######## block 1 ########
Figure 1. A small window of the routed layout (block 1).
Window x 81 to 106, y 81 to 106 um. Cells in grey, sequential cells in the stronger grey; small squares are vias.
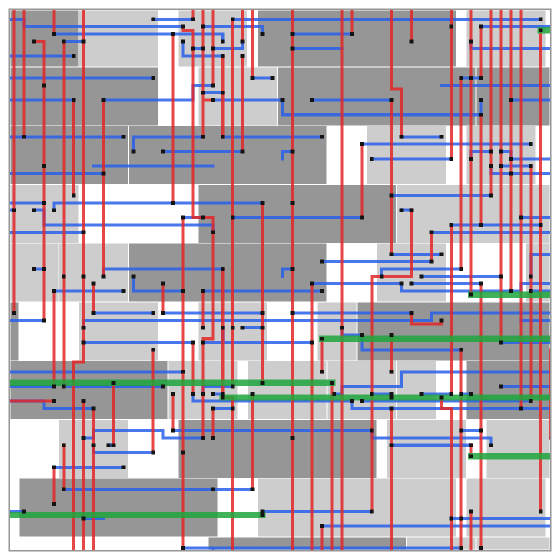
Figure 2. Routing congestion map (block 1).
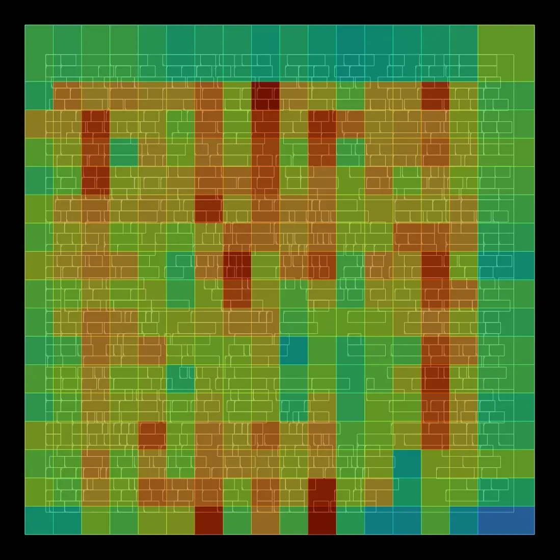
### src/rtl/mem_port_arbiter.sv
// mem_port_arbiter: shares one single-ported memory between the fetch and data ports
module mem_port_arbiter #(
    parameter int AW          = 32,
    parameter int DW          = 32,
    parameter int MAX_DSTREAK = 4,
    parameter int TIMEOUT     = 64
) (
    input  logic          clk_i,
    input  logic          rst_i,
    input  logic          if_req_i,
    input  logic [AW-1:0] if_addr_i,
    output logic          if_ack_o,
    output logic [DW-1:0] if_rdata_o,
    input  logic          dm_req_i,
    input  logic          dm_we_i,
    input  logic [AW-1:0] dm_addr_i,
    input  logic [DW-1:0] dm_wdata_i,
    output logic          dm_ack_o,
    output logic [DW-1:0] dm_rdata_o,
    output logic          mem_req_o,
    output logic          mem_we_o,
    output logic [AW-1:0] mem_addr_o,
    output logic [DW-1:0] mem_wdata_o,
    input  logic          mem_ack_i,
    input  logic [DW-1:0] mem_rdata_i,
    output logic          err_o,
    output logic          stall_o,
    output logic [1:0]    grant_o
);
    localparam int SW = $clog2(MAX_DSTREAK + 1);
    localparam int TW = TIMEOUT > 1 ? $clog2(TIMEOUT) : 1;

    typedef enum logic [1:0] {IDLE, BUSY, RESP} state_t;

    state_t        state, state_n;
    logic [SW-1:0] streak;
    logic [TW-1:0] tcnt;
    logic          pick_dm, pick_if, tout, done;

    // data wins unless fetch is waiting and data already had its streak
    assign pick_dm = dm_req_i && (!if_req_i || streak < SW'(MAX_DSTREAK));
    assign pick_if = if_req_i && !pick_dm;
    assign tout    = (TIMEOUT > 0) && tcnt == TW'(TIMEOUT - 1);
    assign done    = mem_ack_i || tout;
    assign stall_o = (if_req_i && !if_ack_o) || (dm_req_i && !dm_ack_o);

    // state register
    always_ff @(posedge clk_i or negedge rst_i) begin
        if (!rst_i) state <= IDLE;
        else        state <= state_n;
    end

    // next state: grant from IDLE, finish on ack or timeout, one response cycle
    always_comb begin
        state_n = state;
        state_n = state == IDLE ? ((pick_dm || pick_if) ? BUSY : IDLE)
                : state == BUSY ? (done ? RESP : BUSY)
                : IDLE;
    end

    // memory-side registers, completion pulses, streak and timeout counters
    always_ff @(posedge clk_i or negedge rst_i) begin
        if (!rst_i) begin
            mem_req_o   <= 1'b0;
            mem_we_o    <= 1'b0;
            mem_addr_o  <= '0;
            mem_wdata_o <= '0;
            if_ack_o    <= 1'b0;
            dm_ack_o    <= 1'b0;
            if_rdata_o  <= '0;
            dm_rdata_o  <= '0;
            err_o       <= 1'b0;
            grant_o     <= 2'b00;
            streak      <= '0;
            tcnt        <= '0;
        end else begin
            if_ack_o <= 1'b0;
            dm_ack_o <= 1'b0;
            err_o    <= 1'b0;
            if (state == IDLE && (pick_dm || pick_if)) begin
                mem_req_o   <= 1'b1;
                mem_we_o    <= pick_dm && dm_we_i;
                mem_addr_o  <= pick_dm ? dm_addr_i : if_addr_i;
                mem_wdata_o <= pick_dm ? dm_wdata_i : '0;
                grant_o     <= {pick_dm, pick_if};
                streak      <= (pick_dm && if_req_i) ? streak + 1'b1 : '0;
                tcnt        <= '0;
            end
            if (state == BUSY) begin
                tcnt <= tcnt + 1'b1;
                if (done) begin
                    mem_req_o <= 1'b0;
                    if_ack_o  <= grant_o[0];
                    dm_ack_o  <= grant_o[1];
                    err_o     <= !mem_ack_i;
                    if (grant_o[0]) if_rdata_o <= mem_ack_i ? mem_rdata_i : '0;
                    if (grant_o[1] && !(mem_ack_i && mem_we_o)) dm_rdata_o <= mem_ack_i ? mem_rdata_i : '0;
                end
            end
            if (state == RESP) grant_o <= 2'b00;
        end
    end
endmodule
### config.mk
export PLATFORM = sky130hd
export DESIGN_NAME = mem_port_arbiter
export DESIGN_NICKNAME = d
export VERILOG_FILES = /design/src/rtl/mem_port_arbiter.sv
export SDC_FILE = /design/constraint.sdc
export NUM_CORES = 1
export LEC_CHECK = 0
export CORE_MARGIN = 5
export CORE_UTILIZATION = 44
export CTS_CLUSTER_SIZE = 24
export DETAILED_ROUTE_END_ITERATION = 10
export PLACE_DENSITY_LB_ADDON = 0.3
export SETUP_SLACK_MARGIN = 0.4
export SLEW_MARGIN = 20
export SYNTH_ARGS = -nofsm -noshare
export SYNTH_HDL_FRONTEND = slang
export SYNTH_SLANG_ARGS = --single-unit
export TNS_END_PERCENT = 20
### constraint.sdc
create_clock -name clk_i -period 3.55 [get_ports clk_i]
set_clock_uncertainty 0.15 [all_clocks]
set_input_delay 1.065 -clock clk_i [delete_from_list [all_inputs] [get_ports clk_i]]
set_output_delay 1.065 -clock clk_i [all_outputs]
set_load 0.01 [all_outputs]
==> flow_metrics.env <==
# source this file to load flow results
export IMPL_drv_cap=0
export IMPL_via_count=4726
export IMPL_layout_nonclk_buf_share_pct=30.8
export IMPL_async_flop_share_pct=100
export IMPL_met3_usage_pct=11.0
export IMPL_worstPathCellList="clkdlybuf4s50_1 > inv_2 > o22ai_1 > buf_2"
export IMPL_slew_headroom_pct=60.5
export IMPL_antenna_found_initial=1
export IMPL_timing_critical_path_depth=4
export IMPL_critical_path_buf_inv_count=3
export IMPL_topCellsByArea="dfrtp_1 64%, a22o_1 15%, mux2i_1 5.8%, nand2_1 2.7%, o21ai_0 2.3%"
export IMPL_avgSynthCellArea_um2=13.2
export IMPL_fp_util_pct=45.1
export IMPL_yosysMostFrequentCell="dfrtp_1"
export IMPL_synth_warnings=0
export IMPL_hold_path_class="reg2reg"
export IMPL_cts_clk_slew_worst_paths_ps=50
export IMPL_logic_gate_count=248
export IMPL_ys_cells=433
export IMPL_die_h_um=124
export IMPL_yosys_area_top_type="dfrtp_1"
export IMPL_dieArea_mm2=0.0154
export IMPL_holdCritStartpoint="tcnt[5]"
export IMPL_cts_htree_levels=4
export IMPL_setup_viol=0
export IMPL_status="finished clean"
export IMPL_nNonClkInverters=6
About Figure 1:
Key: blue = metal 1; red = metal 2; green = metal 3
Most frequent: dfrtp_1 (11), a22o_1 (9), clkdlybuf4s50_1 (9). Netlist names of flops here include dm_rdata_o (6), if_rdata_o (5). 34 logic cells have their middle in the window. Sequential cells in the window: 11.

About Figure 2:
total global-route track usage: 22.7%
global-route track usage on met1: 26.4%

## cells in the final DEF (no fill, tap or decap), types with 3 or more instances in the layout
| cell | count |
|---|---|
| dfrtp_1 | 146 |
| buf_12 | 3 |
| inv_1 | 5 |
| mux2i_1 | 33 |
| clkdlybuf4s50_1 | 266 |
| nand2_1 | 42 |
| clkbuf_16 | 17 |
| clkbuf_8 | 3 |
| clkinv_2 | 5 |
| o21ai_1 | 14 |
| nor2b_1 | 3 |
| o21ai_0 | 26 |
| a22o_1 | 100 |
| buf_4 | 10 |
| bufinv_16 | 3 |

######## block 2 ########
<file path="src/rtl/goose_sprite.sv">
// Bouncing, two-frame animated goose sprite (16x16 bitmap drawn at 2x) for the VGA colour mux.
// Motion and animation advance once per frame at the start of vblank; pixel outputs are registered.
`timescale 1ns/1ps
module goose_sprite #(
  parameter int unsigned H_ACTIVE = 640,
  parameter int unsigned V_ACTIVE = 480,
  parameter int unsigned SPRITE_W = 32,
  parameter int unsigned SPRITE_H = 32,
  parameter int unsigned STEP_X   = 2,
  parameter int unsigned STEP_Y   = 1,
  parameter int unsigned X0       = 64,
  parameter int unsigned Y0       = 48
) (
  input  logic       clk,
  input  logic       rst_n,
  input  logic [9:0] pix_x,
  input  logic [9:0] pix_y,
  input  logic       video_active,
  input  logic       freeze,
  output logic       in_goose,
  output logic [1:0] goose_R,
  output logic [1:0] goose_G,
  output logic [1:0] goose_B
);

  localparam logic [9:0] X_MAX = 10'(H_ACTIVE - SPRITE_W);
  localparam logic [9:0] Y_MAX = 10'(V_ACTIVE - SPRITE_H);
  localparam logic [9:0] SX    = 10'(STEP_X);
  localparam logic [9:0] SY    = 10'(STEP_Y);
  localparam logic [9:0] SW    = 10'(SPRITE_W);
  localparam logic [9:0] SH    = 10'(SPRITE_H);
  localparam logic [9:0] VA    = 10'(V_ACTIVE);
  localparam logic [9:0] X_RST = 10'(X0);
  localparam logic [9:0] Y_RST = 10'(Y0);

  // One row of the bitmap: column c occupies bits [2c+1:2c]; art faces right.
  function automatic logic [31:0] rom_row(input logic frame, input logic [3:0] row);
    logic [31:0] bits;
    case (row)
      4'd0, 4'd2:               bits = 32'h02A0_0000;
      4'd1:                     bits = 32'h3EA0_0000;
      4'd3, 4'd4, 4'd5, 4'd6:   bits = 32'h0080_0000;
      4'd7:                     bits = 32'h0195_5550;
      4'd8:                     bits = 32'h5555_5555;
      4'd9:                     bits = 32'h0555_5554;
      4'd10:                    bits = 32'h0155_5550;
      4'd11:                    bits = 32'h0055_5540;
      4'd12:                    bits = 32'h0005_5400;
      4'd13:                    bits = 32'h0004_1000;
      4'd14:                    bits = frame ? 32'h0030_0C00 : 32'h000C_3000;
      default:                  bits = frame ? 32'h00F0_0F00 : 32'h000F_3C00;
    endcase
    return bits;
  endfunction

  logic [9:0]  x_q, x_d, y_q, y_d;
  logic        dx_q, dx_d, dy_q, dy_d;
  logic [2:0]  frame_cnt_q, frame_cnt_d;
  logic        anim_q, anim_d;
  logic        in_goose_q, in_goose_d;
  logic [5:0]  rgb_q, rgb_d;

  logic        frame_tick;
  logic        hit;
  logic [3:0]  row, col;
  logic [31:0] row_bits;
  logic [1:0]  idx;
  logic [5:0]  pal;

  always_comb begin
    frame_tick  = (pix_x == 10'd0) && (pix_y == VA);
    x_d         = x_q;
    y_d         = y_q;
    dx_d        = dx_q;
    dy_d        = dy_q;
    frame_cnt_d = frame_cnt_q;
    anim_d      = anim_q;

    if (frame_tick && !freeze) begin
      if (dx_q) begin
        if (x_q + SX >= X_MAX) begin
          x_d  = X_MAX;
          dx_d = 1'b0;
        end else begin
          x_d = x_q + SX;
        end
      end else if (x_q <= SX) begin
        x_d  = '0;
        dx_d = 1'b1;
      end else begin
        x_d = x_q - SX;
      end

      if (dy_q) begin
        if (y_q + SY >= Y_MAX) begin
          y_d  = Y_MAX;
          dy_d = 1'b0;
        end else begin
          y_d = y_q + SY;
        end
      end else if (y_q <= SY) begin
        y_d  = '0;
        dy_d = 1'b1;
      end else begin
        y_d = y_q - SY;
      end

      frame_cnt_d = frame_cnt_q + 3'd1;
      if (frame_cnt_q == 3'd7) anim_d = ~anim_q;
    end

    hit = (pix_x >= x_q) && (pix_x < x_q + SW) && (pix_y >= y_q) && (pix_y < y_q + SH);
    row = 4'((pix_y - y_q) >> 1);
    col = 4'((pix_x - x_q) >> 1);
    if (!dx_q) col = 4'd15 - col;
    row_bits = rom_row(anim_q, row);
    idx      = row_bits[{col, 1'b0} +: 2];

    case (idx)
      2'd1:    pal = 6'b11_11_11;
      2'd3:    pal = 6'b11_10_00;
      default: pal = 6'b00_00_00;
    endcase

    in_goose_d = video_active && hit && (idx != 2'd0);
    rgb_d      = in_goose_d ? pal : '0;
  end

  always_ff @(posedge clk or negedge rst_n) begin
    if (!rst_n) begin
      x_q         <= X_RST;
      y_q         <= Y_RST;
      dx_q        <= 1'b1;
      dy_q        <= 1'b1;
      frame_cnt_q <= '0;
      anim_q      <= 1'b0;
      in_goose_q  <= 1'b0;
      rgb_q       <= '0;
    end else begin
      x_q         <= x_d;
      y_q         <= y_d;
      dx_q        <= dx_d;
      dy_q        <= dy_d;
      frame_cnt_q <= frame_cnt_d;
      anim_q      <= anim_d;
      in_goose_q  <= in_goose_d;
      rgb_q       <= rgb_d;
    end
  end

  assign in_goose = in_goose_q;
  assign goose_R  = rgb_q[5:4];
  assign goose_G  = rgb_q[3:2];
  assign goose_B  = rgb_q[1:0];

endmodule

</file>
<file path="config.mk">
export PLATFORM = sky130hd
export DESIGN_NAME = goose_sprite
export DESIGN_NICKNAME = d
export VERILOG_FILES = /design/src/rtl/goose_sprite.sv
export SDC_FILE = /design/constraint.sdc
export NUM_CORES = 1
export LEC_CHECK = 0
export CORE_UTILIZATION = 55
export DETAILED_ROUTE_END_ITERATION = 12
export PLACE_DENSITY_LB_ADDON = 0.12
export SETUP_SLACK_MARGIN = 0.02
export SYNTH_ARGS = -nofsm -noshare
export SYNTH_HDL_FRONTEND = slang
export SYNTH_SLANG_ARGS = --single-unit
</file>
<file path="constraint.sdc">
create_clock -name clk -period 4.3 [get_ports clk]
set_input_delay 0.43 -clock clk [delete_from_list [all_inputs] [get_ports clk]]
set_output_delay 0.43 -clock clk [all_outputs]
set_load 0.01 [all_outputs]
</file>
Figure 3. Routing congestion map (block 2).
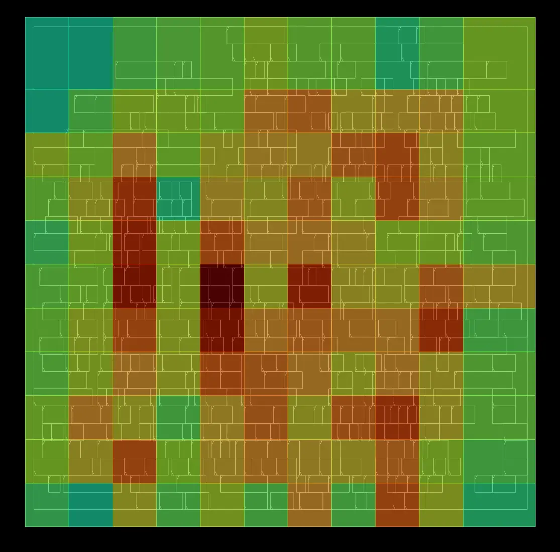
GRT met3 Usage: 2.84%
total global-route track usage: 27.8%
Layout Utilization: 63.4%

Figure 4. A small window of the routed layout (block 2).
Window x 48 to 73, y 48 to 73 um. Cells in grey, sequential cells in the stronger grey; small squares are vias.
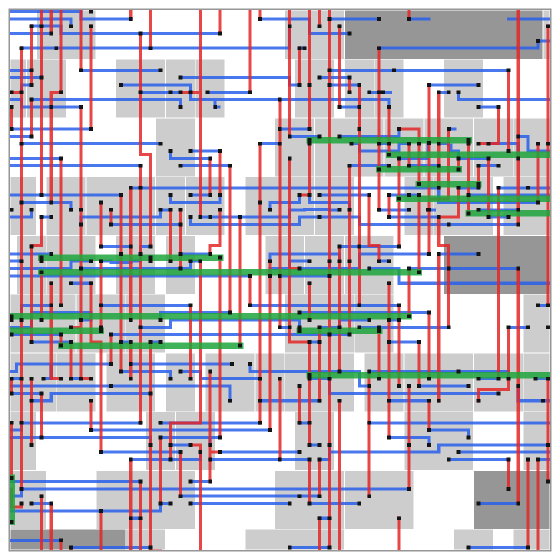
Key: red = metal 2; blue = metal 1; green = metal 3
Sequential cells in the window: 2. 61 logic cells have their middle in the window. Netlist names of flops here include y_q (2). Most frequent: o21ai_0 (7), a21oi_1 (6), nand2_1 (6).

## sequential cells by signal, indices dropped and copies added, names as in the netlist
name / cells
dy_q: 1
in_goose: 1
y_q: 10
frame_cnt_q: 3
anim_q: 1
rgb_q: 2
x_q: 9
dx_q: 1
## metrics by stage
step / setup WS (ps) / instances
floorplan: 1470 / 425
global placement: 868 / 511
detailed placement: 781 / 511
CTS: 1080 / 515
global route: 875 / 515
finish: 1060 / 515
## cell families after synthesis
group | count (synthesis)
compound gates | 133
flops | 28
mux | 3
other cells | 1
xor+xnor | 29
fa+ha+maj | 43
simple gates | 140
buf+inv | 48
==> flow_metrics.env <==
# source this file to load flow results
export IMPL_die_h_um=80.4
export IMPL_ys_ff=28
export IMPL_status="finished clean"
export IMPL_crit_family="AND-OR/OR-AND gates"
export IMPL_intPower_mw=0.463
export IMPL_die_x_um=80.4
export IMPL_rsz0062_at_grt="false"
export IMPL_tap_cells=75
export IMPL_gr_usage_met1_pct=36.6
export IMPL_grt_busiest_layer="met2"
export IMPL_synth_warnings=0
export IMPL_grt_pass1_vias=3087
export IMPL_cts_tree="yes"
export IMPL_cp_max_fo=9
export IMPL_highest_layer="met4"
export IMPL_aoi_share_pct=26.5

######## block 3 ########
Figure 5. Metal 1 (block 3).
Scale: 1.5 px per um.
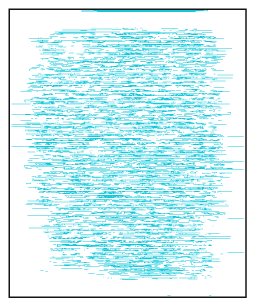
Figure 6. Register map, names as in the netlist (block 3).
Scale: 2 px per um.
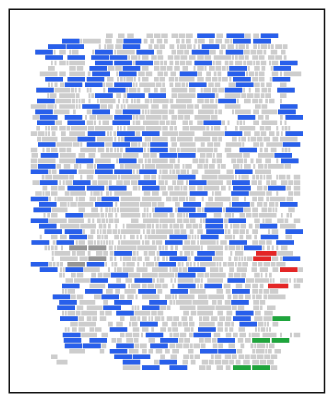
$ cat src/rtl/retire_scheduler_pkg.sv
// Shared core package for the rename/retire slice.
// Holds the architectural register and physical tag counts, their index
// widths, and the packed in-flight entry layout used by the retire queue.
// No ports; imported by retire_scheduler and by rename.
package retire_scheduler_pkg;

  localparam int NUM_REG  = 32;
  localparam int NUM_TAGS = 64;
  localparam int REG_W    = $clog2(NUM_REG);
  localparam int TAG_W    = $clog2(NUM_TAGS);

  // One in-flight instruction. Tag 0 means "no destination", so such an
  // entry is born already done.
  typedef struct packed {
    logic             valid;
    logic             done;
    logic [TAG_W-1:0] tag;
    logic [REG_W-1:0] rd;
  } entry_t;

endpackage

$ cat src/rtl/retire_scheduler.sv
// retire_scheduler
// In-order retirement queue. Rename allocates entries at the tail, execution
// ports mark them done by physical tag, and up to two finished entries leave
// from the head each cycle while rename is ready to accept them.
//
// Ports:
//   clk, rst                 clock, asynchronous active-high reset
//   alloc_valid/tag/reg      renamed instruction from rename
//   alloc_ready              queue has a free entry
//   complete_valid/tag [1:0] execution-complete strobes, one per port
//   retire_ready             rename accepts retirements this cycle
//   retire_valid/tag/reg     retiring slots (slot 1 only with slot 0)
//   count, empty             occupancy
module retire_scheduler #(
  parameter int NUM_REG  = retire_scheduler_pkg::NUM_REG,
  parameter int NUM_TAGS = retire_scheduler_pkg::NUM_TAGS,
  parameter int DEPTH    = 16
) (
  input  logic                                    clk,
  input  logic                                    rst,
  input  logic                                    alloc_valid,
  input  logic [$clog2(NUM_TAGS)-1:0]             alloc_tag,
  input  logic [$clog2(NUM_REG)-1:0]              alloc_reg,
  output logic                                    alloc_ready,
  input  logic [1:0]                              complete_valid,
  input  logic [1:0][$clog2(NUM_TAGS)-1:0]        complete_tag,
  input  logic                                    retire_ready,
  output logic [1:0]                              retire_valid,
  output logic [1:0][$clog2(NUM_TAGS)-1:0]        retire_tag,
  output logic [1:0][$clog2(NUM_REG)-1:0]         retire_reg,
  output logic [$clog2(DEPTH):0]                  count,
  output logic                                    empty
);

  import retire_scheduler_pkg::*;

  localparam int PTR_W = $clog2(DEPTH);
  localparam int CNT_W = PTR_W + 1;

  entry_t             q [DEPTH];
  logic [PTR_W-1:0]   head;
  logic [PTR_W-1:0]   tail;
  logic [PTR_W-1:0]   head1;
  logic               rv0;
  logic               rv1;
  logic               alloc_fire;
  logic [1:0]         retire_cnt;
  logic [DEPTH-1:0]   done_hit;
  logic [DEPTH-1:0]   retire_hit;

  // Head pair selection. Pointer width equals log2(DEPTH), so the +1
  // wraps modulo DEPTH on its own. Slot 1 can only go if slot 0 goes,
  // which keeps the retire stream strictly in order.
  assign head1       = head + PTR_W'(1);
  assign rv0         = retire_ready & q[head].valid & q[head].done;
  assign rv1         = rv0 & q[head1].valid & q[head1].done;
  assign retire_cnt  = {1'b0, rv0} + {1'b0, rv1};

  // Full-ness alone gates allocation; a retirement in the same cycle does
  // not open a slot until the next cycle.
  assign alloc_ready = (count < CNT_W'(DEPTH));
  assign alloc_fire  = alloc_valid & alloc_ready;
  assign empty       = (count == '0);

  // Retire outputs are zeroed on idle slots so downstream never sees stale
  // tags.
  always_comb begin
    retire_valid = {rv1, rv0};
    retire_tag   = '0;
    retire_reg   = '0;
    if (rv0) begin
      retire_tag[0] = q[head].tag;
      retire_reg[0] = q[head].rd;
    end
    if (rv1) begin
      retire_tag[1] = q[head1].tag;
      retire_reg[1] = q[head1].rd;
    end
  end

  // Per-entry parallel compare against both completion ports. Only entries
  // already valid can match, so an entry being written this cycle is never
  // marked done by a same-cycle completion. Tag 0 never matches. Both
  // ports carrying the same tag simply OR together.
  always_comb begin
    done_hit   = '0;
    retire_hit = '0;
    for (int i = 0; i < DEPTH; i++) begin
      done_hit[i] = q[i].valid && (q[i].tag != '0) &&
                    ((complete_valid[0] && (q[i].tag == complete_tag[0])) ||
                     (complete_valid[1] && (q[i].tag == complete_tag[1])));
      retire_hit[i] = (rv0 && (head == PTR_W'(i))) ||
                      (rv1 && (head1 == PTR_W'(i)));
    end
  end

  // Queue state. A retiring entry can never be the tail being written: the
  // tail slot is empty whenever allocation is allowed.
  always_ff @(posedge clk or posedge rst) begin
    if (rst) begin
      head  <= '0;
      tail  <= '0;
      count <= '0;
      for (int i = 0; i < DEPTH; i++) begin
        q[i] <= '0;
      end
    end else begin
      for (int i = 0; i < DEPTH; i++) begin
        if (retire_hit[i]) begin
          q[i] <= '0;
        end else if (alloc_fire && (tail == PTR_W'(i))) begin
          q[i].valid <= 1'b1;
          q[i].done  <= (alloc_tag == '0);
          q[i].tag   <= alloc_tag;
          q[i].rd    <= alloc_reg;
        end else if (done_hit[i]) begin
          q[i].done <= 1'b1;
        end
      end
      head  <= head + PTR_W'(retire_cnt);
      tail  <= tail + PTR_W'(alloc_fire);
      count <= count + CNT_W'(alloc_fire) - CNT_W'(retire_cnt);
    end
  end

endmodule

$ cat config.mk
export PLATFORM = sky130hd
export DESIGN_NAME = retire_scheduler
export DESIGN_NICKNAME = d
export VERILOG_FILES = /design/src/rtl/retire_scheduler_pkg.sv /design/src/rtl/retire_scheduler.sv
export SDC_FILE = /design/constraint.sdc
export NUM_CORES = 1
export LEC_CHECK = 0
export CAP_MARGIN = 0
export CORE_ASPECT_RATIO = 1.25
export CORE_MARGIN = 10
export CORE_UTILIZATION = 68
export CTS_CLUSTER_SIZE = 24
export DETAILED_ROUTE_END_ITERATION = 8
export PLACE_DENSITY = 0.87
export SLEW_MARGIN = 40
export SYNTH_ARGS = -nofsm -noshare
export SYNTH_HDL_FRONTEND = slang
export SYNTH_SLANG_ARGS = --single-unit
$ cat constraint.sdc
create_clock -name clk -period 27.8 [get_ports clk]
set_clock_uncertainty 0.2 [all_clocks]
set_input_delay 8.34 -clock clk [delete_from_list [all_inputs] [get_ports clk]]
set_output_delay 8.34 -clock clk [all_outputs]
set_load 0.05 [all_outputs]
==> flow_metrics.env <==
# source this file to load flow results
export IMPL_layout_nonclk_buf_share_pct=5.47
export IMPL_coreArea_mm2=0.0230
export IMPL_final_cell_mix="219 x dfrtp_1, 197 x xnor2_1, 160 x nor2_1"
export IMPL_p_total_mw=2.31
export IMPL_topCombFamilyByArea="multiplexers"
export IMPL_simple_gate_area_share_pct=12.4
export IMPL_slew_violations=0
export IMPL_lay_top_count="dfrtp_1"
export IMPL_yosysUniqueCellTypes=50
export IMPL_crit_path_max_incr_delay_ps=870
export IMPL_synthFlopType="dfrtp_1"
export IMPL_fp_util_pct=69.1
export IMPL_place_gp_congestion=0.983
export IMPL_timing_critical_path_depth=7
export IMPL_xor_area_share_pct=11.1
export IMPL_cp_max_fo=12
export IMPL_clk_share_pct=4.68
export IMPL_whs_ps=351
export IMPL_wl_per_cell_um=30.9
export IMPL_register_area_mm2=0.00554
export IMPL_status="finished clean"
export IMPL_fin_ws_ps=8390
export IMPL_cts_tree="yes"
export IMPL_ys_ff=221
export IMPL_yosys_area_top_type="dfrtp_1"
export IMPL_drv_cap=0
export IMPL_aoi_share_pct=9.51
About Figure 5:
1444 nets have wire on it. The layer carries 17900 um of wire.
vias after detailed routing: 13700
global-route track usage on met1: 43.9%
Routed WL: 55.8 mm

About Figure 6:
Key: green = count [sequential cells 5, where lower right]; red = head [sequential cells 4]; blue = q [sequential cells 208, where all over the die]
Another 4 sequential cells are not coloured.
Seq area share: 31.6%
sequential power: 0.702 mW
Layout Utilization: 76.1%

-- power by group --
part           total, mW  switching [mW]  internal [mW]
sequential         0.702           0.243          0.459
combinational       1.27           0.711          0.555
clock              0.340           0.140          0.200
total               2.31            1.09           1.21
-- state kept, by name, summed over array words and instances (netlist names) --
signal / count
q: 208
tail: 4
count: 5
head: 4
-- metal layers --
metal	GRT usage [%]	routed length (um)	vias to the layer above
met5	0	11	-
met3	11.7	7640	421
met2	56.7	24900	1293
li1	-	-	5416
met1	43.9	17900	6583
met4	28.8	5400	2

######## block 4 ########
Figure 7. Routing congestion map (block 4).
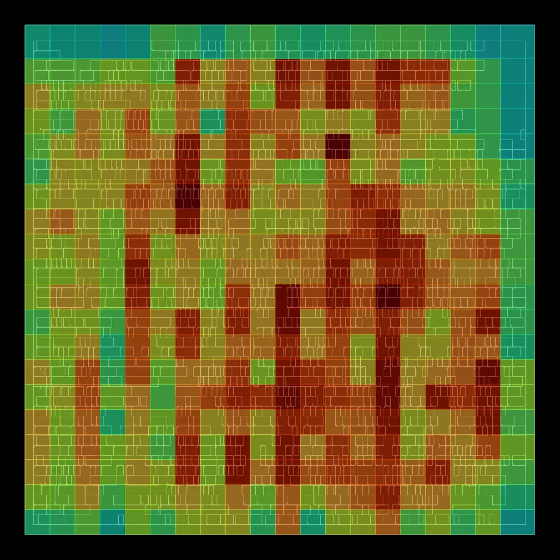
Figure 8. Metal 1 (block 4).
Scale: 2 px per um.
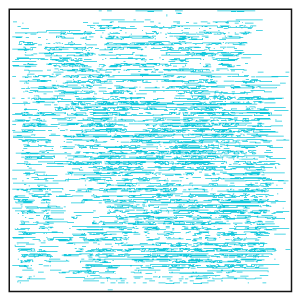
Figure 9. Register map, names as in the netlist (block 4).
Scale: 3 px per um.
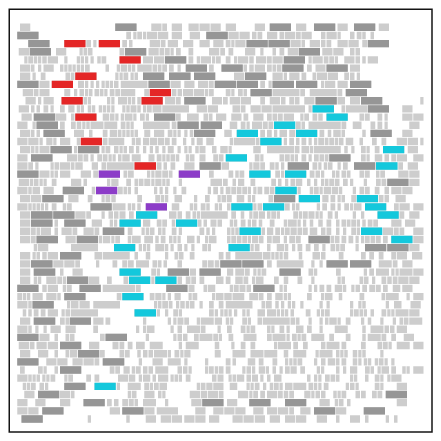
==> src/rtl/hci_datamover_cfg_sequencer.sv <==
// hci_datamover_cfg_sequencer
// Hardware master for one datamover's periph register port. It forwards a stream of
// (offset, data) configuration writes, writes the trigger register, then polls the
// status register until the job finishes. It reports an error on a poll timeout or on
// an unexpected response id.
//
// Handshakes:
//   cmd    : a command transfers on a rising clk edge where cmd_valid_i && cmd_ready_o.
//            cmd_ready_o is registered and is high only in the CMD state.
//   periph : a request transfers on a rising clk edge where periph_req_o && periph_gnt_i.
//            add/wen/data/be are held stable while req is high. Only one transaction is
//            outstanding. A read response is accepted only in RDRSP, which is entered the
//            cycle after the read grant.
module hci_datamover_cfg_sequencer #(
  parameter int unsigned ID_PERIPH       = 8,
  parameter logic [31:0] TRIGGER_OFFSET  = 32'h0000_0000,
  parameter logic [31:0] STATUS_OFFSET   = 32'h0000_000C,
  parameter int unsigned STATUS_BUSY_BIT = 0,
  parameter int unsigned POLL_GAP        = 4,
  parameter int unsigned MAX_POLLS       = 1024
) (
  input  logic                 clk_i,
  input  logic                 rst_i,
  input  logic                 start_i,
  input  logic [31:0]          base_addr_i,
  output logic                 busy_o,
  output logic                 done_o,
  output logic                 error_o,
  output logic [31:0]          status_o,
  input  logic                 cmd_valid_i,
  output logic                 cmd_ready_o,
  input  logic [31:0]          cmd_offset_i,
  input  logic [31:0]          cmd_data_i,
  input  logic                 cmd_last_i,
  output logic                 periph_req_o,
  input  logic                 periph_gnt_i,
  output logic [31:0]          periph_add_o,
  output logic                 periph_wen_o,
  output logic [3:0]           periph_be_o,
  output logic [31:0]          periph_data_o,
  output logic [ID_PERIPH-1:0] periph_id_o,
  input  logic [31:0]          periph_r_data_i,
  input  logic                 periph_r_valid_i,
  input  logic [ID_PERIPH-1:0] periph_r_id_i
);

  localparam int unsigned PW = $clog2(MAX_POLLS + 1);
  localparam int unsigned GW = (POLL_GAP > 1) ? $clog2(POLL_GAP) : 1;
  localparam logic [PW-1:0] POLL_LIMIT = PW'(MAX_POLLS);
  localparam logic [GW-1:0] GAP_LAST   = GW'(POLL_GAP - 1);

  typedef enum logic [3:0] {
    S_IDLE  = 4'd0,
    S_CMD   = 4'd1,
    S_WR    = 4'd2,
    S_TRIG  = 4'd3,
    S_GAP   = 4'd4,
    S_RDREQ = 4'd5,
    S_RDRSP = 4'd6,
    S_DONE  = 4'd7,
    S_ERR   = 4'd8
  } state_t;

  // state_q is the FSM state; kept as a plainly named enum so checkers can bind to it
  state_t        state_q;
  logic [31:0]   base_q;
  logic          last_q;
  logic [PW-1:0] poll_cnt_q;
  logic [GW-1:0] gap_cnt_q;
  logic [PW-1:0] poll_nxt;

  // The response id is fixed; the sequencer only ever issues id 0
  assign periph_id_o = '0;

  // Poll count after the response currently being accepted
  always_comb begin
    poll_nxt = poll_cnt_q + PW'(1);
  end

  // Sequencer FSM; every output it drives is registered here
  always_ff @(posedge clk_i) begin
    if (rst_i) begin
      state_q       <= S_IDLE;
      base_q        <= '0;
      last_q        <= 1'b0;
      poll_cnt_q    <= '0;
      gap_cnt_q     <= '0;
      busy_o        <= 1'b0;
      done_o        <= 1'b0;
      error_o       <= 1'b0;
      status_o      <= '0;
      cmd_ready_o   <= 1'b0;
      periph_req_o  <= 1'b0;
      periph_add_o  <= '0;
      periph_wen_o  <= 1'b1;
      periph_be_o   <= 4'b0000;
      periph_data_o <= '0;
    end else begin
      done_o <= 1'b0;
      case (state_q)
        S_IDLE: begin
          if (start_i) begin
            base_q      <= base_addr_i;
            error_o     <= 1'b0;
            busy_o      <= 1'b1;
            cmd_ready_o <= 1'b1;
            state_q     <= S_CMD;
          end
        end
        S_CMD: begin
          if (cmd_valid_i && cmd_ready_o) begin
            periph_req_o  <= 1'b1;
            periph_be_o   <= 4'b1111;
            periph_wen_o  <= 1'b0;
            periph_add_o  <= base_q + cmd_offset_i;
            periph_data_o <= cmd_data_i;
            last_q        <= cmd_last_i;
            cmd_ready_o   <= 1'b0;
            state_q       <= S_WR;
          end
        end
        S_WR: begin
          if (periph_gnt_i) begin
            if (last_q) begin
              // Trigger write goes out back-to-back with the final config write
              periph_add_o  <= base_q + TRIGGER_OFFSET;
              periph_data_o <= '0;
              periph_wen_o  <= 1'b0;
              state_q       <= S_TRIG;
            end else begin
              periph_req_o <= 1'b0;
              periph_be_o  <= 4'b0000;
              cmd_ready_o  <= 1'b1;
              state_q      <= S_CMD;
            end
          end
        end
        S_TRIG: begin
          if (periph_gnt_i) begin
            periph_req_o <= 1'b0;
            periph_be_o  <= 4'b0000;
            poll_cnt_q   <= '0;
            gap_cnt_q    <= '0;
            state_q      <= S_GAP;
          end
        end
        S_GAP: begin
          if (gap_cnt_q == GAP_LAST) begin
            periph_req_o  <= 1'b1;
            periph_be_o   <= 4'b1111;
            periph_wen_o  <= 1'b1;
            periph_add_o  <= base_q + STATUS_OFFSET;
            periph_data_o <= '0;
            state_q       <= S_RDREQ;
          end else begin
            gap_cnt_q <= gap_cnt_q + GW'(1);
          end
        end
        S_RDREQ: begin
          if (periph_gnt_i) begin
            periph_req_o <= 1'b0;
            periph_be_o  <= 4'b0000;
            state_q      <= S_RDRSP;
          end
        end
        S_RDRSP: begin
          if (periph_r_valid_i) begin
            status_o   <= periph_r_data_i;
            poll_cnt_q <= poll_nxt;
            if (periph_r_id_i != '0) begin
              error_o <= 1'b1;
              state_q <= S_ERR;
            end else if (!periph_r_data_i[STATUS_BUSY_BIT]) begin
              done_o  <= 1'b1;
              state_q <= S_DONE;
            end else if (poll_nxt == POLL_LIMIT) begin
              error_o <= 1'b1;
              state_q <= S_ERR;
            end else begin
              gap_cnt_q <= '0;
              state_q   <= S_GAP;
            end
          end
        end
        S_DONE: begin
          busy_o  <= 1'b0;
          state_q <= S_IDLE;
        end
        S_ERR: begin
          busy_o  <= 1'b0;
          state_q <= S_IDLE;
        end
        default: begin
          state_q <= S_IDLE;
        end
      endcase
    end
  end

endmodule
==> config.mk <==
export PLATFORM = sky130hd
export DESIGN_NAME = hci_datamover_cfg_sequencer
export DESIGN_NICKNAME = d
export VERILOG_FILES = /design/src/rtl/hci_datamover_cfg_sequencer.sv
export SDC_FILE = /design/constraint.sdc
export NUM_CORES = 1
export LEC_CHECK = 0
export ABC_AREA = 1
export ABC_CLOCK_PERIOD_IN_PS = 2900
export CORE_MARGIN = 2
export CORE_UTILIZATION = 49
export DETAILED_ROUTE_END_ITERATION = 7
export HOLD_SLACK_MARGIN = 0.05
export PLACE_DENSITY = 0.87
export SLEW_MARGIN = 20
export SYNTH_ARGS = -nofsm -noshare
export SYNTH_HDL_FRONTEND = slang
export SYNTH_SLANG_ARGS = --single-unit
==> constraint.sdc <==
create_clock -name clk_i -period 2.9 [get_ports clk_i]
set_clock_uncertainty 0.2 [all_clocks]
set_input_delay 0.435 -clock clk_i [delete_from_list [all_inputs] [get_ports clk_i]]
set_output_delay 0.435 -clock clk_i [all_outputs]
set_load 0.05 [all_outputs]
==> flow_metrics.env <==
# source this file to load flow results
export IMPL_hold_path_class="in2reg"
export IMPL_p_clk_mw=2.37
export IMPL_postPlaceCellArea_mm2=0.0119
export IMPL_lay_top_count="nand2_1"
export IMPL_yosysMostFrequentCell="nand2_1"
export IMPL_wirelength_met1_mm=12.8
export IMPL_ir_drop_mv=0.481
export IMPL_logic_gate_count=1078
export IMPL_status="finished clean"
export IMPL_slew_headroom_pct=45.6
export IMPL_worstPathCellList="ha_1 > inv_1 > fa_1 > o21ai_1 > a21oi_1 > o21ai_1 > nand2_1 > nand2_1 > nand2_1 > nand3_1 > a21oi_1"
export IMPL_fp_util_pct=50.4
export IMPL_topCellsByArea="dfxtp_1 33%, nand2_1 12%, a21oi_1 9.1%, nand3_1 7.5%, o21ai_0 6.9%"
export IMPL_grt_max_degree=64
export IMPL_yosys_area_top_type="dfxtp_1"
## Picture notes: Figure 7
routed wire length per instance: 17.1 um
GRT met3 Usage: 8.65%
Most Crowded Layer GR: met2

## Picture notes: Figure 8
The wires run mostly horizontal. The layer carries 12800 um of wire. 1680 nets have wire on it. The layer holds 39% of the routed length. The longest straight run is 36.3 um.
global-route track usage on met1: 39.8%
vias after detailed routing: 10700
Routed WL: 32.5 mm

## Picture notes: Figure 9
Key: red = poll_cnt_q [sequential cells 11, where upper left]; cyan = base_q [sequential cells 32]; purple = state_q [sequential cells 4]
Another 105 sequential cells are not coloured.
sequential power: 2.97 mW
Layout Utilization: 69.0%
register area: 0.00304 mm^2

## state kept, by name, indices dropped and copies added (netlist names), 2 cells and up
signal	cells
state_q	4
periph_data_o	32
gap_cnt_q	2
poll_cnt_q	11
periph_add_o	32
base_q	32
status_o	32
## worst max-delay path by stage
stage / slack, ps / endpoint / cells after the start
floorplan: 700 / periph_add_o[20] / 11
global placement: 60 / periph_add_o[28] / 12
detailed placement: 8 / periph_add_o[28] / 12
CTS: 440 / periph_add_o[28] / 12
global route: 200 / periph_add_o[28] / 12
finish: 360 / periph_add_o[28] / 11

######## block 5 ########
Figure 10. Register map, names as in the netlist (block 5).
Scale: 3 px per um.
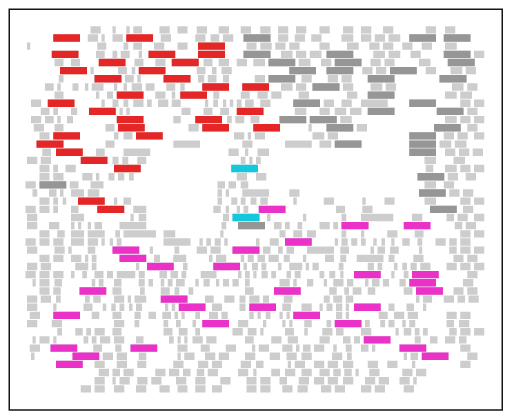
Figure 11. Gate-type map (block 5).
Scale: 1.5 px per um.
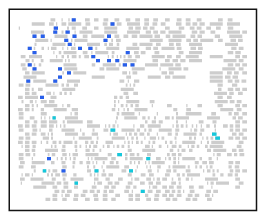
**src/rtl/pc_fetch_unit.sv**
```systemverilog
// rtl/pc_fetch_unit.sv - program counter owner and single-outstanding instruction fetch sequencer
module pc_fetch_unit #(
    parameter int              N        = 32,
    parameter logic [N-1:0]    RESET_PC = '0
) (
    input  logic         clk,
    input  logic         reset,
    input  logic [1:0]   PCSrc,
    input  logic [N-1:0] PCTarget,
    input  logic [N-1:0] JumpTarget,
    input  logic         redirect_valid,
    input  logic [N-1:0] redirect_pc,
    output logic         imem_req,
    output logic [N-1:0] imem_addr,
    input  logic         imem_ready,
    input  logic         imem_rvalid,
    input  logic [N-1:0] imem_rdata,
    output logic         instr_valid,
    output logic [N-1:0] instr,
    input  logic         instr_ready,
    output logic [N-1:0] PC,
    output logic         align_err,
    output logic [31:0]  fetch_count
);

    typedef enum logic [1:0] {
        S_REQ  = 2'd0,
        S_WAIT = 2'd1,
        S_HOLD = 2'd2,
        S_DROP = 2'd3
    } state_t;

    state_t       state;
    state_t       state_next;
    logic [N-1:0] pc_plus4;
    logic [N-1:0] pc_sel;
    logic         hold_pc;

    assign imem_addr = PC;
    assign pc_plus4  = PC + N'(4);
    assign hold_pc   = (PCSrc == 2'b11);

    // Raw next-PC candidate chosen by the datapath; alignment is applied at load time.
    always_comb begin
        pc_sel = pc_plus4;
        case (PCSrc)
            2'b00:   pc_sel = pc_plus4;
            2'b01:   pc_sel = PCTarget;
            2'b10:   pc_sel = JumpTarget;
            default: pc_sel = PC;
        endcase
    end

    // Fetch state register.
    always_ff @(posedge clk or posedge reset) begin
        if (reset) begin
            state <= S_REQ;
        end else begin
            state <= state_next;
        end
    end

    // Next-state and request strobe; a redirect that lands while a request is in flight
    // must park in S_DROP so the stale response is swallowed.
    always_comb begin
        state_next = state;
        imem_req   = 1'b0;
        case (state)
            S_REQ: begin
                imem_req = ~reset;
                if (redirect_valid) begin
                    state_next = imem_ready ? S_DROP : S_REQ;
                end else if (imem_ready) begin
                    state_next = S_WAIT;
                end
            end
            S_WAIT: begin
                if (redirect_valid) begin
                    state_next = imem_rvalid ? S_REQ : S_DROP;
                end else if (imem_rvalid) begin
                    state_next = S_HOLD;
                end
            end
            S_HOLD: begin
                if (redirect_valid || instr_ready) begin
                    state_next = S_REQ;
                end
            end
            S_DROP: begin
                if (imem_rvalid) begin
                    state_next = S_REQ;
                end
            end
            default: state_next = S_REQ;
        endcase
    end

    // PC, instruction buffer, sticky alignment flag and delivery counter.
    always_ff @(posedge clk or posedge reset) begin
        if (reset) begin
            PC          <= RESET_PC;
            instr_valid <= 1'b0;
            instr       <= '0;
            align_err   <= 1'b0;
            fetch_count <= '0;
        end else if (redirect_valid) begin
            PC          <= {redirect_pc[N-1:2], 2'b00};
            align_err   <= align_err | (|redirect_pc[1:0]);
            instr_valid <= 1'b0;
        end else begin
            case (state)
                S_WAIT: begin
                    if (imem_rvalid) begin
                        instr       <= imem_rdata;
                        instr_valid <= 1'b1;
                    end
                end
                S_HOLD: begin
                    if (instr_ready) begin
                        instr_valid <= 1'b0;
                        if (!hold_pc) begin
                            PC          <= {pc_sel[N-1:2], 2'b00};
                            align_err   <= align_err | (|pc_sel[1:0]);
                            fetch_count <= fetch_count + 32'd1;
                        end
                    end
                end
                default: ;
            endcase
        end
    end

endmodule
```
**config.mk**
```make
export PLATFORM = sky130hd
export DESIGN_NAME = pc_fetch_unit
export DESIGN_NICKNAME = d
export VERILOG_FILES = /design/src/rtl/pc_fetch_unit.sv
export SDC_FILE = /design/constraint.sdc
export NUM_CORES = 1
export LEC_CHECK = 0
export CAP_MARGIN = 20
export CELL_PAD_IN_SITES_DETAIL_PLACEMENT = 1
export CELL_PAD_IN_SITES_GLOBAL_PLACEMENT = 1
export CORE_ASPECT_RATIO = 0.8
export CORE_MARGIN = 5
export CORE_UTILIZATION = 30
export DETAILED_ROUTE_END_ITERATION = 6
export GPL_ROUTABILITY_DRIVEN = 0
export PLACE_DENSITY_LB_ADDON = 0.3
export SLEW_MARGIN = 40
export SYNTH_ARGS = -nofsm -noshare
export SYNTH_HDL_FRONTEND = slang
export SYNTH_SLANG_ARGS = --single-unit
```
**constraint.sdc**
```tcl
create_clock -name clk -period 3.7 [get_ports clk]
set_input_delay 0.37 -clock clk [delete_from_list [all_inputs] [get_ports clk]]
set_output_delay 0.37 -clock clk [all_outputs]
set_load 0.01 [all_outputs]
```
==> flow_metrics.env <==
# source this file to load flow results
export IMPL_ys_cells=594
export IMPL_worst_setup_path_type="reg2reg"
export IMPL_p_total_mw=4.13
export IMPL_synth_warnings=0
export IMPL_wirelength_met1_mm=9.70
export IMPL_fin_crit_ps=2840
export IMPL_xor_area_share_pct=5.09
export IMPL_status="finished clean"
export IMPL_buffers=275
export IMPL_n_fill_cell=2167
export IMPL_critPathLaunchType="flip-flop"
export IMPL_power_leader="registers"
export IMPL_adder_share_pct=1.32
export IMPL_slew_headroom_pct=51.9
export IMPL_crit_path_max_incr_delay_ps=620
## Picture notes: Figure 10
Key: red = fetch_count [sequential cells 32, where upper left]; magenta = PC [sequential cells 30]; cyan = state [sequential cells 2]
Another 34 sequential cells are not coloured.
Layout Utilization: 46.3%
register area: 0.00245 mm^2
sequential power: 1.57 mW

## Picture notes: Figure 11
Key: cyan = AND-OR and OR-AND gates [cells 11, most used o21a_1]; blue = XOR/XNOR gates [cells 33, most used xnor2_1, where upper left]
combinational share of cell area: 32.1%
Top cell excl fill/tap: clkdlybuf4s50_1
Final Non-Filler Cells: 1081

-- Yosys cell counts, types with 4 or more instances --
cell type and count:
a211oi_1 7, a21oi_1 16, a221oi_1 6, a222oi_1 4
a22oi_1 21, a31oi_1 5, a32oi_1 6, and3_1 14
and4_1 5, buf_1 7, buf_4 34, clkbuf_1 20
dfrtp_1 98, ha_1 6, inv_1 22, mux2_2 33
mux2i_1 5, nand2_1 51, nand3_1 25, nand4_1 13
nor2_1 41, nor3_1 14, nor4_1 7, o211ai_1 6
o21ai_0 25, o22ai_1 4, o311ai_0 7, or2_2 5
or3_1 4, or4_1 4, xnor2_1 24, xor2_1 9

######## block 6 ########
File: src/rtl/cpu_param.sv
// ============================================================================
// cpu_param
// ----------------------------------------------------------------------------
// Parametrised multi-cycle three-address processor core. An internal
// single-port word memory holds both program and data. Each instruction
// passes through six one-cycle states:
//     FETCH -> LDIR -> RDA -> RDB -> LDB -> EXE
// An external loader can write the memory while the core is held.
//
// Instruction word (DW = 2 + 3*AW bits):
//     [DW-1:DW-2]  op   00 ADD, 01 SUB, 10 OUT, 11 BEQ/NOP
//     next AW bits a    first source address
//     next AW bits b    second source address
//     low  AW bits c    destination address / branch target
//
// Build option:
//     CPU_PARAM_BRANCH_EN  defined   : opcode 11 is BEQ (pc <= c if mem[a]==mem[b])
//                          undefined : opcode 11 is a six-cycle NOP, and no
//                                      comparator is built
//
// Parameters:
//     AW        address width, memory depth is 2**AW words
//     RESET_PC  pc value after reset and after any program load
//     DW        derived data / instruction width (2 + 3*AW)
//
// Ports:
//     clk         in   single clock, everything on the rising edge
//     rst         in   synchronous active-high reset, wins over load_en
//     load_en     in   program-load write strobe, holds the core at FETCH
//     load_addr   in   load write address
//     load_data   in   load write data
//     Outp        out  output register, written by OUT
//     outp_valid  out  one-cycle pulse in the cycle after an OUT executes
//     pc          out  current program counter
//     busy        out  high whenever the core is not held by rst/load_en
// ============================================================================
module cpu_param #(
    parameter  int            AW       = 4,
    parameter  logic [AW-1:0] RESET_PC = '0,
    localparam int            DW       = 2 + 3 * AW
) (
    input  logic          clk,
    input  logic          rst,
    input  logic          load_en,
    input  logic [AW-1:0] load_addr,
    input  logic [DW-1:0] load_data,
    output logic [DW-1:0] Outp,
    output logic          outp_valid,
    output logic [AW-1:0] pc,
    output logic          busy
);

    localparam int DEPTH = 1 << AW;

    localparam logic [1:0] OP_ADD = 2'b00;
    localparam logic [1:0] OP_SUB = 2'b01;
    localparam logic [1:0] OP_OUT = 2'b10;
    localparam logic [1:0] OP_BEQ = 2'b11;

    localparam logic [AW-1:0] PC_STEP = {{(AW-1){1'b0}}, 1'b1};

    typedef enum logic [2:0] {
        S_FETCH = 3'd0,
        S_LDIR  = 3'd1,
        S_RDA   = 3'd2,
        S_RDB   = 3'd3,
        S_LDB   = 3'd4,
        S_EXE   = 3'd5
    } state_t;

    // ------------------------------------------------------------------------
    // Registers
    // ------------------------------------------------------------------------
    state_t        r_state;
    logic [AW-1:0] r_pc;
    logic [DW-1:0] r_ir;
    logic [DW-1:0] r_op1;
    logic [DW-1:0] r_op2;
    logic [DW-1:0] r_outp;
    logic          r_outpValid;
    logic [DW-1:0] r_mem [DEPTH];
    logic [DW-1:0] r_memQ;

    // ------------------------------------------------------------------------
    // Combinational signals
    // ------------------------------------------------------------------------
    state_t        w_stateNext;
    logic [1:0]    w_op;
    logic [AW-1:0] w_fieldA;
    logic [AW-1:0] w_fieldB;
    logic [AW-1:0] w_fieldC;
    logic [DW-1:0] w_aluResult;
    logic [AW-1:0] w_memAddr;
    logic          w_memWe;
    logic [DW-1:0] w_memWdata;
    logic          w_branchTaken;
    logic          w_hold;

    // Instruction field decode from the latched instruction register.
    assign w_op     = r_ir[DW-1 -: 2];
    assign w_fieldA = r_ir[3*AW-1 -: AW];
    assign w_fieldB = r_ir[2*AW-1 -: AW];
    assign w_fieldC = r_ir[AW-1:0];

    // The core is frozen at FETCH whenever reset or the loader owns it.
    assign w_hold = rst | load_en;

    // Add/subtract share one result path; wrap-around is modulo 2**DW and
    // carry/borrow is simply dropped.
    assign w_aluResult = (w_op == OP_SUB) ? (r_op1 - r_op2) : (r_op1 + r_op2);

    // The equality comparator only exists when branching is built in; without
    // it opcode 11 falls through the EXE state as a plain NOP.
`ifdef CPU_PARAM_BRANCH_EN
    assign w_branchTaken = (w_op == OP_BEQ) && (r_op1 == r_op2);
`else
    assign w_branchTaken = 1'b0;
`endif

    // ------------------------------------------------------------------------
    // Next-state and memory-port control. The memory has one address, so this
    // block picks which address the port sees in every state and whether the
    // cycle writes. Reset blocks every write; a load takes over the port and
    // forces the sequence back to FETCH, which also drops any half-finished
    // instruction before its EXE write.
    // ------------------------------------------------------------------------
    always_comb begin
        w_stateNext = r_state;
        w_memAddr   = r_pc;
        w_memWe     = 1'b0;
        w_memWdata  = w_aluResult;

        if (rst) begin
            w_stateNext = S_FETCH;
        end else if (load_en) begin
            w_stateNext = S_FETCH;
            w_memAddr   = load_addr;
            w_memWe     = 1'b1;
            w_memWdata  = load_data;
        end else begin
            case (r_state)
                S_FETCH: begin
                    w_memAddr   = r_pc;
                    w_stateNext = S_LDIR;
                end
                S_LDIR: begin
                    w_stateNext = S_RDA;
                end
                S_RDA: begin
                    w_memAddr   = w_fieldA;
                    w_stateNext = S_RDB;
                end
                S_RDB: begin
                    w_memAddr   = w_fieldB;
                    w_stateNext = S_LDB;
                end
                S_LDB: begin
                    w_stateNext = S_EXE;
                end
                S_EXE: begin
                    w_memAddr   = w_fieldC;
                    w_stateNext = S_FETCH;
                    case (w_op)
                        OP_ADD,
                        OP_SUB:  w_memWe = 1'b1;
                        OP_OUT,
                        OP_BEQ:  w_memWe = 1'b0;
                        default: w_memWe = 1'b0;
                    endcase
                end
                default: begin
                    w_stateNext = S_FETCH;
                end
            endcase
        end
    end

    // ------------------------------------------------------------------------
    // Word memory: synchronous write, registered read data one cycle after the
    // address. Deliberately no reset so a program survives rst.
    // ------------------------------------------------------------------------
    always_ff @(posedge clk) begin
        if (w_memWe) begin
            r_mem[w_memAddr] <= w_memWdata;
        end
        r_memQ <= r_mem[w_memAddr];
    end

    // ------------------------------------------------------------------------
    // State register.
    // ------------------------------------------------------------------------
    always_ff @(posedge clk) begin
        if (rst) begin
            r_state <= S_FETCH;
        end else begin
            r_state <= w_stateNext;
        end
    end

    // ------------------------------------------------------------------------
    // Datapath registers. LDIR captures the instruction and advances pc; the
    // operand registers pick up the read data in the cycle after each operand
    // address was presented. In EXE a taken branch overwrites the pc value
    // already advanced in LDIR, and OUT copies op1 to the output register.
    // During a load nothing here changes except pc returning to RESET_PC.
    // ------------------------------------------------------------------------
    always_ff @(posedge clk) begin
        if (rst) begin
            r_pc        <= RESET_PC;
            r_ir        <= '0;
            r_op1       <= '0;
            r_op2       <= '0;
            r_outp      <= '0;
            r_outpValid <= 1'b0;
        end else begin
            r_outpValid <= 1'b0;
            if (load_en) begin
                r_pc <= RESET_PC;
            end else begin
                case (r_state)
                    S_LDIR: begin
                        r_ir <= r_memQ;
                        r_pc <= r_pc + PC_STEP;
                    end
                    S_RDB: begin
                        r_op1 <= r_memQ;
                    end
                    S_LDB: begin
                        r_op2 <= r_memQ;
                    end
                    S_EXE: begin
                        if (w_op == OP_OUT) begin
                            r_outp      <= r_op1;
                            r_outpValid <= 1'b1;
                        end
                        if (w_branchTaken) begin
                            r_pc <= w_fieldC;
                        end
                    end
                    default: begin
                    end
                endcase
            end
        end
    end

    assign Outp       = r_outp;
    assign outp_valid = r_outpValid;
    assign pc         = r_pc;
    assign busy       = ~w_hold;

endmodule
File: config.mk
export PLATFORM = sky130hd
export DESIGN_NAME = cpu_param
export DESIGN_NICKNAME = d
export VERILOG_FILES = /design/src/rtl/cpu_param.sv
export SDC_FILE = /design/constraint.sdc
export NUM_CORES = 1
export LEC_CHECK = 0
export CORE_MARGIN = 3
export CORE_UTILIZATION = 57
export CTS_BUF_LIST = sky130_fd_sc_hd__clkbuf_2 sky130_fd_sc_hd__clkbuf_4 sky130_fd_sc_hd__clkbuf_8
export DETAILED_ROUTE_END_ITERATION = 12
export PLACE_DENSITY = 0.78
export SETUP_SLACK_MARGIN = 0.3
export SLEW_MARGIN = 30
export SYNTH_ARGS = -nofsm -noshare
export SYNTH_HDL_FRONTEND = slang
export SYNTH_SLANG_ARGS = --single-unit
File: constraint.sdc
create_clock -name clk -period 3.65 [get_ports clk]
set_input_delay 0.73 -clock clk [delete_from_list [all_inputs] [get_ports clk]]
set_output_delay 0.73 -clock clk [all_outputs]
set_load 0.005 [all_outputs]
Figure 12. Register map, names as in the netlist (block 6).
Scale: 3 px per um.
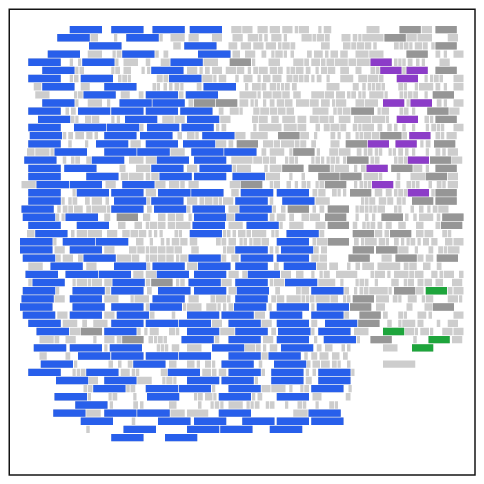
Key: purple = r_op1 [sequential cells 14, where upper right]; blue = r_mem [sequential cells 224]; green = pc [sequential cells 4]
Another 60 sequential cells are not coloured.
register area: 0.00829 mm^2
sequential power: 3.83 mW
Layout Utilization: 69.0%

Figure 13. A small window of the routed layout (block 6).
Window x 104 to 129, y 104 to 129 um. Cells in grey, sequential cells in the stronger grey; small squares are vias.
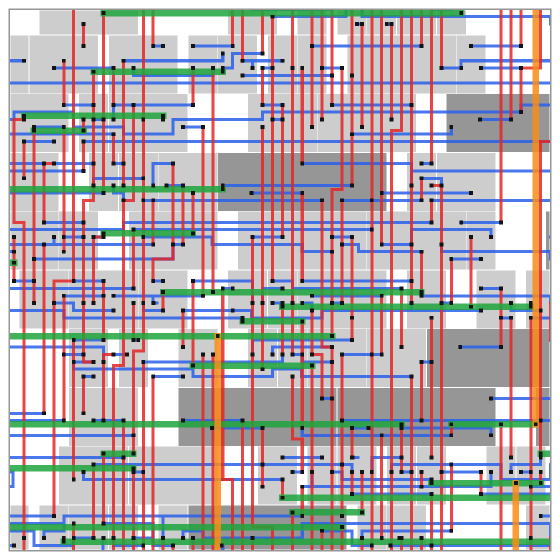
Key: green = metal 3; blue = metal 1; red = metal 2; orange = metal 4
Netlist names of flops here include r_op2 (4), r_op1 (2). 64 logic cells have their middle in the window. Most frequent: nand2_1 (19), a21oi_1 (11). Sequential cells in the window: 6.

==> flow_metrics.env <==
# source this file to load flow results
export IMPL_grt_total_usage_pct=24.9
export IMPL_async_flop_share_pct=0
export IMPL_synthFlopType="edfxtp_1"
export IMPL_whs_ps=451
export IMPL_num_antenna_cells=0
export IMPL_clk_share_pct=6.50
export IMPL_slew_headroom_pct=49.9
export IMPL_cts_made_buffers=47
export IMPL_area_growth_pct=16.7
export IMPL_buffers=125
export IMPL_drtPass1Iterations=7
export IMPL_seq_share_pct=56.3
export IMPL_cts_tree="yes"
export IMPL_worst_setup_path_type="reg2reg"
export IMPL_leakage_nw=5.29
export IMPL_fin_crit_sh_pct=89.1
export IMPL_yosys_area_top_type="edfxtp_1"
export IMPL_nClkBuffers=69
export IMPL_postPlaceCellArea_mm2=0.0137
export IMPL_status="finished clean"
export IMPL_final_nets=1233
export IMPL_wl_per_cell_um=20.1
export IMPL_yosysUniqueCellTypes=55
export IMPL_crit_path_max_incr_delay_ps=400
export IMPL_final_cell_mix="273 x nand2_1, 224 x edfxtp_1, 98 x a21oi_1"
export IMPL_openroad_warnings=26
export IMPL_placed_cells=1421
-- routing by layer --
metal / share of wire [%] / vias to the layer above / GRT usage (%)
met3: 9.7 / 62 / 5.26
met2: 47 / 439 / 39.5
met1: 41 / 4300 / 34.5
met5: 0 / - / 0
met4: 2.7 / 0 / 8.87
li1: - / 4152 / -
-- sequential cells by signal, indices dropped and copies added, names as in the netlist, 3 cells and up --
signal	flops
Outp	14
pc	4
r_ir	14
r_mem	224
r_memQ	14
r_op1	14
r_op2	14
r_state	3
-- report_power, final --
group | switching [mW] | internal (mW)
Clock | 1.27 | 1.55
Combinational | 0.319 | 0.170
Sequential | 0.0603 | 3.77

######## block 7 ########
Figure 14. Routing congestion map (block 7).
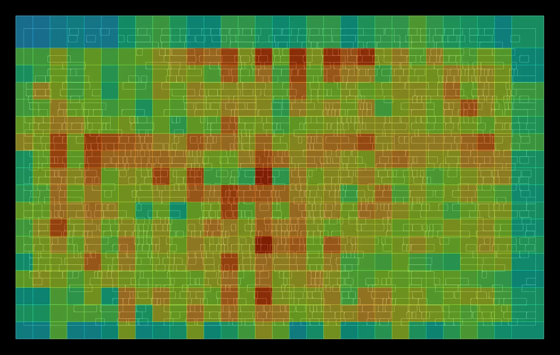
`config.mk`:
```
export PLATFORM = sky130hd
export DESIGN_NAME = mac_job_sequencer_flat
export DESIGN_NICKNAME = d
export VERILOG_FILES = /design/src/rtl/mac_job_sequencer_if.sv /design/src/rtl/mac_job_sequencer.sv /design/src/flat_wrapper.sv
export SDC_FILE = /design/constraint.sdc
export NUM_CORES = 1
export LEC_CHECK = 0
export CORE_ASPECT_RATIO = 0.6
export CORE_MARGIN = 3
export CORE_UTILIZATION = 40
export DETAILED_ROUTE_END_ITERATION = 8
export PLACE_DENSITY = 0.64
export SYNTH_ARGS = -nofsm -noshare
export SYNTH_HDL_FRONTEND = slang
export SYNTH_SLANG_ARGS = --single-unit
```
`constraint.sdc`:
```
create_clock -name system_clk -period 2.99 [get_ports system_clk]
set_input_delay 0.4485 -clock system_clk [delete_from_list [all_inputs] [get_ports system_clk]]
set_output_delay 0.4485 -clock system_clk [all_outputs]
set_load 0.02 [all_outputs]
```
`src/rtl/mac_job_sequencer_if.sv`:
```
// Job, operand, MulAdder and result signals shared by mac_job_sequencer and its neighbours.
// slave is the sequencer side; master is the scheduler/MulAdder side.
interface mac_job_sequencer_if #(
  parameter int LEN_W = 10
) ();
  logic             start;
  logic [LEN_W-1:0] len;
  logic [35:0]      bias;
  logic             busy;
  logic             in_valid;
  logic             in_ready;
  logic [15:0]      in_w;
  logic [15:0]      in_x;
  logic             mul_ce;
  logic             mul_sclr;
  logic [15:0]      mul_a;
  logic [15:0]      mul_b;
  logic [35:0]      mul_c;
  logic             mul_subtract;
  logic [35:0]      mul_p;
  logic             out_valid;
  logic             out_ready;
  logic [35:0]      out_data;
  logic             done;

  modport slave (
    input  start, len, bias, in_valid, in_w, in_x, mul_p, out_ready,
    output busy, in_ready, mul_ce, mul_sclr, mul_a, mul_b, mul_c, mul_subtract,
           out_valid, out_data, done
  );

  modport master (
    output start, len, bias, in_valid, in_w, in_x, mul_p, out_ready,
    input  busy, in_ready, mul_ce, mul_sclr, mul_a, mul_b, mul_c, mul_subtract,
           out_valid, out_data, done
  );
endinterface

```
`src/rtl/mac_job_sequencer.sv`:
```
// Drives one MulAdder slice through a dot-product job and returns bias + sum(w*x).
// Define MAC_SEQ_SAT_EN to saturate the 36-bit result instead of truncating it.
//
// state    | meaning
// S_IDLE   | waiting for start
// S_CLEAR  | one-cycle SCLR of the MulAdder pipeline, accumulator cleared
// S_FEED   | accepting operand pairs, bias rides on the first beat's C
// S_DRAIN  | waiting for in-flight products to be accumulated
// S_OUTPUT | holding the result until out_ready
module mac_job_sequencer #(
  parameter int MUL_LAT = 3,
  parameter int LEN_W   = 10,
  parameter int ACC_W   = 48
) (
  input logic                  system_clk,
  input logic                  rst_n,
  mac_job_sequencer_if.slave   bus
);

  typedef enum logic [2:0] {
    S_IDLE   = 3'd0,
    S_CLEAR  = 3'd1,
    S_FEED   = 3'd2,
    S_DRAIN  = 3'd3,
    S_OUTPUT = 3'd4
  } state_t;

  state_t             r_state, w_state_nxt;
  logic [LEN_W-1:0]   r_len, r_cnt, w_cnt_inc;
  logic [35:0]        r_bias;
  logic [MUL_LAT-1:0] r_tag;
  logic [MUL_LAT:0]   w_tag_sh;
  logic [ACC_W-1:0]   r_acc;
  logic               r_mul_ce, r_mul_sclr, r_out_valid, r_done;
  logic [15:0]        r_mul_a, r_mul_b;
  logic [35:0]        r_mul_c, r_out_data;
  logic               w_mul_ce, w_mul_sclr, w_tag_in, w_in_hs, w_out_hs;
  logic [15:0]        w_mul_a, w_mul_b;
  logic [35:0]        w_mul_c, w_res;

  assign w_in_hs   = bus.in_valid && (r_state == S_FEED);
  assign w_out_hs  = r_out_valid && bus.out_ready;
  assign w_cnt_inc = r_cnt + 1'b1;
  assign w_tag_sh  = {r_tag, w_tag_in};

  always_comb begin
    w_state_nxt = r_state;
    w_mul_ce    = 1'b0;
    w_mul_sclr  = 1'b0;
    w_mul_a     = '0;
    w_mul_b     = '0;
    w_mul_c     = '0;
    w_tag_in    = 1'b0;
    unique case (r_state)
      S_IDLE: begin
        if (bus.start) w_state_nxt = (bus.len != '0) ? S_CLEAR : S_OUTPUT;
      end
      S_CLEAR: begin
        w_mul_sclr  = 1'b1;
        w_mul_ce    = 1'b1;
        w_state_nxt = S_FEED;
      end
      S_FEED: begin
        w_mul_ce = 1'b1;
        if (w_in_hs) begin
          w_mul_a  = bus.in_w;
          w_mul_b  = bus.in_x;
          w_mul_c  = (r_cnt == '0) ? r_bias : '0;
          w_tag_in = 1'b1;
          if (w_cnt_inc == r_len) w_state_nxt = S_DRAIN;
        end
      end
      S_DRAIN: begin
        w_mul_ce = 1'b1;
        if (r_tag == '0) w_state_nxt = S_OUTPUT;
      end
      S_OUTPUT: begin
        if (w_out_hs) w_state_nxt = S_IDLE;
      end
      default: w_state_nxt = S_IDLE;
    endcase
  end

  always_comb begin
`ifdef MAC_SEQ_SAT_EN
    if ((&r_acc[ACC_W-1:35]) || (~|r_acc[ACC_W-1:35])) w_res = r_acc[35:0];
    else if (r_acc[ACC_W-1])                            w_res = {1'b1, {35{1'b0}}};
    else                                                w_res = {1'b0, {35{1'b1}}};
`else
    w_res = r_acc[35:0];
`endif
  end

  always_ff @(posedge system_clk or negedge rst_n) begin
    if (!rst_n) begin
      r_state     <= S_IDLE;
      r_len       <= '0;
      r_cnt       <= '0;
      r_bias      <= '0;
      r_tag       <= '0;
      r_acc       <= '0;
      r_mul_ce    <= 1'b0;
      r_mul_sclr  <= 1'b0;
      r_mul_a     <= '0;
      r_mul_b     <= '0;
      r_mul_c     <= '0;
      r_out_valid <= 1'b0;
      r_out_data  <= '0;
      r_done      <= 1'b0;
    end else begin
      r_state    <= w_state_nxt;
      r_mul_ce   <= w_mul_ce;
      r_mul_sclr <= w_mul_sclr;
      r_mul_a    <= w_mul_a;
      r_mul_b    <= w_mul_b;
      r_mul_c    <= w_mul_c;
      r_done     <= 1'b0;
      if (r_state != S_IDLE) r_tag <= w_tag_sh[MUL_LAT-1:0];
      // The top tag bit marks the cycle whose mul_p belongs to an accepted pair.
      if (r_tag[MUL_LAT-1]) r_acc <= r_acc + {{(ACC_W-36){bus.mul_p[35]}}, bus.mul_p};
      unique case (r_state)
        S_IDLE: begin
          if (bus.start) begin
            r_len  <= bus.len;
            r_bias <= bus.bias;
            if (bus.len == '0) begin
              r_acc       <= {{(ACC_W-36){bus.bias[35]}}, bus.bias};
              r_out_data  <= bus.bias;
              r_out_valid <= 1'b1;
            end
          end
        end
        S_CLEAR: begin
          r_acc <= '0;
          r_cnt <= '0;
        end
        S_FEED: begin
          if (w_in_hs) r_cnt <= w_cnt_inc;
        end
        S_DRAIN: begin
          if (r_tag == '0) begin
            r_out_data  <= w_res;
            r_out_valid <= 1'b1;
          end
        end
        S_OUTPUT: begin
          if (w_out_hs) begin
            r_out_valid <= 1'b0;
            r_done      <= 1'b1;
          end
        end
        default: ;
      endcase
    end
  end

  assign bus.busy         = (r_state != S_IDLE);
  assign bus.in_ready     = (r_state == S_FEED);
  assign bus.mul_ce       = r_mul_ce;
  assign bus.mul_sclr     = r_mul_sclr;
  assign bus.mul_a        = r_mul_a;
  assign bus.mul_b        = r_mul_b;
  assign bus.mul_c        = r_mul_c;
  assign bus.mul_subtract = 1'b0;
  assign bus.out_valid    = r_out_valid;
  assign bus.out_data     = r_out_data;
  assign bus.done         = r_done;

endmodule

```
`src/flat_wrapper.sv`:
```
// flat-port wrapper written by rule: the top's interface ports become plain ports
module mac_job_sequencer_flat 
#(
  parameter int MUL_LAT = 3,
  parameter int LEN_W   = 10,
  parameter int ACC_W   = 48
)
  (system_clk, rst_n, bus_start, bus_len, bus_bias, bus_in_valid, bus_in_w, bus_in_x, bus_mul_p, bus_out_ready, bus_busy, bus_in_ready, bus_mul_ce, bus_mul_sclr, bus_mul_a, bus_mul_b, bus_mul_c, bus_mul_subtract, bus_out_valid, bus_out_data, bus_done);
  mac_job_sequencer_if #(.LEN_W(LEN_W)) bus_i ();
  input logic system_clk;
  input logic rst_n;
  input wire logic [$bits(bus_i.start)-1:0] bus_start;
  input wire logic [$bits(bus_i.len)-1:0] bus_len;
  input wire logic [$bits(bus_i.bias)-1:0] bus_bias;
  input wire logic [$bits(bus_i.in_valid)-1:0] bus_in_valid;
  input wire logic [$bits(bus_i.in_w)-1:0] bus_in_w;
  input wire logic [$bits(bus_i.in_x)-1:0] bus_in_x;
  input wire logic [$bits(bus_i.mul_p)-1:0] bus_mul_p;
  input wire logic [$bits(bus_i.out_ready)-1:0] bus_out_ready;
  output wire logic [$bits(bus_i.busy)-1:0] bus_busy;
  output wire logic [$bits(bus_i.in_ready)-1:0] bus_in_ready;
  output wire logic [$bits(bus_i.mul_ce)-1:0] bus_mul_ce;
  output wire logic [$bits(bus_i.mul_sclr)-1:0] bus_mul_sclr;
  output wire logic [$bits(bus_i.mul_a)-1:0] bus_mul_a;
  output wire logic [$bits(bus_i.mul_b)-1:0] bus_mul_b;
  output wire logic [$bits(bus_i.mul_c)-1:0] bus_mul_c;
  output wire logic [$bits(bus_i.mul_subtract)-1:0] bus_mul_subtract;
  output wire logic [$bits(bus_i.out_valid)-1:0] bus_out_valid;
  output wire logic [$bits(bus_i.out_data)-1:0] bus_out_data;
  output wire logic [$bits(bus_i.done)-1:0] bus_done;
  assign bus_i.start = bus_start;
  assign bus_i.len = bus_len;
  assign bus_i.bias = bus_bias;
  assign bus_i.in_valid = bus_in_valid;
  assign bus_i.in_w = bus_in_w;
  assign bus_i.in_x = bus_in_x;
  assign bus_i.mul_p = bus_mul_p;
  assign bus_i.out_ready = bus_out_ready;
  assign bus_busy = bus_i.busy;
  assign bus_in_ready = bus_i.in_ready;
  assign bus_mul_ce = bus_i.mul_ce;
  assign bus_mul_sclr = bus_i.mul_sclr;
  assign bus_mul_a = bus_i.mul_a;
  assign bus_mul_b = bus_i.mul_b;
  assign bus_mul_c = bus_i.mul_c;
  assign bus_mul_subtract = bus_i.mul_subtract;
  assign bus_out_valid = bus_i.out_valid;
  assign bus_out_data = bus_i.out_data;
  assign bus_done = bus_i.done;
  mac_job_sequencer #(.MUL_LAT(MUL_LAT), .LEN_W(LEN_W), .ACC_W(ACC_W)) u_core (.system_clk(system_clk), .rst_n(rst_n), .bus(bus_i));
endmodule
```
==> flow_metrics.env <==
# source this file to load flow results
export IMPL_status="finished clean"
export IMPL_rr_endpoint="u_core.r_acc[32]"
export IMPL_final_cell_mix="227 x clkdlybuf4s50_1, 206 x dfrtp_1, 76 x nand2_1"
export IMPL_register_area_mm2=0.00515
export IMPL_hold_viol_final=0
export IMPL_comb_area_mm2=0.00487
export IMPL_die_x_um=213
export IMPL_fin_ws_ps=247
export IMPL_power_frac_seq_pct=31.3
export IMPL_seq_share_pct=36.4
export IMPL_p_total_mw=14.4
export IMPL_place_gp_congestion=0.923
export IMPL_tap_cells=322
export IMPL_comb_area_share_pct=34.4
export IMPL_wl_met2_mm=11.5
export IMPL_syn_num_nets=1133
export IMPL_netlist_top_cells_count="206 x dfrtp_1, 76 x nand2_1, 75 x nor2_1"
export IMPL_topCombFamilyByArea="simple AND/OR/NAND/NOR gates"
export IMPL_coreArea_mm2=0.0247
export IMPL_dieArea_mm2=0.0278
export IMPL_grt_max_degree=74
export IMPL_ant_nets=0
export IMPL_port_buffers=228
export IMPL_ys_cells=976
export IMPL_reg2reg_slack_ps=290
export IMPL_ys_sh_mux_pct=10.3
export IMPL_dp_hpwl_mm=21.5
export IMPL_synthFlopType="dfrtp_1"
export IMPL_holdCritStartpoint="u_core.r_bias[14]"
## Picture notes: Figure 14
global-route track usage on met1: 34.5%
routed wire length per instance: 18.4 um
total global-route track usage: 21.0%
met2 Use GR: 28.4%
Most Crowded Layer GR: met1

[worst max path at each step]
stage | cells past startpoint | from | slack [ps] | end
finish | 3 | u_core.r_state[0] | 250 | bus_busy
global route | 11 | u_core.r_acc[0] | 60 | u_core.r_acc[32]
CTS | 11 | u_core.r_acc[0] | 190 | u_core.r_acc[32]
detailed placement | 12 | bus_mul_p[0] | -270 | u_core.r_acc[32]
global placement | 12 | bus_mul_p[0] | -260 | u_core.r_acc[32]
floorplan | 11 | bus_mul_p[0] | 250 | u_core.r_acc[32]

######## block 8 ########
Figure 15. Routing congestion map (block 8).
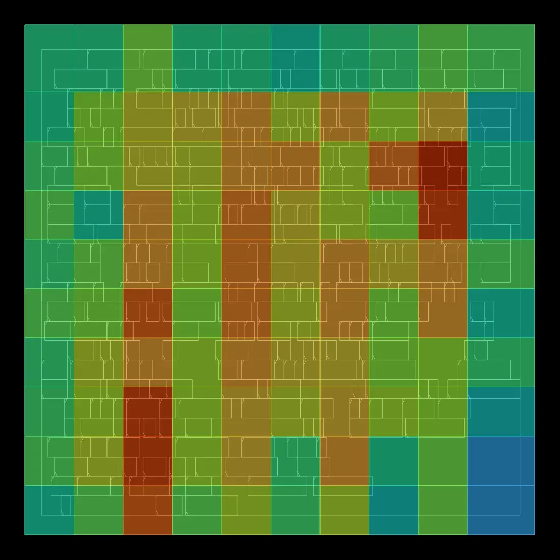
Figure 16. A small window of the routed layout (block 8).
Window x 41 to 66, y 41 to 66 um. Cells in grey, sequential cells in the stronger grey; small squares are vias.
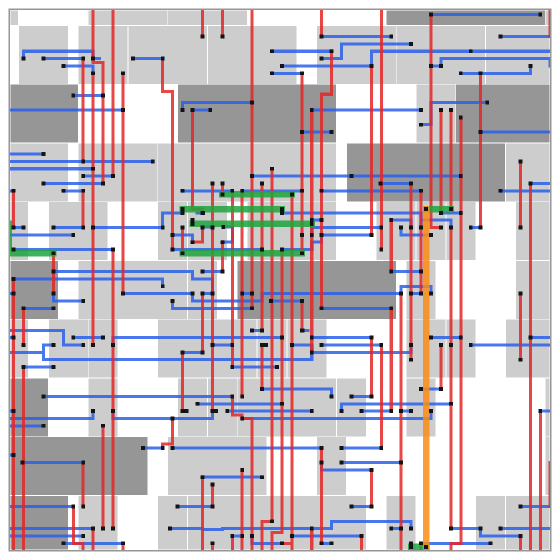
$ cat src/rtl/bsg_scan_pipe.sv
// Pipelined Kogge-Stone prefix scan (xor/and/or/pass) with one register per log2 level.
// Each item carries its own op, direction and tag; bubbles collapse under backpressure.
module bsg_scan_pipe #(
  parameter int width_p     = 8,
  parameter int tag_width_p = 1
) (
  input  logic                   clk_i,
  input  logic                   reset_i,
  input  logic                   v_i,
  output logic                   ready_o,
  input  logic [width_p-1:0]     data_i,
  input  logic [1:0]             op_i,
  input  logic                   lo_to_hi_i,
  input  logic [tag_width_p-1:0] tag_i,
  output logic                   v_o,
  input  logic                   yumi_i,
  output logic [width_p-1:0]     data_o,
  output logic [tag_width_p-1:0] tag_o
);

  localparam int levels_lp = (width_p > 1) ? $clog2(width_p) : 1;

  // Handshake: input transfers on v_i & ready_o; output transfers on v_o & yumi_i.
  // ready_o depends only on yumi_i and the stage valids, never on v_i.

  logic [levels_lp-1:0]   v_st;
  logic [levels_lp-1:0]   dir_st;
  logic [1:0]             op_st   [levels_lp];
  logic [width_p-1:0]     data_st [levels_lp];
  logic [tag_width_p-1:0] tag_st  [levels_lp];

  logic [width_p-1:0] data_rev_i;
  logic [width_p-1:0] out_raw;
  logic [width_p-1:0] out_rev;

  genvar j, k;

  for (j = 0; j < width_p; j++) begin : g_rev
    assign data_rev_i[j] = data_i[width_p-1-j];
    assign out_rev[j]    = out_raw[width_p-1-j];
  end

  for (k = 0; k < levels_lp; k++) begin : g_stage
    localparam int shift_lp = 1 << k;

    logic                   v_up;
    logic                   dir_up;
    logic [1:0]             op_up;
    logic [width_p-1:0]     data_up;
    logic [tag_width_p-1:0] tag_up;
    logic [width_p-1:0]     data_sh;
    logic [width_p-1:0]     data_res;
    logic                   fill;
    logic                   adv;

    logic                   v_q,    v_d;
    logic                   dir_q,  dir_d;
    logic [1:0]             op_q,   op_d;
    logic [width_p-1:0]     data_q, data_d;
    logic [tag_width_p-1:0] tag_q,  tag_d;

    if (k == 0) begin : g_head
      // Lo-to-hi scans are run on the bit-reversed vector through the same tree.
      assign v_up    = v_i;
      assign dir_up  = lo_to_hi_i;
      assign op_up   = op_i;
      assign data_up = lo_to_hi_i ? data_rev_i : data_i;
      assign tag_up  = tag_i;
    end else begin : g_body
      assign v_up    = v_st[k-1];
      assign dir_up  = dir_st[k-1];
      assign op_up   = op_st[k-1];
      assign data_up = data_st[k-1];
      assign tag_up  = tag_st[k-1];
    end

    assign fill = (op_up == 2'd1);

    for (j = 0; j < width_p; j++) begin : g_sh
      if (j + shift_lp < width_p) begin : g_in
        assign data_sh[j] = data_up[j+shift_lp];
      end else begin : g_fill
        assign data_sh[j] = fill;
      end
    end

    assign data_res = (op_up == 2'd0) ? (data_up ^ data_sh) :
                      (op_up == 2'd1) ? (data_up & data_sh) :
                      (op_up == 2'd2) ? (data_up | data_sh) :
                                        data_up;

    // A stage moves if it or any stage downstream of it has a hole, or the sink takes.
    assign adv = yumi_i | ~(&v_st[levels_lp-1:k]);

    always_comb begin
      v_d    = v_q;
      dir_d  = dir_q;
      op_d   = op_q;
      data_d = data_q;
      tag_d  = tag_q;
      if (adv) begin
        v_d    = v_up;
        dir_d  = dir_up;
        op_d   = op_up;
        data_d = data_res;
        tag_d  = tag_up;
      end
    end

    always_ff @(posedge clk_i) begin
      if (reset_i) begin
        v_q    <= 1'b0;
        dir_q  <= 1'b0;
        op_q   <= 2'd0;
        data_q <= '0;
        tag_q  <= '0;
      end else begin
        v_q    <= v_d;
        dir_q  <= dir_d;
        op_q   <= op_d;
        data_q <= data_d;
        tag_q  <= tag_d;
      end
    end

    assign v_st[k]    = v_q;
    assign dir_st[k]  = dir_q;
    assign op_st[k]   = op_q;
    assign data_st[k] = data_q;
    assign tag_st[k]  = tag_q;
  end

  assign out_raw = data_st[levels_lp-1];
  assign data_o  = dir_st[levels_lp-1] ? out_rev : out_raw;
  assign tag_o   = tag_st[levels_lp-1];
  assign v_o     = v_st[levels_lp-1];
  assign ready_o = yumi_i | ~(&v_st);

endmodule
$ cat config.mk
export PLATFORM = sky130hd
export DESIGN_NAME = bsg_scan_pipe
export DESIGN_NICKNAME = d
export VERILOG_FILES = /design/src/rtl/bsg_scan_pipe.sv
export SDC_FILE = /design/constraint.sdc
export NUM_CORES = 1
export LEC_CHECK = 0
export CAP_MARGIN = 25
export CORE_MARGIN = 2
export CORE_UTILIZATION = 55
export CTS_CLUSTER_DIAMETER = 30
export DETAILED_ROUTE_END_ITERATION = 12
export MAX_ROUTING_LAYER = met4
export PLACE_DENSITY = 0.75
export SLEW_MARGIN = 30
export SYNTH_ARGS = -nofsm -noshare
export SYNTH_HDL_FRONTEND = slang
export SYNTH_SLANG_ARGS = --single-unit
$ cat constraint.sdc
create_clock -name clk_i -period 5.1 [get_ports clk_i]
set_input_delay 1.02 -clock clk_i [delete_from_list [all_inputs] [get_ports clk_i]]
set_output_delay 1.02 -clock clk_i [all_outputs]
set_load 0.02 [all_outputs]
==> flow_metrics.env <==
# source this file to load flow results
export IMPL_status="finished clean"
export IMPL_ys_cells=285
export IMPL_numSequentialCells=37
export IMPL_sw_frac_of_total_pct=29.2
export IMPL_dieArea_mm2=0.00511
export IMPL_rr_worst_depth=4
export IMPL_routed_wl_mm=4.74
export IMPL_tap_cells=52
export IMPL_seq_power_mw=0.340
export IMPL_setup_viol=0
export IMPL_openroad_warnings=43
export IMPL_tns_ps=0
export IMPL_use_met2_pct=37.1
export IMPL_crit_path_max_incr_delay_ps=600
export IMPL_met3_usage_pct=3.52
export IMPL_xor_area_share_pct=0.350
export IMPL_register_area_um2=741
export IMPL_final_cells=357
export IMPL_ant_nets=0
Notes on Figure 15 above:
routed wire length per instance: 13.3 um
Layout Utilization: 65.1%
total global-route track usage: 20.7%

Notes on Figure 16 above:
Key: red = metal 2; orange = metal 4; green = metal 3; blue = metal 1
Netlist names of flops here include g_stage.data_q (5). 48 logic cells have their middle in the window. Sequential cells in the window: 5. Most frequent: nand2_1 (15), a21oi_1 (7), dfxtp_1 (5).

## Yosys cell counts
cell type,n
and2_4,1
clkinv_8,1
nand2b_1,2
nor2_1,8
dfxtp_1,37
mux2i_1,8
mux2_2,8
a21oi_1,30
ha_1,36
mux4_2,10
inv_1,35
buf_2,3
or3_1,7
nand2_1,51
nor2_8,1
a32o_1,7
clkbuf_1,7
o21ai_0,23
nor2b_1,1
buf_4,1
clkbuf_2,2
buf_6,2
xor2_1,1
and3b_1,1
nor2_4,1
a211oi_2,1

######## block 9 ########
==> config.mk <==
export PLATFORM = sky130hd
export DESIGN_NAME = iter_alu
export DESIGN_NICKNAME = d
export VERILOG_FILES = /design/src/rtl/iter_alu_pkg.sv /design/src/rtl/iter_alu_muldiv.sv /design/src/rtl/iter_alu.sv
export SDC_FILE = /design/constraint.sdc
export NUM_CORES = 1
export LEC_CHECK = 0
export ABC_CLOCK_PERIOD_IN_PS = 4300
export CORE_MARGIN = 2
export CORE_UTILIZATION = 54
export CTS_BUF_LIST = sky130_fd_sc_hd__clkbuf_8
export DETAILED_ROUTE_END_ITERATION = 6
export PLACE_DENSITY = 0.74
export SLEW_MARGIN = 15
export SYNTH_ARGS = -nofsm -noshare
export SYNTH_HDL_FRONTEND = slang
export SYNTH_SLANG_ARGS = --single-unit
==> constraint.sdc <==
create_clock -name clk -period 4.3 [get_ports clk]
set_clock_uncertainty 0.2 [all_clocks]
set_input_delay 0.86 -clock clk [delete_from_list [all_inputs] [get_ports clk]]
set_output_delay 0.86 -clock clk [all_outputs]
set_load 0.02 [all_outputs]
==> src/rtl/iter_alu_pkg.sv <==
// Shared definitions for iter_alu: opcode and FSM state encodings, status flag bit positions.
package iter_alu_pkg;

    typedef enum logic [3:0] {
        OP_ADD   = 4'b0000,
        OP_SUB   = 4'b0001,
        OP_AND   = 4'b0010,
        OP_OR    = 4'b0011,
        OP_XOR   = 4'b0100,
        OP_SLT   = 4'b0101,
        OP_SLTU  = 4'b0110,
        OP_MUL   = 4'b1000,
        OP_MULHU = 4'b1001,
        OP_DIVU  = 4'b1010,
        OP_REMU  = 4'b1011
    } opcode_e;

    typedef enum logic [1:0] {
        IDLE = 2'd0,
        CALC = 2'd1,
        DONE = 2'd2
    } state_e;

    localparam int FLAG_N = 3;
    localparam int FLAG_Z = 2;
    localparam int FLAG_C = 1;
    localparam int FLAG_V = 0;

endpackage

==> src/rtl/iter_alu_muldiv.sv <==
// Iterative engine: shift-add multiply and (with ITER_ALU_DIV_EN) restoring divide, one bit per cycle.
module iter_alu_muldiv
    import iter_alu_pkg::*;
#(
    parameter int N = 32
) (
    input  logic         clk,
    input  logic         rstn,
    input  logic         start,
    input  logic [3:0]   op,
    input  logic [N-1:0] a,
    input  logic [N-1:0] b,
    output logic         done,
    output logic [N-1:0] result
);

    localparam int CW = $clog2(N) + 1;

    logic [CW-1:0] cnt;
    logic [N-1:0]  hi, lo, opnd;
    logic [N-1:0]  hi_nxt, lo_nxt;
    logic [N:0]    mul_sum;
    logic          want_hi;
`ifdef ITER_ALU_DIV_EN
    logic          is_div;
    logic [N:0]    shifted, diff;
`endif

    // hi:lo is the product (hi accumulates, lo shifts out multiplier bits)
    // or, for division, the partial remainder and the dividend/quotient shifter.
    always_comb begin
        mul_sum = {1'b0, hi} + (lo[0] ? {1'b0, opnd} : '0);
        hi_nxt  = mul_sum[N:1];
        lo_nxt  = {mul_sum[0], lo[N-1:1]};
`ifdef ITER_ALU_DIV_EN
        shifted = {hi, lo[N-1]};
        diff    = shifted - {1'b0, opnd};
        if (is_div) begin
            hi_nxt = diff[N] ? shifted[N-1:0] : diff[N-1:0];
            lo_nxt = {lo[N-2:0], ~diff[N]};
        end
`endif
    end

    // The final iteration's values are forwarded so the result lands on the same edge.
    assign done   = (cnt == CW'(1));
    assign result = want_hi ? hi_nxt : lo_nxt;

    always_ff @(posedge clk or negedge rstn) begin
        if (!rstn) begin
            cnt     <= '0;
            hi      <= '0;
            lo      <= '0;
            opnd    <= '0;
            want_hi <= 1'b0;
`ifdef ITER_ALU_DIV_EN
            is_div  <= 1'b0;
`endif
        end else if (start) begin
            cnt     <= CW'(N);
            hi      <= '0;
`ifdef ITER_ALU_DIV_EN
            is_div  <= (op == OP_DIVU) || (op == OP_REMU);
            want_hi <= (op == OP_MULHU) || (op == OP_REMU);
            lo      <= ((op == OP_DIVU) || (op == OP_REMU)) ? a : b;
            opnd    <= ((op == OP_DIVU) || (op == OP_REMU)) ? b : a;
`else
            want_hi <= (op == OP_MULHU);
            lo      <= b;
            opnd    <= a;
`endif
        end else if (cnt != '0) begin
            cnt <= cnt - CW'(1);
            hi  <= hi_nxt;
            lo  <= lo_nxt;
        end
    end

endmodule

==> src/rtl/iter_alu.sv <==
// Iterative ALU top: FSM, single-cycle ops, flags and output registers.
// Define ITER_ALU_DIV_EN to enable DIVU/REMU; otherwise those opcodes are illegal.
module iter_alu
    import iter_alu_pkg::*;
#(
    parameter int N = 32
) (
    input  logic         clk,
    input  logic         rstn,
    input  logic         in_valid,
    output logic         in_ready,
    input  logic [N-1:0] a,
    input  logic [N-1:0] b,
    input  logic [3:0]   opcode,
    output logic         out_valid,
    input  logic         out_ready,
    output logic [N-1:0] result,
    output logic [3:0]   status,
    output logic         err
);

    state_e       state;
    logic [N:0]   add_w, sub_w;
    logic [N-1:0] sc_res, md_res;
    logic         sc_c, sc_v, sc_err, iter, start, md_done;

    function automatic logic [3:0] make_flags(input logic [N-1:0] r, input logic c, input logic v);
        logic [3:0] f;
        f[FLAG_N] = r[N-1];
        f[FLAG_Z] = (r == '0);
        f[FLAG_C] = c;
        f[FLAG_V] = v;
        return f;
    endfunction

    assign add_w = {1'b0, a} + {1'b0, b};
    assign sub_w = {1'b0, a} - {1'b0, b};

    always_comb begin
        sc_res = '0;
        sc_c   = 1'b0;
        sc_v   = 1'b0;
        sc_err = 1'b0;
        iter   = 1'b0;
        case (opcode)
            OP_ADD: begin
                sc_res = add_w[N-1:0];
                sc_c   = add_w[N];
                sc_v   = (a[N-1] == b[N-1]) && (add_w[N-1] != a[N-1]);
            end
            OP_SUB: begin
                sc_res = sub_w[N-1:0];
                sc_c   = sub_w[N];
                sc_v   = (a[N-1] != b[N-1]) && (sub_w[N-1] != a[N-1]);
            end
            OP_AND:  sc_res = a & b;
            OP_OR:   sc_res = a | b;
            OP_XOR:  sc_res = a ^ b;
            OP_SLT:  sc_res = {{(N-1){1'b0}}, $signed(a) < $signed(b)};
            OP_SLTU: sc_res = {{(N-1){1'b0}}, a < b};
            OP_MUL, OP_MULHU: iter = 1'b1;
`ifdef ITER_ALU_DIV_EN
            // Divide by zero resolves immediately without entering CALC.
            OP_DIVU: if (b == '0) sc_res = '1; else iter = 1'b1;
            OP_REMU: if (b == '0) sc_res = a;  else iter = 1'b1;
`endif
            default: sc_err = 1'b1;
        endcase
    end

    assign in_ready  = (state == IDLE);
    assign out_valid = (state == DONE);
    assign start     = in_valid && (state == IDLE) && iter;

    iter_alu_muldiv #(.N(N)) u_muldiv (
        .clk    (clk),
        .rstn   (rstn),
        .start  (start),
        .op     (opcode),
        .a      (a),
        .b      (b),
        .done   (md_done),
        .result (md_res)
    );

    always_ff @(posedge clk or negedge rstn) begin
        if (!rstn) begin
            state  <= IDLE;
            result <= '0;
            status <= '0;
            err    <= 1'b0;
        end else begin
            case (state)
                IDLE: if (in_valid) begin
                    if (iter) begin
                        state <= CALC;
                    end else begin
                        state  <= DONE;
                        result <= sc_res;
                        status <= make_flags(sc_res, sc_c, sc_v);
                        err    <= sc_err;
                    end
                end
                CALC: if (md_done) begin
                    state  <= DONE;
                    result <= md_res;
                    status <= make_flags(md_res, 1'b0, 1'b0);
                    err    <= 1'b0;
                end
                DONE: if (out_ready) state <= IDLE;
                default: state <= IDLE;
            endcase
        end
    end

endmodule

==> flow_metrics.env <==
# source this file to load flow results
export IMPL_status="finished, violations left"
export IMPL_violations="setup timing"
export IMPL_p_comb_mw=6.30
export IMPL_fin_crit_sh_pct=101
export IMPL_setup_viol=1
export IMPL_edf_count=0
export IMPL_seq_power_mw=2.45
export IMPL_antenna_found_initial=2
export IMPL_final_nets=2549
export IMPL_hold_viol_final=0
export IMPL_sw_frac_of_total_pct=45.3
export IMPL_yosys_area_top_type="dfrtp_1"
export IMPL_openroad_warnings=113
export IMPL_fin_ws_ps=-59.6
export IMPL_clk_latency_ps=450
export IMPL_drtPass1Iterations=6
export IMPL_dr_wl_met3_mm=6.18
export IMPL_hold_path_class="reg2reg"
export IMPL_startpoint="a[0]"
export IMPL_r2r_start="u_muldiv.lo[0]"
-- repair_timing --
action,in CTS,in global routing
pin swaps,19,25
buffers inserted,6,9
hold buffers,0,0
endpoints found under the setup margin,8,9
gates resized,63,57
-- cell families (layout without fill, tap and decap cells) --
logic type      Yosys count  after routing  synth area share (%)
flops                   141            141                  24.9
compound gates          612            612                  29.3
xor+xnor                 40             40                  2.47
mux                      24             24                  1.79
buf+inv                 233            714                  6.56
simple gates            659            659                  21.6
fa+ha+maj               150            150                  13.4
Figure 17. Metal 1 (block 9).
Scale: 1.5 px per um.
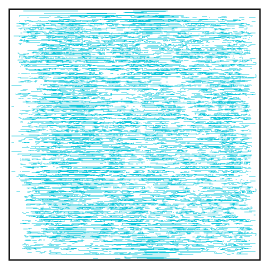
2331 nets have wire on it. The longest straight run is 83.7 um.
global-route track usage on met1: 55.7%
Routed WL: 56.2 mm
vias after detailed routing: 16600

Figure 18. Routing congestion map (block 9).
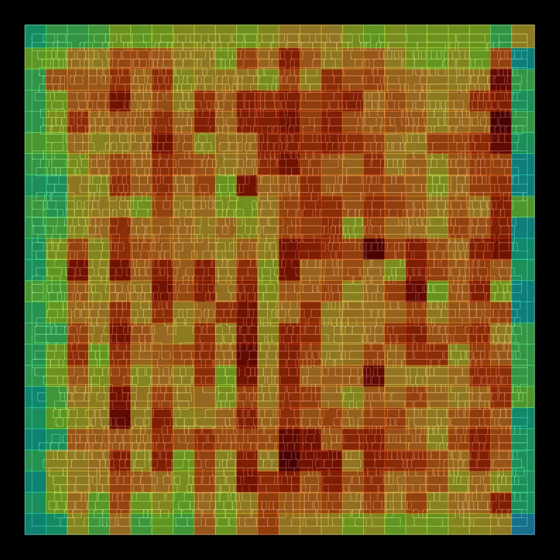
met2 Use GR: 60.4%
GRT met3 Usage: 9.99%


######## block 10 ########
Figure 19. Routing congestion map (block 10).
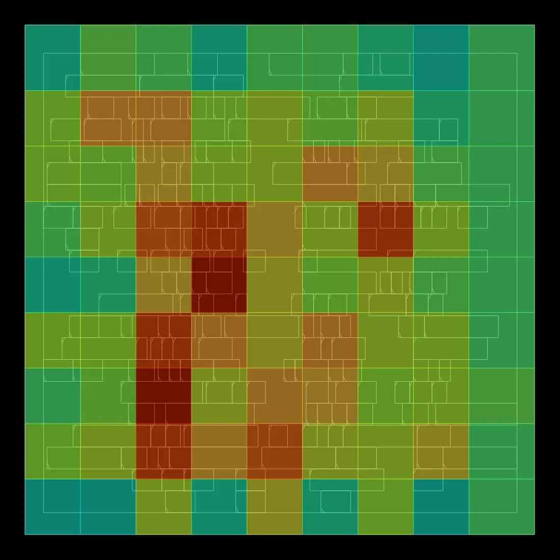
Figure 20. Gate-type map (block 10).
Scale: 4 px per um.
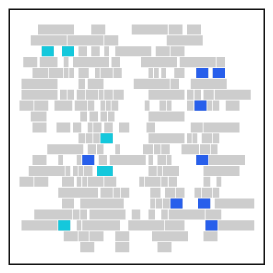
===== src/rtl/lock_pkg.sv =====
// Shared types and constants for the keypad lock controller.
package lock_pkg;

    localparam int unsigned DIGIT_W = 2;

    typedef enum logic [2:0] {
        StInit    = 3'd0,
        StProgram = 3'd1,
        StLocked  = 3'd2,
        StEntry   = 3'd3,
        StCheck   = 3'd4,
        StOpen    = 3'd5,
        StLockout = 3'd6
    } state_e;

endpackage


===== src/rtl/lock_timer.sv =====
// Loadable down-counter; done is high while the count sits at zero.
module lock_timer #(
    parameter int unsigned WIDTH = 13
) (
    input  logic             clk,
    input  logic             input_reset,
    input  logic             load,
    input  logic [WIDTH-1:0] load_value,
    output logic             done
);

    logic [WIDTH-1:0] count_q;

    always_ff @(posedge clk or negedge input_reset) begin
        if (!input_reset) begin
            count_q <= '0;
        end else if (load) begin
            count_q <= load_value;
        end else if (count_q != '0) begin
            count_q <= count_q - WIDTH'(1);
        end
    end

    assign done = (count_q == '0);

endmodule


===== src/rtl/lock_sequencer.sv =====
// Keypad lock controller: sequences the password checker and drives unlock, alarm and lockout.
module lock_sequencer
    import lock_pkg::*;
#(
    parameter int unsigned MAX_LEN        = 4,
    parameter int unsigned MAX_ATTEMPTS   = 3,
    parameter int unsigned UNLOCK_CYCLES  = 1000,
    parameter int unsigned LOCKOUT_CYCLES = 5000,
    parameter int unsigned RESULT_WAIT    = 2
) (
    input  logic               clk,
    input  logic               input_reset,
    input  logic               key_valid,
    input  logic [DIGIT_W-1:0] key_bits,
    input  logic               key_enter,
    input  logic               key_program,
    input  logic               correct_password,
    input  logic               incorrect_password,
    output logic [DIGIT_W-1:0] chk_bits,
    output logic               input_value,
    output logic               store_value,
    output logic               compare,
    output logic               chk_input_rst_n,
    output logic               chk_system_rst_n,
    output logic               unlock,
    output logic               alarm,
    output logic [2:0]         state,
    output logic [1:0]         attempts_left
);

    localparam int unsigned TimerMax0 =
        (UNLOCK_CYCLES > LOCKOUT_CYCLES) ? UNLOCK_CYCLES : LOCKOUT_CYCLES;
    localparam int unsigned TimerMax  = (TimerMax0 > RESULT_WAIT) ? TimerMax0 : RESULT_WAIT;
    localparam int unsigned TimerW    = $clog2(TimerMax + 1);
    localparam int unsigned CntW      = $clog2(MAX_LEN + 1);
    localparam logic [1:0]  AttInit   = 2'(MAX_ATTEMPTS);

    state_e               state_q, state_d;
    logic [CntW-1:0]      cnt_q, cnt_d;
    logic                 pend_q, pend_d;
    logic [DIGIT_W-1:0]   bits_q, bits_d;
    logic                 input_value_q, input_value_d;
    logic                 store_value_q, store_value_d;
    logic                 compare_q, compare_d;
    logic                 in_rst_n_q, in_rst_n_d;
    logic                 sys_rst_n_q, sys_rst_n_d;
    logic                 unlock_q, unlock_d;
    logic                 alarm_q, alarm_d;
    logic [1:0]           att_q, att_d;
    logic                 tmr_load;
    logic [TimerW-1:0]    tmr_value;
    logic                 tmr_done;
    logic                 digit_ok;
    logic                 enter_ok;

    // A pending strobe blocks all keys; a digit on the same cycle as enter wins.
    assign digit_ok = key_valid && !pend_q && (cnt_q < CntW'(MAX_LEN));
    assign enter_ok = key_enter && !key_valid && !pend_q && (cnt_q != '0);

    lock_timer #(
        .WIDTH (TimerW)
    ) u_timer (
        .clk         (clk),
        .input_reset (input_reset),
        .load        (tmr_load),
        .load_value  (tmr_value),
        .done        (tmr_done)
    );

    always_comb begin
        state_d       = state_q;
        cnt_d         = cnt_q;
        pend_d        = 1'b0;
        bits_d        = bits_q;
        input_value_d = 1'b0;
        store_value_d = 1'b0;
        compare_d     = 1'b0;
        in_rst_n_d    = 1'b1;
        sys_rst_n_d   = 1'b1;
        unlock_d      = unlock_q;
        alarm_d       = alarm_q;
        att_d         = att_q;
        tmr_load      = 1'b0;
        tmr_value     = '0;

        if (pend_q) begin
            if (state_q == StProgram) begin
                store_value_d = 1'b1;
            end else begin
                input_value_d = 1'b1;
            end
        end

        unique case (state_q)
            StInit: state_d = StProgram;
            StProgram, StEntry: begin
                if (digit_ok) begin
                    bits_d = key_bits;
                    pend_d = 1'b1;
                    cnt_d  = cnt_q + CntW'(1);
                end else if (enter_ok) begin
                    cnt_d = '0;
                    if (state_q == StProgram) begin
                        state_d = StLocked;
                    end else begin
                        state_d   = StCheck;
                        compare_d = 1'b1;
                        tmr_load  = 1'b1;
                        tmr_value = TimerW'(RESULT_WAIT);
                    end
                end
            end
            StLocked: begin
                if (digit_ok) begin
                    state_d = StEntry;
                    bits_d  = key_bits;
                    pend_d  = 1'b1;
                    cnt_d   = CntW'(1);
                end
            end
            StCheck: begin
                if (tmr_done) begin
                    in_rst_n_d = 1'b0;
                    cnt_d      = '0;
                    tmr_load   = 1'b1;
                    if (correct_password && !incorrect_password) begin
                        state_d   = StOpen;
                        unlock_d  = 1'b1;
                        att_d     = AttInit;
                        tmr_value = TimerW'(UNLOCK_CYCLES - 1);
                    end else if (att_q <= 2'd1) begin
                        state_d   = StLockout;
                        alarm_d   = 1'b1;
                        att_d     = 2'd0;
                        tmr_value = TimerW'(LOCKOUT_CYCLES - 1);
                    end else begin
                        state_d = StLocked;
                        att_d   = att_q - 2'd1;
                    end
                end
            end
            StOpen: begin
                if (key_program) begin
                    state_d     = StProgram;
                    sys_rst_n_d = 1'b0;
                    unlock_d    = 1'b0;
                    cnt_d       = '0;
                end else if (tmr_done) begin
                    state_d  = StLocked;
                    unlock_d = 1'b0;
                end
            end
            StLockout: begin
                if (tmr_done) begin
                    state_d = StLocked;
                    alarm_d = 1'b0;
                    att_d   = AttInit;
                end
            end
            default: state_d = StInit;
        endcase
    end

    always_ff @(posedge clk or negedge input_reset) begin
        if (!input_reset) begin
            state_q       <= StInit;
            cnt_q         <= '0;
            pend_q        <= 1'b0;
            bits_q        <= '0;
            input_value_q <= 1'b0;
            store_value_q <= 1'b0;
            compare_q     <= 1'b0;
            in_rst_n_q    <= 1'b0;
            sys_rst_n_q   <= 1'b0;
            unlock_q      <= 1'b0;
            alarm_q       <= 1'b0;
            att_q         <= AttInit;
        end else begin
            state_q       <= state_d;
            cnt_q         <= cnt_d;
            pend_q        <= pend_d;
            bits_q        <= bits_d;
            input_value_q <= input_value_d;
            store_value_q <= store_value_d;
            compare_q     <= compare_d;
            in_rst_n_q    <= in_rst_n_d;
            sys_rst_n_q   <= sys_rst_n_d;
            unlock_q      <= unlock_d;
            alarm_q       <= alarm_d;
            att_q         <= att_d;
        end
    end

    assign chk_bits         = bits_q;
    assign input_value      = input_value_q;
    assign store_value      = store_value_q;
    assign compare          = compare_q;
    assign chk_input_rst_n  = in_rst_n_q;
    assign chk_system_rst_n = sys_rst_n_q;
    assign unlock           = unlock_q;
    assign alarm            = alarm_q;
    assign state            = state_q;
    assign attempts_left    = att_q;

endmodule


===== config.mk =====
export PLATFORM = sky130hd
export DESIGN_NAME = lock_sequencer
export DESIGN_NICKNAME = d
export VERILOG_FILES = /design/src/rtl/lock_pkg.sv /design/src/rtl/lock_timer.sv /design/src/rtl/lock_sequencer.sv
export SDC_FILE = /design/constraint.sdc
export NUM_CORES = 1
export LEC_CHECK = 0
export ABC_CLOCK_PERIOD_IN_PS = 6100
export CAP_MARGIN = 20
export CORE_MARGIN = 2
export CORE_UTILIZATION = 45
export DETAILED_ROUTE_END_ITERATION = 16
export GPL_ROUTABILITY_DRIVEN = 1
export GPL_TIMING_DRIVEN = 0
export PLACE_DENSITY = 0.68
export SYNTH_ARGS = -nofsm -noshare
export SYNTH_HDL_FRONTEND = slang
export SYNTH_SLANG_ARGS = --single-unit

===== constraint.sdc =====
create_clock -name clk -period 6.1 [get_ports clk]
set_input_delay 1.22 -clock clk [delete_from_list [all_inputs] [get_ports clk]]
set_output_delay 1.22 -clock clk [all_outputs]
set_load 0.01 [all_outputs]

==> flow_metrics.env <==
# source this file to load flow results
export IMPL_rr_endpoint="attempts_left[0]"
export IMPL_post_cts_resized=0
export IMPL_slew_violations=0
export IMPL_coreArea_mm2=0.00336
export IMPL_yosysUniqueCellTypes=43
export IMPL_comb_area_um2=732
export IMPL_reg2reg_slack_ps=3420
export IMPL_slowest_stage="clkdlybuf4s50_1"
export IMPL_n_fill_cell=313
export IMPL_end_kind="flip-flop"
export IMPL_clock_skew_ps=10.5
export IMPL_critPathLaunchType="primary input"
export IMPL_ant_nets=0
export IMPL_cts_tree="yes"
export IMPL_antenna_found_initial=0
export IMPL_tns_ps=0
export IMPL_ys_sh_mux_pct=2.76
export IMPL_status="finished clean"
export IMPL_register_area_um2=778
export IMPL_grt_max_degree=20
export IMPL_leakage_nw=0.815
export IMPL_cts_hold_buf=0
export IMPL_netlist_top_cells_count="29 x dfrtp_1, 10 x o21ai_0, 9 x inv_1, 9 x nand2_1, 9 x nor2_1"
export IMPL_synth_top_area_share_pct=45.8
export IMPL_ys_cells=156
export IMPL_ir_drop_mv=0.194
export IMPL_hold_path_class="reg2reg"
export IMPL_edf_count=0
export IMPL_buffers=30
export IMPL_io_pins=23
Notes on Figure 19 above:
GRT met3 Usage: 6.25%
global-route track usage on met1: 22.6%
total global-route track usage: 19.4%
Most Crowded Layer GR: met2
met2 Use GR: 32.4%

Notes on Figure 20 above:
Key: cyan = AND-OR and OR-AND gates [cells 5, most used a22o_1]; blue = XOR/XNOR gates [cells 8, most used xnor2_1]
combinational share of cell area: 37.0%
Final Non-Filler Cells: 233
Top cell excl fill/tap: dfrtp_1

where the power goes:
part           switching (mW)  leakage, nW  internal (mW)
logic                   0.168        0.386          0.169
clock network          0.0738       0.0482         0.0968
registers              0.0619        0.381          0.277
total                   0.303        0.815          0.543
worst max-delay path: cells and delay by family:
kind	cells	cell delay, ps
compound gates	3	820
buf+inv	2	630
simple gates	1	430
metal layers:
metal | share of wire, % | routed length, um
met5 | 0 | 0
met4 | 2.8 | 97
met3 | 4.0 | 138
met2 | 49 | 1690
met1 | 44 | 1490

######## block 11 ########
Figure 21. Gate-type map (block 11).
Scale: 3 px per um.
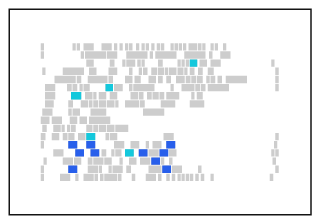
Figure 22. Register map, names as in the netlist (block 11).
Scale: 4 px per um.
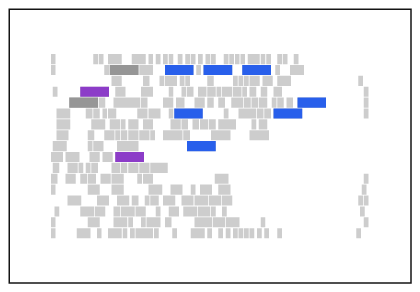
Figure 23. Metal 1 (block 11).
Scale: 3 px per um.
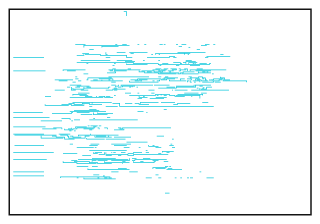
### src/rtl/cpu_types_pkg.sv
// Shared pipeline control types: FSM state encoding, latch index map and
// register-number type used by the hazard logic.
package cpu_types_pkg;

    typedef enum logic [1:0] {
        RUN    = 2'd0,
        DWAIT  = 2'd1,
        HALTED = 2'd2
    } pipe_state_t;

    // Bit positions of each inter-stage latch in latch_w / latch_rst
    localparam int STG_IFID  = 0;
    localparam int STG_IDEX  = 1;
    localparam int STG_EXMEM = 2;
    localparam int STG_MEMWB = 3;

    typedef logic [4:0] regbits_t;

endpackage

### src/rtl/pipeline_ctrl_load_use_detect.sv
// Load-use hazard detector: the instruction in ID reads a register that the
// load in EX has not produced yet. r0 is hardwired, so it never hazards.
module load_use_detect
    import cpu_types_pkg::*;
(
    input  logic     ex_memread,
    input  regbits_t ex_wsel,
    input  regbits_t id_rs,
    input  regbits_t id_rt,
    output logic     hazard
);

    // Pure compare; no state
    always_comb begin
        hazard = ex_memread && (ex_wsel != 5'd0) &&
                 ((ex_wsel == id_rs) || (ex_wsel == id_rt));
    end

endmodule

### src/rtl/pipeline_ctrl.sv
// Central hazard/stall sequencer for the 5-stage pipeline.
// Optional build macro PIPE_PERF_EN enables the stall/flush perf counters;
// without it the counter ports are tied to zero.
module pipeline_ctrl
    import cpu_types_pkg::*;
#(
    parameter int CNT_W     = 32,
    parameter int DWAIT_MAX = 64
) (
    input  logic             CLK,
    input  logic             RST,
    input  logic             ihit,
    input  logic             dhit,
    input  logic             mem_dreq,
    input  logic             mem_halt,
    input  logic             br_taken,
    input  logic             ex_memread,
    input  logic [4:0]       ex_wsel,
    input  logic [4:0]       id_rs,
    input  logic [4:0]       id_rt,
    output logic [3:0]       latch_w,
    output logic [3:0]       latch_rst,
    output logic             pc_en,
    output logic             halt_o,
    output logic             err_o,
    output logic [CNT_W-1:0] stall_cnt,
    output logic [CNT_W-1:0] flush_cnt
);

    localparam int WD_W = (DWAIT_MAX > 1) ? $clog2(DWAIT_MAX + 1) : 1;

    pipe_state_t     state_q, state_d;
    logic            halt_q, halt_d;
    logic            err_q, err_d;
    logic [WD_W-1:0] wd_cnt_q, wd_cnt_d;

    logic       hazard;
    logic       dmiss;
    logic       rules_active;
    logic [3:0] rule_w, rule_rst;
    logic       rule_pc;

    load_use_detect u_lud (
        .ex_memread (ex_memread),
        .ex_wsel    (ex_wsel),
        .id_rs      (id_rs),
        .id_rt      (id_rt),
        .hazard     (hazard)
    );

    assign dmiss = mem_dreq && !dhit;

    // Rules 2-6 in priority order; shared by RUN and the DWAIT release cycle
    always_comb begin
        rule_w   = 4'hF;
        rule_rst = 4'h0;
        rule_pc  = 1'b1;
        if (mem_halt) begin
            rule_w   = 4'b1000;
            rule_rst = 4'b0111;
            rule_pc  = 1'b0;
        end else if (br_taken) begin
            // Branch squashes younger stages, including any load-use victim
            rule_w   = 4'b1000;
            rule_rst = 4'b0111;
            rule_pc  = 1'b1;
        end else if (hazard) begin
            rule_w   = 4'b1100;
            rule_rst = 4'b0010;
            rule_pc  = 1'b0;
        end else if (!ihit) begin
            rule_w   = 4'b1110;
            rule_rst = 4'b0001;
            rule_pc  = 1'b0;
        end
    end

    // Rules apply in RUN without a pending miss, or on the cycle DWAIT sees dhit
    assign rules_active = !RST && (((state_q == RUN) && !dmiss) ||
                                   ((state_q == DWAIT) && dhit));

    // Next-state, outputs, watchdog and sticky flags
    always_comb begin
        state_d   = state_q;
        halt_d    = halt_q;
        err_d     = err_q;
        wd_cnt_d  = wd_cnt_q;
        latch_w   = 4'h0;
        latch_rst = 4'h0;
        pc_en     = 1'b0;
        if (RST) begin
            state_d   = RUN;
            halt_d    = 1'b0;
            err_d     = 1'b0;
            wd_cnt_d  = '0;
            latch_rst = 4'hF;
        end else if (rules_active) begin
            latch_w   = rule_w;
            latch_rst = rule_rst;
            pc_en     = rule_pc;
            state_d   = mem_halt ? HALTED : RUN;
            halt_d    = mem_halt;
        end else if (state_q == RUN) begin
            // Miss in RUN: freeze everything and wait for the data side
            state_d  = DWAIT;
            wd_cnt_d = '0;
        end else if (state_q == DWAIT) begin
            // Still waiting: count toward the watchdog, stay frozen
            if (DWAIT_MAX != 0) begin
                if (wd_cnt_q == WD_W'(DWAIT_MAX - 1))
                    err_d = 1'b1;
                if (wd_cnt_q != WD_W'(DWAIT_MAX))
                    wd_cnt_d = wd_cnt_q + 1'b1;
            end
        end
    end

    // State and flag registers
    always_ff @(posedge CLK) begin
        state_q  <= state_d;
        halt_q   <= halt_d;
        err_q    <= err_d;
        wd_cnt_q <= wd_cnt_d;
    end

    assign halt_o = halt_q;
    assign err_o  = err_q;

`ifdef PIPE_PERF_EN
    logic [CNT_W-1:0] stall_cnt_q, flush_cnt_q;
    logic             stall_ev, flush_ev;

    assign stall_ev = !RST && (state_q != HALTED) && !pc_en;
    assign flush_ev = rules_active && !mem_halt && br_taken;

    // Saturating perf counters, cleared by reset
    always_ff @(posedge CLK) begin
        if (RST) begin
            stall_cnt_q <= '0;
            flush_cnt_q <= '0;
        end else begin
            if (stall_ev && (stall_cnt_q != {CNT_W{1'b1}}))
                stall_cnt_q <= stall_cnt_q + 1'b1;
            if (flush_ev && (flush_cnt_q != {CNT_W{1'b1}}))
                flush_cnt_q <= flush_cnt_q + 1'b1;
        end
    end

    assign stall_cnt = stall_cnt_q;
    assign flush_cnt = flush_cnt_q;
`else
    assign stall_cnt = '0;
    assign flush_cnt = '0;
`endif

endmodule

### config.mk
export PLATFORM = sky130hd
export DESIGN_NAME = pipeline_ctrl
export DESIGN_NICKNAME = d
export VERILOG_FILES = /design/src/rtl/cpu_types_pkg.sv /design/src/rtl/pipeline_ctrl_load_use_detect.sv /design/src/rtl/pipeline_ctrl.sv
export SDC_FILE = /design/constraint.sdc
export NUM_CORES = 1
export LEC_CHECK = 0
export ABC_CLOCK_PERIOD_IN_PS = 2000
export CAP_MARGIN = 15
export CORE_ASPECT_RATIO = 0.6
export CORE_MARGIN = 10
export CORE_UTILIZATION = 34
export CTS_BUF_LIST = sky130_fd_sc_hd__clkbuf_4 sky130_fd_sc_hd__clkbuf_8 sky130_fd_sc_hd__clkbuf_16
export DETAILED_ROUTE_END_ITERATION = 8
export PLACE_DENSITY = 0.81
export REMOVE_ABC_BUFFERS = 1
export SYNTH_ARGS = -nofsm -noshare
export SYNTH_HDL_FRONTEND = slang
export SYNTH_SLANG_ARGS = --single-unit
### constraint.sdc
create_clock -name CLK -period 2 [get_ports CLK]
set_input_delay 0.2 -clock CLK [delete_from_list [all_inputs] [get_ports CLK]]
set_output_delay 0.2 -clock CLK [all_outputs]
set_load 0.02 [all_outputs]
==> flow_metrics.env <==
# source this file to load flow results
export IMPL_hold_viol_final=0
export IMPL_drt_first_iter_violations=61
export IMPL_fin_area_mm2=0.00160
export IMPL_cts_htree_levels=1
export IMPL_netlist_top_cells_count="66 x buf_4, 11 x a21oi_1, 11 x dfxtp_1, 11 x nor2_1, 10 x xnor2_1"
export IMPL_grt_max_degree=18
export IMPL_cp_required_ps=1800
export IMPL_n_fill_cell=382
export IMPL_worstPathCellList="clkdlybuf4s50_1 > o21ba_2 > o31ai_1 > buf_4 > nor2_1 > a31oi_1 > buf_2"
export IMPL_async_flop_share_pct=0
export IMPL_rr_worst_depth=5
export IMPL_critical_path_buf_inv_count=3
export IMPL_dp_hpwl_mm=3.08
export IMPL_drc=0
export IMPL_rsz0062_at_grt="false"
export IMPL_status="finished clean"
export IMPL_cts_tree="yes"
export IMPL_grt_busiest_layer="met2"
export IMPL_io_pins=98
export IMPL_antenna_found_initial=0
export IMPL_wl_per_cell_um=13.2
export IMPL_combPwrFrac_pct=42.2
export IMPL_fin_ws_ps=130
export IMPL_highest_layer="met4"
export IMPL_r2r_start="state_q[0]"
export IMPL_yosysMostFrequentCell="buf_4"
export IMPL_ys_seq_share_pct=16.8
## Picture notes: Figure 21
Key: cyan = AND-OR and OR-AND gates [cells 5]; blue = XOR/XNOR gates [cells 10, most used xnor2_1]
combinational share of cell area: 50.1%
Top cell excl fill/tap: conb_1

## Picture notes: Figure 22
Key: blue = wd_cnt_q [sequential cells 7]; purple = state_q [sequential cells 2]
sequential power: 0.231 mW
Layout Utilization: 43.4%

## Picture notes: Figure 23
The layer carries 1450 um of wire. The longest straight run is 31.3 um.
Routed WL: 3.58 mm
vias after detailed routing: 1120

## area by class of cell
| type | count | area, um^2 | share of cell area (%) |
|---|---|---|---|
| clock inverters | 1 | 5.00 | 0.313 |
| inverters | 5 | 18.8 | 1.17 |
| repair buffers | 52 | 453 | 28.3 |
| multi-input cells | 151 | 801 | 50.1 |
| flip-flops and latches | 11 | 220 | 13.8 |
| well taps | 47 | 58.8 | 3.68 |
| clock buffers | 3 | 41.3 | 2.58 |
## flip-flops by register name (all words and copies together), names as in the netlist
signal    count
wd_cnt_q      7
state_q       2
err_o         1
halt_o        1

######## block 12 ########
File: config.mk
export PLATFORM = sky130hd
export DESIGN_NAME = latch_pipeline_stage_flat
export DESIGN_NICKNAME = d
export VERILOG_FILES = /design/src/rtl/latch_pipeline_stage_if.sv /design/src/rtl/latch_pipeline_stage.sv /design/src/flat_wrapper.sv
export SDC_FILE = /design/constraint.sdc
export NUM_CORES = 1
export LEC_CHECK = 0
export CAP_MARGIN = 20
export CELL_PAD_IN_SITES_DETAIL_PLACEMENT = 1
export CELL_PAD_IN_SITES_GLOBAL_PLACEMENT = 1
export CORE_MARGIN = 4
export CORE_UTILIZATION = 34
export DETAILED_ROUTE_END_ITERATION = 7
export PLACE_DENSITY_LB_ADDON = 0.1
export REMOVE_ABC_BUFFERS = 1
export SLEW_MARGIN = 40
export SYNTH_ARGS = -nofsm -noshare
export SYNTH_HDL_FRONTEND = slang
export SYNTH_HIERARCHICAL = 1
export SYNTH_SLANG_ARGS = --single-unit
File: constraint.sdc
create_clock -name clock -period 4.7 [get_ports clock]
set_input_delay 0.94 -clock clock [delete_from_list [all_inputs] [get_ports clock]]
set_output_delay 0.94 -clock clock [all_outputs]
set_load 0.005 [all_outputs]
File: src/rtl/latch_pipeline_stage_if.sv
// Bus bundle between a pipeline latch and its neighbours: stall/flush control,
// payload in/out and the performance counters.
interface latch_pipeline_stage_if #(
  parameter int DATA_WIDTH  = 64,
  parameter int STALL_WIDTH = 6,
  parameter int COUNT_WIDTH = 16
);
  logic [STALL_WIDTH-1:0] stall;
  logic                   flush;
  logic [DATA_WIDTH-1:0]  in_data;
  logic                   in_valid;
  logic [DATA_WIDTH-1:0]  out_data;
  logic                   out_valid;
  logic                   counter_clear;
  logic [COUNT_WIDTH-1:0] hold_count;
  logic [COUNT_WIDTH-1:0] bubble_count;
  logic [COUNT_WIDTH-1:0] flush_count;

  modport master (
    output stall, flush, in_data, in_valid, counter_clear,
    input  out_data, out_valid, hold_count, bubble_count, flush_count
  );

  modport slave (
    input  stall, flush, in_data, in_valid, counter_clear,
    output out_data, out_valid, hold_count, bubble_count, flush_count
  );
endinterface

File: src/rtl/latch_pipeline_stage.sv
// Inter-stage pipeline register with stall/bubble/flush handling and
// saturating hold/bubble/flush event counters.
module latch_pipeline_stage #(
  parameter int                    DATA_WIDTH   = 64,
  parameter int                    STALL_WIDTH  = 6,
  parameter int                    STAGE        = 2,
  parameter logic [DATA_WIDTH-1:0] BUBBLE_VALUE = {DATA_WIDTH{1'b0}},
  parameter int                    COUNT_WIDTH  = 16
) (
  input logic                clock,
  input logic                reset,
  latch_pipeline_stage_if.slave bus
);

  localparam logic [COUNT_WIDTH-1:0] COUNT_MAX = {COUNT_WIDTH{1'b1}};
  localparam logic [COUNT_WIDTH-1:0] COUNT_ONE = {{(COUNT_WIDTH-1){1'b0}}, 1'b1};

  typedef enum logic [1:0] {
    MODE_PASS   = 2'd0,
    MODE_BUBBLE = 2'd1,
    MODE_HOLD   = 2'd2,
    MODE_FLUSH  = 2'd3
  } mode_t;

  logic                   up;
  logic                   down;
  mode_t                  mode;
  logic [DATA_WIDTH-1:0]  held_data;
  logic                   held_valid;
  logic [COUNT_WIDTH-1:0] hold_cnt;
  logic [COUNT_WIDTH-1:0] bubble_cnt;
  logic [COUNT_WIDTH-1:0] flush_cnt;

  // Clear beats increment; increments stop at all-ones.
  function automatic logic [COUNT_WIDTH-1:0] sat_next(
    input logic [COUNT_WIDTH-1:0] cnt,
    input logic                   hit,
    input logic                   clear
  );
    logic [COUNT_WIDTH-1:0] nxt;
    if (clear) begin
      nxt = {COUNT_WIDTH{1'b0}};
    end else if (hit && (cnt != COUNT_MAX)) begin
      nxt = cnt + COUNT_ONE;
    end else begin
      nxt = cnt;
    end
    return nxt;
  endfunction

  assign up = bus.stall[STAGE];

  // The last stage has no downstream stall bit.
  generate
    if (STAGE == STALL_WIDTH-1) begin : g_last
      assign down = 1'b0;
    end else begin : g_mid
      assign down = bus.stall[STAGE+1];
    end
  endgenerate

  // Priority decode of the per-edge action; up=0/down=1 falls through to PASS.
  always_comb begin
    mode = MODE_PASS;
    if (bus.flush) begin
      mode = MODE_FLUSH;
    end else if (up && !down) begin
      mode = MODE_BUBBLE;
    end else if (up && down) begin
      mode = MODE_HOLD;
    end else begin
      mode = MODE_PASS;
    end
  end

  // Payload/valid register and event counters.
  always_ff @(posedge clock or posedge reset) begin
    if (reset) begin
      held_data  <= BUBBLE_VALUE;
      held_valid <= 1'b0;
      hold_cnt   <= {COUNT_WIDTH{1'b0}};
      bubble_cnt <= {COUNT_WIDTH{1'b0}};
      flush_cnt  <= {COUNT_WIDTH{1'b0}};
    end else begin
      case (mode)
        MODE_FLUSH, MODE_BUBBLE: begin
          held_data  <= BUBBLE_VALUE;
          held_valid <= 1'b0;
        end
        MODE_HOLD: begin
          held_data  <= held_data;
          held_valid <= held_valid;
        end
        MODE_PASS: begin
          held_data  <= bus.in_data;
          held_valid <= bus.in_valid;
        end
        default: begin
          held_data  <= BUBBLE_VALUE;
          held_valid <= 1'b0;
        end
      endcase
      hold_cnt   <= sat_next(hold_cnt,   mode == MODE_HOLD,   bus.counter_clear);
      bubble_cnt <= sat_next(bubble_cnt, mode == MODE_BUBBLE, bus.counter_clear);
      flush_cnt  <= sat_next(flush_cnt,  mode == MODE_FLUSH,  bus.counter_clear);
    end
  end

  assign bus.out_data     = held_data;
  assign bus.out_valid    = held_valid;
  assign bus.hold_count   = hold_cnt;
  assign bus.bubble_count = bubble_cnt;
  assign bus.flush_count  = flush_cnt;

  latch_pipeline_stage_checker u_checker (
    .clock (clock),
    .reset (reset),
    .up    (up),
    .down  (down)
  );

endmodule

// Flags a downstream stall without an upstream stall, which the stall
// controller never produces.
module latch_pipeline_stage_checker (
  input logic clock,
  input logic reset,
  input logic up,
  input logic down
);
  stall_contiguous: assert property (@(posedge clock) disable iff (reset) !(down && !up));
endmodule

File: src/flat_wrapper.sv
// flat-port wrapper written by rule: the top's interface ports become plain ports
module latch_pipeline_stage_flat 
#(
  parameter int                    DATA_WIDTH   = 64,
  parameter int                    STALL_WIDTH  = 6,
  parameter int                    STAGE        = 2,
  parameter logic [DATA_WIDTH-1:0] BUBBLE_VALUE = {DATA_WIDTH{1'b0}},
  parameter int                    COUNT_WIDTH  = 16
)
  (clock, reset, bus_stall, bus_flush, bus_in_data, bus_in_valid, bus_counter_clear, bus_out_data, bus_out_valid, bus_hold_count, bus_bubble_count, bus_flush_count);
  latch_pipeline_stage_if #(.DATA_WIDTH(DATA_WIDTH), .STALL_WIDTH(STALL_WIDTH), .COUNT_WIDTH(COUNT_WIDTH)) bus_i ();
  input logic clock;
  input logic reset;
  input wire logic [$bits(bus_i.stall)-1:0] bus_stall;
  input wire logic [$bits(bus_i.flush)-1:0] bus_flush;
  input wire logic [$bits(bus_i.in_data)-1:0] bus_in_data;
  input wire logic [$bits(bus_i.in_valid)-1:0] bus_in_valid;
  input wire logic [$bits(bus_i.counter_clear)-1:0] bus_counter_clear;
  output wire logic [$bits(bus_i.out_data)-1:0] bus_out_data;
  output wire logic [$bits(bus_i.out_valid)-1:0] bus_out_valid;
  output wire logic [$bits(bus_i.hold_count)-1:0] bus_hold_count;
  output wire logic [$bits(bus_i.bubble_count)-1:0] bus_bubble_count;
  output wire logic [$bits(bus_i.flush_count)-1:0] bus_flush_count;
  assign bus_i.stall = bus_stall;
  assign bus_i.flush = bus_flush;
  assign bus_i.in_data = bus_in_data;
  assign bus_i.in_valid = bus_in_valid;
  assign bus_i.counter_clear = bus_counter_clear;
  assign bus_out_data = bus_i.out_data;
  assign bus_out_valid = bus_i.out_valid;
  assign bus_hold_count = bus_i.hold_count;
  assign bus_bubble_count = bus_i.bubble_count;
  assign bus_flush_count = bus_i.flush_count;
  latch_pipeline_stage #(.DATA_WIDTH(DATA_WIDTH), .STALL_WIDTH(STALL_WIDTH), .STAGE(STAGE), .BUBBLE_VALUE(BUBBLE_VALUE), .COUNT_WIDTH(COUNT_WIDTH)) u_core (.clock(clock), .reset(reset), .bus(bus_i));
endmodule
Figure 24. Metal 1 (block 12).
Scale: 2 px per um.
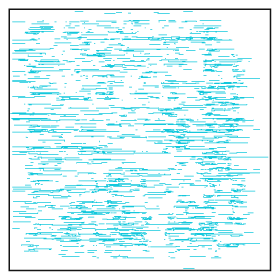
The longest straight run is 26.2 um. The layer carries 6830 um of wire. The layer holds 41% of the routed length.
Routed WL: 16.5 mm
vias after detailed routing: 4632

==> flow_metrics.env <==
# source this file to load flow results
export IMPL_status="finished clean"
export IMPL_hold_viol_final=0
export IMPL_topCombFamilyByArea="AND-OR/OR-AND gates"
export IMPL_netlist_top_cells_count="113 x dfrtp_1, 65 x a22o_1, 44 x a21oi_1"
export IMPL_register_area_mm2=0.00283
export IMPL_cts_htree_levels=4
export IMPL_pre_cts_ws_ps=1170
export IMPL_openroad_warnings=29
export IMPL_dieArea_mm2=0.0169
export IMPL_cts_made_buffers=17
export IMPL_ys_seq_share_pct=56.0
export IMPL_grt_overflow_total=0
export IMPL_post_cts_resized=0
export IMPL_comb_area_share_pct=27.2
export IMPL_largestClassByArea="sequential cells"
Figure 25. A small window of the routed layout (block 12).
Window x 85 to 110, y 85 to 110 um. Cells in grey, sequential cells in the stronger grey; small squares are vias.
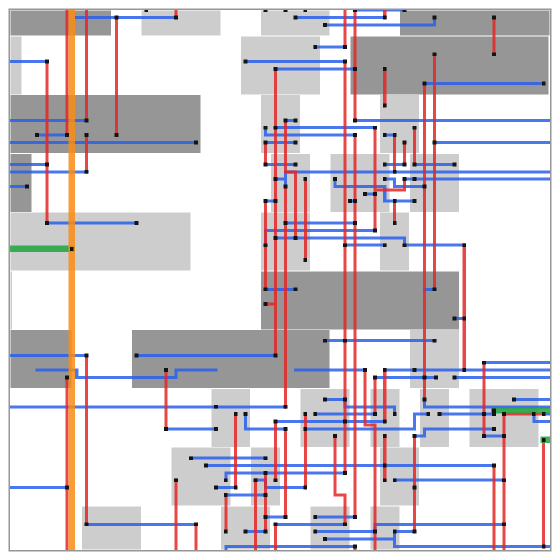
Key: green = metal 3; blue = metal 1; red = metal 2; orange = metal 4
Most frequent: dfrtp_1 (4). 26 logic cells have their middle in the window. Netlist names of flops here include u_core/bus.bubble_count (3), u_core/bus.out_data (1). Sequential cells in the window: 4.

==> critical path: stages <==
cell             delay (ps)
clkdlybuf4s50_1         760
nand3b_4                390
or4_4                   600
nor4b_1                 300
mux2_1                  360
==> registers in the layout (all words and copies together) (netlist names) <==
| register | flops |
|---|---|
| u_core/bus.bubble_count | 16 |
| u_core/bus.flush_count | 16 |
| u_core/bus.hold_count | 16 |
| u_core/bus.out_data | 64 |
| u_core/bus.out_valid | 1 |
==> power by group <==
group          internal, mW  switching [mW]
combinational         0.126          0.0883
clock                 0.977           0.457
sequential             1.00          0.0212
total                  2.11           0.566

######## block 13 ########
Figure 26. A small window of the routed layout (block 13).
Window x 55 to 80, y 55 to 80 um. Cells in grey, sequential cells in the stronger grey; small squares are vias.
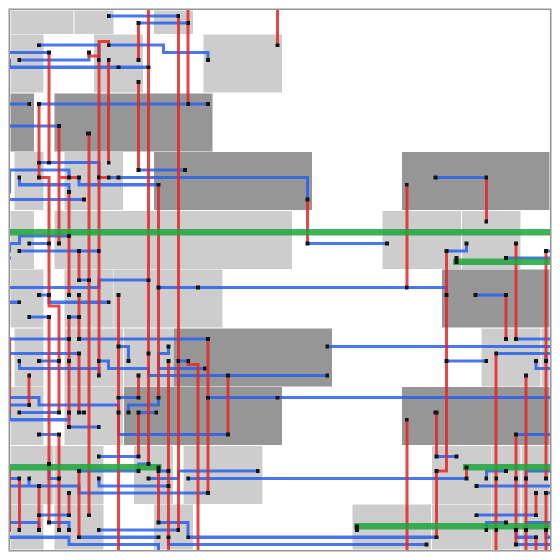
--- config.mk ---
export PLATFORM = sky130hd
export DESIGN_NAME = ifu_fetch
export DESIGN_NICKNAME = d
export VERILOG_FILES = /design/src/rtl/npc_pkg.sv /design/src/rtl/ifu_fetch.sv
export SDC_FILE = /design/constraint.sdc
export NUM_CORES = 1
export LEC_CHECK = 0
export ABC_AREA = 0
export CORE_MARGIN = 1
export CORE_UTILIZATION = 44
export CTS_CLUSTER_DIAMETER = 30
export CTS_CLUSTER_SIZE = 16
export DETAILED_ROUTE_END_ITERATION = 7
export GPL_TIMING_DRIVEN = 1
export PLACE_DENSITY = 0.94
export SLEW_MARGIN = 40
export SYNTH_ARGS = -nofsm -noshare
export SYNTH_HDL_FRONTEND = slang
export SYNTH_SLANG_ARGS = --single-unit
--- constraint.sdc ---
create_clock -name clk -period 3.2 [get_ports clk]
set_input_delay 0.64 -clock clk [delete_from_list [all_inputs] [get_ports clk]]
set_output_delay 0.64 -clock clk [all_outputs]
set_load 0.01 [all_outputs]
--- src/rtl/npc_pkg.sv ---
// Shared fetch-side definitions: fetch state encoding and well-known instruction words.
package npc_pkg;

  typedef enum logic [1:0] {
    S_REQ  = 2'd0,
    S_WAIT = 2'd1,
    S_HOLD = 2'd2
  } fetch_state_e;

  localparam logic [31:0] RESET_PC_DEFAULT = 32'h8000_0000;
  localparam logic [31:0] NOP              = 32'h0000_0013;
  localparam logic [31:0] INST_EBREAK      = 32'h0010_0073;

endpackage

--- src/rtl/ifu_fetch.sv ---
// Instruction fetch unit: owns the PC, keeps one imem read in flight and hands
// each fetched word with its PC to decode; redirects squash wrong-path responses.
module ifu_fetch
  import npc_pkg::*;
#(
  parameter int unsigned       XLEN     = 32,
  parameter logic [XLEN-1:0]   RESET_PC = XLEN'(RESET_PC_DEFAULT)
) (
  input  logic            clk,
  input  logic            rst_n,
  input  logic            halt,
  input  logic            redirect_valid,
  input  logic [XLEN-1:0] redirect_pc,
  output logic            imem_req_valid,
  input  logic            imem_req_ready,
  output logic [XLEN-1:0] imem_req_addr,
  input  logic            imem_resp_valid,
  input  logic [XLEN-1:0] imem_resp_data,
  output logic            inst_valid,
  input  logic            inst_ready,
  output logic [XLEN-1:0] inst,
  output logic [XLEN-1:0] inst_pc
);

  localparam logic [XLEN-1:0] ALIGN_MASK = ~XLEN'(2'b11);
  localparam logic [XLEN-1:0] PC_STEP    = XLEN'(3'd4);

  fetch_state_e    state_q, state_d;
  logic [XLEN-1:0] pc_q, pc_d;
  logic [XLEN-1:0] inst_buf_q, inst_buf_d;
  logic            drop_q, drop_d;
  logic            req_fire_s;

  // Request handshake uses the same halt gating as the visible request valid.
  assign req_fire_s = (state_q == S_REQ) && !halt && imem_req_ready;

  // State, PC, drop flag and instruction buffer registers.
  always_ff @(posedge clk) begin
    if (!rst_n) begin
      state_q    <= S_REQ;
      pc_q       <= RESET_PC;
      inst_buf_q <= XLEN'(NOP);
      drop_q     <= 1'b0;
    end else begin
      state_q    <= state_d;
      pc_q       <= pc_d;
      inst_buf_q <= inst_buf_d;
      drop_q     <= drop_d;
    end
  end

  // Next-state logic; a redirect overrides the PC in every state.
  always_comb begin
    state_d    = state_q;
    pc_d       = pc_q;
    inst_buf_d = inst_buf_q;
    drop_d     = drop_q;
    case (state_q)
      S_REQ: begin
        if (req_fire_s) begin
          state_d = S_WAIT;
          // The address already sent is stale if a redirect lands with it.
          drop_d  = redirect_valid;
        end else begin
          state_d = S_REQ;
        end
      end
      S_WAIT: begin
        if (imem_resp_valid) begin
          if (drop_q || redirect_valid) begin
            drop_d  = 1'b0;
            state_d = S_REQ;
          end else begin
            inst_buf_d = imem_resp_data;
            state_d    = S_HOLD;
          end
        end else if (redirect_valid) begin
          drop_d = 1'b1;
        end else begin
          drop_d = drop_q;
        end
      end
      S_HOLD: begin
        if (redirect_valid) begin
          state_d = S_REQ;
        end else if (inst_ready) begin
          pc_d    = pc_q + PC_STEP;
          state_d = S_REQ;
        end else begin
          state_d = S_HOLD;
        end
      end
      default: begin
        state_d = S_REQ;
        drop_d  = 1'b0;
      end
    endcase
    if (redirect_valid) begin
      pc_d = redirect_pc & ALIGN_MASK;
    end else begin
      pc_d = pc_d;
    end
  end

  // Outputs decode from registered state only (halt is the sole input gate).
  always_comb begin
    imem_req_valid = 1'b0;
    inst_valid     = 1'b0;
    case (state_q)
      S_REQ:   imem_req_valid = !halt;
      S_WAIT:  imem_req_valid = 1'b0;
      S_HOLD:  inst_valid     = 1'b1;
      default: imem_req_valid = 1'b0;
    endcase
    imem_req_addr = pc_q;
    inst          = inst_buf_q;
    inst_pc       = pc_q;
  end

endmodule

==> flow_metrics.env <==
# source this file to load flow results
export IMPL_status="finished clean"
export IMPL_use_met2_pct=42.0
export IMPL_wirelength_met1_mm=3.80
export IMPL_grt_busiest_layer="met2"
export IMPL_met3_usage_pct=5.94
export IMPL_antenna_found_initial=0
export IMPL_final_nets=601
export IMPL_nClkBuffers=12
export IMPL_fin_crit_sh_pct=76.3
export IMPL_crit_top_cell="clkdlybuf4s50_1"
export IMPL_numSequentialCells=65
export IMPL_crit_path_max_incr_delay_ps=580
export IMPL_dp_hpwl_mm=6.79
export IMPL_drt_first_iter_violations=212
export IMPL_vias_per_cell=5.37
export IMPL_max_freq_ghz=0.409
export IMPL_topCellsByArea="dfxtp_1 38%, nand2_1 8.2%, buf_4 7.5%, a21boi_1 6.2%, clkbuf_1 3.0%"
export IMPL_comb_area_share_pct=34.0
export IMPL_yosysMostFrequentCell="nand2_1"
export IMPL_slowest_stage="clkdlybuf4s50_1"
export IMPL_largestClassByArea="multi-input combinational cells"
export IMPL_synth_top_area_share_pct=38.5
Notes on Figure 26 above:
Key: red = metal 2; blue = metal 1; green = metal 3
39 logic cells have their middle in the window. Most frequent: dfxtp_1 (7), nand2_1 (6). Sequential cells in the window: 7. Netlist names of flops here include imem_req_addr (4), inst (3).

[path summary, 6_finish.rpt]
kind	end	slack [ps]	cells after the start
worst max-delay path	imem_req_valid	760	3
worst min-delay path	inst[19]	450	2
worst max register to register	imem_req_addr[29]	890	4
worst min register to register	inst[19]	450	2
[registers in the layout (all words and copies together), names as in the netlist]
name and flops:
imem_req_addr 30, inst 32, state_q 2, drop_q 1
[worst max-delay path, delay by kind of cell]
kind,cells,cell delay [ps]
buf+inv,2,1000
simple gates,1,160

######## block 14 ########
==> config.mk <==
export PLATFORM = sky130hd
export DESIGN_NAME = aclk_display_ctrl
export DESIGN_NICKNAME = d
export VERILOG_FILES = /design/src/rtl/aclk_display_ctrl.sv
export SDC_FILE = /design/constraint.sdc
export NUM_CORES = 1
export LEC_CHECK = 0
export CAP_MARGIN = 25
export CORE_AREA = 2 2 93 95
export CTS_CLUSTER_DIAMETER = 80
export DETAILED_ROUTE_END_ITERATION = 12
export DIE_AREA = 0 0 95 97
export GPL_TIMING_DRIVEN = 0
export REMOVE_ABC_BUFFERS = 1
export SYNTH_ARGS = -nofsm -noshare
export SYNTH_HDL_FRONTEND = slang
export SYNTH_SLANG_ARGS = --single-unit
==> constraint.sdc <==
create_clock -name clock -period 2.1 [get_ports clock]
set_input_delay 0.63 -clock clock [delete_from_list [all_inputs] [get_ports clock]]
set_output_delay 0.63 -clock clock [all_outputs]
set_load 0.02 [all_outputs]
==> src/rtl/aclk_display_ctrl.sv <==
// Alarm clock display and alarm controller: per-digit source select, BCD to LCD
// character conversion, and the ARMED/RINGING/HOLD alarm sequencer.
// Optional edit-digit blink is built when ALARM_BLINK_EN is defined.
module aclk_display_ctrl #(
    parameter int NUM_DIGITS   = 4,
    parameter int SOUND_CYCLES = 1024,
    parameter int BLINK_HALF   = 8
) (
    input  logic                                                 clock,
    input  logic                                                 reset,
    input  logic [4*NUM_DIGITS-1:0]                              alarm_time,
    input  logic [4*NUM_DIGITS-1:0]                              current_time,
    input  logic [4*NUM_DIGITS-1:0]                              key_buf,
    input  logic                                                 show_new_time,
    input  logic                                                 show_a,
    input  logic                                                 alarm_enable,
    input  logic                                                 stop_alarm,
    input  logic [((NUM_DIGITS > 1) ? $clog2(NUM_DIGITS) : 1)-1:0] edit_digit,
    output logic [8*NUM_DIGITS-1:0]                              display,
    output logic                                                 sound_alarm,
    output logic                                                 time_match
);

    localparam int CNT_W = $clog2(SOUND_CYCLES);

    localparam logic [1:0] ARMED   = 2'd0;
    localparam logic [1:0] RINGING = 2'd1;
    localparam logic [1:0] HOLD    = 2'd2;

    logic [4*NUM_DIGITS-1:0] src_digits;
    logic [8*NUM_DIGITS-1:0] display_next;
    logic                    match_c;
    logic [1:0]              state;
    logic [CNT_W-1:0]        sound_cnt;
    logic                    blink_on;

    function automatic logic [7:0] char_code(input logic [3:0] nib);
        if (nib < 4'd10)
            return 8'h30 + {4'h0, nib};
        else
            return 8'h2D;
    endfunction

    always_comb begin
        if (show_new_time)
            src_digits = key_buf;
        else if (show_a)
            src_digits = alarm_time;
        else
            src_digits = current_time;
    end

    assign match_c = (alarm_time == current_time);

`ifdef ALARM_BLINK_EN
    localparam int BLINK_W = (BLINK_HALF > 1) ? $clog2(BLINK_HALF) : 1;

    logic [BLINK_W-1:0] blink_cnt;
    logic               blink_phase;

    // Phase 0 is the visible half, so a freshly reset display never starts blanked.
    always_ff @(posedge clock or negedge reset) begin
        if (!reset) begin
            blink_cnt   <= '0;
            blink_phase <= 1'b0;
        end else if (blink_cnt == BLINK_W'(BLINK_HALF - 1)) begin
            blink_cnt   <= '0;
            blink_phase <= ~blink_phase;
        end else begin
            blink_cnt <= blink_cnt + 1'b1;
        end
    end

    assign blink_on = show_new_time & blink_phase;
`else
    localparam int unused_blink_half = BLINK_HALF;
    logic unused_edit;
    assign unused_edit = ^edit_digit;
    assign blink_on    = 1'b0;
`endif

    always_comb begin
        display_next = '0;
        for (int i = 0; i < NUM_DIGITS; i++) begin
            if (blink_on && (int'(edit_digit) == i))
                display_next[8*i +: 8] = 8'h20;
            else
                display_next[8*i +: 8] = char_code(src_digits[4*i +: 4]);
        end
    end

    always_ff @(posedge clock or negedge reset) begin
        if (!reset) begin
            display    <= {NUM_DIGITS{8'h30}};
            time_match <= 1'b0;
        end else begin
            display    <= display_next;
            time_match <= match_c;
        end
    end

    // Starting in HOLD means a match already present at reset release cannot ring.
    always_ff @(posedge clock or negedge reset) begin
        if (!reset) begin
            state     <= HOLD;
            sound_cnt <= '0;
        end else if (!alarm_enable) begin
            state <= HOLD;
        end else begin
            case (state)
                ARMED: begin
                    if (match_c) begin
                        state     <= RINGING;
                        sound_cnt <= '0;
                    end
                end
                RINGING: begin
                    if (stop_alarm)
                        state <= HOLD;
                    else if (sound_cnt == CNT_W'(SOUND_CYCLES - 1))
                        state <= HOLD;
                    else
                        sound_cnt <= sound_cnt + 1'b1;
                end
                HOLD: begin
                    if (!match_c)
                        state <= ARMED;
                end
                default: state <= HOLD;
            endcase
        end
    end

    assign sound_alarm = (state == RINGING);

endmodule
Figure 27. Gate-type map (block 14).
Scale: 3 px per um.
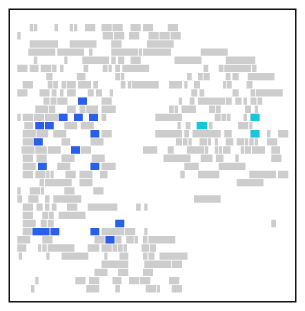
Key: blue = XOR/XNOR gates [cells 16, most used xor2_1, where middle left]; cyan = AND-OR and OR-AND gates [cells 3]
Final Non-Filler Cells: 402
Top cell excl fill/tap: clkdlybuf4s50_1
combinational share of cell area: 35.9%

Figure 28. Register map, names as in the netlist (block 14).
Scale: 4 px per um.
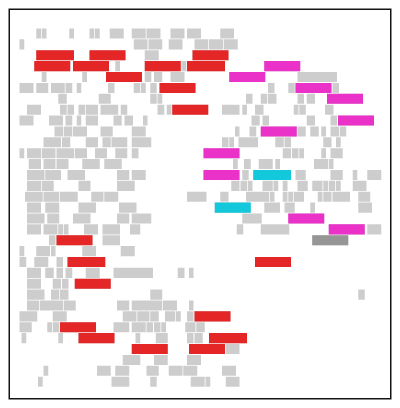
Key: red = display [sequential cells 20]; magenta = sound_cnt [sequential cells 10]; cyan = state [sequential cells 2]
Another 1 sequential cells are not coloured.
Layout Utilization: 37.1%
sequential power: 0.690 mW
Seq area share: 27.6%
register area: 832 um^2

==> flow_metrics.env <==
# source this file to load flow results
export IMPL_status="finished clean"
export IMPL_netlist_top_cells_count="28 x dfrtp_1, 22 x nand2_1, 16 x xor2_1"
export IMPL_end_kind="output pin"
export IMPL_num_antenna_cells=0
export IMPL_rsz0062_at_grt="false"
export IMPL_place_gp_congestion=0.800
export IMPL_syn_area_mm2=0.00201
export IMPL_fin_crit_ps=2040
export IMPL_vias_per_cell=4.49
export IMPL_cts_made_buffers=5
export IMPL_root_buffer="clkbuf_8"
export IMPL_nClkBuffers=5
export IMPL_fp_util_pct=24.7
export IMPL_grt_pass1_wl_mm=8.34
export IMPL_port_buffers=75
export IMPL_power_leader="registers"
export IMPL_timing_critical_path_depth=1
export IMPL_fin_ws_ps=62.6
export IMPL_ant_nets=0
export IMPL_openroad_warnings=27
export IMPL_cts_clk_slew_worst_paths_ps=70
export IMPL_grt_total_usage_pct=11.5
export IMPL_final_cell_mix="39 x clkdlybuf4s50_1, 28 x dfrtp_1, 22 x nand2_1"
export IMPL_grt_max_degree=34
export IMPL_critPathLaunchType="flip-flop"
export IMPL_post_cts_resized=21
export IMPL_slew_headroom_pct=48.6
export IMPL_yosysUniqueCellTypes=36
Figure 29. A small window of the routed layout (block 14).
Window x 59 to 84, y 60 to 85 um. Cells in grey, sequential cells in the stronger grey; small squares are vias.
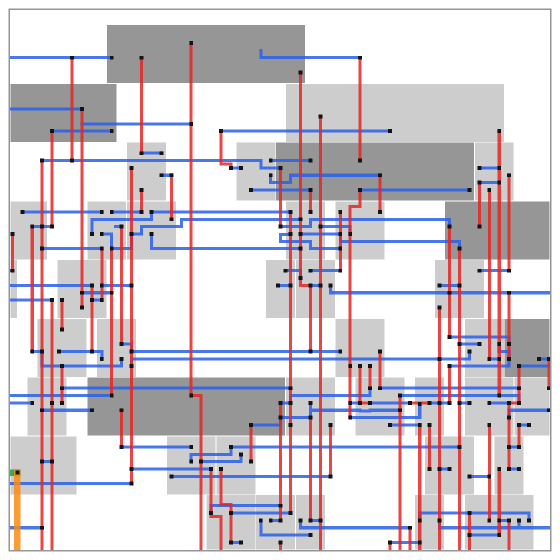
Key: orange = metal 4; blue = metal 1; red = metal 2; green = metal 3
Sequential cells in the window: 5. Netlist names of flops here include sound_cnt (5). 38 logic cells have their middle in the window. Most frequent: o21ai_1 (9), or3_1 (5), dfrtp_1 (5).

[state kept, by name, indices dropped and copies added (netlist names)]
name and count:
display 20, sound_cnt 10, state 2, time_match 1
[layer usage]
| metal | vias up | wire, um | GRT usage, % |
|---|---|---|---|
| li1 | 887 | - | - |
| met1 | 854 | 2130 | 13.2 |
| met2 | 56 | 2470 | 19.2 |
| met3 | 7 | 460 | 4.91 |
| met4 | 0 | 59 | 3.34 |
| met5 | - | 0 | 0 |
[through the flow]
stage | util (%) | std cells
floorplan | - | 209
finish | 37.1 | 402
detailed placement | 34.7 | 390
CTS | 36.3 | 402
global route | 37.1 | 402
global placement | 34.5 | 389

######## block 15 ########
Figure 30. Gate-type map (block 15).
Scale: 2 px per um.
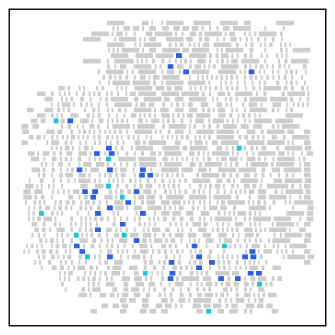
Figure 31. Metal 1 (block 15).
Scale: 2 px per um.
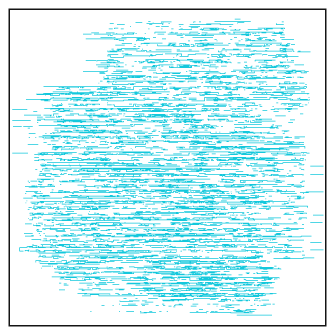
Figure 32. A small window of the routed layout (block 15).
Window x 106 to 131, y 106 to 131 um. Cells in grey, sequential cells in the stronger grey; small squares are vias.
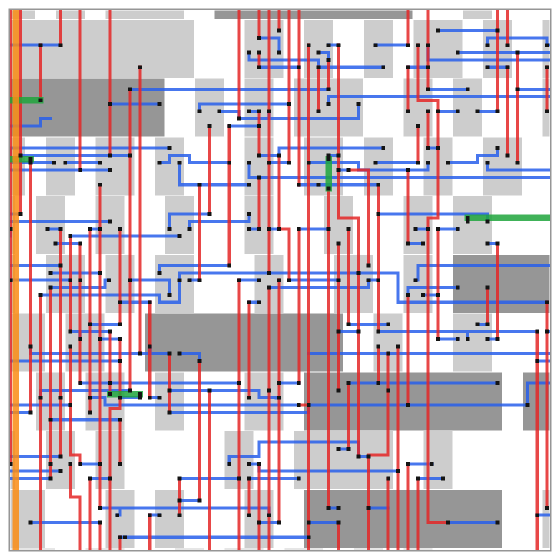
## config.mk

```make
export PLATFORM = sky130hd
export DESIGN_NAME = event_peak_tracker
export DESIGN_NICKNAME = d
export VERILOG_FILES = /design/src/rtl/event_peak_tracker_pkg.sv /design/src/rtl/event_peak_tracker_baseline_ema.sv /design/src/rtl/event_peak_tracker.sv
export SDC_FILE = /design/constraint.sdc
export NUM_CORES = 1
export LEC_CHECK = 0
export ABC_AREA = 1
export CAP_MARGIN = 20
export CELL_PAD_IN_SITES_DETAIL_PLACEMENT = 1
export CELL_PAD_IN_SITES_GLOBAL_PLACEMENT = 1
export CORE_MARGIN = 5
export CORE_UTILIZATION = 43
export CTS_BUF_LIST = sky130_fd_sc_hd__clkbuf_16
export CTS_CLUSTER_SIZE = 14
export DETAILED_ROUTE_END_ITERATION = 7
export PLACE_DENSITY = 0.91
export SYNTH_ARGS = -nofsm -noshare
export SYNTH_HDL_FRONTEND = slang
export SYNTH_HIERARCHICAL = 1
export SYNTH_SLANG_ARGS = --single-unit
export TNS_END_PERCENT = 1
```

## constraint.sdc

```tcl
create_clock -name clk -period 4.8 [get_ports clk]
set_input_delay 0.96 -clock clk [delete_from_list [all_inputs] [get_ports clk]]
set_output_delay 0.96 -clock clk [all_outputs]
set_load 0.05 [all_outputs]
```

## src/rtl/event_peak_tracker_pkg.sv

```systemverilog
// Shared types and helpers for the event peak tracker: sample width, FSM state
// encoding and the saturating adder used to form the trigger level.
package event_pkg;

    localparam int DATA_W = 20;

    typedef enum logic [2:0] {
        SETTLE    = 3'd0,
        ARMED     = 3'd1,
        IN_EVENT  = 3'd2,
        TRAILING  = 3'd3,
        RPT_SETUP = 3'd4,
        RPT       = 3'd5
    } tracker_state_t;

    // Unsigned add that clamps to all-ones instead of wrapping.
    function automatic logic [DATA_W-1:0] sat_add(input logic [DATA_W-1:0] a,
                                                  input logic [DATA_W-1:0] b);
        logic [DATA_W:0] sum;
        sum = {1'b0, a} + {1'b0, b};
        return sum[DATA_W] ? {DATA_W{1'b1}} : sum[DATA_W-1:0];
    endfunction

endpackage

```

## src/rtl/event_peak_tracker_baseline_ema.sv

```systemverilog
// Combinational EMA step: next = baseline + ((sample - baseline) >>> AVG_SHIFT).
// The arithmetic shift rounds toward -inf, so the result never leaves [0, 2^DATA_W-1].
module baseline_ema
    import event_pkg::*;
#(
    parameter int AVG_SHIFT = 3
) (
    input  logic [DATA_W-1:0] sample,
    input  logic [DATA_W-1:0] baseline,
    output logic [DATA_W-1:0] next_baseline
);

    logic signed [DATA_W:0] diff;
    logic signed [DATA_W:0] delta;

    assign diff  = $signed({1'b0, sample}) - $signed({1'b0, baseline});
    assign delta = diff >>> AVG_SHIFT;

    // Carry out of the top bit is discarded; the true sum is always in range.
    assign next_baseline = DATA_W'({1'b0, baseline} + $unsigned(delta));

endmodule

```

## src/rtl/event_peak_tracker.sv

```systemverilog
// Event qualifier: EMA baseline tracking, event detection above baseline+threshold,
// peak capture and a registered baseline/peak report with a one-cycle enable.
//
// state     | meaning
// SETTLE    | baseline warming up, no triggering
// ARMED     | baseline tracking, waiting for sample > trig_level
// IN_EVENT  | samples above trig_level, tracking the peak
// TRAILING  | counting consecutive at/below-level samples
// RPT_SETUP | load output pair from frozen baseline and peak
// RPT       | raise useful_event_enable, then back to ARMED
module event_peak_tracker
    import event_pkg::*;
#(
    parameter int AVG_SHIFT         = 3,
    parameter int SETTLE_SAMPLES    = 8,
    parameter int HOLD_SAMPLES      = 4,
    parameter int MAX_EVENT_SAMPLES = 1024
) (
    input  logic              clk,
    input  logic              nrst,
    input  logic              sample_valid,
    input  logic [DATA_W-1:0] sample,
    input  logic [DATA_W-1:0] threshold,
    output logic [DATA_W-1:0] baseline_value,
    output logic [DATA_W-1:0] current_maximum_value,
    output logic              useful_event_enable,
    output logic              busy,
    output logic              sample_overrun
);

    localparam int SETTLE_W = $clog2(SETTLE_SAMPLES + 1);
    localparam int HOLD_W   = $clog2(HOLD_SAMPLES + 1);
    localparam int LEN_W    = $clog2(MAX_EVENT_SAMPLES + 1);

    tracker_state_t    state;
    logic [DATA_W-1:0] baseline;
    logic [DATA_W-1:0] peak;
    logic [DATA_W-1:0] trig_level;
    logic [DATA_W-1:0] ema_next;
    logic [DATA_W-1:0] peak_next;
    logic              first_seen;
    logic [SETTLE_W-1:0] settle_cnt;
    logic [HOLD_W-1:0]   hold_cnt;
    logic [HOLD_W-1:0]   hold_next;
    logic [LEN_W-1:0]    len_cnt;
    logic [LEN_W-1:0]    len_next;
    logic              above;
    logic              cap_hit;

    baseline_ema #(
        .AVG_SHIFT(AVG_SHIFT)
    ) u_ema (
        .sample       (sample),
        .baseline     (baseline),
        .next_baseline(ema_next)
    );

    assign trig_level = sat_add(baseline, threshold);
    assign above      = sample > trig_level;
    assign peak_next  = (sample > peak) ? sample : peak;
    assign len_next   = len_cnt + LEN_W'(1);
    assign hold_next  = hold_cnt + HOLD_W'(1);
    assign cap_hit    = len_next == LEN_W'(MAX_EVENT_SAMPLES);
    assign busy       = (state == IN_EVENT) || (state == TRAILING) ||
                        (state == RPT_SETUP) || (state == RPT);

    always_ff @(posedge clk or negedge nrst) begin
        if (!nrst) begin
            state                 <= SETTLE;
            baseline              <= '0;
            peak                  <= '0;
            first_seen            <= 1'b0;
            settle_cnt            <= '0;
            hold_cnt              <= '0;
            len_cnt               <= '0;
            baseline_value        <= '0;
            current_maximum_value <= '0;
            useful_event_enable   <= 1'b0;
            sample_overrun        <= 1'b0;
        end else begin
            useful_event_enable <= 1'b0;
            sample_overrun      <= 1'b0;
            case (state)
                SETTLE: begin
                    if (sample_valid) begin
                        first_seen <= 1'b1;
                        baseline   <= first_seen ? ema_next : sample;
                        settle_cnt <= settle_cnt + SETTLE_W'(1);
                        if (settle_cnt == SETTLE_W'(SETTLE_SAMPLES - 1)) begin
                            state <= ARMED;
                        end
                    end
                end
                ARMED: begin
                    if (sample_valid) begin
                        if (above) begin
                            state    <= IN_EVENT;
                            peak     <= sample;
                            len_cnt  <= LEN_W'(1);
                            hold_cnt <= '0;
                        end else begin
                            baseline <= ema_next;
                        end
                    end
                end
                IN_EVENT: begin
                    if (sample_valid) begin
                        peak    <= peak_next;
                        len_cnt <= len_next;
                        if (cap_hit) begin
                            state <= RPT_SETUP;
                        end else if (!above) begin
                            hold_cnt <= HOLD_W'(1);
                            state    <= (HOLD_SAMPLES <= 1) ? RPT_SETUP : TRAILING;
                        end
                    end
                end
                TRAILING: begin
                    if (sample_valid) begin
                        peak    <= peak_next;
                        len_cnt <= len_next;
                        if (cap_hit) begin
                            state <= RPT_SETUP;
                        end else if (above) begin
                            hold_cnt <= '0;
                            state    <= IN_EVENT;
                        end else begin
                            hold_cnt <= hold_next;
                            if (hold_next == HOLD_W'(HOLD_SAMPLES)) begin
                                state <= RPT_SETUP;
                            end
                        end
                    end
                end
                RPT_SETUP: begin
                    baseline_value        <= baseline;
                    current_maximum_value <= peak;
                    sample_overrun        <= sample_valid;
                    state                 <= RPT;
                end
                RPT: begin
                    useful_event_enable <= 1'b1;
                    sample_overrun      <= sample_valid;
                    state               <= ARMED;
                end
                default: state <= SETTLE;
            endcase
        end
    end

endmodule
```

==> flow_metrics.env <==
# source this file to load flow results
export IMPL_ys_seq_share_pct=27.8
export IMPL_worstPathCellList="clkdlybuf4s50_1 > ha_1 > a21oi_1 > nand2_1 > a21boi_1 > o21ai_0 > buf_4 > nand3_1 > nand2_1 > xor2_1 > nor2_1 > ha_1 > nand2_1 > inv_1 > nand2_1 > nand2_1 > a21oi_1 > nand3_2 > nand2_4 > o21ai_2 > buf_12 > o21ai_0"
export IMPL_ys_area_mm2=0.00935
export IMPL_grt_pass1_vias=10100
export IMPL_drt_first_iter_violations=685
export IMPL_post_cts_resized=0
export IMPL_status="finished clean"
export IMPL_placed_cells=1734
export IMPL_dp_hpwl_mm=26.8
export IMPL_setup_viol=0
export IMPL_clock_skew_ps=11.2
export IMPL_worst_pin_slew_ps=638
export IMPL_adder_share_pct=14.3
export IMPL_die_h_um=157
export IMPL_antenna_found_initial=0
export IMPL_reg2reg_slack_ps=730
export IMPL_crit_path_max_incr_delay_ps=430
export IMPL_final_cell_mix="407 x nand2_1, 189 x inv_1, 104 x ha_1, 104 x dfrtp_1, 93 x nor2_1"
export IMPL_synth_warnings=6
export IMPL_comb_area_mm2=0.00587
## Picture notes: Figure 30
Key: blue = XOR/XNOR gates [cells 41, most used xor2_1]; cyan = AND-OR and OR-AND gates [cells 13, most used a21o_1]
Final Non-Filler Cells: 1752
combinational share of cell area: 53.0%
Top cell excl fill/tap: nand2_1

## Picture notes: Figure 31
The layer holds 40% of the routed length. The wires run mostly horizontal. The layer carries 13700 um of wire. 1537 nets have wire on it. The longest straight run is 55.2 um.
global-route track usage on met1: 33.9%
Routed WL: 34.1 mm
vias after detailed routing: 9596

## Picture notes: Figure 32
Key: blue = metal 1; orange = metal 4; red = metal 2; green = metal 3
Sequential cells in the window: 4. 51 logic cells have their middle in the window. Netlist names of flops here include hold_cnt (2). Most frequent: nand2_1 (14), inv_1 (8), nor2_1 (8).

==> worst min-delay path by stage <==
stage	from	to	slack [ps]	cells after the start
floorplan	first_seen	first_seen	420	2
global placement	first_seen	first_seen	440	2
detailed placement	baseline_value[19]	baseline_value[19]	460	2
CTS	first_seen	first_seen	470	2
global route	settle_cnt[3]	settle_cnt[3]	480	1
finish	first_seen	first_seen	460	2
==> layer usage <==
metal	track usage [%]	routed length, um	vias to the layer above
met4	13.3	1480	0
li1	-	-	4590
met2	49.2	17200	283
met1	33.9	13700	4630
met3	3.90	1760	93
met5	0	0	-

######## block 16 ########
Figure 33. Routing congestion map (block 16).
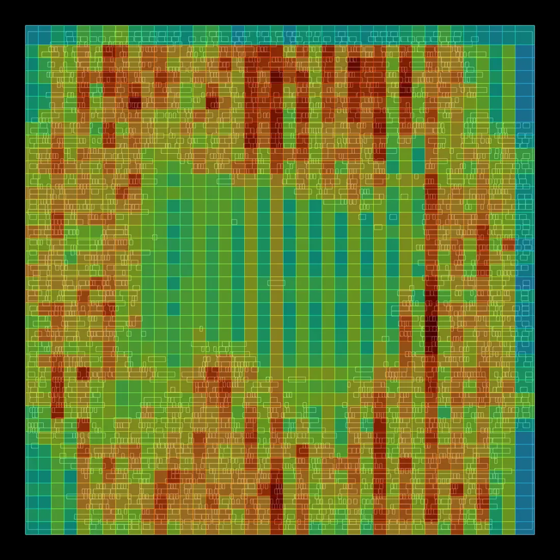
Figure 34. Metal 1 (block 16).
Scale: 1 px per um.
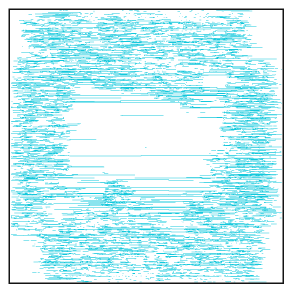
Figure 35. A small window of the routed layout (block 16).
Window x 192 to 217, y 192 to 217 um. Cells in grey, sequential cells in the stronger grey; small squares are vias.
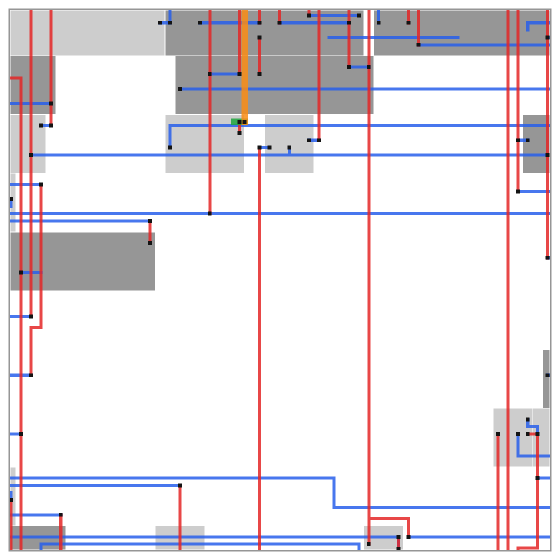
`src/rtl/conv_pkg.sv`:
```
// Shared types and sizes for the convolution frame loader and its pixel bank.
package conv_pkg;
   localparam int PIX_W     = 8;
   localparam int FRAME_DIM = 8;
   localparam int FRAME_PIX = FRAME_DIM * FRAME_DIM;
   localparam int IDX_W     = 6;

   typedef logic signed [PIX_W-1:0] pix_t;
   typedef pix_t [0:FRAME_DIM-1][0:FRAME_DIM-1] frame_t;

   typedef enum logic [1:0] {
      FILL  = 2'd0,
      ISSUE = 2'd1,
      WAIT  = 2'd2
   } ld_state_t;
endpackage

```
`src/rtl/conv_frame_bank.sv`:
```
// 64-entry pixel register bank: one indexed write per cycle, whole frame readable in parallel.
module conv_frame_bank
   import conv_pkg::*;
(
   input  logic             i_clk,
   input  logic             i_reset,
   input  logic             i_we,
   input  logic [IDX_W-1:0] i_idx,
   input  pix_t             i_pix,
   output frame_t           o_frame
);

   frame_t r_frame;

   // Raster index k maps to row k/8, column k%8.
   always_ff @(posedge i_clk or posedge i_reset) begin
      if (i_reset)
         r_frame <= '0;
      else if (i_we)
         r_frame[i_idx[5:3]][i_idx[2:0]] <= i_pix;
   end

   assign o_frame = r_frame;

endmodule

```
`src/rtl/conv_frame_loader.sv`:
```
// Assembles raster pixels into an 8x8 frame and hands it to the convolution processor.
// Build option CONV_LOADER_PINGPONG_EN: two banks so the next frame fills while one is processed.
//
// state | meaning
// FILL  | accepting pixels into the fill bank
// ISSUE | one-cycle start pulse to the processor
// WAIT  | processor busy; issued frame held until out_st
module conv_frame_loader
   import conv_pkg::*;
(
   input  logic        i_clk,
   input  logic        i_reset,
   input  pix_t        i_pix_in,
   input  logic        i_pix_valid,
   input  logic        i_pix_sof,
   output logic        o_pix_ready,
   output frame_t      o_din,
   output logic        o_in_st,
   input  logic        i_out_st,
   output logic        o_busy,
   output logic        o_frame_err,
   output logic [15:0] o_frame_cnt
);

   ld_state_t        r_state, w_next_state;
   logic [IDX_W-1:0] r_idx, w_wr_idx;
   logic             r_pix_ready, r_frame_err;
   logic [15:0]      r_frame_cnt;
   logic             w_acc, w_drop, w_restart, w_we, w_last, w_done;
   logic             w_ready_nxt, w_idx_clr;

   assign w_acc     = i_pix_valid & r_pix_ready;
   assign w_drop    = w_acc & ~i_pix_sof & (r_idx == '0);
   assign w_restart = w_acc &  i_pix_sof & (r_idx != '0);
   assign w_we      = w_acc & ~w_drop;
   assign w_wr_idx  = i_pix_sof ? '0 : r_idx;
   assign w_last    = w_we & (w_wr_idx == IDX_W'(FRAME_PIX - 1));
   assign w_done    = i_out_st & (r_state == WAIT);

`ifdef CONV_LOADER_PINGPONG_EN
   logic   r_pend, w_pend_nxt, r_fill_sel, r_iss_sel, w_swap;
   frame_t w_bank0, w_bank1;

   // A bank that completes while the processor is busy parks in r_pend until out_st.
   always_comb begin
      w_next_state = r_state;
      w_swap       = 1'b0;
      w_pend_nxt   = r_pend;
      case (r_state)
         FILL: begin
            if (w_last) begin
               w_next_state = ISSUE;
               w_swap       = 1'b1;
            end
         end
         ISSUE: w_next_state = WAIT;
         WAIT: begin
            if (i_out_st) begin
               w_pend_nxt = 1'b0;
               if (r_pend | w_last) begin
                  w_next_state = ISSUE;
                  w_swap       = 1'b1;
               end else begin
                  w_next_state = FILL;
               end
            end else if (w_last) begin
               w_pend_nxt = 1'b1;
            end
         end
         default: w_next_state = FILL;
      endcase
   end

   assign w_ready_nxt = ~w_pend_nxt;
   assign w_idx_clr   = 1'b0;

   always_ff @(posedge i_clk or posedge i_reset) begin
      if (i_reset) begin
         r_pend     <= 1'b0;
         r_fill_sel <= 1'b0;
         r_iss_sel  <= 1'b0;
      end else begin
         r_pend <= w_pend_nxt;
         if (w_swap) begin
            r_iss_sel  <= r_fill_sel;
            r_fill_sel <= ~r_fill_sel;
         end
      end
   end

   conv_frame_bank u_bank0 (
      .i_clk   (i_clk),
      .i_reset (i_reset),
      .i_we    (w_we & ~r_fill_sel),
      .i_idx   (w_wr_idx),
      .i_pix   (i_pix_in),
      .o_frame (w_bank0)
   );

   conv_frame_bank u_bank1 (
      .i_clk   (i_clk),
      .i_reset (i_reset),
      .i_we    (w_we & r_fill_sel),
      .i_idx   (w_wr_idx),
      .i_pix   (i_pix_in),
      .o_frame (w_bank1)
   );

   assign o_din = r_iss_sel ? w_bank1 : w_bank0;
`else
   always_comb begin
      w_next_state = r_state;
      case (r_state)
         FILL:    if (w_last) w_next_state = ISSUE;
         ISSUE:   w_next_state = WAIT;
         WAIT:    if (i_out_st) w_next_state = FILL;
         default: w_next_state = FILL;
      endcase
   end

   assign w_ready_nxt = (w_next_state == FILL);
   assign w_idx_clr   = w_done;

   conv_frame_bank u_bank (
      .i_clk   (i_clk),
      .i_reset (i_reset),
      .i_we    (w_we),
      .i_idx   (w_wr_idx),
      .i_pix   (i_pix_in),
      .o_frame (o_din)
   );
`endif

   always_ff @(posedge i_clk or posedge i_reset) begin
      if (i_reset) begin
         r_state     <= FILL;
         r_idx       <= '0;
         r_pix_ready <= 1'b0;
         r_frame_err <= 1'b0;
         r_frame_cnt <= '0;
      end else begin
         r_state     <= w_next_state;
         r_pix_ready <= w_ready_nxt;
         r_frame_err <= w_drop | w_restart;
         if (w_done)
            r_frame_cnt <= r_frame_cnt + 16'd1;
         // Index wraps 63 -> 0 on its own when a frame completes.
         if (w_we)
            r_idx <= w_wr_idx + 1'b1;
         else if (w_idx_clr)
            r_idx <= '0;
      end
   end

   assign o_pix_ready = r_pix_ready;
   assign o_in_st     = (r_state == ISSUE);
   assign o_busy      = (r_state == WAIT);
   assign o_frame_err = r_frame_err;
   assign o_frame_cnt = r_frame_cnt;

endmodule

```
`config.mk`:
```
export PLATFORM = sky130hd
export DESIGN_NAME = conv_frame_loader
export DESIGN_NICKNAME = d
export VERILOG_FILES = /design/src/rtl/conv_pkg.sv /design/src/rtl/conv_frame_bank.sv /design/src/rtl/conv_frame_loader.sv
export SDC_FILE = /design/constraint.sdc
export NUM_CORES = 1
export LEC_CHECK = 0
export ABC_AREA = 1
export CORE_UTILIZATION = 30
export DETAILED_ROUTE_END_ITERATION = 7
export PLACE_DENSITY = 0.57
export RECOVER_POWER = 25
export SLEW_MARGIN = 40
export SYNTH_ARGS = -nofsm -noshare
export SYNTH_HDL_FRONTEND = slang
export SYNTH_SLANG_ARGS = --single-unit
```
`constraint.sdc`:
```
create_clock -name i_clk -period 26.9 [get_ports i_clk]
set_input_delay 5.38 -clock i_clk [delete_from_list [all_inputs] [get_ports i_clk]]
set_output_delay 5.38 -clock i_clk [all_outputs]
set_load 0.05 [all_outputs]
```
==> flow_metrics.env <==
# source this file to load flow results
export IMPL_violations="capacitance limit, slew limit"
export IMPL_ir_drop_mv=0.0656
export IMPL_grt_pass1_wl_mm=126
export IMPL_reg2reg_slack_ps=23340
export IMPL_intPower_mw=1.46
export IMPL_port_buffers=544
export IMPL_pre_cts_ws_ps=17660
export IMPL_p_total_mw=2.06
export IMPL_cts_made_buffers=60
export IMPL_rsz0062_at_grt="false"
export IMPL_slew_headroom_pct=-322
export IMPL_drv_cap=3
export IMPL_setup_viol=0
export IMPL_status="finished, violations left"
export IMPL_cts_tree="yes"
export IMPL_slew_violations=256
export IMPL_coreArea_mm2=0.0720
export IMPL_holdCritStartpoint="u_bank.o_frame[459]"
export IMPL_drt_first_iter_violations=1713
export IMPL_p_per_area_mw_per_mm2=67.6
export IMPL_p_switching_mw=0.603
export IMPL_postPlaceCellArea_mm2=0.0283
export IMPL_dieArea_mm2=0.0743
Notes on Figure 33 above:
Most Crowded Layer GR: met2
GRT met3 Usage: 4.49%

Notes on Figure 34 above:
2661 nets have wire on it. The wires run mostly horizontal. The layer holds 42% of the routed length.
Routed WL: 85.2 mm
global-route track usage on met1: 29.3%
vias after detailed routing: 19500

Notes on Figure 35 above:
Key: red = metal 2; blue = metal 1; green = metal 3; orange = metal 4
9 logic cells have their middle in the window. Most frequent: dfrtp_1 (4). Sequential cells in the window: 4. Netlist names of flops here include u_bank.o_frame (4).

cell usage in the layout (no fill, tap or decap), drive strengths merged, types with 14 or more instances in the layout:
cell | Yosys | layout
buf | 19 | 30
dfrtp | 538 | 538
nand2 | 1076 | 1076
dlygate4sd3 | 0 | 131
inv | 24 | 24
nor2 | 94 | 94
clkinv | 0 | 14
clkdlybuf4s50 | 0 | 405
clkbuf | 111 | 84
nand3 | 599 | 599

######## block 17 ########
Figure 36. Gate-type map (block 17).
Scale: 4 px per um.
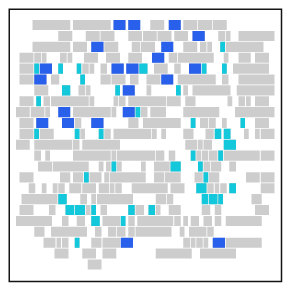
Figure 37. Routing congestion map (block 17).
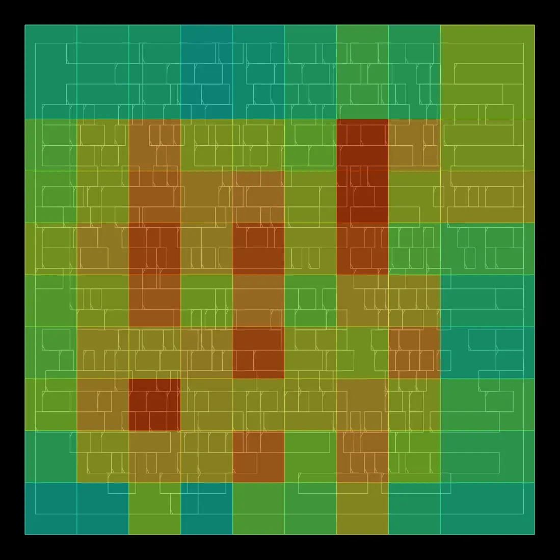
**config.mk**
```make
export PLATFORM = sky130hd
export DESIGN_NAME = uart_bist_controller
export DESIGN_NICKNAME = d
export VERILOG_FILES = /design/src/rtl/bist_pkg.sv /design/src/rtl/bist_misr.sv /design/src/rtl/uart_bist_controller.sv
export SDC_FILE = /design/constraint.sdc
export NUM_CORES = 1
export LEC_CHECK = 0
export CAP_MARGIN = 10
export CORE_UTILIZATION = 45
export CTS_BUF_LIST = sky130_fd_sc_hd__clkbuf_4
export CTS_CLUSTER_DIAMETER = 50
export DETAILED_ROUTE_END_ITERATION = 8
export GPL_TIMING_DRIVEN = 0
export PLACE_DENSITY = 0.72
export SYNTH_ARGS = -nofsm -noshare
export SYNTH_HDL_FRONTEND = slang
export SYNTH_SLANG_ARGS = --single-unit
```
**constraint.sdc**
```tcl
create_clock -name clk -period 4.15 [get_ports clk]
set_input_delay 0.6225 -clock clk [delete_from_list [all_inputs] [get_ports clk]]
set_output_delay 0.6225 -clock clk [all_outputs]
set_load 0.01 [all_outputs]
```
**src/rtl/bist_pkg.sv**
```systemverilog
// Shared types and constants for the UART loopback self-test sequencer.
package bist_pkg;

  typedef enum logic [2:0] {
    ST_IDLE,
    ST_SEED,
    ST_SETTLE,
    ST_RUN,
    ST_CHECK,
    ST_DONE
  } bist_state_e;

  localparam logic [15:0] MISR_POLY = 16'h1021;
  localparam logic [15:0] MISR_INIT = 16'hFFFF;

  // One serial compaction step: CCITT polynomial with the new bit folded into the feedback.
  function automatic logic [15:0] misr_step(input logic [15:0] sig, input logic din);
    logic fb;
    fb = sig[15] ^ din;
    return {sig[14:0], 1'b0} ^ (fb ? MISR_POLY : 16'h0000);
  endfunction

endpackage

```
**src/rtl/bist_misr.sv**
```systemverilog
// 16-bit serial-input signature register; init takes priority over shift.
module bist_misr
  import bist_pkg::*;
(
  input  logic        clk,
  input  logic        rst,
  input  logic        init,
  input  logic        shift_en,
  input  logic        din,
  output logic [15:0] sig
);

  logic [15:0] sig_q, sig_d;

  always_comb begin
    sig_d = sig_q;
    if (init) begin
      sig_d = MISR_INIT;
    end else if (shift_en) begin
      sig_d = misr_step(sig_q, din);
    end
  end

  always_ff @(posedge clk or posedge rst) begin
    if (rst) begin
      sig_q <= MISR_INIT;
    end else begin
      sig_q <= sig_d;
    end
  end

  assign sig = sig_q;

endmodule

```
**src/rtl/uart_bist_controller.sv**
```systemverilog
// Bounded, restartable UART loopback self-test: seeds the LFSR, waits out the
// pipeline, compacts TEST_BITS returned bits into a MISR and grades the result.
module uart_bist_controller
  import bist_pkg::*;
#(
  parameter int TEST_BITS    = 67,
  parameter int SETTLE_TICKS = 4
) (
  input  logic        clk,
  input  logic        rst,
  input  logic        baud_tick,
  input  logic        start,
  input  logic        abort,
  input  logic        loop_in,
  input  logic [15:0] expected_sig,
  output logic        op_mode,
  output logic        seed_load,
  output logic        busy,
  output logic        done,
  output logic        pass,
  output logic        fail,
  output logic [15:0] signature,
  output logic [6:0]  bit_count
);

  localparam logic [6:0] TEST_BITS_C    = 7'(TEST_BITS);
  localparam logic [3:0] SETTLE_TICKS_C = 4'(SETTLE_TICKS);

  bist_state_e state_q, state_d;
  logic [3:0]  settle_cnt_q, settle_cnt_d;
  logic [6:0]  bit_count_q, bit_count_d;
  logic        pass_q, pass_d;
  logic        fail_q, fail_d;
  logic        done_q, done_d;
  logic        op_mode_q, op_mode_d;
  logic        seed_load_q, seed_load_d;
  logic        busy_q, busy_d;
  logic        misr_init, misr_shift;
  logic [15:0] sig;

  bist_misr u_misr (
    .clk      (clk),
    .rst      (rst),
    .init     (misr_init),
    .shift_en (misr_shift),
    .din      (loop_in),
    .sig      (sig)
  );

  always_comb begin
    state_d      = state_q;
    settle_cnt_d = settle_cnt_q;
    bit_count_d  = bit_count_q;
    pass_d       = pass_q;
    fail_d       = fail_q;
    misr_init    = 1'b0;
    misr_shift   = 1'b0;

    // Abort outranks both start and tick handling; counters and MISR stay frozen.
    if (abort && state_q != ST_IDLE) begin
      state_d = ST_IDLE;
      pass_d  = 1'b0;
      fail_d  = 1'b0;
    end else begin
      case (state_q)
        ST_IDLE: begin
          if (start && !abort) begin
            state_d      = ST_SEED;
            pass_d       = 1'b0;
            fail_d       = 1'b0;
            bit_count_d  = '0;
            settle_cnt_d = '0;
            misr_init    = 1'b1;
          end else if (abort) begin
            pass_d = 1'b0;
            fail_d = 1'b0;
          end
        end
        ST_SEED: begin
          if (baud_tick) begin
            state_d = (SETTLE_TICKS_C == 4'd0) ? ST_RUN : ST_SETTLE;
          end
        end
        ST_SETTLE: begin
          if (baud_tick) begin
            settle_cnt_d = settle_cnt_q + 4'd1;
            if (settle_cnt_d == SETTLE_TICKS_C) begin
              state_d = ST_RUN;
            end
          end
        end
        ST_RUN: begin
          if (baud_tick) begin
            misr_shift  = 1'b1;
            bit_count_d = bit_count_q + 7'd1;
            if (bit_count_d == TEST_BITS_C) begin
              state_d = ST_CHECK;
            end
          end
        end
        ST_CHECK: begin
          pass_d  = (sig == expected_sig);
          fail_d  = (sig != expected_sig);
          state_d = ST_DONE;
        end
        ST_DONE: begin
          state_d = ST_IDLE;
        end
        default: begin
          state_d = ST_IDLE;
        end
      endcase
    end

    // Outputs are decoded from the next state so they change on the same edge as the state.
    op_mode_d   = (state_d != ST_IDLE);
    busy_d      = (state_d != ST_IDLE);
    seed_load_d = (state_d == ST_SEED);
    done_d      = (state_d == ST_DONE);
  end

  always_ff @(posedge clk or posedge rst) begin
    if (rst) begin
      state_q      <= ST_IDLE;
      settle_cnt_q <= '0;
      bit_count_q  <= '0;
      pass_q       <= 1'b0;
      fail_q       <= 1'b0;
      done_q       <= 1'b0;
      op_mode_q    <= 1'b0;
      seed_load_q  <= 1'b0;
      busy_q       <= 1'b0;
    end else begin
      state_q      <= state_d;
      settle_cnt_q <= settle_cnt_d;
      bit_count_q  <= bit_count_d;
      pass_q       <= pass_d;
      fail_q       <= fail_d;
      done_q       <= done_d;
      op_mode_q    <= op_mode_d;
      seed_load_q  <= seed_load_d;
      busy_q       <= busy_d;
    end
  end

  assign op_mode   = op_mode_q;
  assign seed_load = seed_load_q;
  assign busy      = busy_q;
  assign done      = done_q;
  assign pass      = pass_q;
  assign fail      = fail_q;
  assign signature = sig;
  assign bit_count = bit_count_q;

endmodule
```
==> flow_metrics.env <==
# source this file to load flow results
export IMPL_status="finished clean"
export IMPL_numSequentialCells=35
export IMPL_tap_cells=50
export IMPL_row_count=23
export IMPL_combPwrFrac_pct=35.8
export IMPL_fp_util_pct=47.9
export IMPL_rr_worst_depth=6
export IMPL_cts_setup_buffers=0
export IMPL_yosysUniqueCellTypes=40
export IMPL_antenna_found_initial=0
export IMPL_hold_path_class="reg2reg"
export IMPL_ant_nets=0
export IMPL_ys_cells=219
export IMPL_comb_area_um2=956
export IMPL_nClkBuffers=7
export IMPL_xor_area_share_pct=9.47
export IMPL_clockBufferDepth=2
export IMPL_endpoint="bit_count[6]"
export IMPL_netlist_instances=219
export IMPL_n_fill_cell=360
export IMPL_p_comb_mw=0.413
export IMPL_grt_max_degree=24
export IMPL_avgSynthCellArea_um2=8.87
export IMPL_cp_required_ps=4390
export IMPL_intPower_mw=0.765
export IMPL_layout_drive_gt1_share_pct=11.9
export IMPL_reg2reg_slack_ps=2190
export IMPL_synth_warnings=0
export IMPL_p_clk_share_pct=16.8
export IMPL_startpoint="baud_tick"
## Picture notes: Figure 36
Key: cyan = NOR gates [cells 42, most used nor2_1]; blue = XOR/XNOR gates [cells 21, most used xnor2_1]
combinational share of cell area: 37.1%
Top cell excl fill/tap: clkdlybuf4s50_1
Final Non-Filler Cells: 327

## Picture notes: Figure 37
GRT met3 Usage: 5.57%
global-route track usage on met1: 31.5%

==> sequential cells by signal (all words and copies together), names as in the netlist <==
name / cells
pass: 1
seed_load: 1
bit_count: 7
done: 1
fail: 1
settle_cnt_q: 4
state_q: 3
busy: 1
u_misr.sig: 16
==> through the flow <==
stage / instance area (um^2) / total power [mW]
6_report: 2580 / 1.15
4_1_cts: 2580 / 1.16
5_1_grt: 2580 / 1.23
3_5_place_dp: 2520 / 0.965
2_1_floorplan: 1940 / 0.748
3_3_place_gp: 2490 / 0.952

######## block 18 ########
[config.mk]
export PLATFORM = sky130hd
export DESIGN_NAME = ex_alu_seq
export DESIGN_NICKNAME = d
export VERILOG_FILES = /design/src/rtl/ex_alu_seq.sv
export SDC_FILE = /design/constraint.sdc
export NUM_CORES = 1
export LEC_CHECK = 0
export CAP_MARGIN = 20
export CORE_MARGIN = 2
export CORE_UTILIZATION = 55
export DETAILED_ROUTE_END_ITERATION = 16
export HOLD_SLACK_MARGIN = 0.03
export PLACE_DENSITY = 0.78
export RECOVER_POWER = 25
export SYNTH_ARGS = -nofsm -noshare
export SYNTH_HDL_FRONTEND = slang
export SYNTH_SLANG_ARGS = --single-unit
export TNS_END_PERCENT = 20
[constraint.sdc]
create_clock -name clk -period 9.65 [get_ports clk]
set_input_delay 1.4475 -clock clk [delete_from_list [all_inputs] [get_ports clk]]
set_output_delay 1.4475 -clock clk [all_outputs]
set_load 0.05 [all_outputs]
[src/rtl/ex_alu_seq.sv]
// ex_alu_seq: execute-stage ALU, registered result over valid/ready; 1-cycle ops, serial 1-bit/cycle shifts.
// Define FAST_SHIFT_EN for a single-cycle barrel shifter; new ops stall while a shift runs or a result is unconsumed.
`ifndef ALU_SEL_W
`define ALU_SEL_W 4
`endif

module ex_alu_seq #(
  parameter int XLEN    = 32,
  parameter int SHAMT_W = 5
) (
  input  logic                  clk,
  input  logic                  reset,
  input  logic                  flush,
  input  logic                  in_valid,
  output logic                  in_ready,
  input  logic [`ALU_SEL_W-1:0] ALUCtl,
  input  logic [XLEN-1:0]       src_a,
  input  logic [XLEN-1:0]       src_b,
  output logic                  out_valid,
  input  logic                  out_ready,
  output logic [XLEN-1:0]       result,
  output logic                  taken,
  output logic                  illegal,
  output logic                  busy
);

  localparam logic [`ALU_SEL_W-1:0] ALU_ERROR = `ALU_SEL_W'(0);
  localparam logic [`ALU_SEL_W-1:0] ALU_ADD   = `ALU_SEL_W'(1);
  localparam logic [`ALU_SEL_W-1:0] ALU_SUB   = `ALU_SEL_W'(2);
  localparam logic [`ALU_SEL_W-1:0] ALU_AND   = `ALU_SEL_W'(3);
  localparam logic [`ALU_SEL_W-1:0] ALU_OR    = `ALU_SEL_W'(4);
  localparam logic [`ALU_SEL_W-1:0] ALU_XOR   = `ALU_SEL_W'(5);
  localparam logic [`ALU_SEL_W-1:0] ALU_SLL   = `ALU_SEL_W'(6);
  localparam logic [`ALU_SEL_W-1:0] ALU_SRL   = `ALU_SEL_W'(7);
  localparam logic [`ALU_SEL_W-1:0] ALU_SRA   = `ALU_SEL_W'(8);
  localparam logic [`ALU_SEL_W-1:0] ALU_SLT   = `ALU_SEL_W'(9);
  localparam logic [`ALU_SEL_W-1:0] ALU_SLTU  = `ALU_SEL_W'(10);
  localparam logic [`ALU_SEL_W-1:0] ALU_BNE   = `ALU_SEL_W'(11);
  localparam logic [`ALU_SEL_W-1:0] ALU_BLT   = `ALU_SEL_W'(12);
  localparam logic [`ALU_SEL_W-1:0] ALU_BGE   = `ALU_SEL_W'(13);
  localparam logic [`ALU_SEL_W-1:0] ALU_BLTU  = `ALU_SEL_W'(14);
  localparam logic [`ALU_SEL_W-1:0] ALU_BGEU  = `ALU_SEL_W'(15);

  typedef enum logic [0:0] {IDLE, SHIFT} state_t;

  state_t                  state, state_nxt;
  logic [SHAMT_W-1:0]      shamt;
  logic [SHAMT_W-1:0]      cnt;
  logic [XLEN-1:0]         shreg, sh_nxt;
  logic [`ALU_SEL_W-1:0]   op;
  logic [XLEN-1:0]         diff;
  logic                    lt_s, lt_u;
  logic [XLEN-1:0]         alu_res;
  logic                    alu_tk, alu_il, is_shift;
  logic                    accept, shift_start;

  assign shamt    = src_b[SHAMT_W-1:0];
  assign diff     = src_a - src_b;
  assign lt_s     = $signed(src_a) < $signed(src_b);
  assign lt_u     = src_a < src_b;
  assign busy     = (state == SHIFT);
  assign in_ready = (state == IDLE) & (!out_valid | out_ready) & !flush;
  assign accept   = in_valid & in_ready;

`ifdef FAST_SHIFT_EN
  assign shift_start = 1'b0;
`else
  assign shift_start = accept & is_shift & (shamt != '0);
`endif

  always_comb begin
    alu_res  = '0;
    alu_tk   = 1'b0;
    alu_il   = 1'b0;
    is_shift = 1'b0;
    case (ALUCtl)
      ALU_ADD:  alu_res = src_a + src_b;
      ALU_SUB:  begin alu_res = diff; alu_tk = (diff == '0); end
      ALU_AND:  alu_res = src_a & src_b;
      ALU_OR:   alu_res = src_a | src_b;
      ALU_XOR:  alu_res = src_a ^ src_b;
      ALU_SLT:  alu_res = {{(XLEN-1){1'b0}}, lt_s};
      ALU_SLTU: alu_res = {{(XLEN-1){1'b0}}, lt_u};
      ALU_BNE:  begin alu_res = diff; alu_tk = (diff != '0); end
      ALU_BLT:  begin alu_res = diff; alu_tk = lt_s;  end
      ALU_BGE:  begin alu_res = diff; alu_tk = !lt_s; end
      ALU_BLTU: begin alu_res = diff; alu_tk = lt_u;  end
      ALU_BGEU: begin alu_res = diff; alu_tk = !lt_u; end
`ifdef FAST_SHIFT_EN
      ALU_SLL:  begin is_shift = 1'b1; alu_res = src_a << shamt; end
      ALU_SRL:  begin is_shift = 1'b1; alu_res = src_a >> shamt; end
      ALU_SRA:  begin is_shift = 1'b1; alu_res = XLEN'($signed(src_a) >>> shamt); end
`else
      // Only the shamt==0 case completes here; nonzero amounts go through SHIFT.
      ALU_SLL, ALU_SRL, ALU_SRA: begin is_shift = 1'b1; alu_res = src_a; end
`endif
      default:  alu_il = 1'b1;
    endcase
  end

  always_comb begin
    case (op)
      ALU_SLL: sh_nxt = {shreg[XLEN-2:0], 1'b0};
      ALU_SRL: sh_nxt = {1'b0, shreg[XLEN-1:1]};
      default: sh_nxt = {shreg[XLEN-1], shreg[XLEN-1:1]};
    endcase
  end

  always_comb begin
    state_nxt = state;
    case (state)
      IDLE:    if (shift_start) state_nxt = SHIFT;
      SHIFT:   if (cnt == SHAMT_W'(1)) state_nxt = IDLE;
      default: state_nxt = IDLE;
    endcase
  end

  always_ff @(posedge clk) begin
    if (reset || flush) state <= IDLE;
    else                state <= state_nxt;
  end

  always_ff @(posedge clk) begin
    if (reset) begin
      out_valid <= 1'b0;
      result    <= '0;
      taken     <= 1'b0;
      illegal   <= 1'b0;
      cnt       <= '0;
      shreg     <= '0;
      op        <= ALU_ERROR;
    end else if (flush) begin
      out_valid <= 1'b0;
      cnt       <= '0;
    end else begin
      if (out_valid && out_ready) out_valid <= 1'b0;
      if (accept) begin
        taken   <= alu_tk;
        illegal <= alu_il;
        if (shift_start) begin
          shreg <= src_a;
          cnt   <= shamt;
          op    <= ALUCtl;
        end else begin
          result    <= alu_res;
          out_valid <= 1'b1;
        end
      end else if (state == SHIFT) begin
        shreg <= sh_nxt;
        cnt   <= cnt - SHAMT_W'(1);
        if (cnt == SHAMT_W'(1)) begin
          result    <= sh_nxt;
          out_valid <= 1'b1;
        end
      end
    end
  end

endmodule
Figure 38. Metal 1 (block 18).
Scale: 2 px per um.
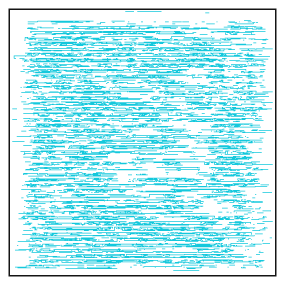
1337 nets have wire on it. The layer holds 44% of the routed length. The longest straight run is 64.9 um. The wires run mostly horizontal.
Routed WL: 32.4 mm
vias after detailed routing: 10200
global-route track usage on met1: 50.1%

==> flow_metrics.env <==
# source this file to load flow results
export IMPL_reg2reg_slack_ps=5950
export IMPL_worstPathCellList="clkdlybuf4s50_1 > inv_1 > ha_1 > fa_1 > nor2_1 > o311ai_1 > a21oi_1 > o2111ai_1 > a21oi_1 > nor2_1 > xnor2_1 > or4_1 > or4_1 > nor4_2 > mux2_1 > a221o_1"
export IMPL_numSequentialCells=77
export IMPL_drv_cap=0
export IMPL_port_buffers=109
export IMPL_clk_latency_ps=360
export IMPL_grt_max_degree=76
export IMPL_die_h_um=133
export IMPL_comb_area_mm2=0.00684
export IMPL_p_comb_mw=0.492
export IMPL_ant_nets=0
export IMPL_openroad_warnings=94
export IMPL_nClkBuffers=9
export IMPL_status="finished clean"
export IMPL_drt_first_iter_violations=1244
export IMPL_end_kind="flip-flop"
export IMPL_intPower_mw=0.707
export IMPL_post_cts_resized=0
export IMPL_fin_crit_sh_pct=61.5
export IMPL_startpoint="src_a[0]"
export IMPL_p_clk_mw=0.367
export IMPL_r2r_start="out_valid"
-- cell families after synthesis --
logic type                 after synthesis  share of synthesized area, %
xor gates and xnor gates                52                          5.01
buffers and inverters                  191                          8.11
adders and majority gates              103                          14.3
AOI/OAI and AO/OA                      445                          31.6
muxes                                   37                          4.10
and+or+nand+nor                        394                          19.9
DFF                                     77                          17.0
-- flip-flops by register name, indices dropped and copies added, names as in the netlist --
signal	cells
busy	1
shreg	32
taken	1
out_valid	1
cnt	5
op	4
illegal	1
result	32
-- routing by layer --
metal  routed length, um  part of all wire, %
met3                3350                   10
met2               14100                   43
met1               14100                   44
met4                 858                  2.6
met5                   0                    0

######## block 19 ########
==> src/rtl/vga_sync_gen_pkg.sv <==
// Shared VGA timing constants (640x480 @ 60 Hz defaults) and helpers used by the
// sync generator and the pixel-generation stage.
package vga_sync_gen_pkg;
  localparam int CNT_W = 10;

  localparam int DEF_H_DISPLAY = 640;
  localparam int DEF_H_FRONT   = 16;
  localparam int DEF_H_SYNC    = 96;
  localparam int DEF_H_BACK    = 48;
  localparam int DEF_V_DISPLAY = 480;
  localparam int DEF_V_FRONT   = 10;
  localparam int DEF_V_SYNC    = 2;
  localparam int DEF_V_BACK    = 33;

  localparam int DEF_H_TOTAL = DEF_H_DISPLAY + DEF_H_FRONT + DEF_H_SYNC + DEF_H_BACK;
  localparam int DEF_V_TOTAL = DEF_V_DISPLAY + DEF_V_FRONT + DEF_V_SYNC + DEF_V_BACK;

  // Inclusive window test used for the sync pulse regions.
  function automatic logic in_window(input logic [CNT_W-1:0] v,
                                     input logic [CNT_W-1:0] lo,
                                     input logic [CNT_W-1:0] hi);
    return (v >= lo) && (v <= hi);
  endfunction
endpackage

==> src/rtl/vga_sync_gen_if.sv <==
// Video timing bundle produced by vga_sync_gen and consumed by pixel generators.
interface vga_sync_gen_if;
  import vga_sync_gen_pkg::*;

  logic             p_tick;
  logic [CNT_W-1:0] x;
  logic [CNT_W-1:0] y;
  logic             video_on;
  logic             hsync;
  logic             vsync;
  logic             frame_tick;

  modport master (output p_tick, x, y, video_on, hsync, vsync, frame_tick);
  modport slave  (input  p_tick, x, y, video_on, hsync, vsync, frame_tick);
endinterface

==> src/rtl/vga_sync_gen_pixel_tick_div.sv <==
// Free-running divide-by-4 producing a one-clk pixel enable when the count is 3.
module pixel_tick_div (
  input  logic clk,
  input  logic reset,
  output logic tick
);
  logic [1:0] div_q;
  logic [1:0] div_d;

  always_comb begin
    div_d = div_q + 2'd1;
  end

  always_ff @(posedge clk) begin
    if (reset) begin
      div_q <= 2'd0;
    end else begin
      div_q <= div_d;
    end
  end

  assign tick = (div_q == 2'd3);
endmodule

==> src/rtl/vga_sync_gen.sv <==
// VGA horizontal/vertical timing generator: pixel counters, registered active-low
// syncs, visible-area flag and an end-of-frame pulse, all in the clk domain.
module vga_sync_gen
  import vga_sync_gen_pkg::*;
#(
  parameter int H_DISPLAY = DEF_H_DISPLAY,
  parameter int H_FRONT   = DEF_H_FRONT,
  parameter int H_SYNC    = DEF_H_SYNC,
  parameter int H_BACK    = DEF_H_BACK,
  parameter int V_DISPLAY = DEF_V_DISPLAY,
  parameter int V_FRONT   = DEF_V_FRONT,
  parameter int V_SYNC    = DEF_V_SYNC,
  parameter int V_BACK    = DEF_V_BACK
) (
  input  logic           clk,
  input  logic           reset,
  vga_sync_gen_if.master bus
);
  localparam int H_TOTAL = H_DISPLAY + H_FRONT + H_SYNC + H_BACK;
  localparam int V_TOTAL = V_DISPLAY + V_FRONT + V_SYNC + V_BACK;

  localparam logic [CNT_W-1:0] H_LAST   = CNT_W'(H_TOTAL - 1);
  localparam logic [CNT_W-1:0] V_LAST   = CNT_W'(V_TOTAL - 1);
  localparam logic [CNT_W-1:0] H_VIS    = CNT_W'(H_DISPLAY);
  localparam logic [CNT_W-1:0] V_VIS    = CNT_W'(V_DISPLAY);
  localparam logic [CNT_W-1:0] HS_START = CNT_W'(H_DISPLAY + H_FRONT);
  localparam logic [CNT_W-1:0] HS_END   = CNT_W'(H_DISPLAY + H_FRONT + H_SYNC - 1);
  localparam logic [CNT_W-1:0] VS_START = CNT_W'(V_DISPLAY + V_FRONT);
  localparam logic [CNT_W-1:0] VS_END   = CNT_W'(V_DISPLAY + V_FRONT + V_SYNC - 1);

  logic             p_tick;
  logic [CNT_W-1:0] x_q, x_d;
  logic [CNT_W-1:0] y_q, y_d;
  logic             hsync_q, hsync_d;
  logic             vsync_q, vsync_d;

  pixel_tick_div u_tick_div (
    .clk   (clk),
    .reset (reset),
    .tick  (p_tick)
  );

  // Syncs are derived from the next counter values so they land on the same edge as x/y.
  always_comb begin
    x_d = x_q;
    y_d = y_q;
    if (p_tick) begin
      if (x_q == H_LAST) begin
        x_d = '0;
        y_d = (y_q == V_LAST) ? '0 : y_q + CNT_W'(1);
      end else begin
        x_d = x_q + CNT_W'(1);
      end
    end
    hsync_d = !in_window(x_d, HS_START, HS_END);
    vsync_d = !in_window(y_d, VS_START, VS_END);
  end

  always_ff @(posedge clk) begin
    if (reset) begin
      x_q     <= '0;
      y_q     <= '0;
      hsync_q <= 1'b1;
      vsync_q <= 1'b1;
    end else begin
      x_q     <= x_d;
      y_q     <= y_d;
      hsync_q <= hsync_d;
      vsync_q <= vsync_d;
    end
  end

  assign bus.p_tick     = p_tick;
  assign bus.x          = x_q;
  assign bus.y          = y_q;
  assign bus.hsync      = hsync_q;
  assign bus.vsync      = vsync_q;
  assign bus.video_on   = (x_q < H_VIS) && (y_q < V_VIS);
  assign bus.frame_tick = p_tick && (x_q == H_LAST) && (y_q == V_LAST);
endmodule

==> src/flat_wrapper.sv <==
// flat-port wrapper written by rule: the top's interface ports become plain ports
module vga_sync_gen_flat import vga_sync_gen_pkg::*;
#(
  parameter int H_DISPLAY = DEF_H_DISPLAY,
  parameter int H_FRONT   = DEF_H_FRONT,
  parameter int H_SYNC    = DEF_H_SYNC,
  parameter int H_BACK    = DEF_H_BACK,
  parameter int V_DISPLAY = DEF_V_DISPLAY,
  parameter int V_FRONT   = DEF_V_FRONT,
  parameter int V_SYNC    = DEF_V_SYNC,
  parameter int V_BACK    = DEF_V_BACK
)
  (clk, reset, bus_p_tick, bus_x, bus_y, bus_video_on, bus_hsync, bus_vsync, bus_frame_tick);
  vga_sync_gen_if bus_i ();
  input  logic clk;
  input  logic reset;
  output wire logic [$bits(bus_i.p_tick)-1:0] bus_p_tick;
  output wire logic [$bits(bus_i.x)-1:0] bus_x;
  output wire logic [$bits(bus_i.y)-1:0] bus_y;
  output wire logic [$bits(bus_i.video_on)-1:0] bus_video_on;
  output wire logic [$bits(bus_i.hsync)-1:0] bus_hsync;
  output wire logic [$bits(bus_i.vsync)-1:0] bus_vsync;
  output wire logic [$bits(bus_i.frame_tick)-1:0] bus_frame_tick;
  assign bus_p_tick = bus_i.p_tick;
  assign bus_x = bus_i.x;
  assign bus_y = bus_i.y;
  assign bus_video_on = bus_i.video_on;
  assign bus_hsync = bus_i.hsync;
  assign bus_vsync = bus_i.vsync;
  assign bus_frame_tick = bus_i.frame_tick;
  vga_sync_gen #(.H_DISPLAY(H_DISPLAY), .H_FRONT(H_FRONT), .H_SYNC(H_SYNC), .H_BACK(H_BACK), .V_DISPLAY(V_DISPLAY), .V_FRONT(V_FRONT), .V_SYNC(V_SYNC), .V_BACK(V_BACK)) u_core (.clk(clk), .reset(reset), .bus(bus_i));
endmodule
==> config.mk <==
export PLATFORM = sky130hd
export DESIGN_NAME = vga_sync_gen_flat
export DESIGN_NICKNAME = d
export VERILOG_FILES = /design/src/rtl/vga_sync_gen_pkg.sv /design/src/rtl/vga_sync_gen_if.sv /design/src/rtl/vga_sync_gen_pixel_tick_div.sv /design/src/rtl/vga_sync_gen.sv /design/src/flat_wrapper.sv
export SDC_FILE = /design/constraint.sdc
export NUM_CORES = 1
export LEC_CHECK = 0
export ABC_CLOCK_PERIOD_IN_PS = 2300
export CAP_MARGIN = 0
export CORE_ASPECT_RATIO = 1.25
export CORE_MARGIN = 10
export CORE_UTILIZATION = 46
export CTS_CLUSTER_SIZE = 14
export DETAILED_ROUTE_END_ITERATION = 8
export PLACE_DENSITY = 0.75
export SLEW_MARGIN = 30
export SYNTH_ARGS = -nofsm -noshare
export SYNTH_HDL_FRONTEND = slang
export SYNTH_SLANG_ARGS = --single-unit
==> constraint.sdc <==
create_clock -name clk -period 2.3 [get_ports clk]
set_input_delay 0.23 -clock clk [delete_from_list [all_inputs] [get_ports clk]]
set_output_delay 0.23 -clock clk [all_outputs]
set_load 0.05 [all_outputs]
Figure 39. A small window of the routed layout (block 19).
Window x 39 to 64, y 48 to 73 um. Cells in grey, sequential cells in the stronger grey; small squares are vias.
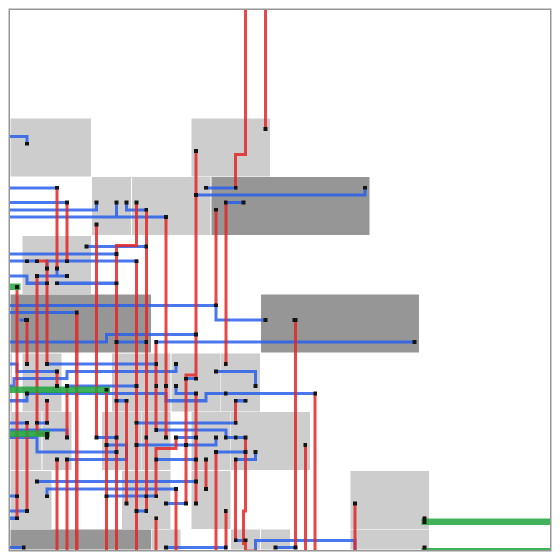
Key: blue = metal 1; red = metal 2; green = metal 3
22 logic cells have their middle in the window. Most frequent: a21oi_1 (3), clkdlybuf4s50_1 (3), dfxtp_1 (3). Sequential cells in the window: 3. Netlist names of flops here include u_core.bus.y (3).

Figure 40. Metal 1 (block 19).
Scale: 3 px per um.
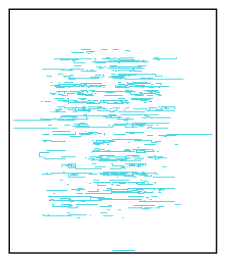
189 nets have wire on it. The longest straight run is 18.9 um.
vias after detailed routing: 1398
Routed WL: 3.72 mm
global-route track usage on met1: 17.6%

==> flow_metrics.env <==
# source this file to load flow results
export IMPL_status="finished clean"
export IMPL_rsz0062_at_grt="false"
export IMPL_cts_clk_slew_worst_paths_ps=130
export IMPL_fin_area_mm2=0.00183
export IMPL_wl_met2_mm=1.90
export IMPL_crit_path_max_incr_delay_ps=580
export IMPL_ys_sh_mux_pct=1.48
export IMPL_antenna_found_initial=0
export IMPL_leakage_nw=0.580
export IMPL_seq_share_pct=27.3
export IMPL_edf_count=0
export IMPL_reg2reg_slack_ps=150
export IMPL_vias_per_cell=5.92
export IMPL_comb_area_um2=862
export IMPL_slew_headroom_pct=62.5
export IMPL_end_kind="output pin"
export IMPL_dr_wl_met3_um=193
export IMPL_post_cts_resized=1
export IMPL_fin_crit_ps=2180
export IMPL_max_freq_ghz=0.458
export IMPL_met3_usage_pct=1.81
export IMPL_cp_required_ps=2070
export IMPL_hold_path_class="reg2reg"
export IMPL_syn_area_mm2=0.00136
export IMPL_rr_worst_depth=7
export IMPL_wirelength_met1_mm=1.57
[registers in the layout, indices dropped and copies added, names as in the netlist]
| signal | flops |
|---|---|
| u_core.bus.vsync | 1 |
| u_core.bus.x | 10 |
| u_core.bus.hsync | 1 |
| u_core.bus.y | 10 |
| u_core.u_tick_div.div_q | 2 |
[power breakdown]
group / switching, mW / total, mW / internal [mW]
clock network: 0.127 / 0.191 / 0.0633
logic: 0.0197 / 0.0333 / 0.0135
registers: 0.00460 / 0.422 / 0.418

######## block 20 ########
Figure 41. Routing congestion map (block 20).
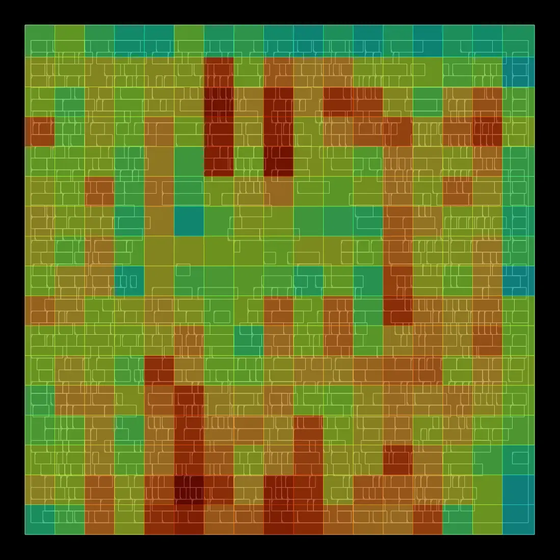
Figure 42. Register map, names as in the netlist (block 20).
Scale: 4 px per um.
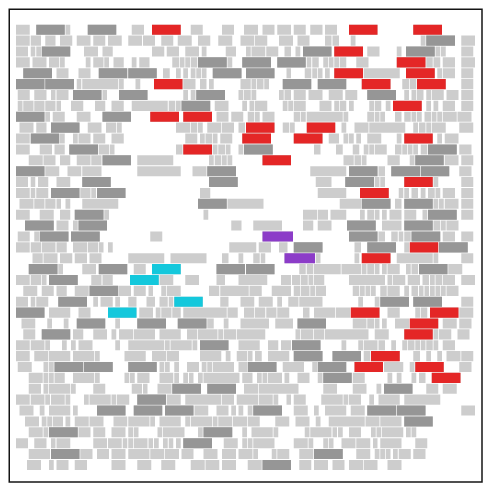
==> src/rtl/mem_arbiter.sv <==
// Single external-bus arbiter: MEM load/store port has strict priority over instruction fetch.
// Define ARB_TIMEOUT_EN to abort bus cycles that get no ack within TIMEOUT cycles.
module mem_arbiter #(
  parameter int TIMEOUT = 16
) (
  input  logic        clk,
  input  logic        rst,
  input  logic        if_ce_i,
  input  logic [31:0] if_addr_i,
  output logic [31:0] if_inst_o,
  output logic        if_stall_req_o,
  output logic        if_err_o,
  input  logic        mem_ce_i,
  input  logic        mem_we_i,
  input  logic [31:0] mem_addr_i,
  input  logic [31:0] mem_data_i,
  input  logic [3:0]  mem_sel_i,
  output logic [31:0] mem_data_o,
  output logic        mem_stall_req_o,
  output logic        mem_err_o,
  input  logic        pipe_adv_i,
  input  logic        flush_i,
  output logic        bus_cyc_o,
  output logic        bus_we_o,
  output logic [31:0] bus_addr_o,
  output logic [31:0] bus_data_o,
  output logic [3:0]  bus_sel_o,
  input  logic [31:0] bus_data_i,
  input  logic        bus_ack_i
);
  localparam logic [1:0] S_IDLE = 2'd0, S_IF = 2'd1, S_MEM = 2'd2;

  logic [1:0]  state_q, state_d;
  logic        cyc_q, cyc_d, we_q, we_d;
  logic [31:0] addr_q, addr_d, wdat_q, wdat_d;
  logic [3:0]  sel_q, sel_d;
  logic        if_done_q, if_done_d, mem_done_q, mem_done_d;
  logic        discard_q, discard_d;
  logic [31:0] inst_q, inst_d, rdata_q, rdata_d;
  logic        mem_pend, if_pend, in_acc, tmo, fin, drop;

  assign mem_pend = mem_ce_i & ~mem_done_q;
  assign if_pend  = if_ce_i & ~if_done_q & (~mem_ce_i | mem_done_q);
  assign in_acc   = (state_q != S_IDLE);
  assign fin      = in_acc & (bus_ack_i | tmo);
  // A flush arriving in the completion cycle still drops that result.
  assign drop     = discard_q | flush_i;

  always_comb begin
    state_d = state_q; cyc_d = cyc_q; we_d = we_q; addr_d = addr_q;
    wdat_d = wdat_q; sel_d = sel_q; discard_d = discard_q;
    if_done_d = if_done_q; mem_done_d = mem_done_q;
    inst_d = inst_q; rdata_d = rdata_q;
    if (pipe_adv_i | flush_i) begin
      if_done_d  = 1'b0;
      mem_done_d = 1'b0;
    end
    case (state_q)
      S_IDLE: begin
        if (!flush_i) begin
          if (mem_pend) begin
            state_d = S_MEM; cyc_d = 1'b1; we_d = mem_we_i;
            addr_d = mem_addr_i; wdat_d = mem_data_i; sel_d = mem_sel_i;
          end else if (if_pend) begin
            state_d = S_IF; cyc_d = 1'b1; we_d = 1'b0;
            addr_d = if_addr_i; wdat_d = 32'h0; sel_d = 4'hF;
          end
        end
      end
      default: begin
        if (flush_i) discard_d = 1'b1;
        if (fin) begin
          state_d = S_IDLE; cyc_d = 1'b0; discard_d = 1'b0;
          // Completion sets done after the advance clear above, so it survives pipe_adv_i.
          if (!drop) begin
            if (state_q == S_IF) begin
              if_done_d = 1'b1;
              inst_d    = tmo ? 32'h0 : bus_data_i;
            end else begin
              mem_done_d = 1'b1;
              if (!we_q || tmo) rdata_d = tmo ? 32'h0 : bus_data_i;
            end
          end
        end
      end
    endcase
  end

  always_ff @(posedge clk) begin
    if (rst) begin
      state_q <= S_IDLE; cyc_q <= 1'b0; we_q <= 1'b0; addr_q <= 32'h0;
      wdat_q <= 32'h0; sel_q <= 4'h0; discard_q <= 1'b0;
      if_done_q <= 1'b0; mem_done_q <= 1'b0; inst_q <= 32'h0; rdata_q <= 32'h0;
    end else begin
      state_q <= state_d; cyc_q <= cyc_d; we_q <= we_d; addr_q <= addr_d;
      wdat_q <= wdat_d; sel_q <= sel_d; discard_q <= discard_d;
      if_done_q <= if_done_d; mem_done_q <= mem_done_d; inst_q <= inst_d; rdata_q <= rdata_d;
    end
  end

`ifdef ARB_TIMEOUT_EN
  logic [7:0] cnt_q, cnt_d;
  logic       if_err_q, if_err_d, mem_err_q, mem_err_d;

  assign tmo   = in_acc & ~bus_ack_i & (cnt_q == 8'(TIMEOUT - 1));
  assign cnt_d = (in_acc && !fin) ? cnt_q + 8'd1 : 8'd0;

  always_comb begin
    if_err_d = if_err_q; mem_err_d = mem_err_q;
    if (pipe_adv_i | flush_i) begin
      if_err_d  = 1'b0;
      mem_err_d = 1'b0;
    end
    if (tmo && !drop) begin
      if (state_q == S_IF) if_err_d = 1'b1;
      else                 mem_err_d = 1'b1;
    end
  end

  always_ff @(posedge clk) begin
    if (rst) begin
      cnt_q <= 8'd0; if_err_q <= 1'b0; mem_err_q <= 1'b0;
    end else begin
      cnt_q <= cnt_d; if_err_q <= if_err_d; mem_err_q <= mem_err_d;
    end
  end

  assign if_err_o  = if_err_q;
  assign mem_err_o = mem_err_q;
`else
  assign tmo       = 1'b0;
  assign if_err_o  = 1'b0;
  assign mem_err_o = 1'b0;
`endif

  // Stalls are masked during reset so every output reads 0 while rst is held.
  assign if_stall_req_o  = ~rst & if_ce_i & ~if_done_q;
  assign mem_stall_req_o = ~rst & mem_ce_i & ~mem_done_q;
  assign if_inst_o  = inst_q;
  assign mem_data_o = rdata_q;
  assign bus_cyc_o  = cyc_q;
  assign bus_we_o   = we_q;
  assign bus_addr_o = addr_q;
  assign bus_data_o = wdat_q;
  assign bus_sel_o  = sel_q;
endmodule

==> config.mk <==
export PLATFORM = sky130hd
export DESIGN_NAME = mem_arbiter
export DESIGN_NICKNAME = d
export VERILOG_FILES = /design/src/rtl/mem_arbiter.sv
export SDC_FILE = /design/constraint.sdc
export NUM_CORES = 1
export LEC_CHECK = 0
export ABC_AREA = 0
export CAP_MARGIN = 30
export CORE_UTILIZATION = 40
export DETAILED_ROUTE_END_ITERATION = 7
export GPL_ROUTABILITY_DRIVEN = 0
export MAX_ROUTING_LAYER = met4
export PLACE_DENSITY = 0.79
export SYNTH_ARGS = -nofsm -noshare
export SYNTH_HDL_FRONTEND = slang
export SYNTH_SLANG_ARGS = --single-unit
export TNS_END_PERCENT = 100
==> constraint.sdc <==
create_clock -name clk -period 1.54 [get_ports clk]
set_input_delay 0.308 -clock clk [delete_from_list [all_inputs] [get_ports clk]]
set_output_delay 0.308 -clock clk [all_outputs]
set_load 0.01 [all_outputs]
==> flow_metrics.env <==
# source this file to load flow results
export IMPL_status="finished clean"
export IMPL_ir_drop_mv=0.715
export IMPL_fin_ws_ps=77.4
export IMPL_fin_area_mm2=0.00888
export IMPL_syn_area_mm2=0.00537
export IMPL_final_nets=1035
export IMPL_ys_area_mm2=0.00537
export IMPL_hold_viol_final=0
export IMPL_avgSynthCellArea_um2=8.63
export IMPL_dieArea_mm2=0.0139
export IMPL_nNonClkInverters=2
export IMPL_largestClassByArea="buffers"
export IMPL_whs_ps=193
export IMPL_fin_crit_ps=1460
export IMPL_dr_wl_met3_mm=1.31
export IMPL_clockBufferDepth=2
export IMPL_cts_sinks=139
export IMPL_pre_cts_ws_ps=-459
export IMPL_post_cts_resized=145
export IMPL_comb_area_share_pct=25.8
export IMPL_synth_top_area_share_pct=51.9
export IMPL_via_count=5445
export IMPL_rsz0062_at_grt="true"
export IMPL_topCombFamilyByArea="AND-OR/OR-AND gates"
export IMPL_end_kind="flip-flop"
export IMPL_cts_htree_levels=4
Notes on Figure 41 above:
global-route track usage on met1: 27.5%
routed wire length per instance: 15.9 um

Notes on Figure 42 above:
Key: red = mem_data_o [sequential cells 32]; cyan = bus_sel_o [sequential cells 4]; purple = state_q [sequential cells 2]
Another 101 sequential cells are not coloured.
Seq area share: 31.4%
Layout Utilization: 69.2%
register area: 0.00279 mm^2

power by group:
part | switching, mW | leakage, nW | internal [mW]
Clock | 1.46 | 0.301 | 2.76
Sequential | 0.0862 | 1.13 | 3.76
Combinational | 0.643 | 2.42 | 0.747
Total | 2.18 | 3.85 | 7.27
worst paths after layout:
| check | startpoint | to | cells after the start |
|---|---|---|---|
| min | flush_i | mem_done_q | 2 |
| max reg2reg | state_q[0] | bus_addr_o[10] | 5 |
| max | state_q[0] | bus_addr_o[10] | 5 |
| min reg2reg | mem_data_o[4] | mem_data_o[4] | 2 |

######## block 21 ########
<file path="config.mk">
export PLATFORM = sky130hd
export DESIGN_NAME = psum_out_fifo
export DESIGN_NICKNAME = d
export VERILOG_FILES = /design/src/rtl/psum_out_fifo.sv
export SDC_FILE = /design/constraint.sdc
export NUM_CORES = 1
export LEC_CHECK = 0
export CAP_MARGIN = 0
export CORE_ASPECT_RATIO = 0.75
export CORE_UTILIZATION = 55
export CTS_BUF_LIST = sky130_fd_sc_hd__clkbuf_2
export DETAILED_ROUTE_END_ITERATION = 10
export PLACE_DENSITY_LB_ADDON = 0.08
export SLEW_MARGIN = 30
export SYNTH_ARGS = -nofsm -noshare
export SYNTH_HDL_FRONTEND = slang
export SYNTH_SLANG_ARGS = --single-unit
</file>
<file path="constraint.sdc">
create_clock -name clk -period 34.3 [get_ports clk]
set_input_delay 6.86 -clock clk [delete_from_list [all_inputs] [get_ports clk]]
set_output_delay 6.86 -clock clk [all_outputs]
set_load 0.01 [all_outputs]
</file>
<file path="src/rtl/psum_out_fifo.sv">
// First-word-fall-through FIFO buffering psum vectors from the PE core to the
// output consumer; throttles the core through its clock-gate enable before full.

module psum_out_fifo_lane #(
    parameter int depth = 8,
    parameter int bw    = 20,
    parameter int aw    = 3
) (
    input  logic          clk,
    input  logic          we,
    input  logic [aw-1:0] waddr,
    input  logic [bw-1:0] wdata,
    input  logic [aw-1:0] raddr,
    output logic [bw-1:0] rdata
);
    // Storage is deliberately not reset; pointers alone define validity.
    logic [bw-1:0] mem [depth];

    always_ff @(posedge clk) begin
        if (we) mem[waddr] <= wdata;
    end

    assign rdata = mem[raddr];
endmodule

module psum_out_fifo #(
    parameter int col       = 8,
    parameter int bw_psum   = 20,
    parameter int depth     = 8,
    parameter int af_margin = 2
) (
    input  logic                     clk,
    input  logic                     reset,
    input  logic                     in_valid,
    input  logic [col*bw_psum-1:0]   in_data,
    output logic                     in_ready,
    output logic                     out_valid,
    output logic [col*bw_psum-1:0]   out_data,
    input  logic                     out_ready,
    output logic                     core_cg_en,
    output logic [$clog2(depth):0]   count,
    output logic                     overflow
);
    localparam int aw = $clog2(depth);
    localparam logic [aw:0]   cnt_full  = (aw+1)'(depth);
    localparam logic [aw:0]   cnt_one   = (aw+1)'(1);
    localparam logic [aw-1:0] ptr_one   = aw'(1);
    // Leave af_margin free slots for vectors already in flight when the gate closes.
    localparam logic [aw:0]   cg_thresh = (aw+1)'(depth - af_margin - 1);

    logic [aw-1:0] wr_ptr, rd_ptr;
    logic [aw:0]   count_next;
    logic          push, pop;

    logic [col-1:0][bw_psum-1:0] in_cols, out_cols;

    assign in_cols   = in_data;
    assign out_data  = out_cols;
    assign in_ready  = (count != cnt_full);
    assign out_valid = (count != '0);
    assign push      = in_valid && in_ready;
    assign pop       = out_valid && out_ready;

    for (genvar c = 0; c < col; c++) begin : g_col
        psum_out_fifo_lane #(.depth(depth), .bw(bw_psum), .aw(aw)) u_lane (
            .clk   (clk),
            .we    (push),
            .waddr (wr_ptr),
            .wdata (in_cols[c]),
            .raddr (rd_ptr),
            .rdata (out_cols[c])
        );
    end

    always_comb begin
        count_next = count;
        if (push && !pop)      count_next = count + cnt_one;
        else if (pop && !push) count_next = count - cnt_one;
    end

    always_ff @(posedge clk) begin
        if (reset) begin
            wr_ptr     <= '0;
            rd_ptr     <= '0;
            count      <= '0;
            overflow   <= 1'b0;
            core_cg_en <= 1'b1;
        end else begin
            if (push) wr_ptr <= wr_ptr + ptr_one;
            if (pop)  rd_ptr <= rd_ptr + ptr_one;
            count      <= count_next;
            core_cg_en <= (count_next <= cg_thresh);
            if (in_valid && !in_ready) overflow <= 1'b1;
        end
    end
endmodule

</file>
Figure 43. A small window of the routed layout (block 21).
Window x 250 to 275, y 184 to 209 um. Cells in grey, sequential cells in the stronger grey; small squares are vias.
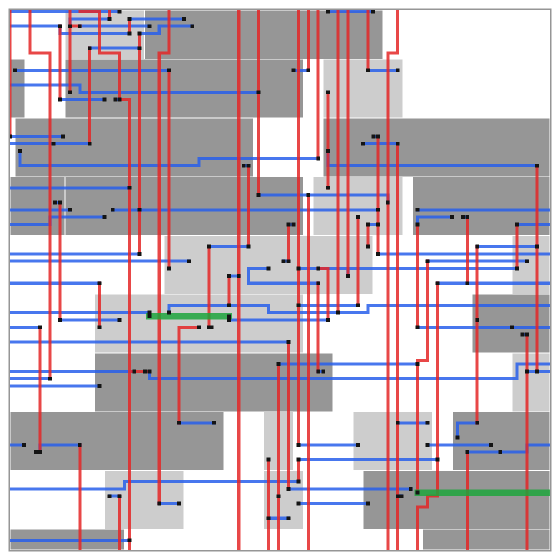
Key: green = metal 3; blue = metal 1; red = metal 2
20 logic cells have their middle in the window. Most frequent: edfxtp_1 (9), clkdlybuf4s50_1 (4), clkbuf_2 (3). Netlist names of flops here include g_col.u_lane.mem (9). Sequential cells in the window: 9.

==> flow_metrics.env <==
# source this file to load flow results
export IMPL_status="finished clean"
export IMPL_openroad_warnings=54
export IMPL_hold_viol_final=0
export IMPL_comb_area_share_pct=18.2
export IMPL_row_count=95
export IMPL_grt_pass1_wl_mm=148
export IMPL_yosys_area_top_type="edfxtp_1"
export IMPL_buffers=369
export IMPL_max_freq_ghz=0.0804
export IMPL_cts_setup_buffers=0
export IMPL_p_comb_mw=0.916
export IMPL_cp_max_fo=68
export IMPL_p_clk_mw=0.931
export IMPL_critical_path_buf_inv_count=4
export IMPL_antenna_found_initial=17
export IMPL_fin_area_mm2=0.0570
export IMPL_topCombFamilyByArea="multiplexers"
export IMPL_clk_share_pct=4.50
export IMPL_reg2reg_slack_ps=30070
export IMPL_lay_top_count="edfxtp_1"
export IMPL_grt_pass1_vias=24300
export IMPL_fin_ws_ps=21870
export IMPL_r2r_start="count[1]"
export IMPL_aoi_share_pct=0.196
Figure 44. Routing congestion map (block 21).
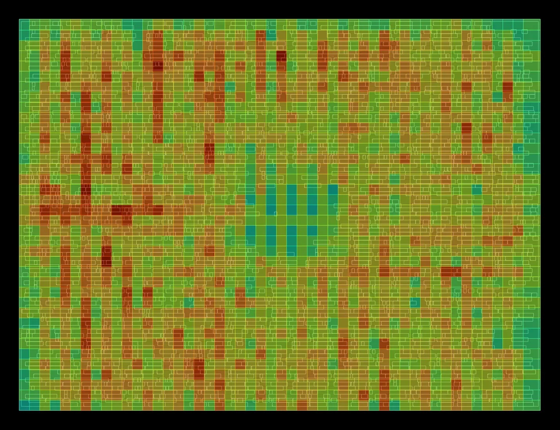
total global-route track usage: 22.2%
global-route track usage on met1: 29.4%
routed wire length per instance: 25.2 um
met2 Use GR: 35.4%
Layout Utilization: 63.6%

-- cells in the mapped netlist, types with 2 or more instances --
cell      count
edfxtp_1   1280
mux4_1      236
mux2_2      160
mux4_2       84
clkbuf_1     43
buf_8        28
nor2_1       16
dfxtp_1      15
buf_1        10
buf_2         7
nand2_1       6
nand2b_1      6
a21oi_1       4
ha_1          4
inv_1         4
mux2i_1       4
nor3_1        4
buf_12        3
buf_6         3
nand3_1       3
xor2_1        3
a31oi_1       2
o21ai_0       2
xnor2_1       2

######## block 22 ########
### src/rtl/seg_scan_mux.sv
// Four-digit multiplexed scan driver for a common-anode 7-segment display.
// Latches a packed BCD word, swaps it in only at frame boundaries, and scans one digit per slot.
module seg_scan_mux #(
    parameter int SCAN_DIV = 12000,
    parameter int DEAD_CYC = 16
) (
    input  logic        clk,
    input  logic        rst,
    input  logic        load,
    input  logic [15:0] din,
    input  logic [3:0]  dp_en,
    input  logic        lzb,
    output logic [3:0]  bcd_out,
    output logic [3:0]  dig_n,
    output logic        dp_n,
    output logic        busy,
    output logic        frame
);

    localparam int CNT_W = $clog2(SCAN_DIV);
    localparam logic [CNT_W-1:0] CNT_LAST = CNT_W'(SCAN_DIV - 1);
    localparam logic [CNT_W-1:0] DEAD_END = CNT_W'(DEAD_CYC);

    localparam logic [0:0] ST_DEAD  = 1'b0;
    localparam logic [0:0] ST_SHOW  = 1'b1;
    // Phase every slot starts in; without a dead window the slot opens in SHOW.
    localparam logic [0:0] ST_FIRST = (DEAD_CYC == 0) ? ST_SHOW : ST_DEAD;

    function automatic logic [3:0] nibble_sel(input logic [15:0] word, input logic [1:0] sel);
        logic [3:0] nib;
        case (sel)
            2'd0:    nib = word[3:0];
            2'd1:    nib = word[7:4];
            2'd2:    nib = word[11:8];
            2'd3:    nib = word[15:12];
            default: nib = 4'hF;
        endcase
        return nib;
    endfunction

    // A digit is a leading zero when it and every digit to its left are zero.
    function automatic logic lz_blank(input logic [15:0] word, input logic [1:0] sel);
        logic blank;
        case (sel)
            2'd3:    blank = (word[15:12] == 4'd0);
            2'd2:    blank = (word[15:8] == 8'd0);
            2'd1:    blank = (word[15:4] == 12'd0);
            default: blank = 1'b0;
        endcase
        return blank;
    endfunction

    logic [CNT_W-1:0] div_cnt_r;
    logic [1:0]       slot_r;
    logic [0:0]       state_r;
    logic [15:0]      pend_din_r;
    logic [3:0]       pend_dp_r;
    logic [15:0]      disp_din_r;
    logic [3:0]       disp_dp_r;
    logic             disp_valid_r;

    logic             wrap_s;
    logic             fb_s;
    logic [CNT_W-1:0] cnt_nxt_s;
    logic [0:0]       state_nxt_s;
    logic [3:0]       bcd_nxt_s;
    logic [3:0]       dig_nxt_s;
    logic             dp_nxt_s;

    assign wrap_s = (div_cnt_r == CNT_LAST);
    assign fb_s   = wrap_s && (slot_r == 2'd3);

    // Next divider value and the phase it belongs to.
    always_comb begin
        cnt_nxt_s   = div_cnt_r + CNT_W'(1);
        state_nxt_s = state_r;
        if (wrap_s) begin
            cnt_nxt_s = {CNT_W{1'b0}};
        end else begin
            cnt_nxt_s = div_cnt_r + CNT_W'(1);
        end
        case (state_r)
            ST_DEAD: begin
                if (cnt_nxt_s == DEAD_END) begin
                    state_nxt_s = ST_SHOW;
                end else begin
                    state_nxt_s = ST_DEAD;
                end
            end
            ST_SHOW: begin
                if (cnt_nxt_s == {CNT_W{1'b0}}) begin
                    state_nxt_s = ST_FIRST;
                end else begin
                    state_nxt_s = ST_SHOW;
                end
            end
            default: state_nxt_s = ST_FIRST;
        endcase
    end

    // Slot divider, slot index and dead/show phase.
    always_ff @(posedge clk) begin
        if (rst) begin
            div_cnt_r <= {CNT_W{1'b0}};
            slot_r    <= 2'd0;
            state_r   <= ST_FIRST;
        end else begin
            div_cnt_r <= cnt_nxt_s;
            state_r   <= state_nxt_s;
            if (wrap_s) begin
                slot_r <= slot_r + 2'd1;
            end else begin
                slot_r <= slot_r;
            end
        end
    end

    // Load capture; the display word only changes on a frame boundary so a frame never tears.
    always_ff @(posedge clk) begin
        if (rst) begin
            pend_din_r   <= 16'h0000;
            pend_dp_r    <= 4'h0;
            disp_din_r   <= 16'h0000;
            disp_dp_r    <= 4'h0;
            disp_valid_r <= 1'b0;
            busy         <= 1'b0;
        end else if (load && fb_s) begin
            disp_din_r   <= din;
            disp_dp_r    <= dp_en;
            disp_valid_r <= 1'b1;
            busy         <= 1'b0;
        end else if (load) begin
            pend_din_r <= din;
            pend_dp_r  <= dp_en;
            busy       <= 1'b1;
        end else if (fb_s && busy) begin
            disp_din_r   <= pend_din_r;
            disp_dp_r    <= pend_dp_r;
            disp_valid_r <= 1'b1;
            busy         <= 1'b0;
        end else begin
            busy <= busy;
        end
    end

    // Digit drive for the current slot; a leading-zero digit stays enabled but shows blank.
    always_comb begin
        bcd_nxt_s = 4'hF;
        dig_nxt_s = 4'hF;
        dp_nxt_s  = 1'b1;
        if ((state_r == ST_SHOW) && disp_valid_r) begin
            dig_nxt_s = ~(4'b0001 << slot_r);
            dp_nxt_s  = ~disp_dp_r[slot_r];
            if (lzb && lz_blank(disp_din_r, slot_r)) begin
                bcd_nxt_s = 4'hF;
            end else begin
                bcd_nxt_s = nibble_sel(disp_din_r, slot_r);
            end
        end else begin
            bcd_nxt_s = 4'hF;
            dig_nxt_s = 4'hF;
            dp_nxt_s  = 1'b1;
        end
    end

    // Output registers.
    always_ff @(posedge clk) begin
        if (rst) begin
            bcd_out <= 4'hF;
            dig_n   <= 4'hF;
            dp_n    <= 1'b1;
            frame   <= 1'b0;
        end else begin
            bcd_out <= bcd_nxt_s;
            dig_n   <= dig_nxt_s;
            dp_n    <= dp_nxt_s;
            frame   <= fb_s;
        end
    end

endmodule

### config.mk
export PLATFORM = sky130hd
export DESIGN_NAME = seg_scan_mux
export DESIGN_NICKNAME = d
export VERILOG_FILES = /design/src/rtl/seg_scan_mux.sv
export SDC_FILE = /design/constraint.sdc
export NUM_CORES = 1
export LEC_CHECK = 0
export CORE_MARGIN = 8
export CORE_UTILIZATION = 56
export DETAILED_ROUTE_END_ITERATION = 8
export HOLD_SLACK_MARGIN = 0.06
export PLACE_DENSITY = 0.9
export REMOVE_ABC_BUFFERS = 1
export SLEW_MARGIN = 40
export SYNTH_ARGS = -nofsm -noshare
export SYNTH_HDL_FRONTEND = slang
export SYNTH_SLANG_ARGS = --single-unit
### constraint.sdc
create_clock -name clk -period 2.25 [get_ports clk]
set_clock_uncertainty 0.1 [all_clocks]
set_input_delay 0.3375 -clock clk [delete_from_list [all_inputs] [get_ports clk]]
set_output_delay 0.3375 -clock clk [all_outputs]
set_load 0.1 [all_outputs]
Figure 45. Gate-type map (block 22).
Scale: 3 px per um.
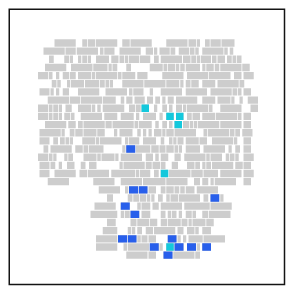
Key: cyan = AND-OR and OR-AND gates [cells 6, most used a21o_1]; blue = XOR/XNOR gates [cells 14, most used xnor2_1, where bottom centre]
Final Non-Filler Cells: 477
combinational share of cell area: 43.3%
Top cell excl fill/tap: dfxtp_1

Figure 46. Register map, names as in the netlist (block 22).
Scale: 4 px per um.
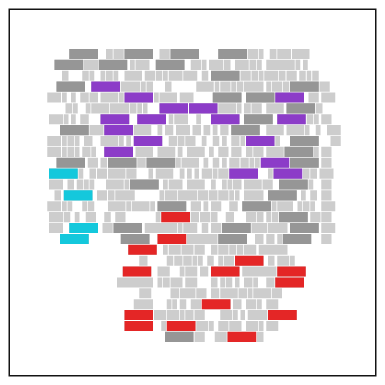
Key: cyan = pend_dp_r [sequential cells 4, where middle left]; red = div_cnt_r [sequential cells 14, where bottom centre]; purple = disp_din_r [sequential cells 16]
register area: 0.00138 mm^2
Layout Utilization: 69.3%
sequential power: 1.27 mW
Seq area share: 36.4%

==> flow_metrics.env <==
# source this file to load flow results
export IMPL_met3_usage_pct=5.76
export IMPL_ant_nets=0
export IMPL_combPwrFrac_pct=8.5
export IMPL_p_clk_mw=0.857
export IMPL_worst_setup_path_type="reg2reg"
export IMPL_r2r_start="div_cnt_r[0]"
export IMPL_placed_cells=456
export IMPL_p_switching_mw=0.590
export IMPL_numSequentialCells=69
export IMPL_final_cell_mix="69 x dfxtp_1, 56 x nand2_1, 42 x nor2_1"
export IMPL_rr_endpoint="disp_din_r[1]"
export IMPL_post_cts_resized=0
export IMPL_wirelength_met1_mm=3.31
export IMPL_power_leader="registers"
export IMPL_slew_headroom_pct=68.6
export IMPL_status="finished clean"
export IMPL_arrival_ps=2280
export IMPL_end_kind="flip-flop"
export IMPL_io_pins=35
export IMPL_cts_sinks=69
export IMPL_grt_total_usage_pct=18.8
export IMPL_clockBufferDepth=2
export IMPL_cts_htree_levels=3
export IMPL_antenna_found_initial=0
export IMPL_num_antenna_cells=0
export IMPL_fin_crit_sh_pct=94.0
export IMPL_power_frac_seq_pct=54.6
export IMPL_grt_busiest_layer="met2"
export IMPL_logic_gate_count=259
## state kept, by name, summed over array words and instances (netlist names), 2 cells and up
signal / cells
pend_dp_r: 4
div_cnt_r: 14
pend_din_r: 16
disp_dp_r: 4
slot_r: 2
dig_n: 4
disp_din_r: 16
bcd_out: 4
## stage by stage
step                instance area (um^2)  hold slack (ps)
floorplan                           3020              302
global placement                    3560              331
detailed placement                  3560              343
CTS                                 3730              266
global route                        3790              276
finish                              3790              270
## cell families after synthesis
kind of cell	synth area share, %
simple gates	24.3
flops	43.6
xor+xnor	3.87
compound gates	19.1
buf+inv	5.45
fa+ha+maj	2.37
mux	1.38

######## block 23 ########
Figure 47. Metal 1 (block 23).
Scale: 6 px per um.
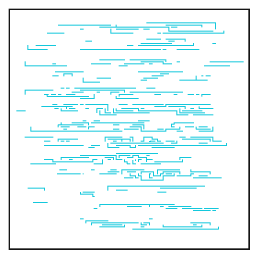
Figure 48. A small window of the routed layout (block 23).
Window x 15 to 40, y 15 to 40 um. Cells in grey, sequential cells in the stronger grey; small squares are vias.
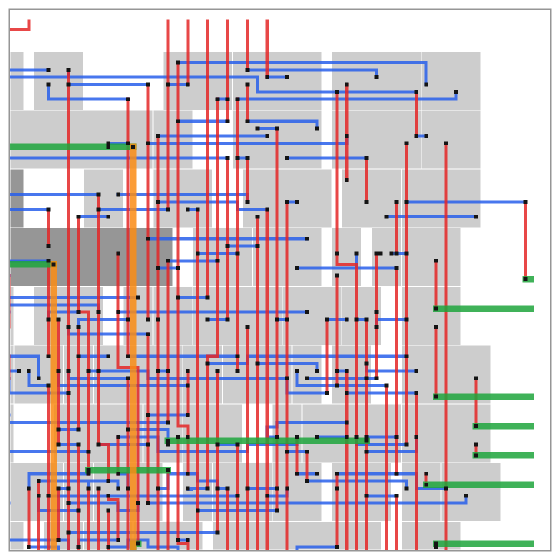
Figure 49. Routed clock nets over the placement (block 23).
Scale: 6 px per um.
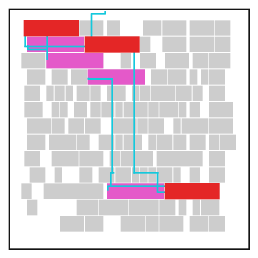
<file path="src/rtl/multicycle_controller.sv">
// Control FSM for the RV32I multicycle core: sequences fetch/decode/execute/memory/writeback.
// Define CTRL_ITYPE_JAL_EN to add I-type ALU and jal support (EXECUTEI and JAL states).
module multicycle_controller (
    input  logic       clk,
    input  logic       reset,
    input  logic [6:0] op,
    input  logic       zero,
    input  logic       mem_ready,
    output logic       PCWrite,
    output logic       AdrSrc,
    output logic       MemWrite,
    output logic       IRWrite,
    output logic [1:0] ResultSrc,
    output logic [1:0] ALUSrcA,
    output logic [1:0] ALUSrcB,
    output logic [1:0] ALUOp,
    output logic [1:0] ImmSrc,
    output logic       RegWrite,
    output logic       instr_done,
    output logic       trap
);

    localparam logic [6:0] OpLw  = 7'b0000011;
    localparam logic [6:0] OpSw  = 7'b0100011;
    localparam logic [6:0] OpR   = 7'b0110011;
    localparam logic [6:0] OpBeq = 7'b1100011;
`ifdef CTRL_ITYPE_JAL_EN
    localparam logic [6:0] OpItype = 7'b0010011;
    localparam logic [6:0] OpJal   = 7'b1101111;
`endif

    typedef enum logic [3:0] {
        StFetch,
        StDecode,
        StMemAdr,
        StMemRead,
        StMemWb,
        StMemWrite,
        StExecuteR,
`ifdef CTRL_ITYPE_JAL_EN
        StExecuteI,
        StJal,
`endif
        StAluWb,
        StBeq,
        StTrap
    } state_e;

    state_e state_q, state_d;

    always_ff @(posedge clk or posedge reset) begin
        if (reset) begin
            state_q <= StFetch;
        end else begin
            state_q <= state_d;
        end
    end

    always_comb begin
        state_d = state_q;
        case (state_q)
            StFetch: if (mem_ready) state_d = StDecode;
            StDecode: begin
                case (op)
                    OpLw, OpSw: state_d = StMemAdr;
                    OpR:        state_d = StExecuteR;
                    OpBeq:      state_d = StBeq;
`ifdef CTRL_ITYPE_JAL_EN
                    OpItype:    state_d = StExecuteI;
                    OpJal:      state_d = StJal;
`endif
                    default:    state_d = StTrap;
                endcase
            end
            StMemAdr:   state_d = (op == OpLw) ? StMemRead : StMemWrite;
            StMemRead:  if (mem_ready) state_d = StMemWb;
            StMemWb:    state_d = StFetch;
            StMemWrite: if (mem_ready) state_d = StFetch;
            StExecuteR: state_d = StAluWb;
`ifdef CTRL_ITYPE_JAL_EN
            StExecuteI: state_d = StAluWb;
            StJal:      state_d = StAluWb;
`endif
            StAluWb:    state_d = StFetch;
            StBeq:      state_d = StFetch;
            StTrap:     state_d = StTrap;
            default:    state_d = StFetch;
        endcase
    end

    always_comb begin
        PCWrite    = 1'b0;
        AdrSrc     = 1'b0;
        MemWrite   = 1'b0;
        IRWrite    = 1'b0;
        ResultSrc  = 2'b00;
        ALUSrcA    = 2'b00;
        ALUSrcB    = 2'b00;
        ALUOp      = 2'b00;
        RegWrite   = 1'b0;
        instr_done = 1'b0;
        trap       = 1'b0;

        case (op)
            OpSw:    ImmSrc = 2'b01;
            OpBeq:   ImmSrc = 2'b10;
`ifdef CTRL_ITYPE_JAL_EN
            OpJal:   ImmSrc = 2'b11;
`endif
            default: ImmSrc = 2'b00;
        endcase

        case (state_q)
            StFetch: begin
                // Reset holds the state in FETCH, so keep the PC/IR strobes quiet meanwhile.
                PCWrite   = mem_ready & ~reset;
                IRWrite   = mem_ready & ~reset;
                ALUSrcB   = 2'b10;
                ResultSrc = 2'b10;
            end
            StDecode: begin
                ALUSrcA = 2'b01;
                ALUSrcB = 2'b01;
            end
            StMemAdr: begin
                ALUSrcA = 2'b10;
                ALUSrcB = 2'b01;
            end
            StMemRead: AdrSrc = 1'b1;
            StMemWb: begin
                ResultSrc  = 2'b01;
                RegWrite   = 1'b1;
                instr_done = 1'b1;
            end
            StMemWrite: begin
                AdrSrc     = 1'b1;
                MemWrite   = 1'b1;
                instr_done = mem_ready;
            end
            StExecuteR: begin
                ALUSrcA = 2'b10;
                ALUOp   = 2'b10;
            end
`ifdef CTRL_ITYPE_JAL_EN
            StExecuteI: begin
                ALUSrcA = 2'b10;
                ALUSrcB = 2'b01;
                ALUOp   = 2'b10;
            end
            StJal: begin
                ALUSrcA = 2'b01;
                ALUSrcB = 2'b10;
                PCWrite = 1'b1;
            end
`endif
            StAluWb: begin
                RegWrite   = 1'b1;
                instr_done = 1'b1;
            end
            StBeq: begin
                ALUSrcA    = 2'b10;
                ALUOp      = 2'b01;
                PCWrite    = zero;
                instr_done = 1'b1;
            end
            StTrap: begin
                ImmSrc = 2'b00;
                trap   = 1'b1;
            end
            default: ;
        endcase
    end

endmodule

</file>
<file path="config.mk">
export PLATFORM = sky130hd
export DESIGN_NAME = multicycle_controller
export DESIGN_NICKNAME = d
export VERILOG_FILES = /design/src/rtl/multicycle_controller.sv
export SDC_FILE = /design/constraint.sdc
export NUM_CORES = 1
export LEC_CHECK = 0
export CORE_MARGIN = 1.5
export CORE_UTILIZATION = 37
export CTS_BUF_LIST = sky130_fd_sc_hd__clkbuf_16
export CTS_CLUSTER_DIAMETER = 30
export CTS_CLUSTER_SIZE = 28
export DETAILED_ROUTE_END_ITERATION = 8
export GPL_TIMING_DRIVEN = 0
export MAX_ROUTING_LAYER = met4
export PLACE_DENSITY = 0.85
export REMOVE_ABC_BUFFERS = 1
export SLEW_MARGIN = 20
export SYNTH_ARGS = -nofsm -noshare
export SYNTH_HDL_FRONTEND = slang
export SYNTH_SLANG_ARGS = --single-unit
</file>
<file path="constraint.sdc">
create_clock -name clk -period 1.97 [get_ports clk]
set_input_delay 0.591 -clock clk [delete_from_list [all_inputs] [get_ports clk]]
set_output_delay 0.591 -clock clk [all_outputs]
set_load 0.05 [all_outputs]
</file>
==> flow_metrics.env <==
# source this file to load flow results
export IMPL_whs_ps=483
export IMPL_rsz0062_at_grt="true"
export IMPL_synthFlopType="dfrtp_1"
export IMPL_antenna_found_initial=0
export IMPL_yosys_area_top_type="dfrtp_1"
export IMPL_ant_nets=0
export IMPL_area_growth_pct=109
export IMPL_fin_ws_ps=-128
export IMPL_ir_drop_mv=1.08
export IMPL_setup_viol=9
export IMPL_status="finished, violations left"
export IMPL_topCellsByArea="dfrtp_1 20%, nand2b_1 7.5%, o21ai_0 6.0%, inv_1 6.0%, nor2_1 6.0%"
export IMPL_end_kind="output pin"
export IMPL_violations="setup timing"
export IMPL_grt_overflow_total=0
export IMPL_die_h_um=39.7
export IMPL_lay_top_count="buf_4"
export IMPL_edf_count=0
export IMPL_clockBufferDepth=2
export IMPL_row_count=13
export IMPL_endpoint="PCWrite"
export IMPL_ys_cells=73
export IMPL_grt_pass1_vias=584
export IMPL_ys_sh_mux_pct=0
export IMPL_finalCoreUtilization_pct=81.0
export IMPL_worst_pin_slew_ps=271
export IMPL_ys_seq_share_pct=20.1
About Figure 47:
The layer carries 728 um of wire. The longest straight run is 16.1 um. The layer holds 40% of the routed length. 108 nets have wire on it.
global-route track usage on met1: 28.1%
Routed WL: 1.81 mm
vias after detailed routing: 686

About Figure 48:
Key: orange = metal 4; blue = metal 1; green = metal 3; red = metal 2
51 logic cells have their middle in the window. Netlist names of flops here include state_q (1). Most frequent: buf_4 (11), buf_6 (6), nor2_1 (4). Sequential cells in the window: 1.

About Figure 49:
Key: cyan = clock wires [length 110 um]; red = clock drivers [count 3]; magenta = flip-flops [count 4]
There are 4 routed clock nets.
clock skew: 6.78 ps
Latency at later pin: 230 ps
Power Clock: 0.329 mW
Clk pwr share: 26.7%

[routing by layer]
layer	global-route usage (%)	share of wire [%]	up-vias
met2	43.4	52	31
met1	28.1	40	306
li1	-	-	345
met3	7.95	5.6	4
met5	-	0	-
met4	10.3	2.0	0
[report_power, final]
part	total (mW)	switching [mW]	internal, mW	leakage (nW)
Clock	0.329	0.0688	0.260	0.0370
Combinational	0.747	0.463	0.284	0.400
Sequential	0.156	0.0519	0.104	0.0433
Total	1.23	0.584	0.649	0.481

######## block 24 ########
Figure 50. A small window of the routed layout (block 24).
Window x 339 to 364, y 339 to 364 um. Cells in grey, sequential cells in the stronger grey; small squares are vias.
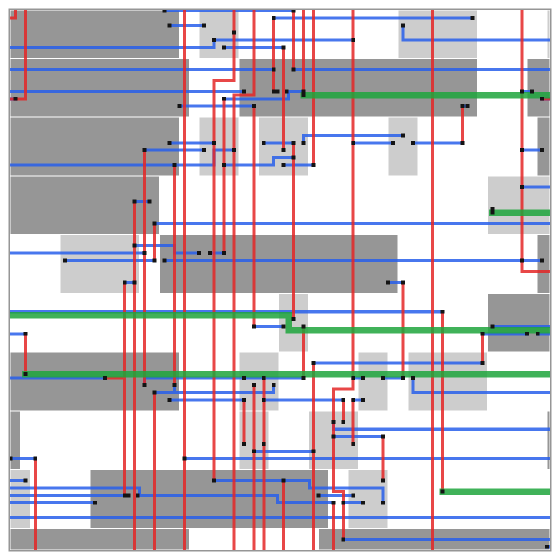
Figure 51. Routing congestion map (block 24).
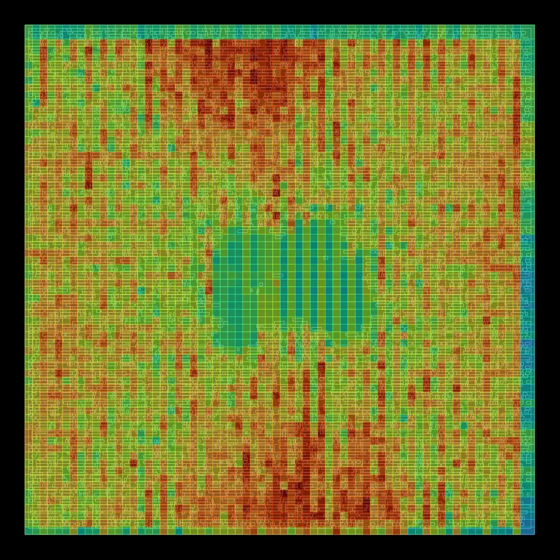
Figure 52. Metal 1 (block 24).
Scale: 1 px per um.
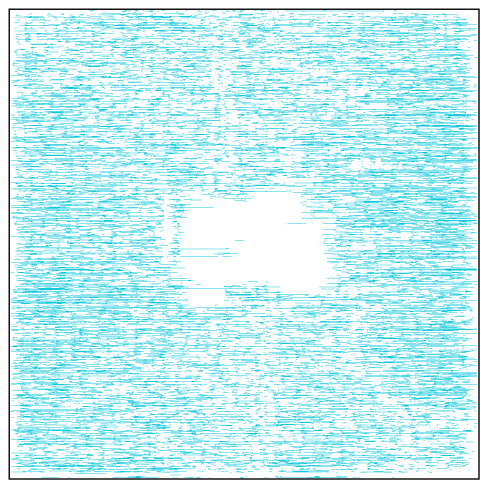
### src/rtl/fu_issue_buffer_pkg.sv
// rtl/fu_issue_buffer_pkg.sv - shared types for the RS->FU issue buffer
//
// Purpose: field-width macros, the control_t bundle and the fu_issue_entry_t
//          payload carried from reservation station to functional unit.
// Ports:   none (package).
`ifndef REG_VAL_WIDTH
`define REG_VAL_WIDTH 32
`endif
`ifndef PHYSICAL_REG_NUM_WIDTH
`define PHYSICAL_REG_NUM_WIDTH 6
`endif
`ifndef INST_ADDR_WIDTH
`define INST_ADDR_WIDTH 32
`endif
`ifndef ROB_SIZE_WIDTH
`define ROB_SIZE_WIDTH 5
`endif

package fu_issue_buffer_pkg;

  typedef struct packed {
    logic [3:0] alu_op;
    logic       use_imm;
    logic       mem_read;
    logic       mem_write;
    logic       reg_write;
    logic       is_branch;
  } control_t;

  typedef struct packed {
    logic [`REG_VAL_WIDTH-1:0]          src1_reg_val;
    logic [`REG_VAL_WIDTH-1:0]          src2_reg_val;
    logic [`PHYSICAL_REG_NUM_WIDTH-1:0] dst_reg_addr;
    control_t                           control;
    logic [`REG_VAL_WIDTH-1:0]          immediate;
    logic [`INST_ADDR_WIDTH-1:0]        pc;
    logic [`ROB_SIZE_WIDTH-1:0]         new_inst_tag;
  } fu_issue_entry_t;

endpackage

### src/rtl/fu_issue_buffer_fifo.sv
// rtl/fu_issue_buffer_fifo.sv - single-channel issue FIFO (module fu_issue_fifo)
//
// Purpose: one RS->FU channel; DEPTH-entry circular buffer with a
//          separate occupancy counter, no input-to-output bypass.
// Ports:   clk, rst_n (async, active-low), flush
//          in_valid / in_ready / in_entry     - RS side
//          out_valid / out_ready / out_entry  - FU side
//          occupancy                          - current entry count
module fu_issue_fifo
  import fu_issue_buffer_pkg::*;
#(
  parameter  int DEPTH = 4,
  localparam int PTR_W = $clog2(DEPTH),
  localparam int OCC_W = $clog2(DEPTH + 1)
) (
  input  logic             clk,
  input  logic             rst_n,
  input  logic             flush,
  input  logic             in_valid,
  output logic             in_ready,
  input  fu_issue_entry_t  in_entry,
  output logic             out_valid,
  input  logic             out_ready,
  output fu_issue_entry_t  out_entry,
  output logic [OCC_W-1:0] occupancy
);

  logic [PTR_W-1:0] rd_ptr_q, rd_ptr_d;
  logic [PTR_W-1:0] wr_ptr_q, wr_ptr_d;
  logic [OCC_W-1:0] count_q, count_d;
  fu_issue_entry_t  mem_q [DEPTH];
  logic             push, pop;

  // Ready depends only on stored state, so a full channel refuses a push
  // even if the FU pops in the same cycle.
  assign in_ready  = (count_q != OCC_W'(DEPTH));
  assign out_valid = (count_q != '0);
  assign push      = in_valid & in_ready;
  assign pop       = out_valid & out_ready;
  assign out_entry = mem_q[rd_ptr_q];
  assign occupancy = count_q;

  // DEPTH is a power of two, so pointer wrap is the natural overflow.
  always_comb begin
    rd_ptr_d = rd_ptr_q;
    wr_ptr_d = wr_ptr_q;
    count_d  = count_q;
    if (flush) begin
      rd_ptr_d = '0;
      wr_ptr_d = '0;
      count_d  = '0;
    end else begin
      if (push) wr_ptr_d = wr_ptr_q + PTR_W'(1);
      if (pop)  rd_ptr_d = rd_ptr_q + PTR_W'(1);
      case ({push, pop})
        2'b10:   count_d = count_q + OCC_W'(1);
        2'b01:   count_d = count_q - OCC_W'(1);
        default: count_d = count_q;
      endcase
    end
  end

  always_ff @(posedge clk or negedge rst_n) begin
    if (!rst_n) begin
      rd_ptr_q <= '0;
      wr_ptr_q <= '0;
      count_q  <= '0;
    end else begin
      rd_ptr_q <= rd_ptr_d;
      wr_ptr_q <= wr_ptr_d;
      count_q  <= count_d;
    end
  end

  // Payload storage is deliberately left out of reset; a flush drops the
  // write so a squashed entry never lands in the array.
  always_ff @(posedge clk) begin
    if (push && !flush) mem_q[wr_ptr_q] <= in_entry;
  end

endmodule

### src/rtl/fu_issue_buffer.sv
// rtl/fu_issue_buffer.sv - NUM_OF_FU independent RS->FU issue channels
//
// Purpose: drop-in buffer between reservation station (in_*) and
//          functional units (out_*); one fu_issue_fifo per channel, shared
//          only through flush.
// Ports:   clk, rst_n (async, active-low), flush
//          in_valid[i] / in_ready[i] / in_entry[i]     - RS side
//          out_valid[i] / out_ready[i] / out_entry[i]  - FU side
//          occupancy[i]                                - entry count
module fu_issue_buffer
  import fu_issue_buffer_pkg::*;
#(
  parameter  int NUM_OF_FU = 4,
  parameter  int DEPTH     = 4,
  localparam int OCC_W     = $clog2(DEPTH + 1)
) (
  input  logic                 clk,
  input  logic                 rst_n,
  input  logic                 flush,
  input  logic [NUM_OF_FU-1:0] in_valid,
  output logic [NUM_OF_FU-1:0] in_ready,
  input  fu_issue_entry_t      in_entry  [NUM_OF_FU],
  output logic [NUM_OF_FU-1:0] out_valid,
  input  logic [NUM_OF_FU-1:0] out_ready,
  output fu_issue_entry_t      out_entry [NUM_OF_FU],
  output logic [OCC_W-1:0]     occupancy [NUM_OF_FU]
);

  for (genvar i = 0; i < NUM_OF_FU; i++) begin : g_ch
    fu_issue_fifo #(
      .DEPTH (DEPTH)
    ) u_fifo (
      .clk       (clk),
      .rst_n     (rst_n),
      .flush     (flush),
      .in_valid  (in_valid[i]),
      .in_ready  (in_ready[i]),
      .in_entry  (in_entry[i]),
      .out_valid (out_valid[i]),
      .out_ready (out_ready[i]),
      .out_entry (out_entry[i]),
      .occupancy (occupancy[i])
    );
  end

endmodule

### config.mk
export PLATFORM = sky130hd
export DESIGN_NAME = fu_issue_buffer
export DESIGN_NICKNAME = d
export VERILOG_FILES = /design/src/rtl/fu_issue_buffer_pkg.sv /design/src/rtl/fu_issue_buffer_fifo.sv /design/src/rtl/fu_issue_buffer.sv
export SDC_FILE = /design/constraint.sdc
export NUM_CORES = 2
export LEC_CHECK = 0
export ABC_AREA = 1
export CAP_MARGIN = 20
export CELL_PAD_IN_SITES_DETAIL_PLACEMENT = 1
export CELL_PAD_IN_SITES_GLOBAL_PLACEMENT = 2
export CORE_MARGIN = 3
export CORE_UTILIZATION = 42
export CTS_CLUSTER_DIAMETER = 50
export DETAILED_ROUTE_END_ITERATION = 12
export PLACE_DENSITY_LB_ADDON = 0.1
export SLEW_MARGIN = 25
export SYNTH_ARGS = -nofsm -noshare
export SYNTH_HDL_FRONTEND = slang
export SYNTH_SLANG_ARGS = --single-unit
export TNS_END_PERCENT = 1
### constraint.sdc
create_clock -name clk -period 21.1 [get_ports clk]
set_input_delay 5.275 -clock clk [delete_from_list [all_inputs] [get_ports clk]]
set_output_delay 5.275 -clock clk [all_outputs]
set_load 0.005 [all_outputs]
==> flow_metrics.env <==
# source this file to load flow results
export IMPL_status="finished clean"
export IMPL_final_cell_mix="2368 x edfxtp_1, 1213 x clkdlybuf4s50_1, 1192 x nor2_1"
export IMPL_ys_seq_share_pct=80.0
export IMPL_wirelength_met1_mm=107
export IMPL_combPwrFrac_pct=23.9
export IMPL_edf_count=2368
export IMPL_synth_warnings=0
export IMPL_clk_share_pct=7.78
export IMPL_intPower_mw=9.61
export IMPL_drc=0
export IMPL_comb_area_share_pct=13.5
export IMPL_postPlaceCellArea_mm2=0.104
export IMPL_p_clk_mw=4.63
export IMPL_critPathLaunchType="flip-flop"
export IMPL_die_h_um=468
export IMPL_logic_gate_count=3144
export IMPL_fp_util_pct=42.3
export IMPL_reg2reg_slack_ps=17170
export IMPL_avgSynthCellArea_um2=15.0
export IMPL_dieArea_mm2=0.219
export IMPL_io_pins=1215
export IMPL_worstPathCellList="inv_8 > buf_4 > buf_12 > buf_4 > o21ai_0 > o22ai_1 > clkdlybuf4s50_1"
export IMPL_cts_clk_slew_worst_paths_ps=60
export IMPL_syn_num_nets=6621
export IMPL_holdCritStartpoint="g_ch[2].u_fifo.occupancy[1]"
export IMPL_layout_drive_gt1_share_pct=6.78
About Figure 50:
Key: red = metal 2; blue = metal 1; green = metal 3
Netlist names of flops here include g_ch.u_fifo.mem_q (8). 21 logic cells have their middle in the window. Most frequent: edfxtp_1 (8), nor2_1 (4), clkdlybuf4s50_1 (3). Sequential cells in the window: 8.

About Figure 51:
Layout Utilization: 53.1%
global-route track usage on met1: 29.7%
GRT met3 Usage: 8.56%
met2 Use GR: 39.9%
Most Crowded Layer GR: met2

About Figure 52:
The layer carries 107 mm of wire. 7320 nets have wire on it.
Routed WL: 280 mm
vias after detailed routing: 56100

## stage by stage
stage                     std cells  power (mW)  setup WS [ps]
after global placement         9688        8.93          11100
final                         10200        13.5          10930
after floorplan                5998        7.16           8450
after global routing          10200        14.1          10610
after detailed placement       9688        8.98          11080
after CTS                     10200        13.6          10790
## state kept, by name, indices dropped and copies added (netlist names)
name and flops:
g_ch.u_fifo.rd_ptr_q 8, g_ch.u_fifo.wr_ptr_q 8, g_ch.u_fifo.occupancy 12, g_ch.u_fifo.mem_q 2368

######## block 25 ########
Figure 53. A small window of the routed layout (block 25).
Window x 100 to 125, y 100 to 125 um. Cells in grey, sequential cells in the stronger grey; small squares are vias.
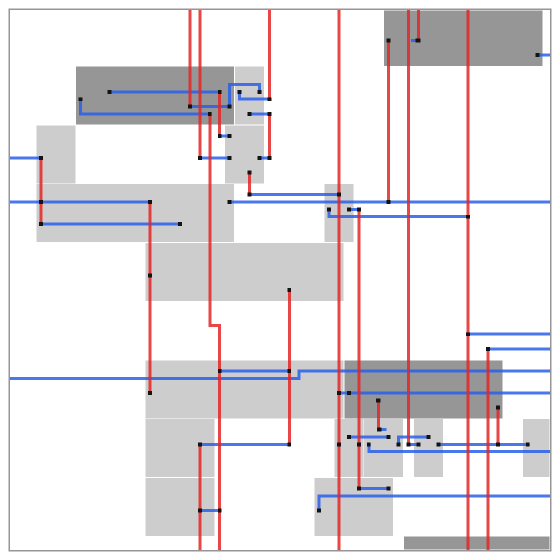
Figure 54. Routing congestion map (block 25).
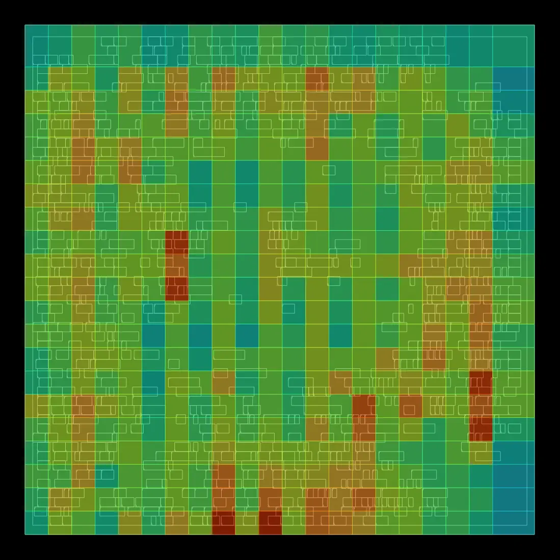
### src/rtl/mem_port_arbiter.sv
// Purpose : shares one single-ported memory between instruction fetch and load/store; data wins ties.
// Latency : request in IDLE at cycle 0 -> mem_req at cycle 1; mem_ack at cycle k -> done/rdata at k+1 -> IDLE at k+2.
// Backpressure: requesters hold req until their done pulse; the memory stalls the arbiter by withholding mem_ack.
//
// Ports:
//   clk, rst                     single clock, synchronous active-high reset
//   if_req/if_addr -> if_rdata/if_done              fetch requester
//   d_req/d_we/d_be/d_addr/d_wdata -> d_rdata/d_done load/store requester
//   err                          accompanies a done pulse when that access timed out
//   busy                         any state other than IDLE (decoded from the state register)
//   mem_req/we/be/addr/wdata, mem_rdata/mem_ack      memory macro port
//
// Optional build macro MEM_TIMEOUT_EN: abandon an access after TIMEOUT_CYCLES wait cycles
// without mem_ack and complete it with err=1 and zero read data. Without it the arbiter
// waits indefinitely and err is tied low.
module mem_port_arbiter #(
    parameter int ADDR_W         = 32,
    parameter int DATA_W         = 32,
    parameter int TIMEOUT_CYCLES = 16
) (
    input  logic              clk,
    input  logic              rst,
    input  logic              if_req,
    input  logic [ADDR_W-1:0] if_addr,
    output logic [DATA_W-1:0] if_rdata,
    output logic              if_done,
    input  logic              d_req,
    input  logic              d_we,
    input  logic [3:0]        d_be,
    input  logic [ADDR_W-1:0] d_addr,
    input  logic [DATA_W-1:0] d_wdata,
    output logic [DATA_W-1:0] d_rdata,
    output logic              d_done,
    output logic              err,
    output logic              busy,
    output logic              mem_req,
    output logic              mem_we,
    output logic [3:0]        mem_be,
    output logic [ADDR_W-1:0] mem_addr,
    output logic [DATA_W-1:0] mem_wdata,
    input  logic [DATA_W-1:0] mem_rdata,
    input  logic              mem_ack
);

    typedef enum logic [1:0] {
        IDLE   = 2'd0,
        I_WAIT = 2'd1,
        D_WAIT = 2'd2,
        RESP   = 2'd3
    } state_t;

    state_t state;

`ifdef MEM_TIMEOUT_EN
    localparam int CNT_W = $clog2(TIMEOUT_CYCLES + 1);
    localparam logic [CNT_W-1:0] CNT_LAST = CNT_W'(TIMEOUT_CYCLES - 1);
    logic [CNT_W-1:0] wait_cnt;
    logic             err_q;
    assign err = err_q;
`else
    assign err = 1'b0;
`endif

    assign busy = (state != IDLE);

    always_ff @(posedge clk) begin
        if (rst) begin
            state     <= IDLE;
            mem_req   <= 1'b0;
            mem_we    <= 1'b0;
            mem_be    <= '0;
            mem_addr  <= '0;
            mem_wdata <= '0;
            if_rdata  <= '0;
            d_rdata   <= '0;
            if_done   <= 1'b0;
            d_done    <= 1'b0;
`ifdef MEM_TIMEOUT_EN
            wait_cnt  <= '0;
            err_q     <= 1'b0;
`endif
        end else begin
            case (state)
                IDLE: begin
                    // Data first: the load/store belongs to the instruction already in flight.
                    if (d_req) begin
                        state     <= D_WAIT;
                        mem_req   <= 1'b1;
                        mem_we    <= d_we;
                        mem_be    <= d_be;
                        mem_addr  <= d_addr;
                        mem_wdata <= d_wdata;
`ifdef MEM_TIMEOUT_EN
                        wait_cnt  <= '0;
`endif
                    end else if (if_req) begin
                        state     <= I_WAIT;
                        mem_req   <= 1'b1;
                        mem_we    <= 1'b0;
                        mem_be    <= 4'hF;
                        mem_addr  <= if_addr;
                        mem_wdata <= '0;
`ifdef MEM_TIMEOUT_EN
                        wait_cnt  <= '0;
`endif
                    end
                end

                I_WAIT: begin
                    if (mem_ack) begin
                        if_rdata <= mem_rdata;
                        if_done  <= 1'b1;
                        mem_req  <= 1'b0;
                        state    <= RESP;
                    end
`ifdef MEM_TIMEOUT_EN
                    else if (wait_cnt == CNT_LAST) begin
                        if_rdata <= '0;
                        if_done  <= 1'b1;
                        err_q    <= 1'b1;
                        mem_req  <= 1'b0;
                        state    <= RESP;
                    end else begin
                        wait_cnt <= wait_cnt + 1'b1;
                    end
`endif
                end

                D_WAIT: begin
                    if (mem_ack) begin
                        // A store completes without touching d_rdata.
                        if (!mem_we)
                            d_rdata <= mem_rdata;
                        d_done  <= 1'b1;
                        mem_req <= 1'b0;
                        mem_we  <= 1'b0;
                        state   <= RESP;
                    end
`ifdef MEM_TIMEOUT_EN
                    else if (wait_cnt == CNT_LAST) begin
                        if (!mem_we)
                            d_rdata <= '0;
                        d_done   <= 1'b1;
                        err_q    <= 1'b1;
                        mem_req  <= 1'b0;
                        mem_we   <= 1'b0;
                        state    <= RESP;
                    end else begin
                        wait_cnt <= wait_cnt + 1'b1;
                    end
`endif
                end

                RESP: begin
                    // The done pulse was raised on entry; drop it so it lasts exactly one cycle.
                    if_done <= 1'b0;
                    d_done  <= 1'b0;
`ifdef MEM_TIMEOUT_EN
                    err_q   <= 1'b0;
`endif
                    state   <= IDLE;
                end

                default: state <= IDLE;
            endcase
        end
    end

endmodule
### config.mk
export PLATFORM = sky130hd
export DESIGN_NAME = mem_port_arbiter
export DESIGN_NICKNAME = d
export VERILOG_FILES = /design/src/rtl/mem_port_arbiter.sv
export SDC_FILE = /design/constraint.sdc
export NUM_CORES = 1
export LEC_CHECK = 0
export CORE_MARGIN = 2
export CORE_UTILIZATION = 25
export DETAILED_ROUTE_END_ITERATION = 16
export PLACE_DENSITY_LB_ADDON = 0.3
export RECOVER_POWER = 100
export SLEW_MARGIN = 10
export SYNTH_ARGS = -nofsm -noshare
export SYNTH_HDL_FRONTEND = slang
export SYNTH_SLANG_ARGS = --single-unit
### constraint.sdc
create_clock -name clk -period 1.8 [get_ports clk]
set_input_delay 0.18 -clock clk [delete_from_list [all_inputs] [get_ports clk]]
set_output_delay 0.18 -clock clk [all_outputs]
set_load 0.02 [all_outputs]
==> flow_metrics.env <==
# source this file to load flow results
export IMPL_cts_hold_buf=0
export IMPL_status="finished clean"
export IMPL_cts_clk_slew_worst_paths_ps=60
export IMPL_p_switching_mw=4.26
export IMPL_rsz0062_at_grt="false"
export IMPL_dp_hpwl_mm=11.9
export IMPL_layout_drive_gt1_share_pct=8.02
export IMPL_post_cts_resized=1
export IMPL_clk_share_pct=6.14
export IMPL_ys_area_mm2=0.00536
export IMPL_final_cells=1149
export IMPL_p_clk_mw=3.25
export IMPL_drc=0
export IMPL_wl_met2_mm=7.70
export IMPL_wl_per_cell_um=14.5
export IMPL_xor_area_share_pct=0
export IMPL_max_freq_ghz=0.604
export IMPL_logic_gate_count=409
export IMPL_synth_warnings=0
export IMPL_cts_setup_buffers=0
export IMPL_yosys_area_top_type="dfxtp_1"
export IMPL_layout_nonclk_buf_share_pct=33.1
## Picture notes: Figure 53
Key: red = metal 2; blue = metal 1
Netlist names of flops here include d_rdata (2), if_rdata (1). Most frequent: nand2_1 (4), clkbuf_16 (3), dfxtp_1 (3). 16 logic cells have their middle in the window. Sequential cells in the window: 3.

## Picture notes: Figure 54
met2 Use GR: 23.8%
total global-route track usage: 14.7%
GRT met3 Usage: 6.00%
Layout Utilization: 42.4%

[worst register-to-register path, cell delays in order, from the launching register on]
cell and delay [ps]:
dfxtp_1 340, inv_1 140, ha_1 200, o21a_1 270
clkbuf_4 330, nor2_1 70, a211oi_1 210
[final timing paths]
check / startpoint / end / slack [ps] / cells after the start
max: d_done / d_done / 140 / 1
min: d_req / mem_we / 220 / 3
max reg2reg: state[0] / mem_addr[0] / 160 / 6
min reg2reg: if_rdata[4] / if_rdata[4] / 450 / 2

######## block 26 ########
Figure 55. Gate-type map (block 26).
Scale: 2 px per um.
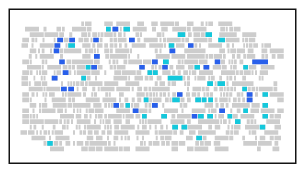
Figure 56. Routing congestion map (block 26).
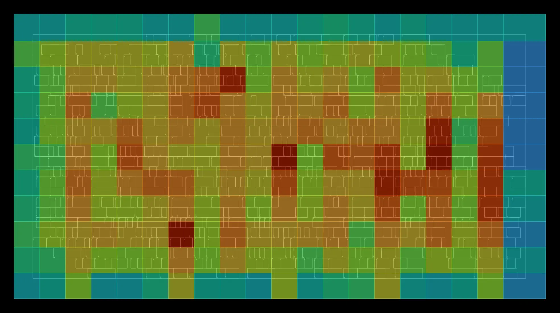
--- src/rtl/booth4_pkg.sv ---
// Shared types and constants for the radix-4 Booth MAC engine.
// Holds the FSM states, the Booth digit selections and their control table.
package booth4_pkg;

   localparam int OPND_W = 8;
   localparam int PP_W   = 9;
   localparam int SUM_W  = 10;
   localparam int PROD_W = 16;

   typedef enum logic [1:0] {
      IDLE = 2'd0,
      MUL  = 2'd1,
      ACC  = 2'd2,
      DONE = 2'd3
   } state_e;

   typedef enum logic [2:0] {
      ZERO = 3'd0,
      P1   = 3'd1,
      P2   = 3'd2,
      M1   = 3'd3,
      M2   = 3'd4
   } booth_sel_e;

   typedef struct packed {
      logic zero;
      logic two;
      logic neg;
   } digit_t;

   function automatic booth_sel_e booth_sel(input logic [2:0] w);
      booth_sel_e s;
      unique case (w)
         3'b000, 3'b111: s = ZERO;
         3'b001, 3'b010: s = P1;
         3'b011:         s = P2;
         3'b100:         s = M2;
         default:        s = M1;
      endcase
      return s;
   endfunction

   // neg doubles as the adder carry-in: subtract = invert plus one
   function automatic digit_t sel_ctl(input booth_sel_e s);
      digit_t d;
      d = '{zero: 1'b1, two: 1'b0, neg: 1'b0};
      unique case (s)
         P1:      d = '{zero: 1'b0, two: 1'b0, neg: 1'b0};
         P2:      d = '{zero: 1'b0, two: 1'b1, neg: 1'b0};
         M1:      d = '{zero: 1'b0, two: 1'b0, neg: 1'b1};
         M2:      d = '{zero: 1'b0, two: 1'b1, neg: 1'b1};
         default: d = '{zero: 1'b1, two: 1'b0, neg: 1'b0};
      endcase
      return d;
   endfunction

endpackage

--- src/rtl/booth_r4_digit_enc.sv ---
// Radix-4 Booth window encoder.
// Maps a 3-bit multiplier window to zero / double / negate controls.
module booth_r4_digit_enc
   import booth4_pkg::*;
(
   input  logic [2:0] window,
   output logic       zero,
   output logic       two,
   output logic       neg
);

   digit_t d;

   assign d    = sel_ctl(booth_sel(window));
   assign zero = d.zero;
   assign two  = d.two;
   assign neg  = d.neg;

endmodule

--- src/rtl/sqrt_csa_rsa.sv ---
// Shared 9-bit signed add/sub unit with a 10-bit result.
// cin=1 subtracts b from a.
module sqrt_csa_rsa (
   input  logic [8:0] a,
   input  logic [8:0] b,
   input  logic       cin,
   output logic [9:0] sum
);

   logic [8:0] b_x;

   assign b_x = b ^ {9{cin}};
   assign sum = {a[8], a} + {b_x[8], b_x} + {9'd0, cin};

endmodule

--- src/rtl/booth4_mac_seq.sv ---
// Sequential signed 8x8 radix-4 Booth multiply-accumulate engine.
// One operand pair per 6 cycles; result held until consumed.
module booth4_mac_seq
   import booth4_pkg::*;
#(
   parameter int DATA_W = 8,
   parameter int ACC_W  = 24
) (
   input  logic              clk,
   input  logic              rst,
   input  logic              in_valid,
   output logic              in_ready,
   input  logic [DATA_W-1:0] in_a,
   input  logic [DATA_W-1:0] in_b,
   input  logic              in_last,
   output logic              out_valid,
   input  logic              out_ready,
   output logic [ACC_W-1:0]  out_acc,
   output logic              busy
);

   if (DATA_W != OPND_W) begin : g_bad_data_w
      $error("booth4_mac_seq: DATA_W must be 8");
   end
   if (ACC_W < PROD_W) begin : g_bad_acc_w
      $error("booth4_mac_seq: ACC_W must be >= 16");
   end

   state_e state;
   state_e state_nx;

   logic [1:0]        step;
   logic [DATA_W-1:0] a_r;
   logic [PP_W-1:0]   hi;
   logic [DATA_W-1:0] lo;
   logic              q_m1;
   logic              last_r;
   logic [ACC_W-1:0]  acc;
   logic [ACC_W-1:0]  out_acc_r;

   logic              zero;
   logic              two;
   logic              neg;
   logic [PP_W-1:0]   add_b;
   logic              cin;
   logic [SUM_W-1:0]  sum;
   logic [PP_W-1:0]   hi_nx;
   logic [DATA_W-1:0] lo_nx;

   logic signed [PROD_W-1:0] prod;
   logic signed [ACC_W-1:0]  prod_x;
   logic [ACC_W-1:0]         acc_sum;

   booth_r4_digit_enc u_enc (
      .window ({lo[1:0], q_m1}),
      .zero   (zero),
      .two    (two),
      .neg    (neg)
   );

   always_comb begin
      add_b = '0;
      if (!zero) begin
         add_b = two ? {a_r, 1'b0} : {a_r[DATA_W-1], a_r};
      end
   end

   assign cin = neg & ~zero;

   sqrt_csa_rsa u_add (
      .a   (hi),
      .b   (add_b),
      .cin (cin),
      .sum (sum)
   );

   // arithmetic shift right by 2 across the hi:lo pair
   assign hi_nx = {sum[SUM_W-1], sum[SUM_W-1:2]};
   assign lo_nx = {sum[1:0], lo[DATA_W-1:2]};

   assign prod    = {hi[DATA_W-1:0], lo};
   assign prod_x  = ACC_W'(prod);
   assign acc_sum = acc + prod_x;

   always_comb begin
      state_nx = state;
      unique case (state)
         IDLE: if (in_valid) state_nx = MUL;
         MUL:  if (step == 2'd3) state_nx = ACC;
         ACC:  state_nx = last_r ? DONE : IDLE;
         DONE: if (out_ready) state_nx = IDLE;
      endcase
   end

   always_ff @(posedge clk) begin
      if (rst) begin
         state     <= IDLE;
         step      <= '0;
         a_r       <= '0;
         hi        <= '0;
         lo        <= '0;
         q_m1      <= 1'b0;
         last_r    <= 1'b0;
         acc       <= '0;
         out_acc_r <= '0;
      end else begin
         state <= state_nx;
         unique case (state)
            IDLE: begin
               if (in_valid) begin
                  a_r    <= in_a;
                  lo     <= in_b;
                  hi     <= '0;
                  q_m1   <= 1'b0;
                  last_r <= in_last;
                  step   <= '0;
               end
            end
            MUL: begin
               hi   <= hi_nx;
               lo   <= lo_nx;
               q_m1 <= lo[1];
               step <= step + 2'd1;
            end
            ACC: begin
               acc <= acc_sum;
               if (last_r) out_acc_r <= acc_sum;
            end
            DONE: begin
               if (out_ready) acc <= '0;
            end
         endcase
      end
   end

   assign in_ready  = (state == IDLE) && !rst;
   assign out_valid = (state == DONE) && !rst;
   assign busy      = (state != IDLE) && !rst;
   assign out_acc   = rst ? '0 : out_acc_r;

endmodule

--- config.mk ---
export PLATFORM = sky130hd
export DESIGN_NAME = booth4_mac_seq
export DESIGN_NICKNAME = d
export VERILOG_FILES = /design/src/rtl/booth4_pkg.sv /design/src/rtl/booth_r4_digit_enc.sv /design/src/rtl/sqrt_csa_rsa.sv /design/src/rtl/booth4_mac_seq.sv
export SDC_FILE = /design/constraint.sdc
export NUM_CORES = 1
export LEC_CHECK = 0
export CAP_MARGIN = 20
export CORE_ASPECT_RATIO = 0.5
export CORE_MARGIN = 5
export CORE_UTILIZATION = 56
export CTS_CLUSTER_DIAMETER = 30
export DETAILED_ROUTE_END_ITERATION = 7
export PLACE_DENSITY_LB_ADDON = 0.1
export SLEW_MARGIN = 20
export SYNTH_ARGS = -nofsm -noshare
export SYNTH_HDL_FRONTEND = slang
export SYNTH_SLANG_ARGS = --single-unit
--- constraint.sdc ---
create_clock -name clk -period 3.7 [get_ports clk]
set_input_delay 0.37 -clock clk [delete_from_list [all_inputs] [get_ports clk]]
set_output_delay 0.37 -clock clk [all_outputs]
set_load 0.005 [all_outputs]
==> flow_metrics.env <==
# source this file to load flow results
export IMPL_status="finished clean"
export IMPL_synthFlopType="dfxtp_1"
export IMPL_clk_share_pct=6.24
export IMPL_netlist_top_cells_count="96 x nand2_1, 78 x dfxtp_1, 51 x a21oi_1"
export IMPL_grt_total_usage_pct=23.4
export IMPL_crit_path_max_incr_delay_ps=770
export IMPL_cts_tree="yes"
export IMPL_p_per_area_mw_per_mm2=387
export IMPL_simple_gate_area_share_pct=23.9
export IMPL_clock_skew_ps=5.28
export IMPL_xor_area_share_pct=5.63
export IMPL_io_pins=48
export IMPL_timing_critical_path_depth=8
export IMPL_area_growth_pct=18.3
export IMPL_ys_cells=621
export IMPL_numSequentialCells=78
export IMPL_post_cts_resized=0
About Figure 55:
Key: cyan = AND-OR and OR-AND gates [cells 39, most used a22o_1]; blue = XOR/XNOR gates [cells 30, most used xor2_1]
Final Non-Filler Cells: 775
Top cell excl fill/tap: nand2_1

About Figure 56:
routed wire length per instance: 15.9 um
Layout Utilization: 67.4%

[report_power, final]
part | internal (mW) | switching, mW
Combinational | 0.109 | 0.159
Sequential | 0.863 | 0.0356
Clock | 0.727 | 0.357
[sequential cells by signal, indices dropped and copies added (netlist names)]
| signal | cells |
|---|---|
| out_acc_r | 24 |
| hi | 8 |
| q_m1 | 1 |
| acc | 24 |
| state | 2 |
| lo | 8 |
| a_r | 8 |
| step | 2 |
| last_r | 1 |
[layer usage]
layer	up-vias	track usage [%]
met5	-	0
met4	0	8.25
met2	147	34.1
met1	2093	33.1
li1	2310	-
met3	27	6.14


==> layout pictures side by side <==
Metal 1.
shot_01.png
Scale: 4 px per um.
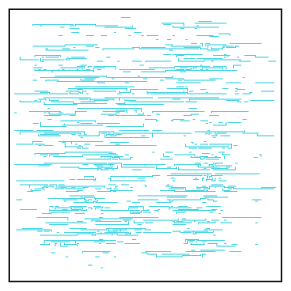
shot_02.png
Scale: 1.5 px per um.
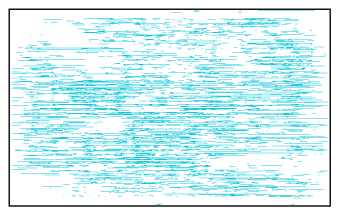
shot_03.png
Scale: 2 px per um.
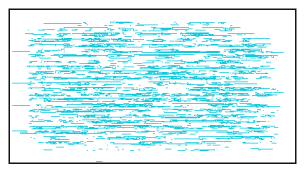
shot_04.png
Scale: 2 px per um.
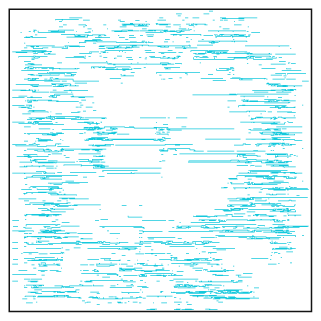
shot_05.png
Scale: 2 px per um.
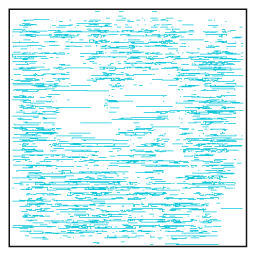
shot_06.png
Scale: 3 px per um.
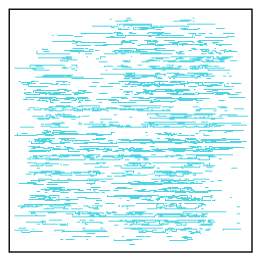
shot_05.png is block 20.
shot_02.png is block 7.
shot_01.png is block 17.
shot_06.png is block 2.
shot_03.png is block 26.
shot_04.png is block 25.

Key to shot_01.png:
The layer holds 48% of the routed length. 258 nets have wire on it. The layer carries 2270 um of wire.


==> gallery <==
Routing congestion map.
Plate I
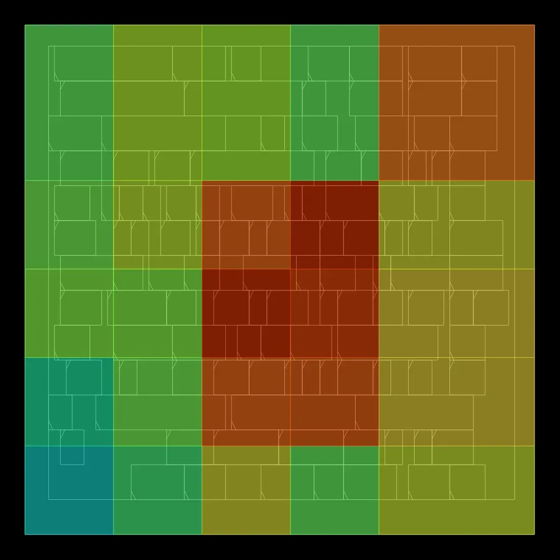
Plate II
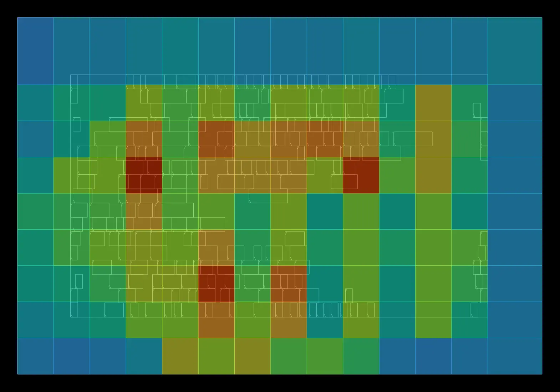
Plate III
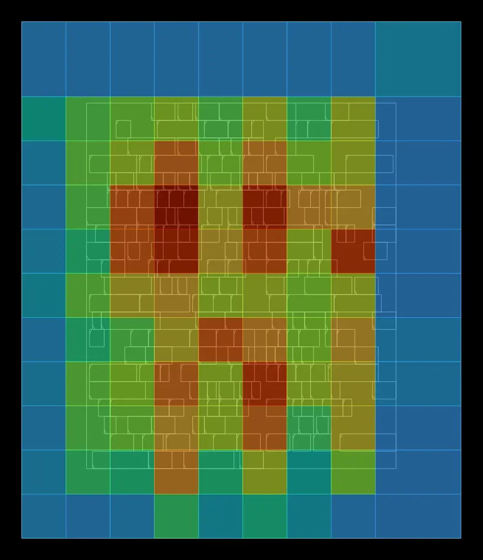
Plate IV
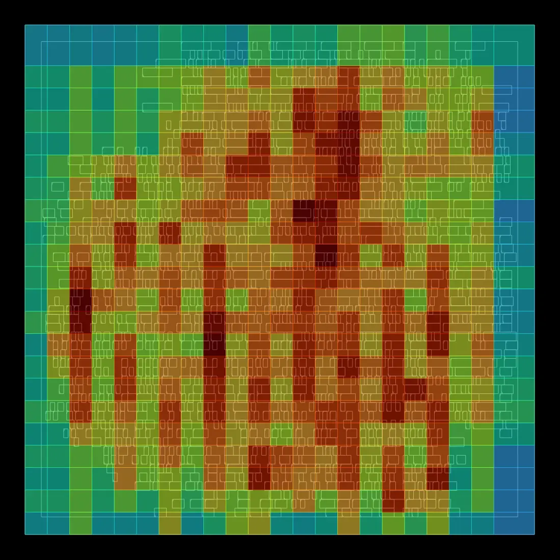
Plate V
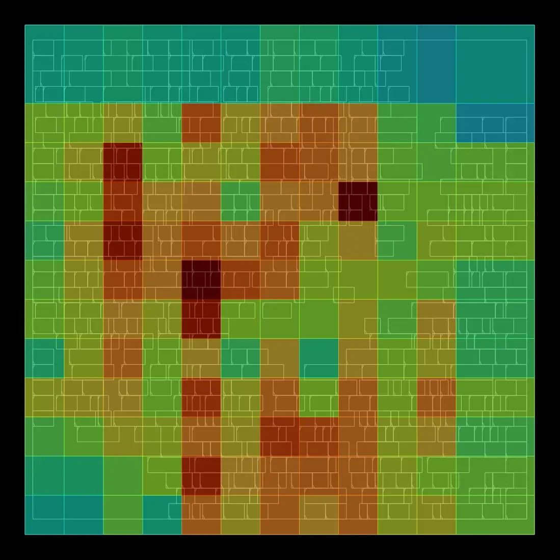
Plate VI
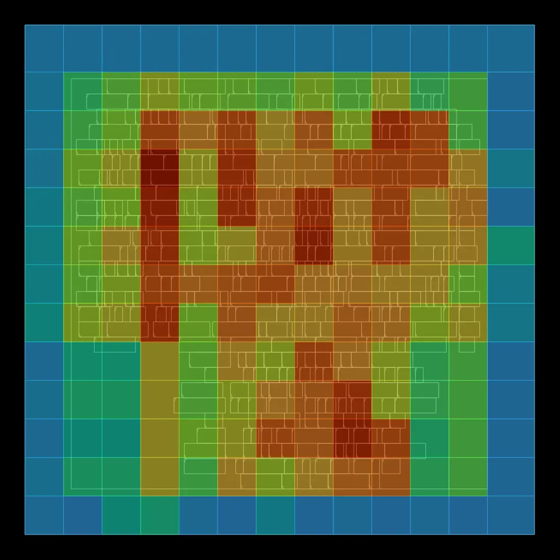
For block 22, see Plate VI.
For block 19, see Plate III.
For block 11, see Plate II.
For block 23, see Plate I.
For block 15, see Plate IV.
For block 13, see Plate V.
- lowest track usage: Plate II

Power and IR drop assume default switching activity.
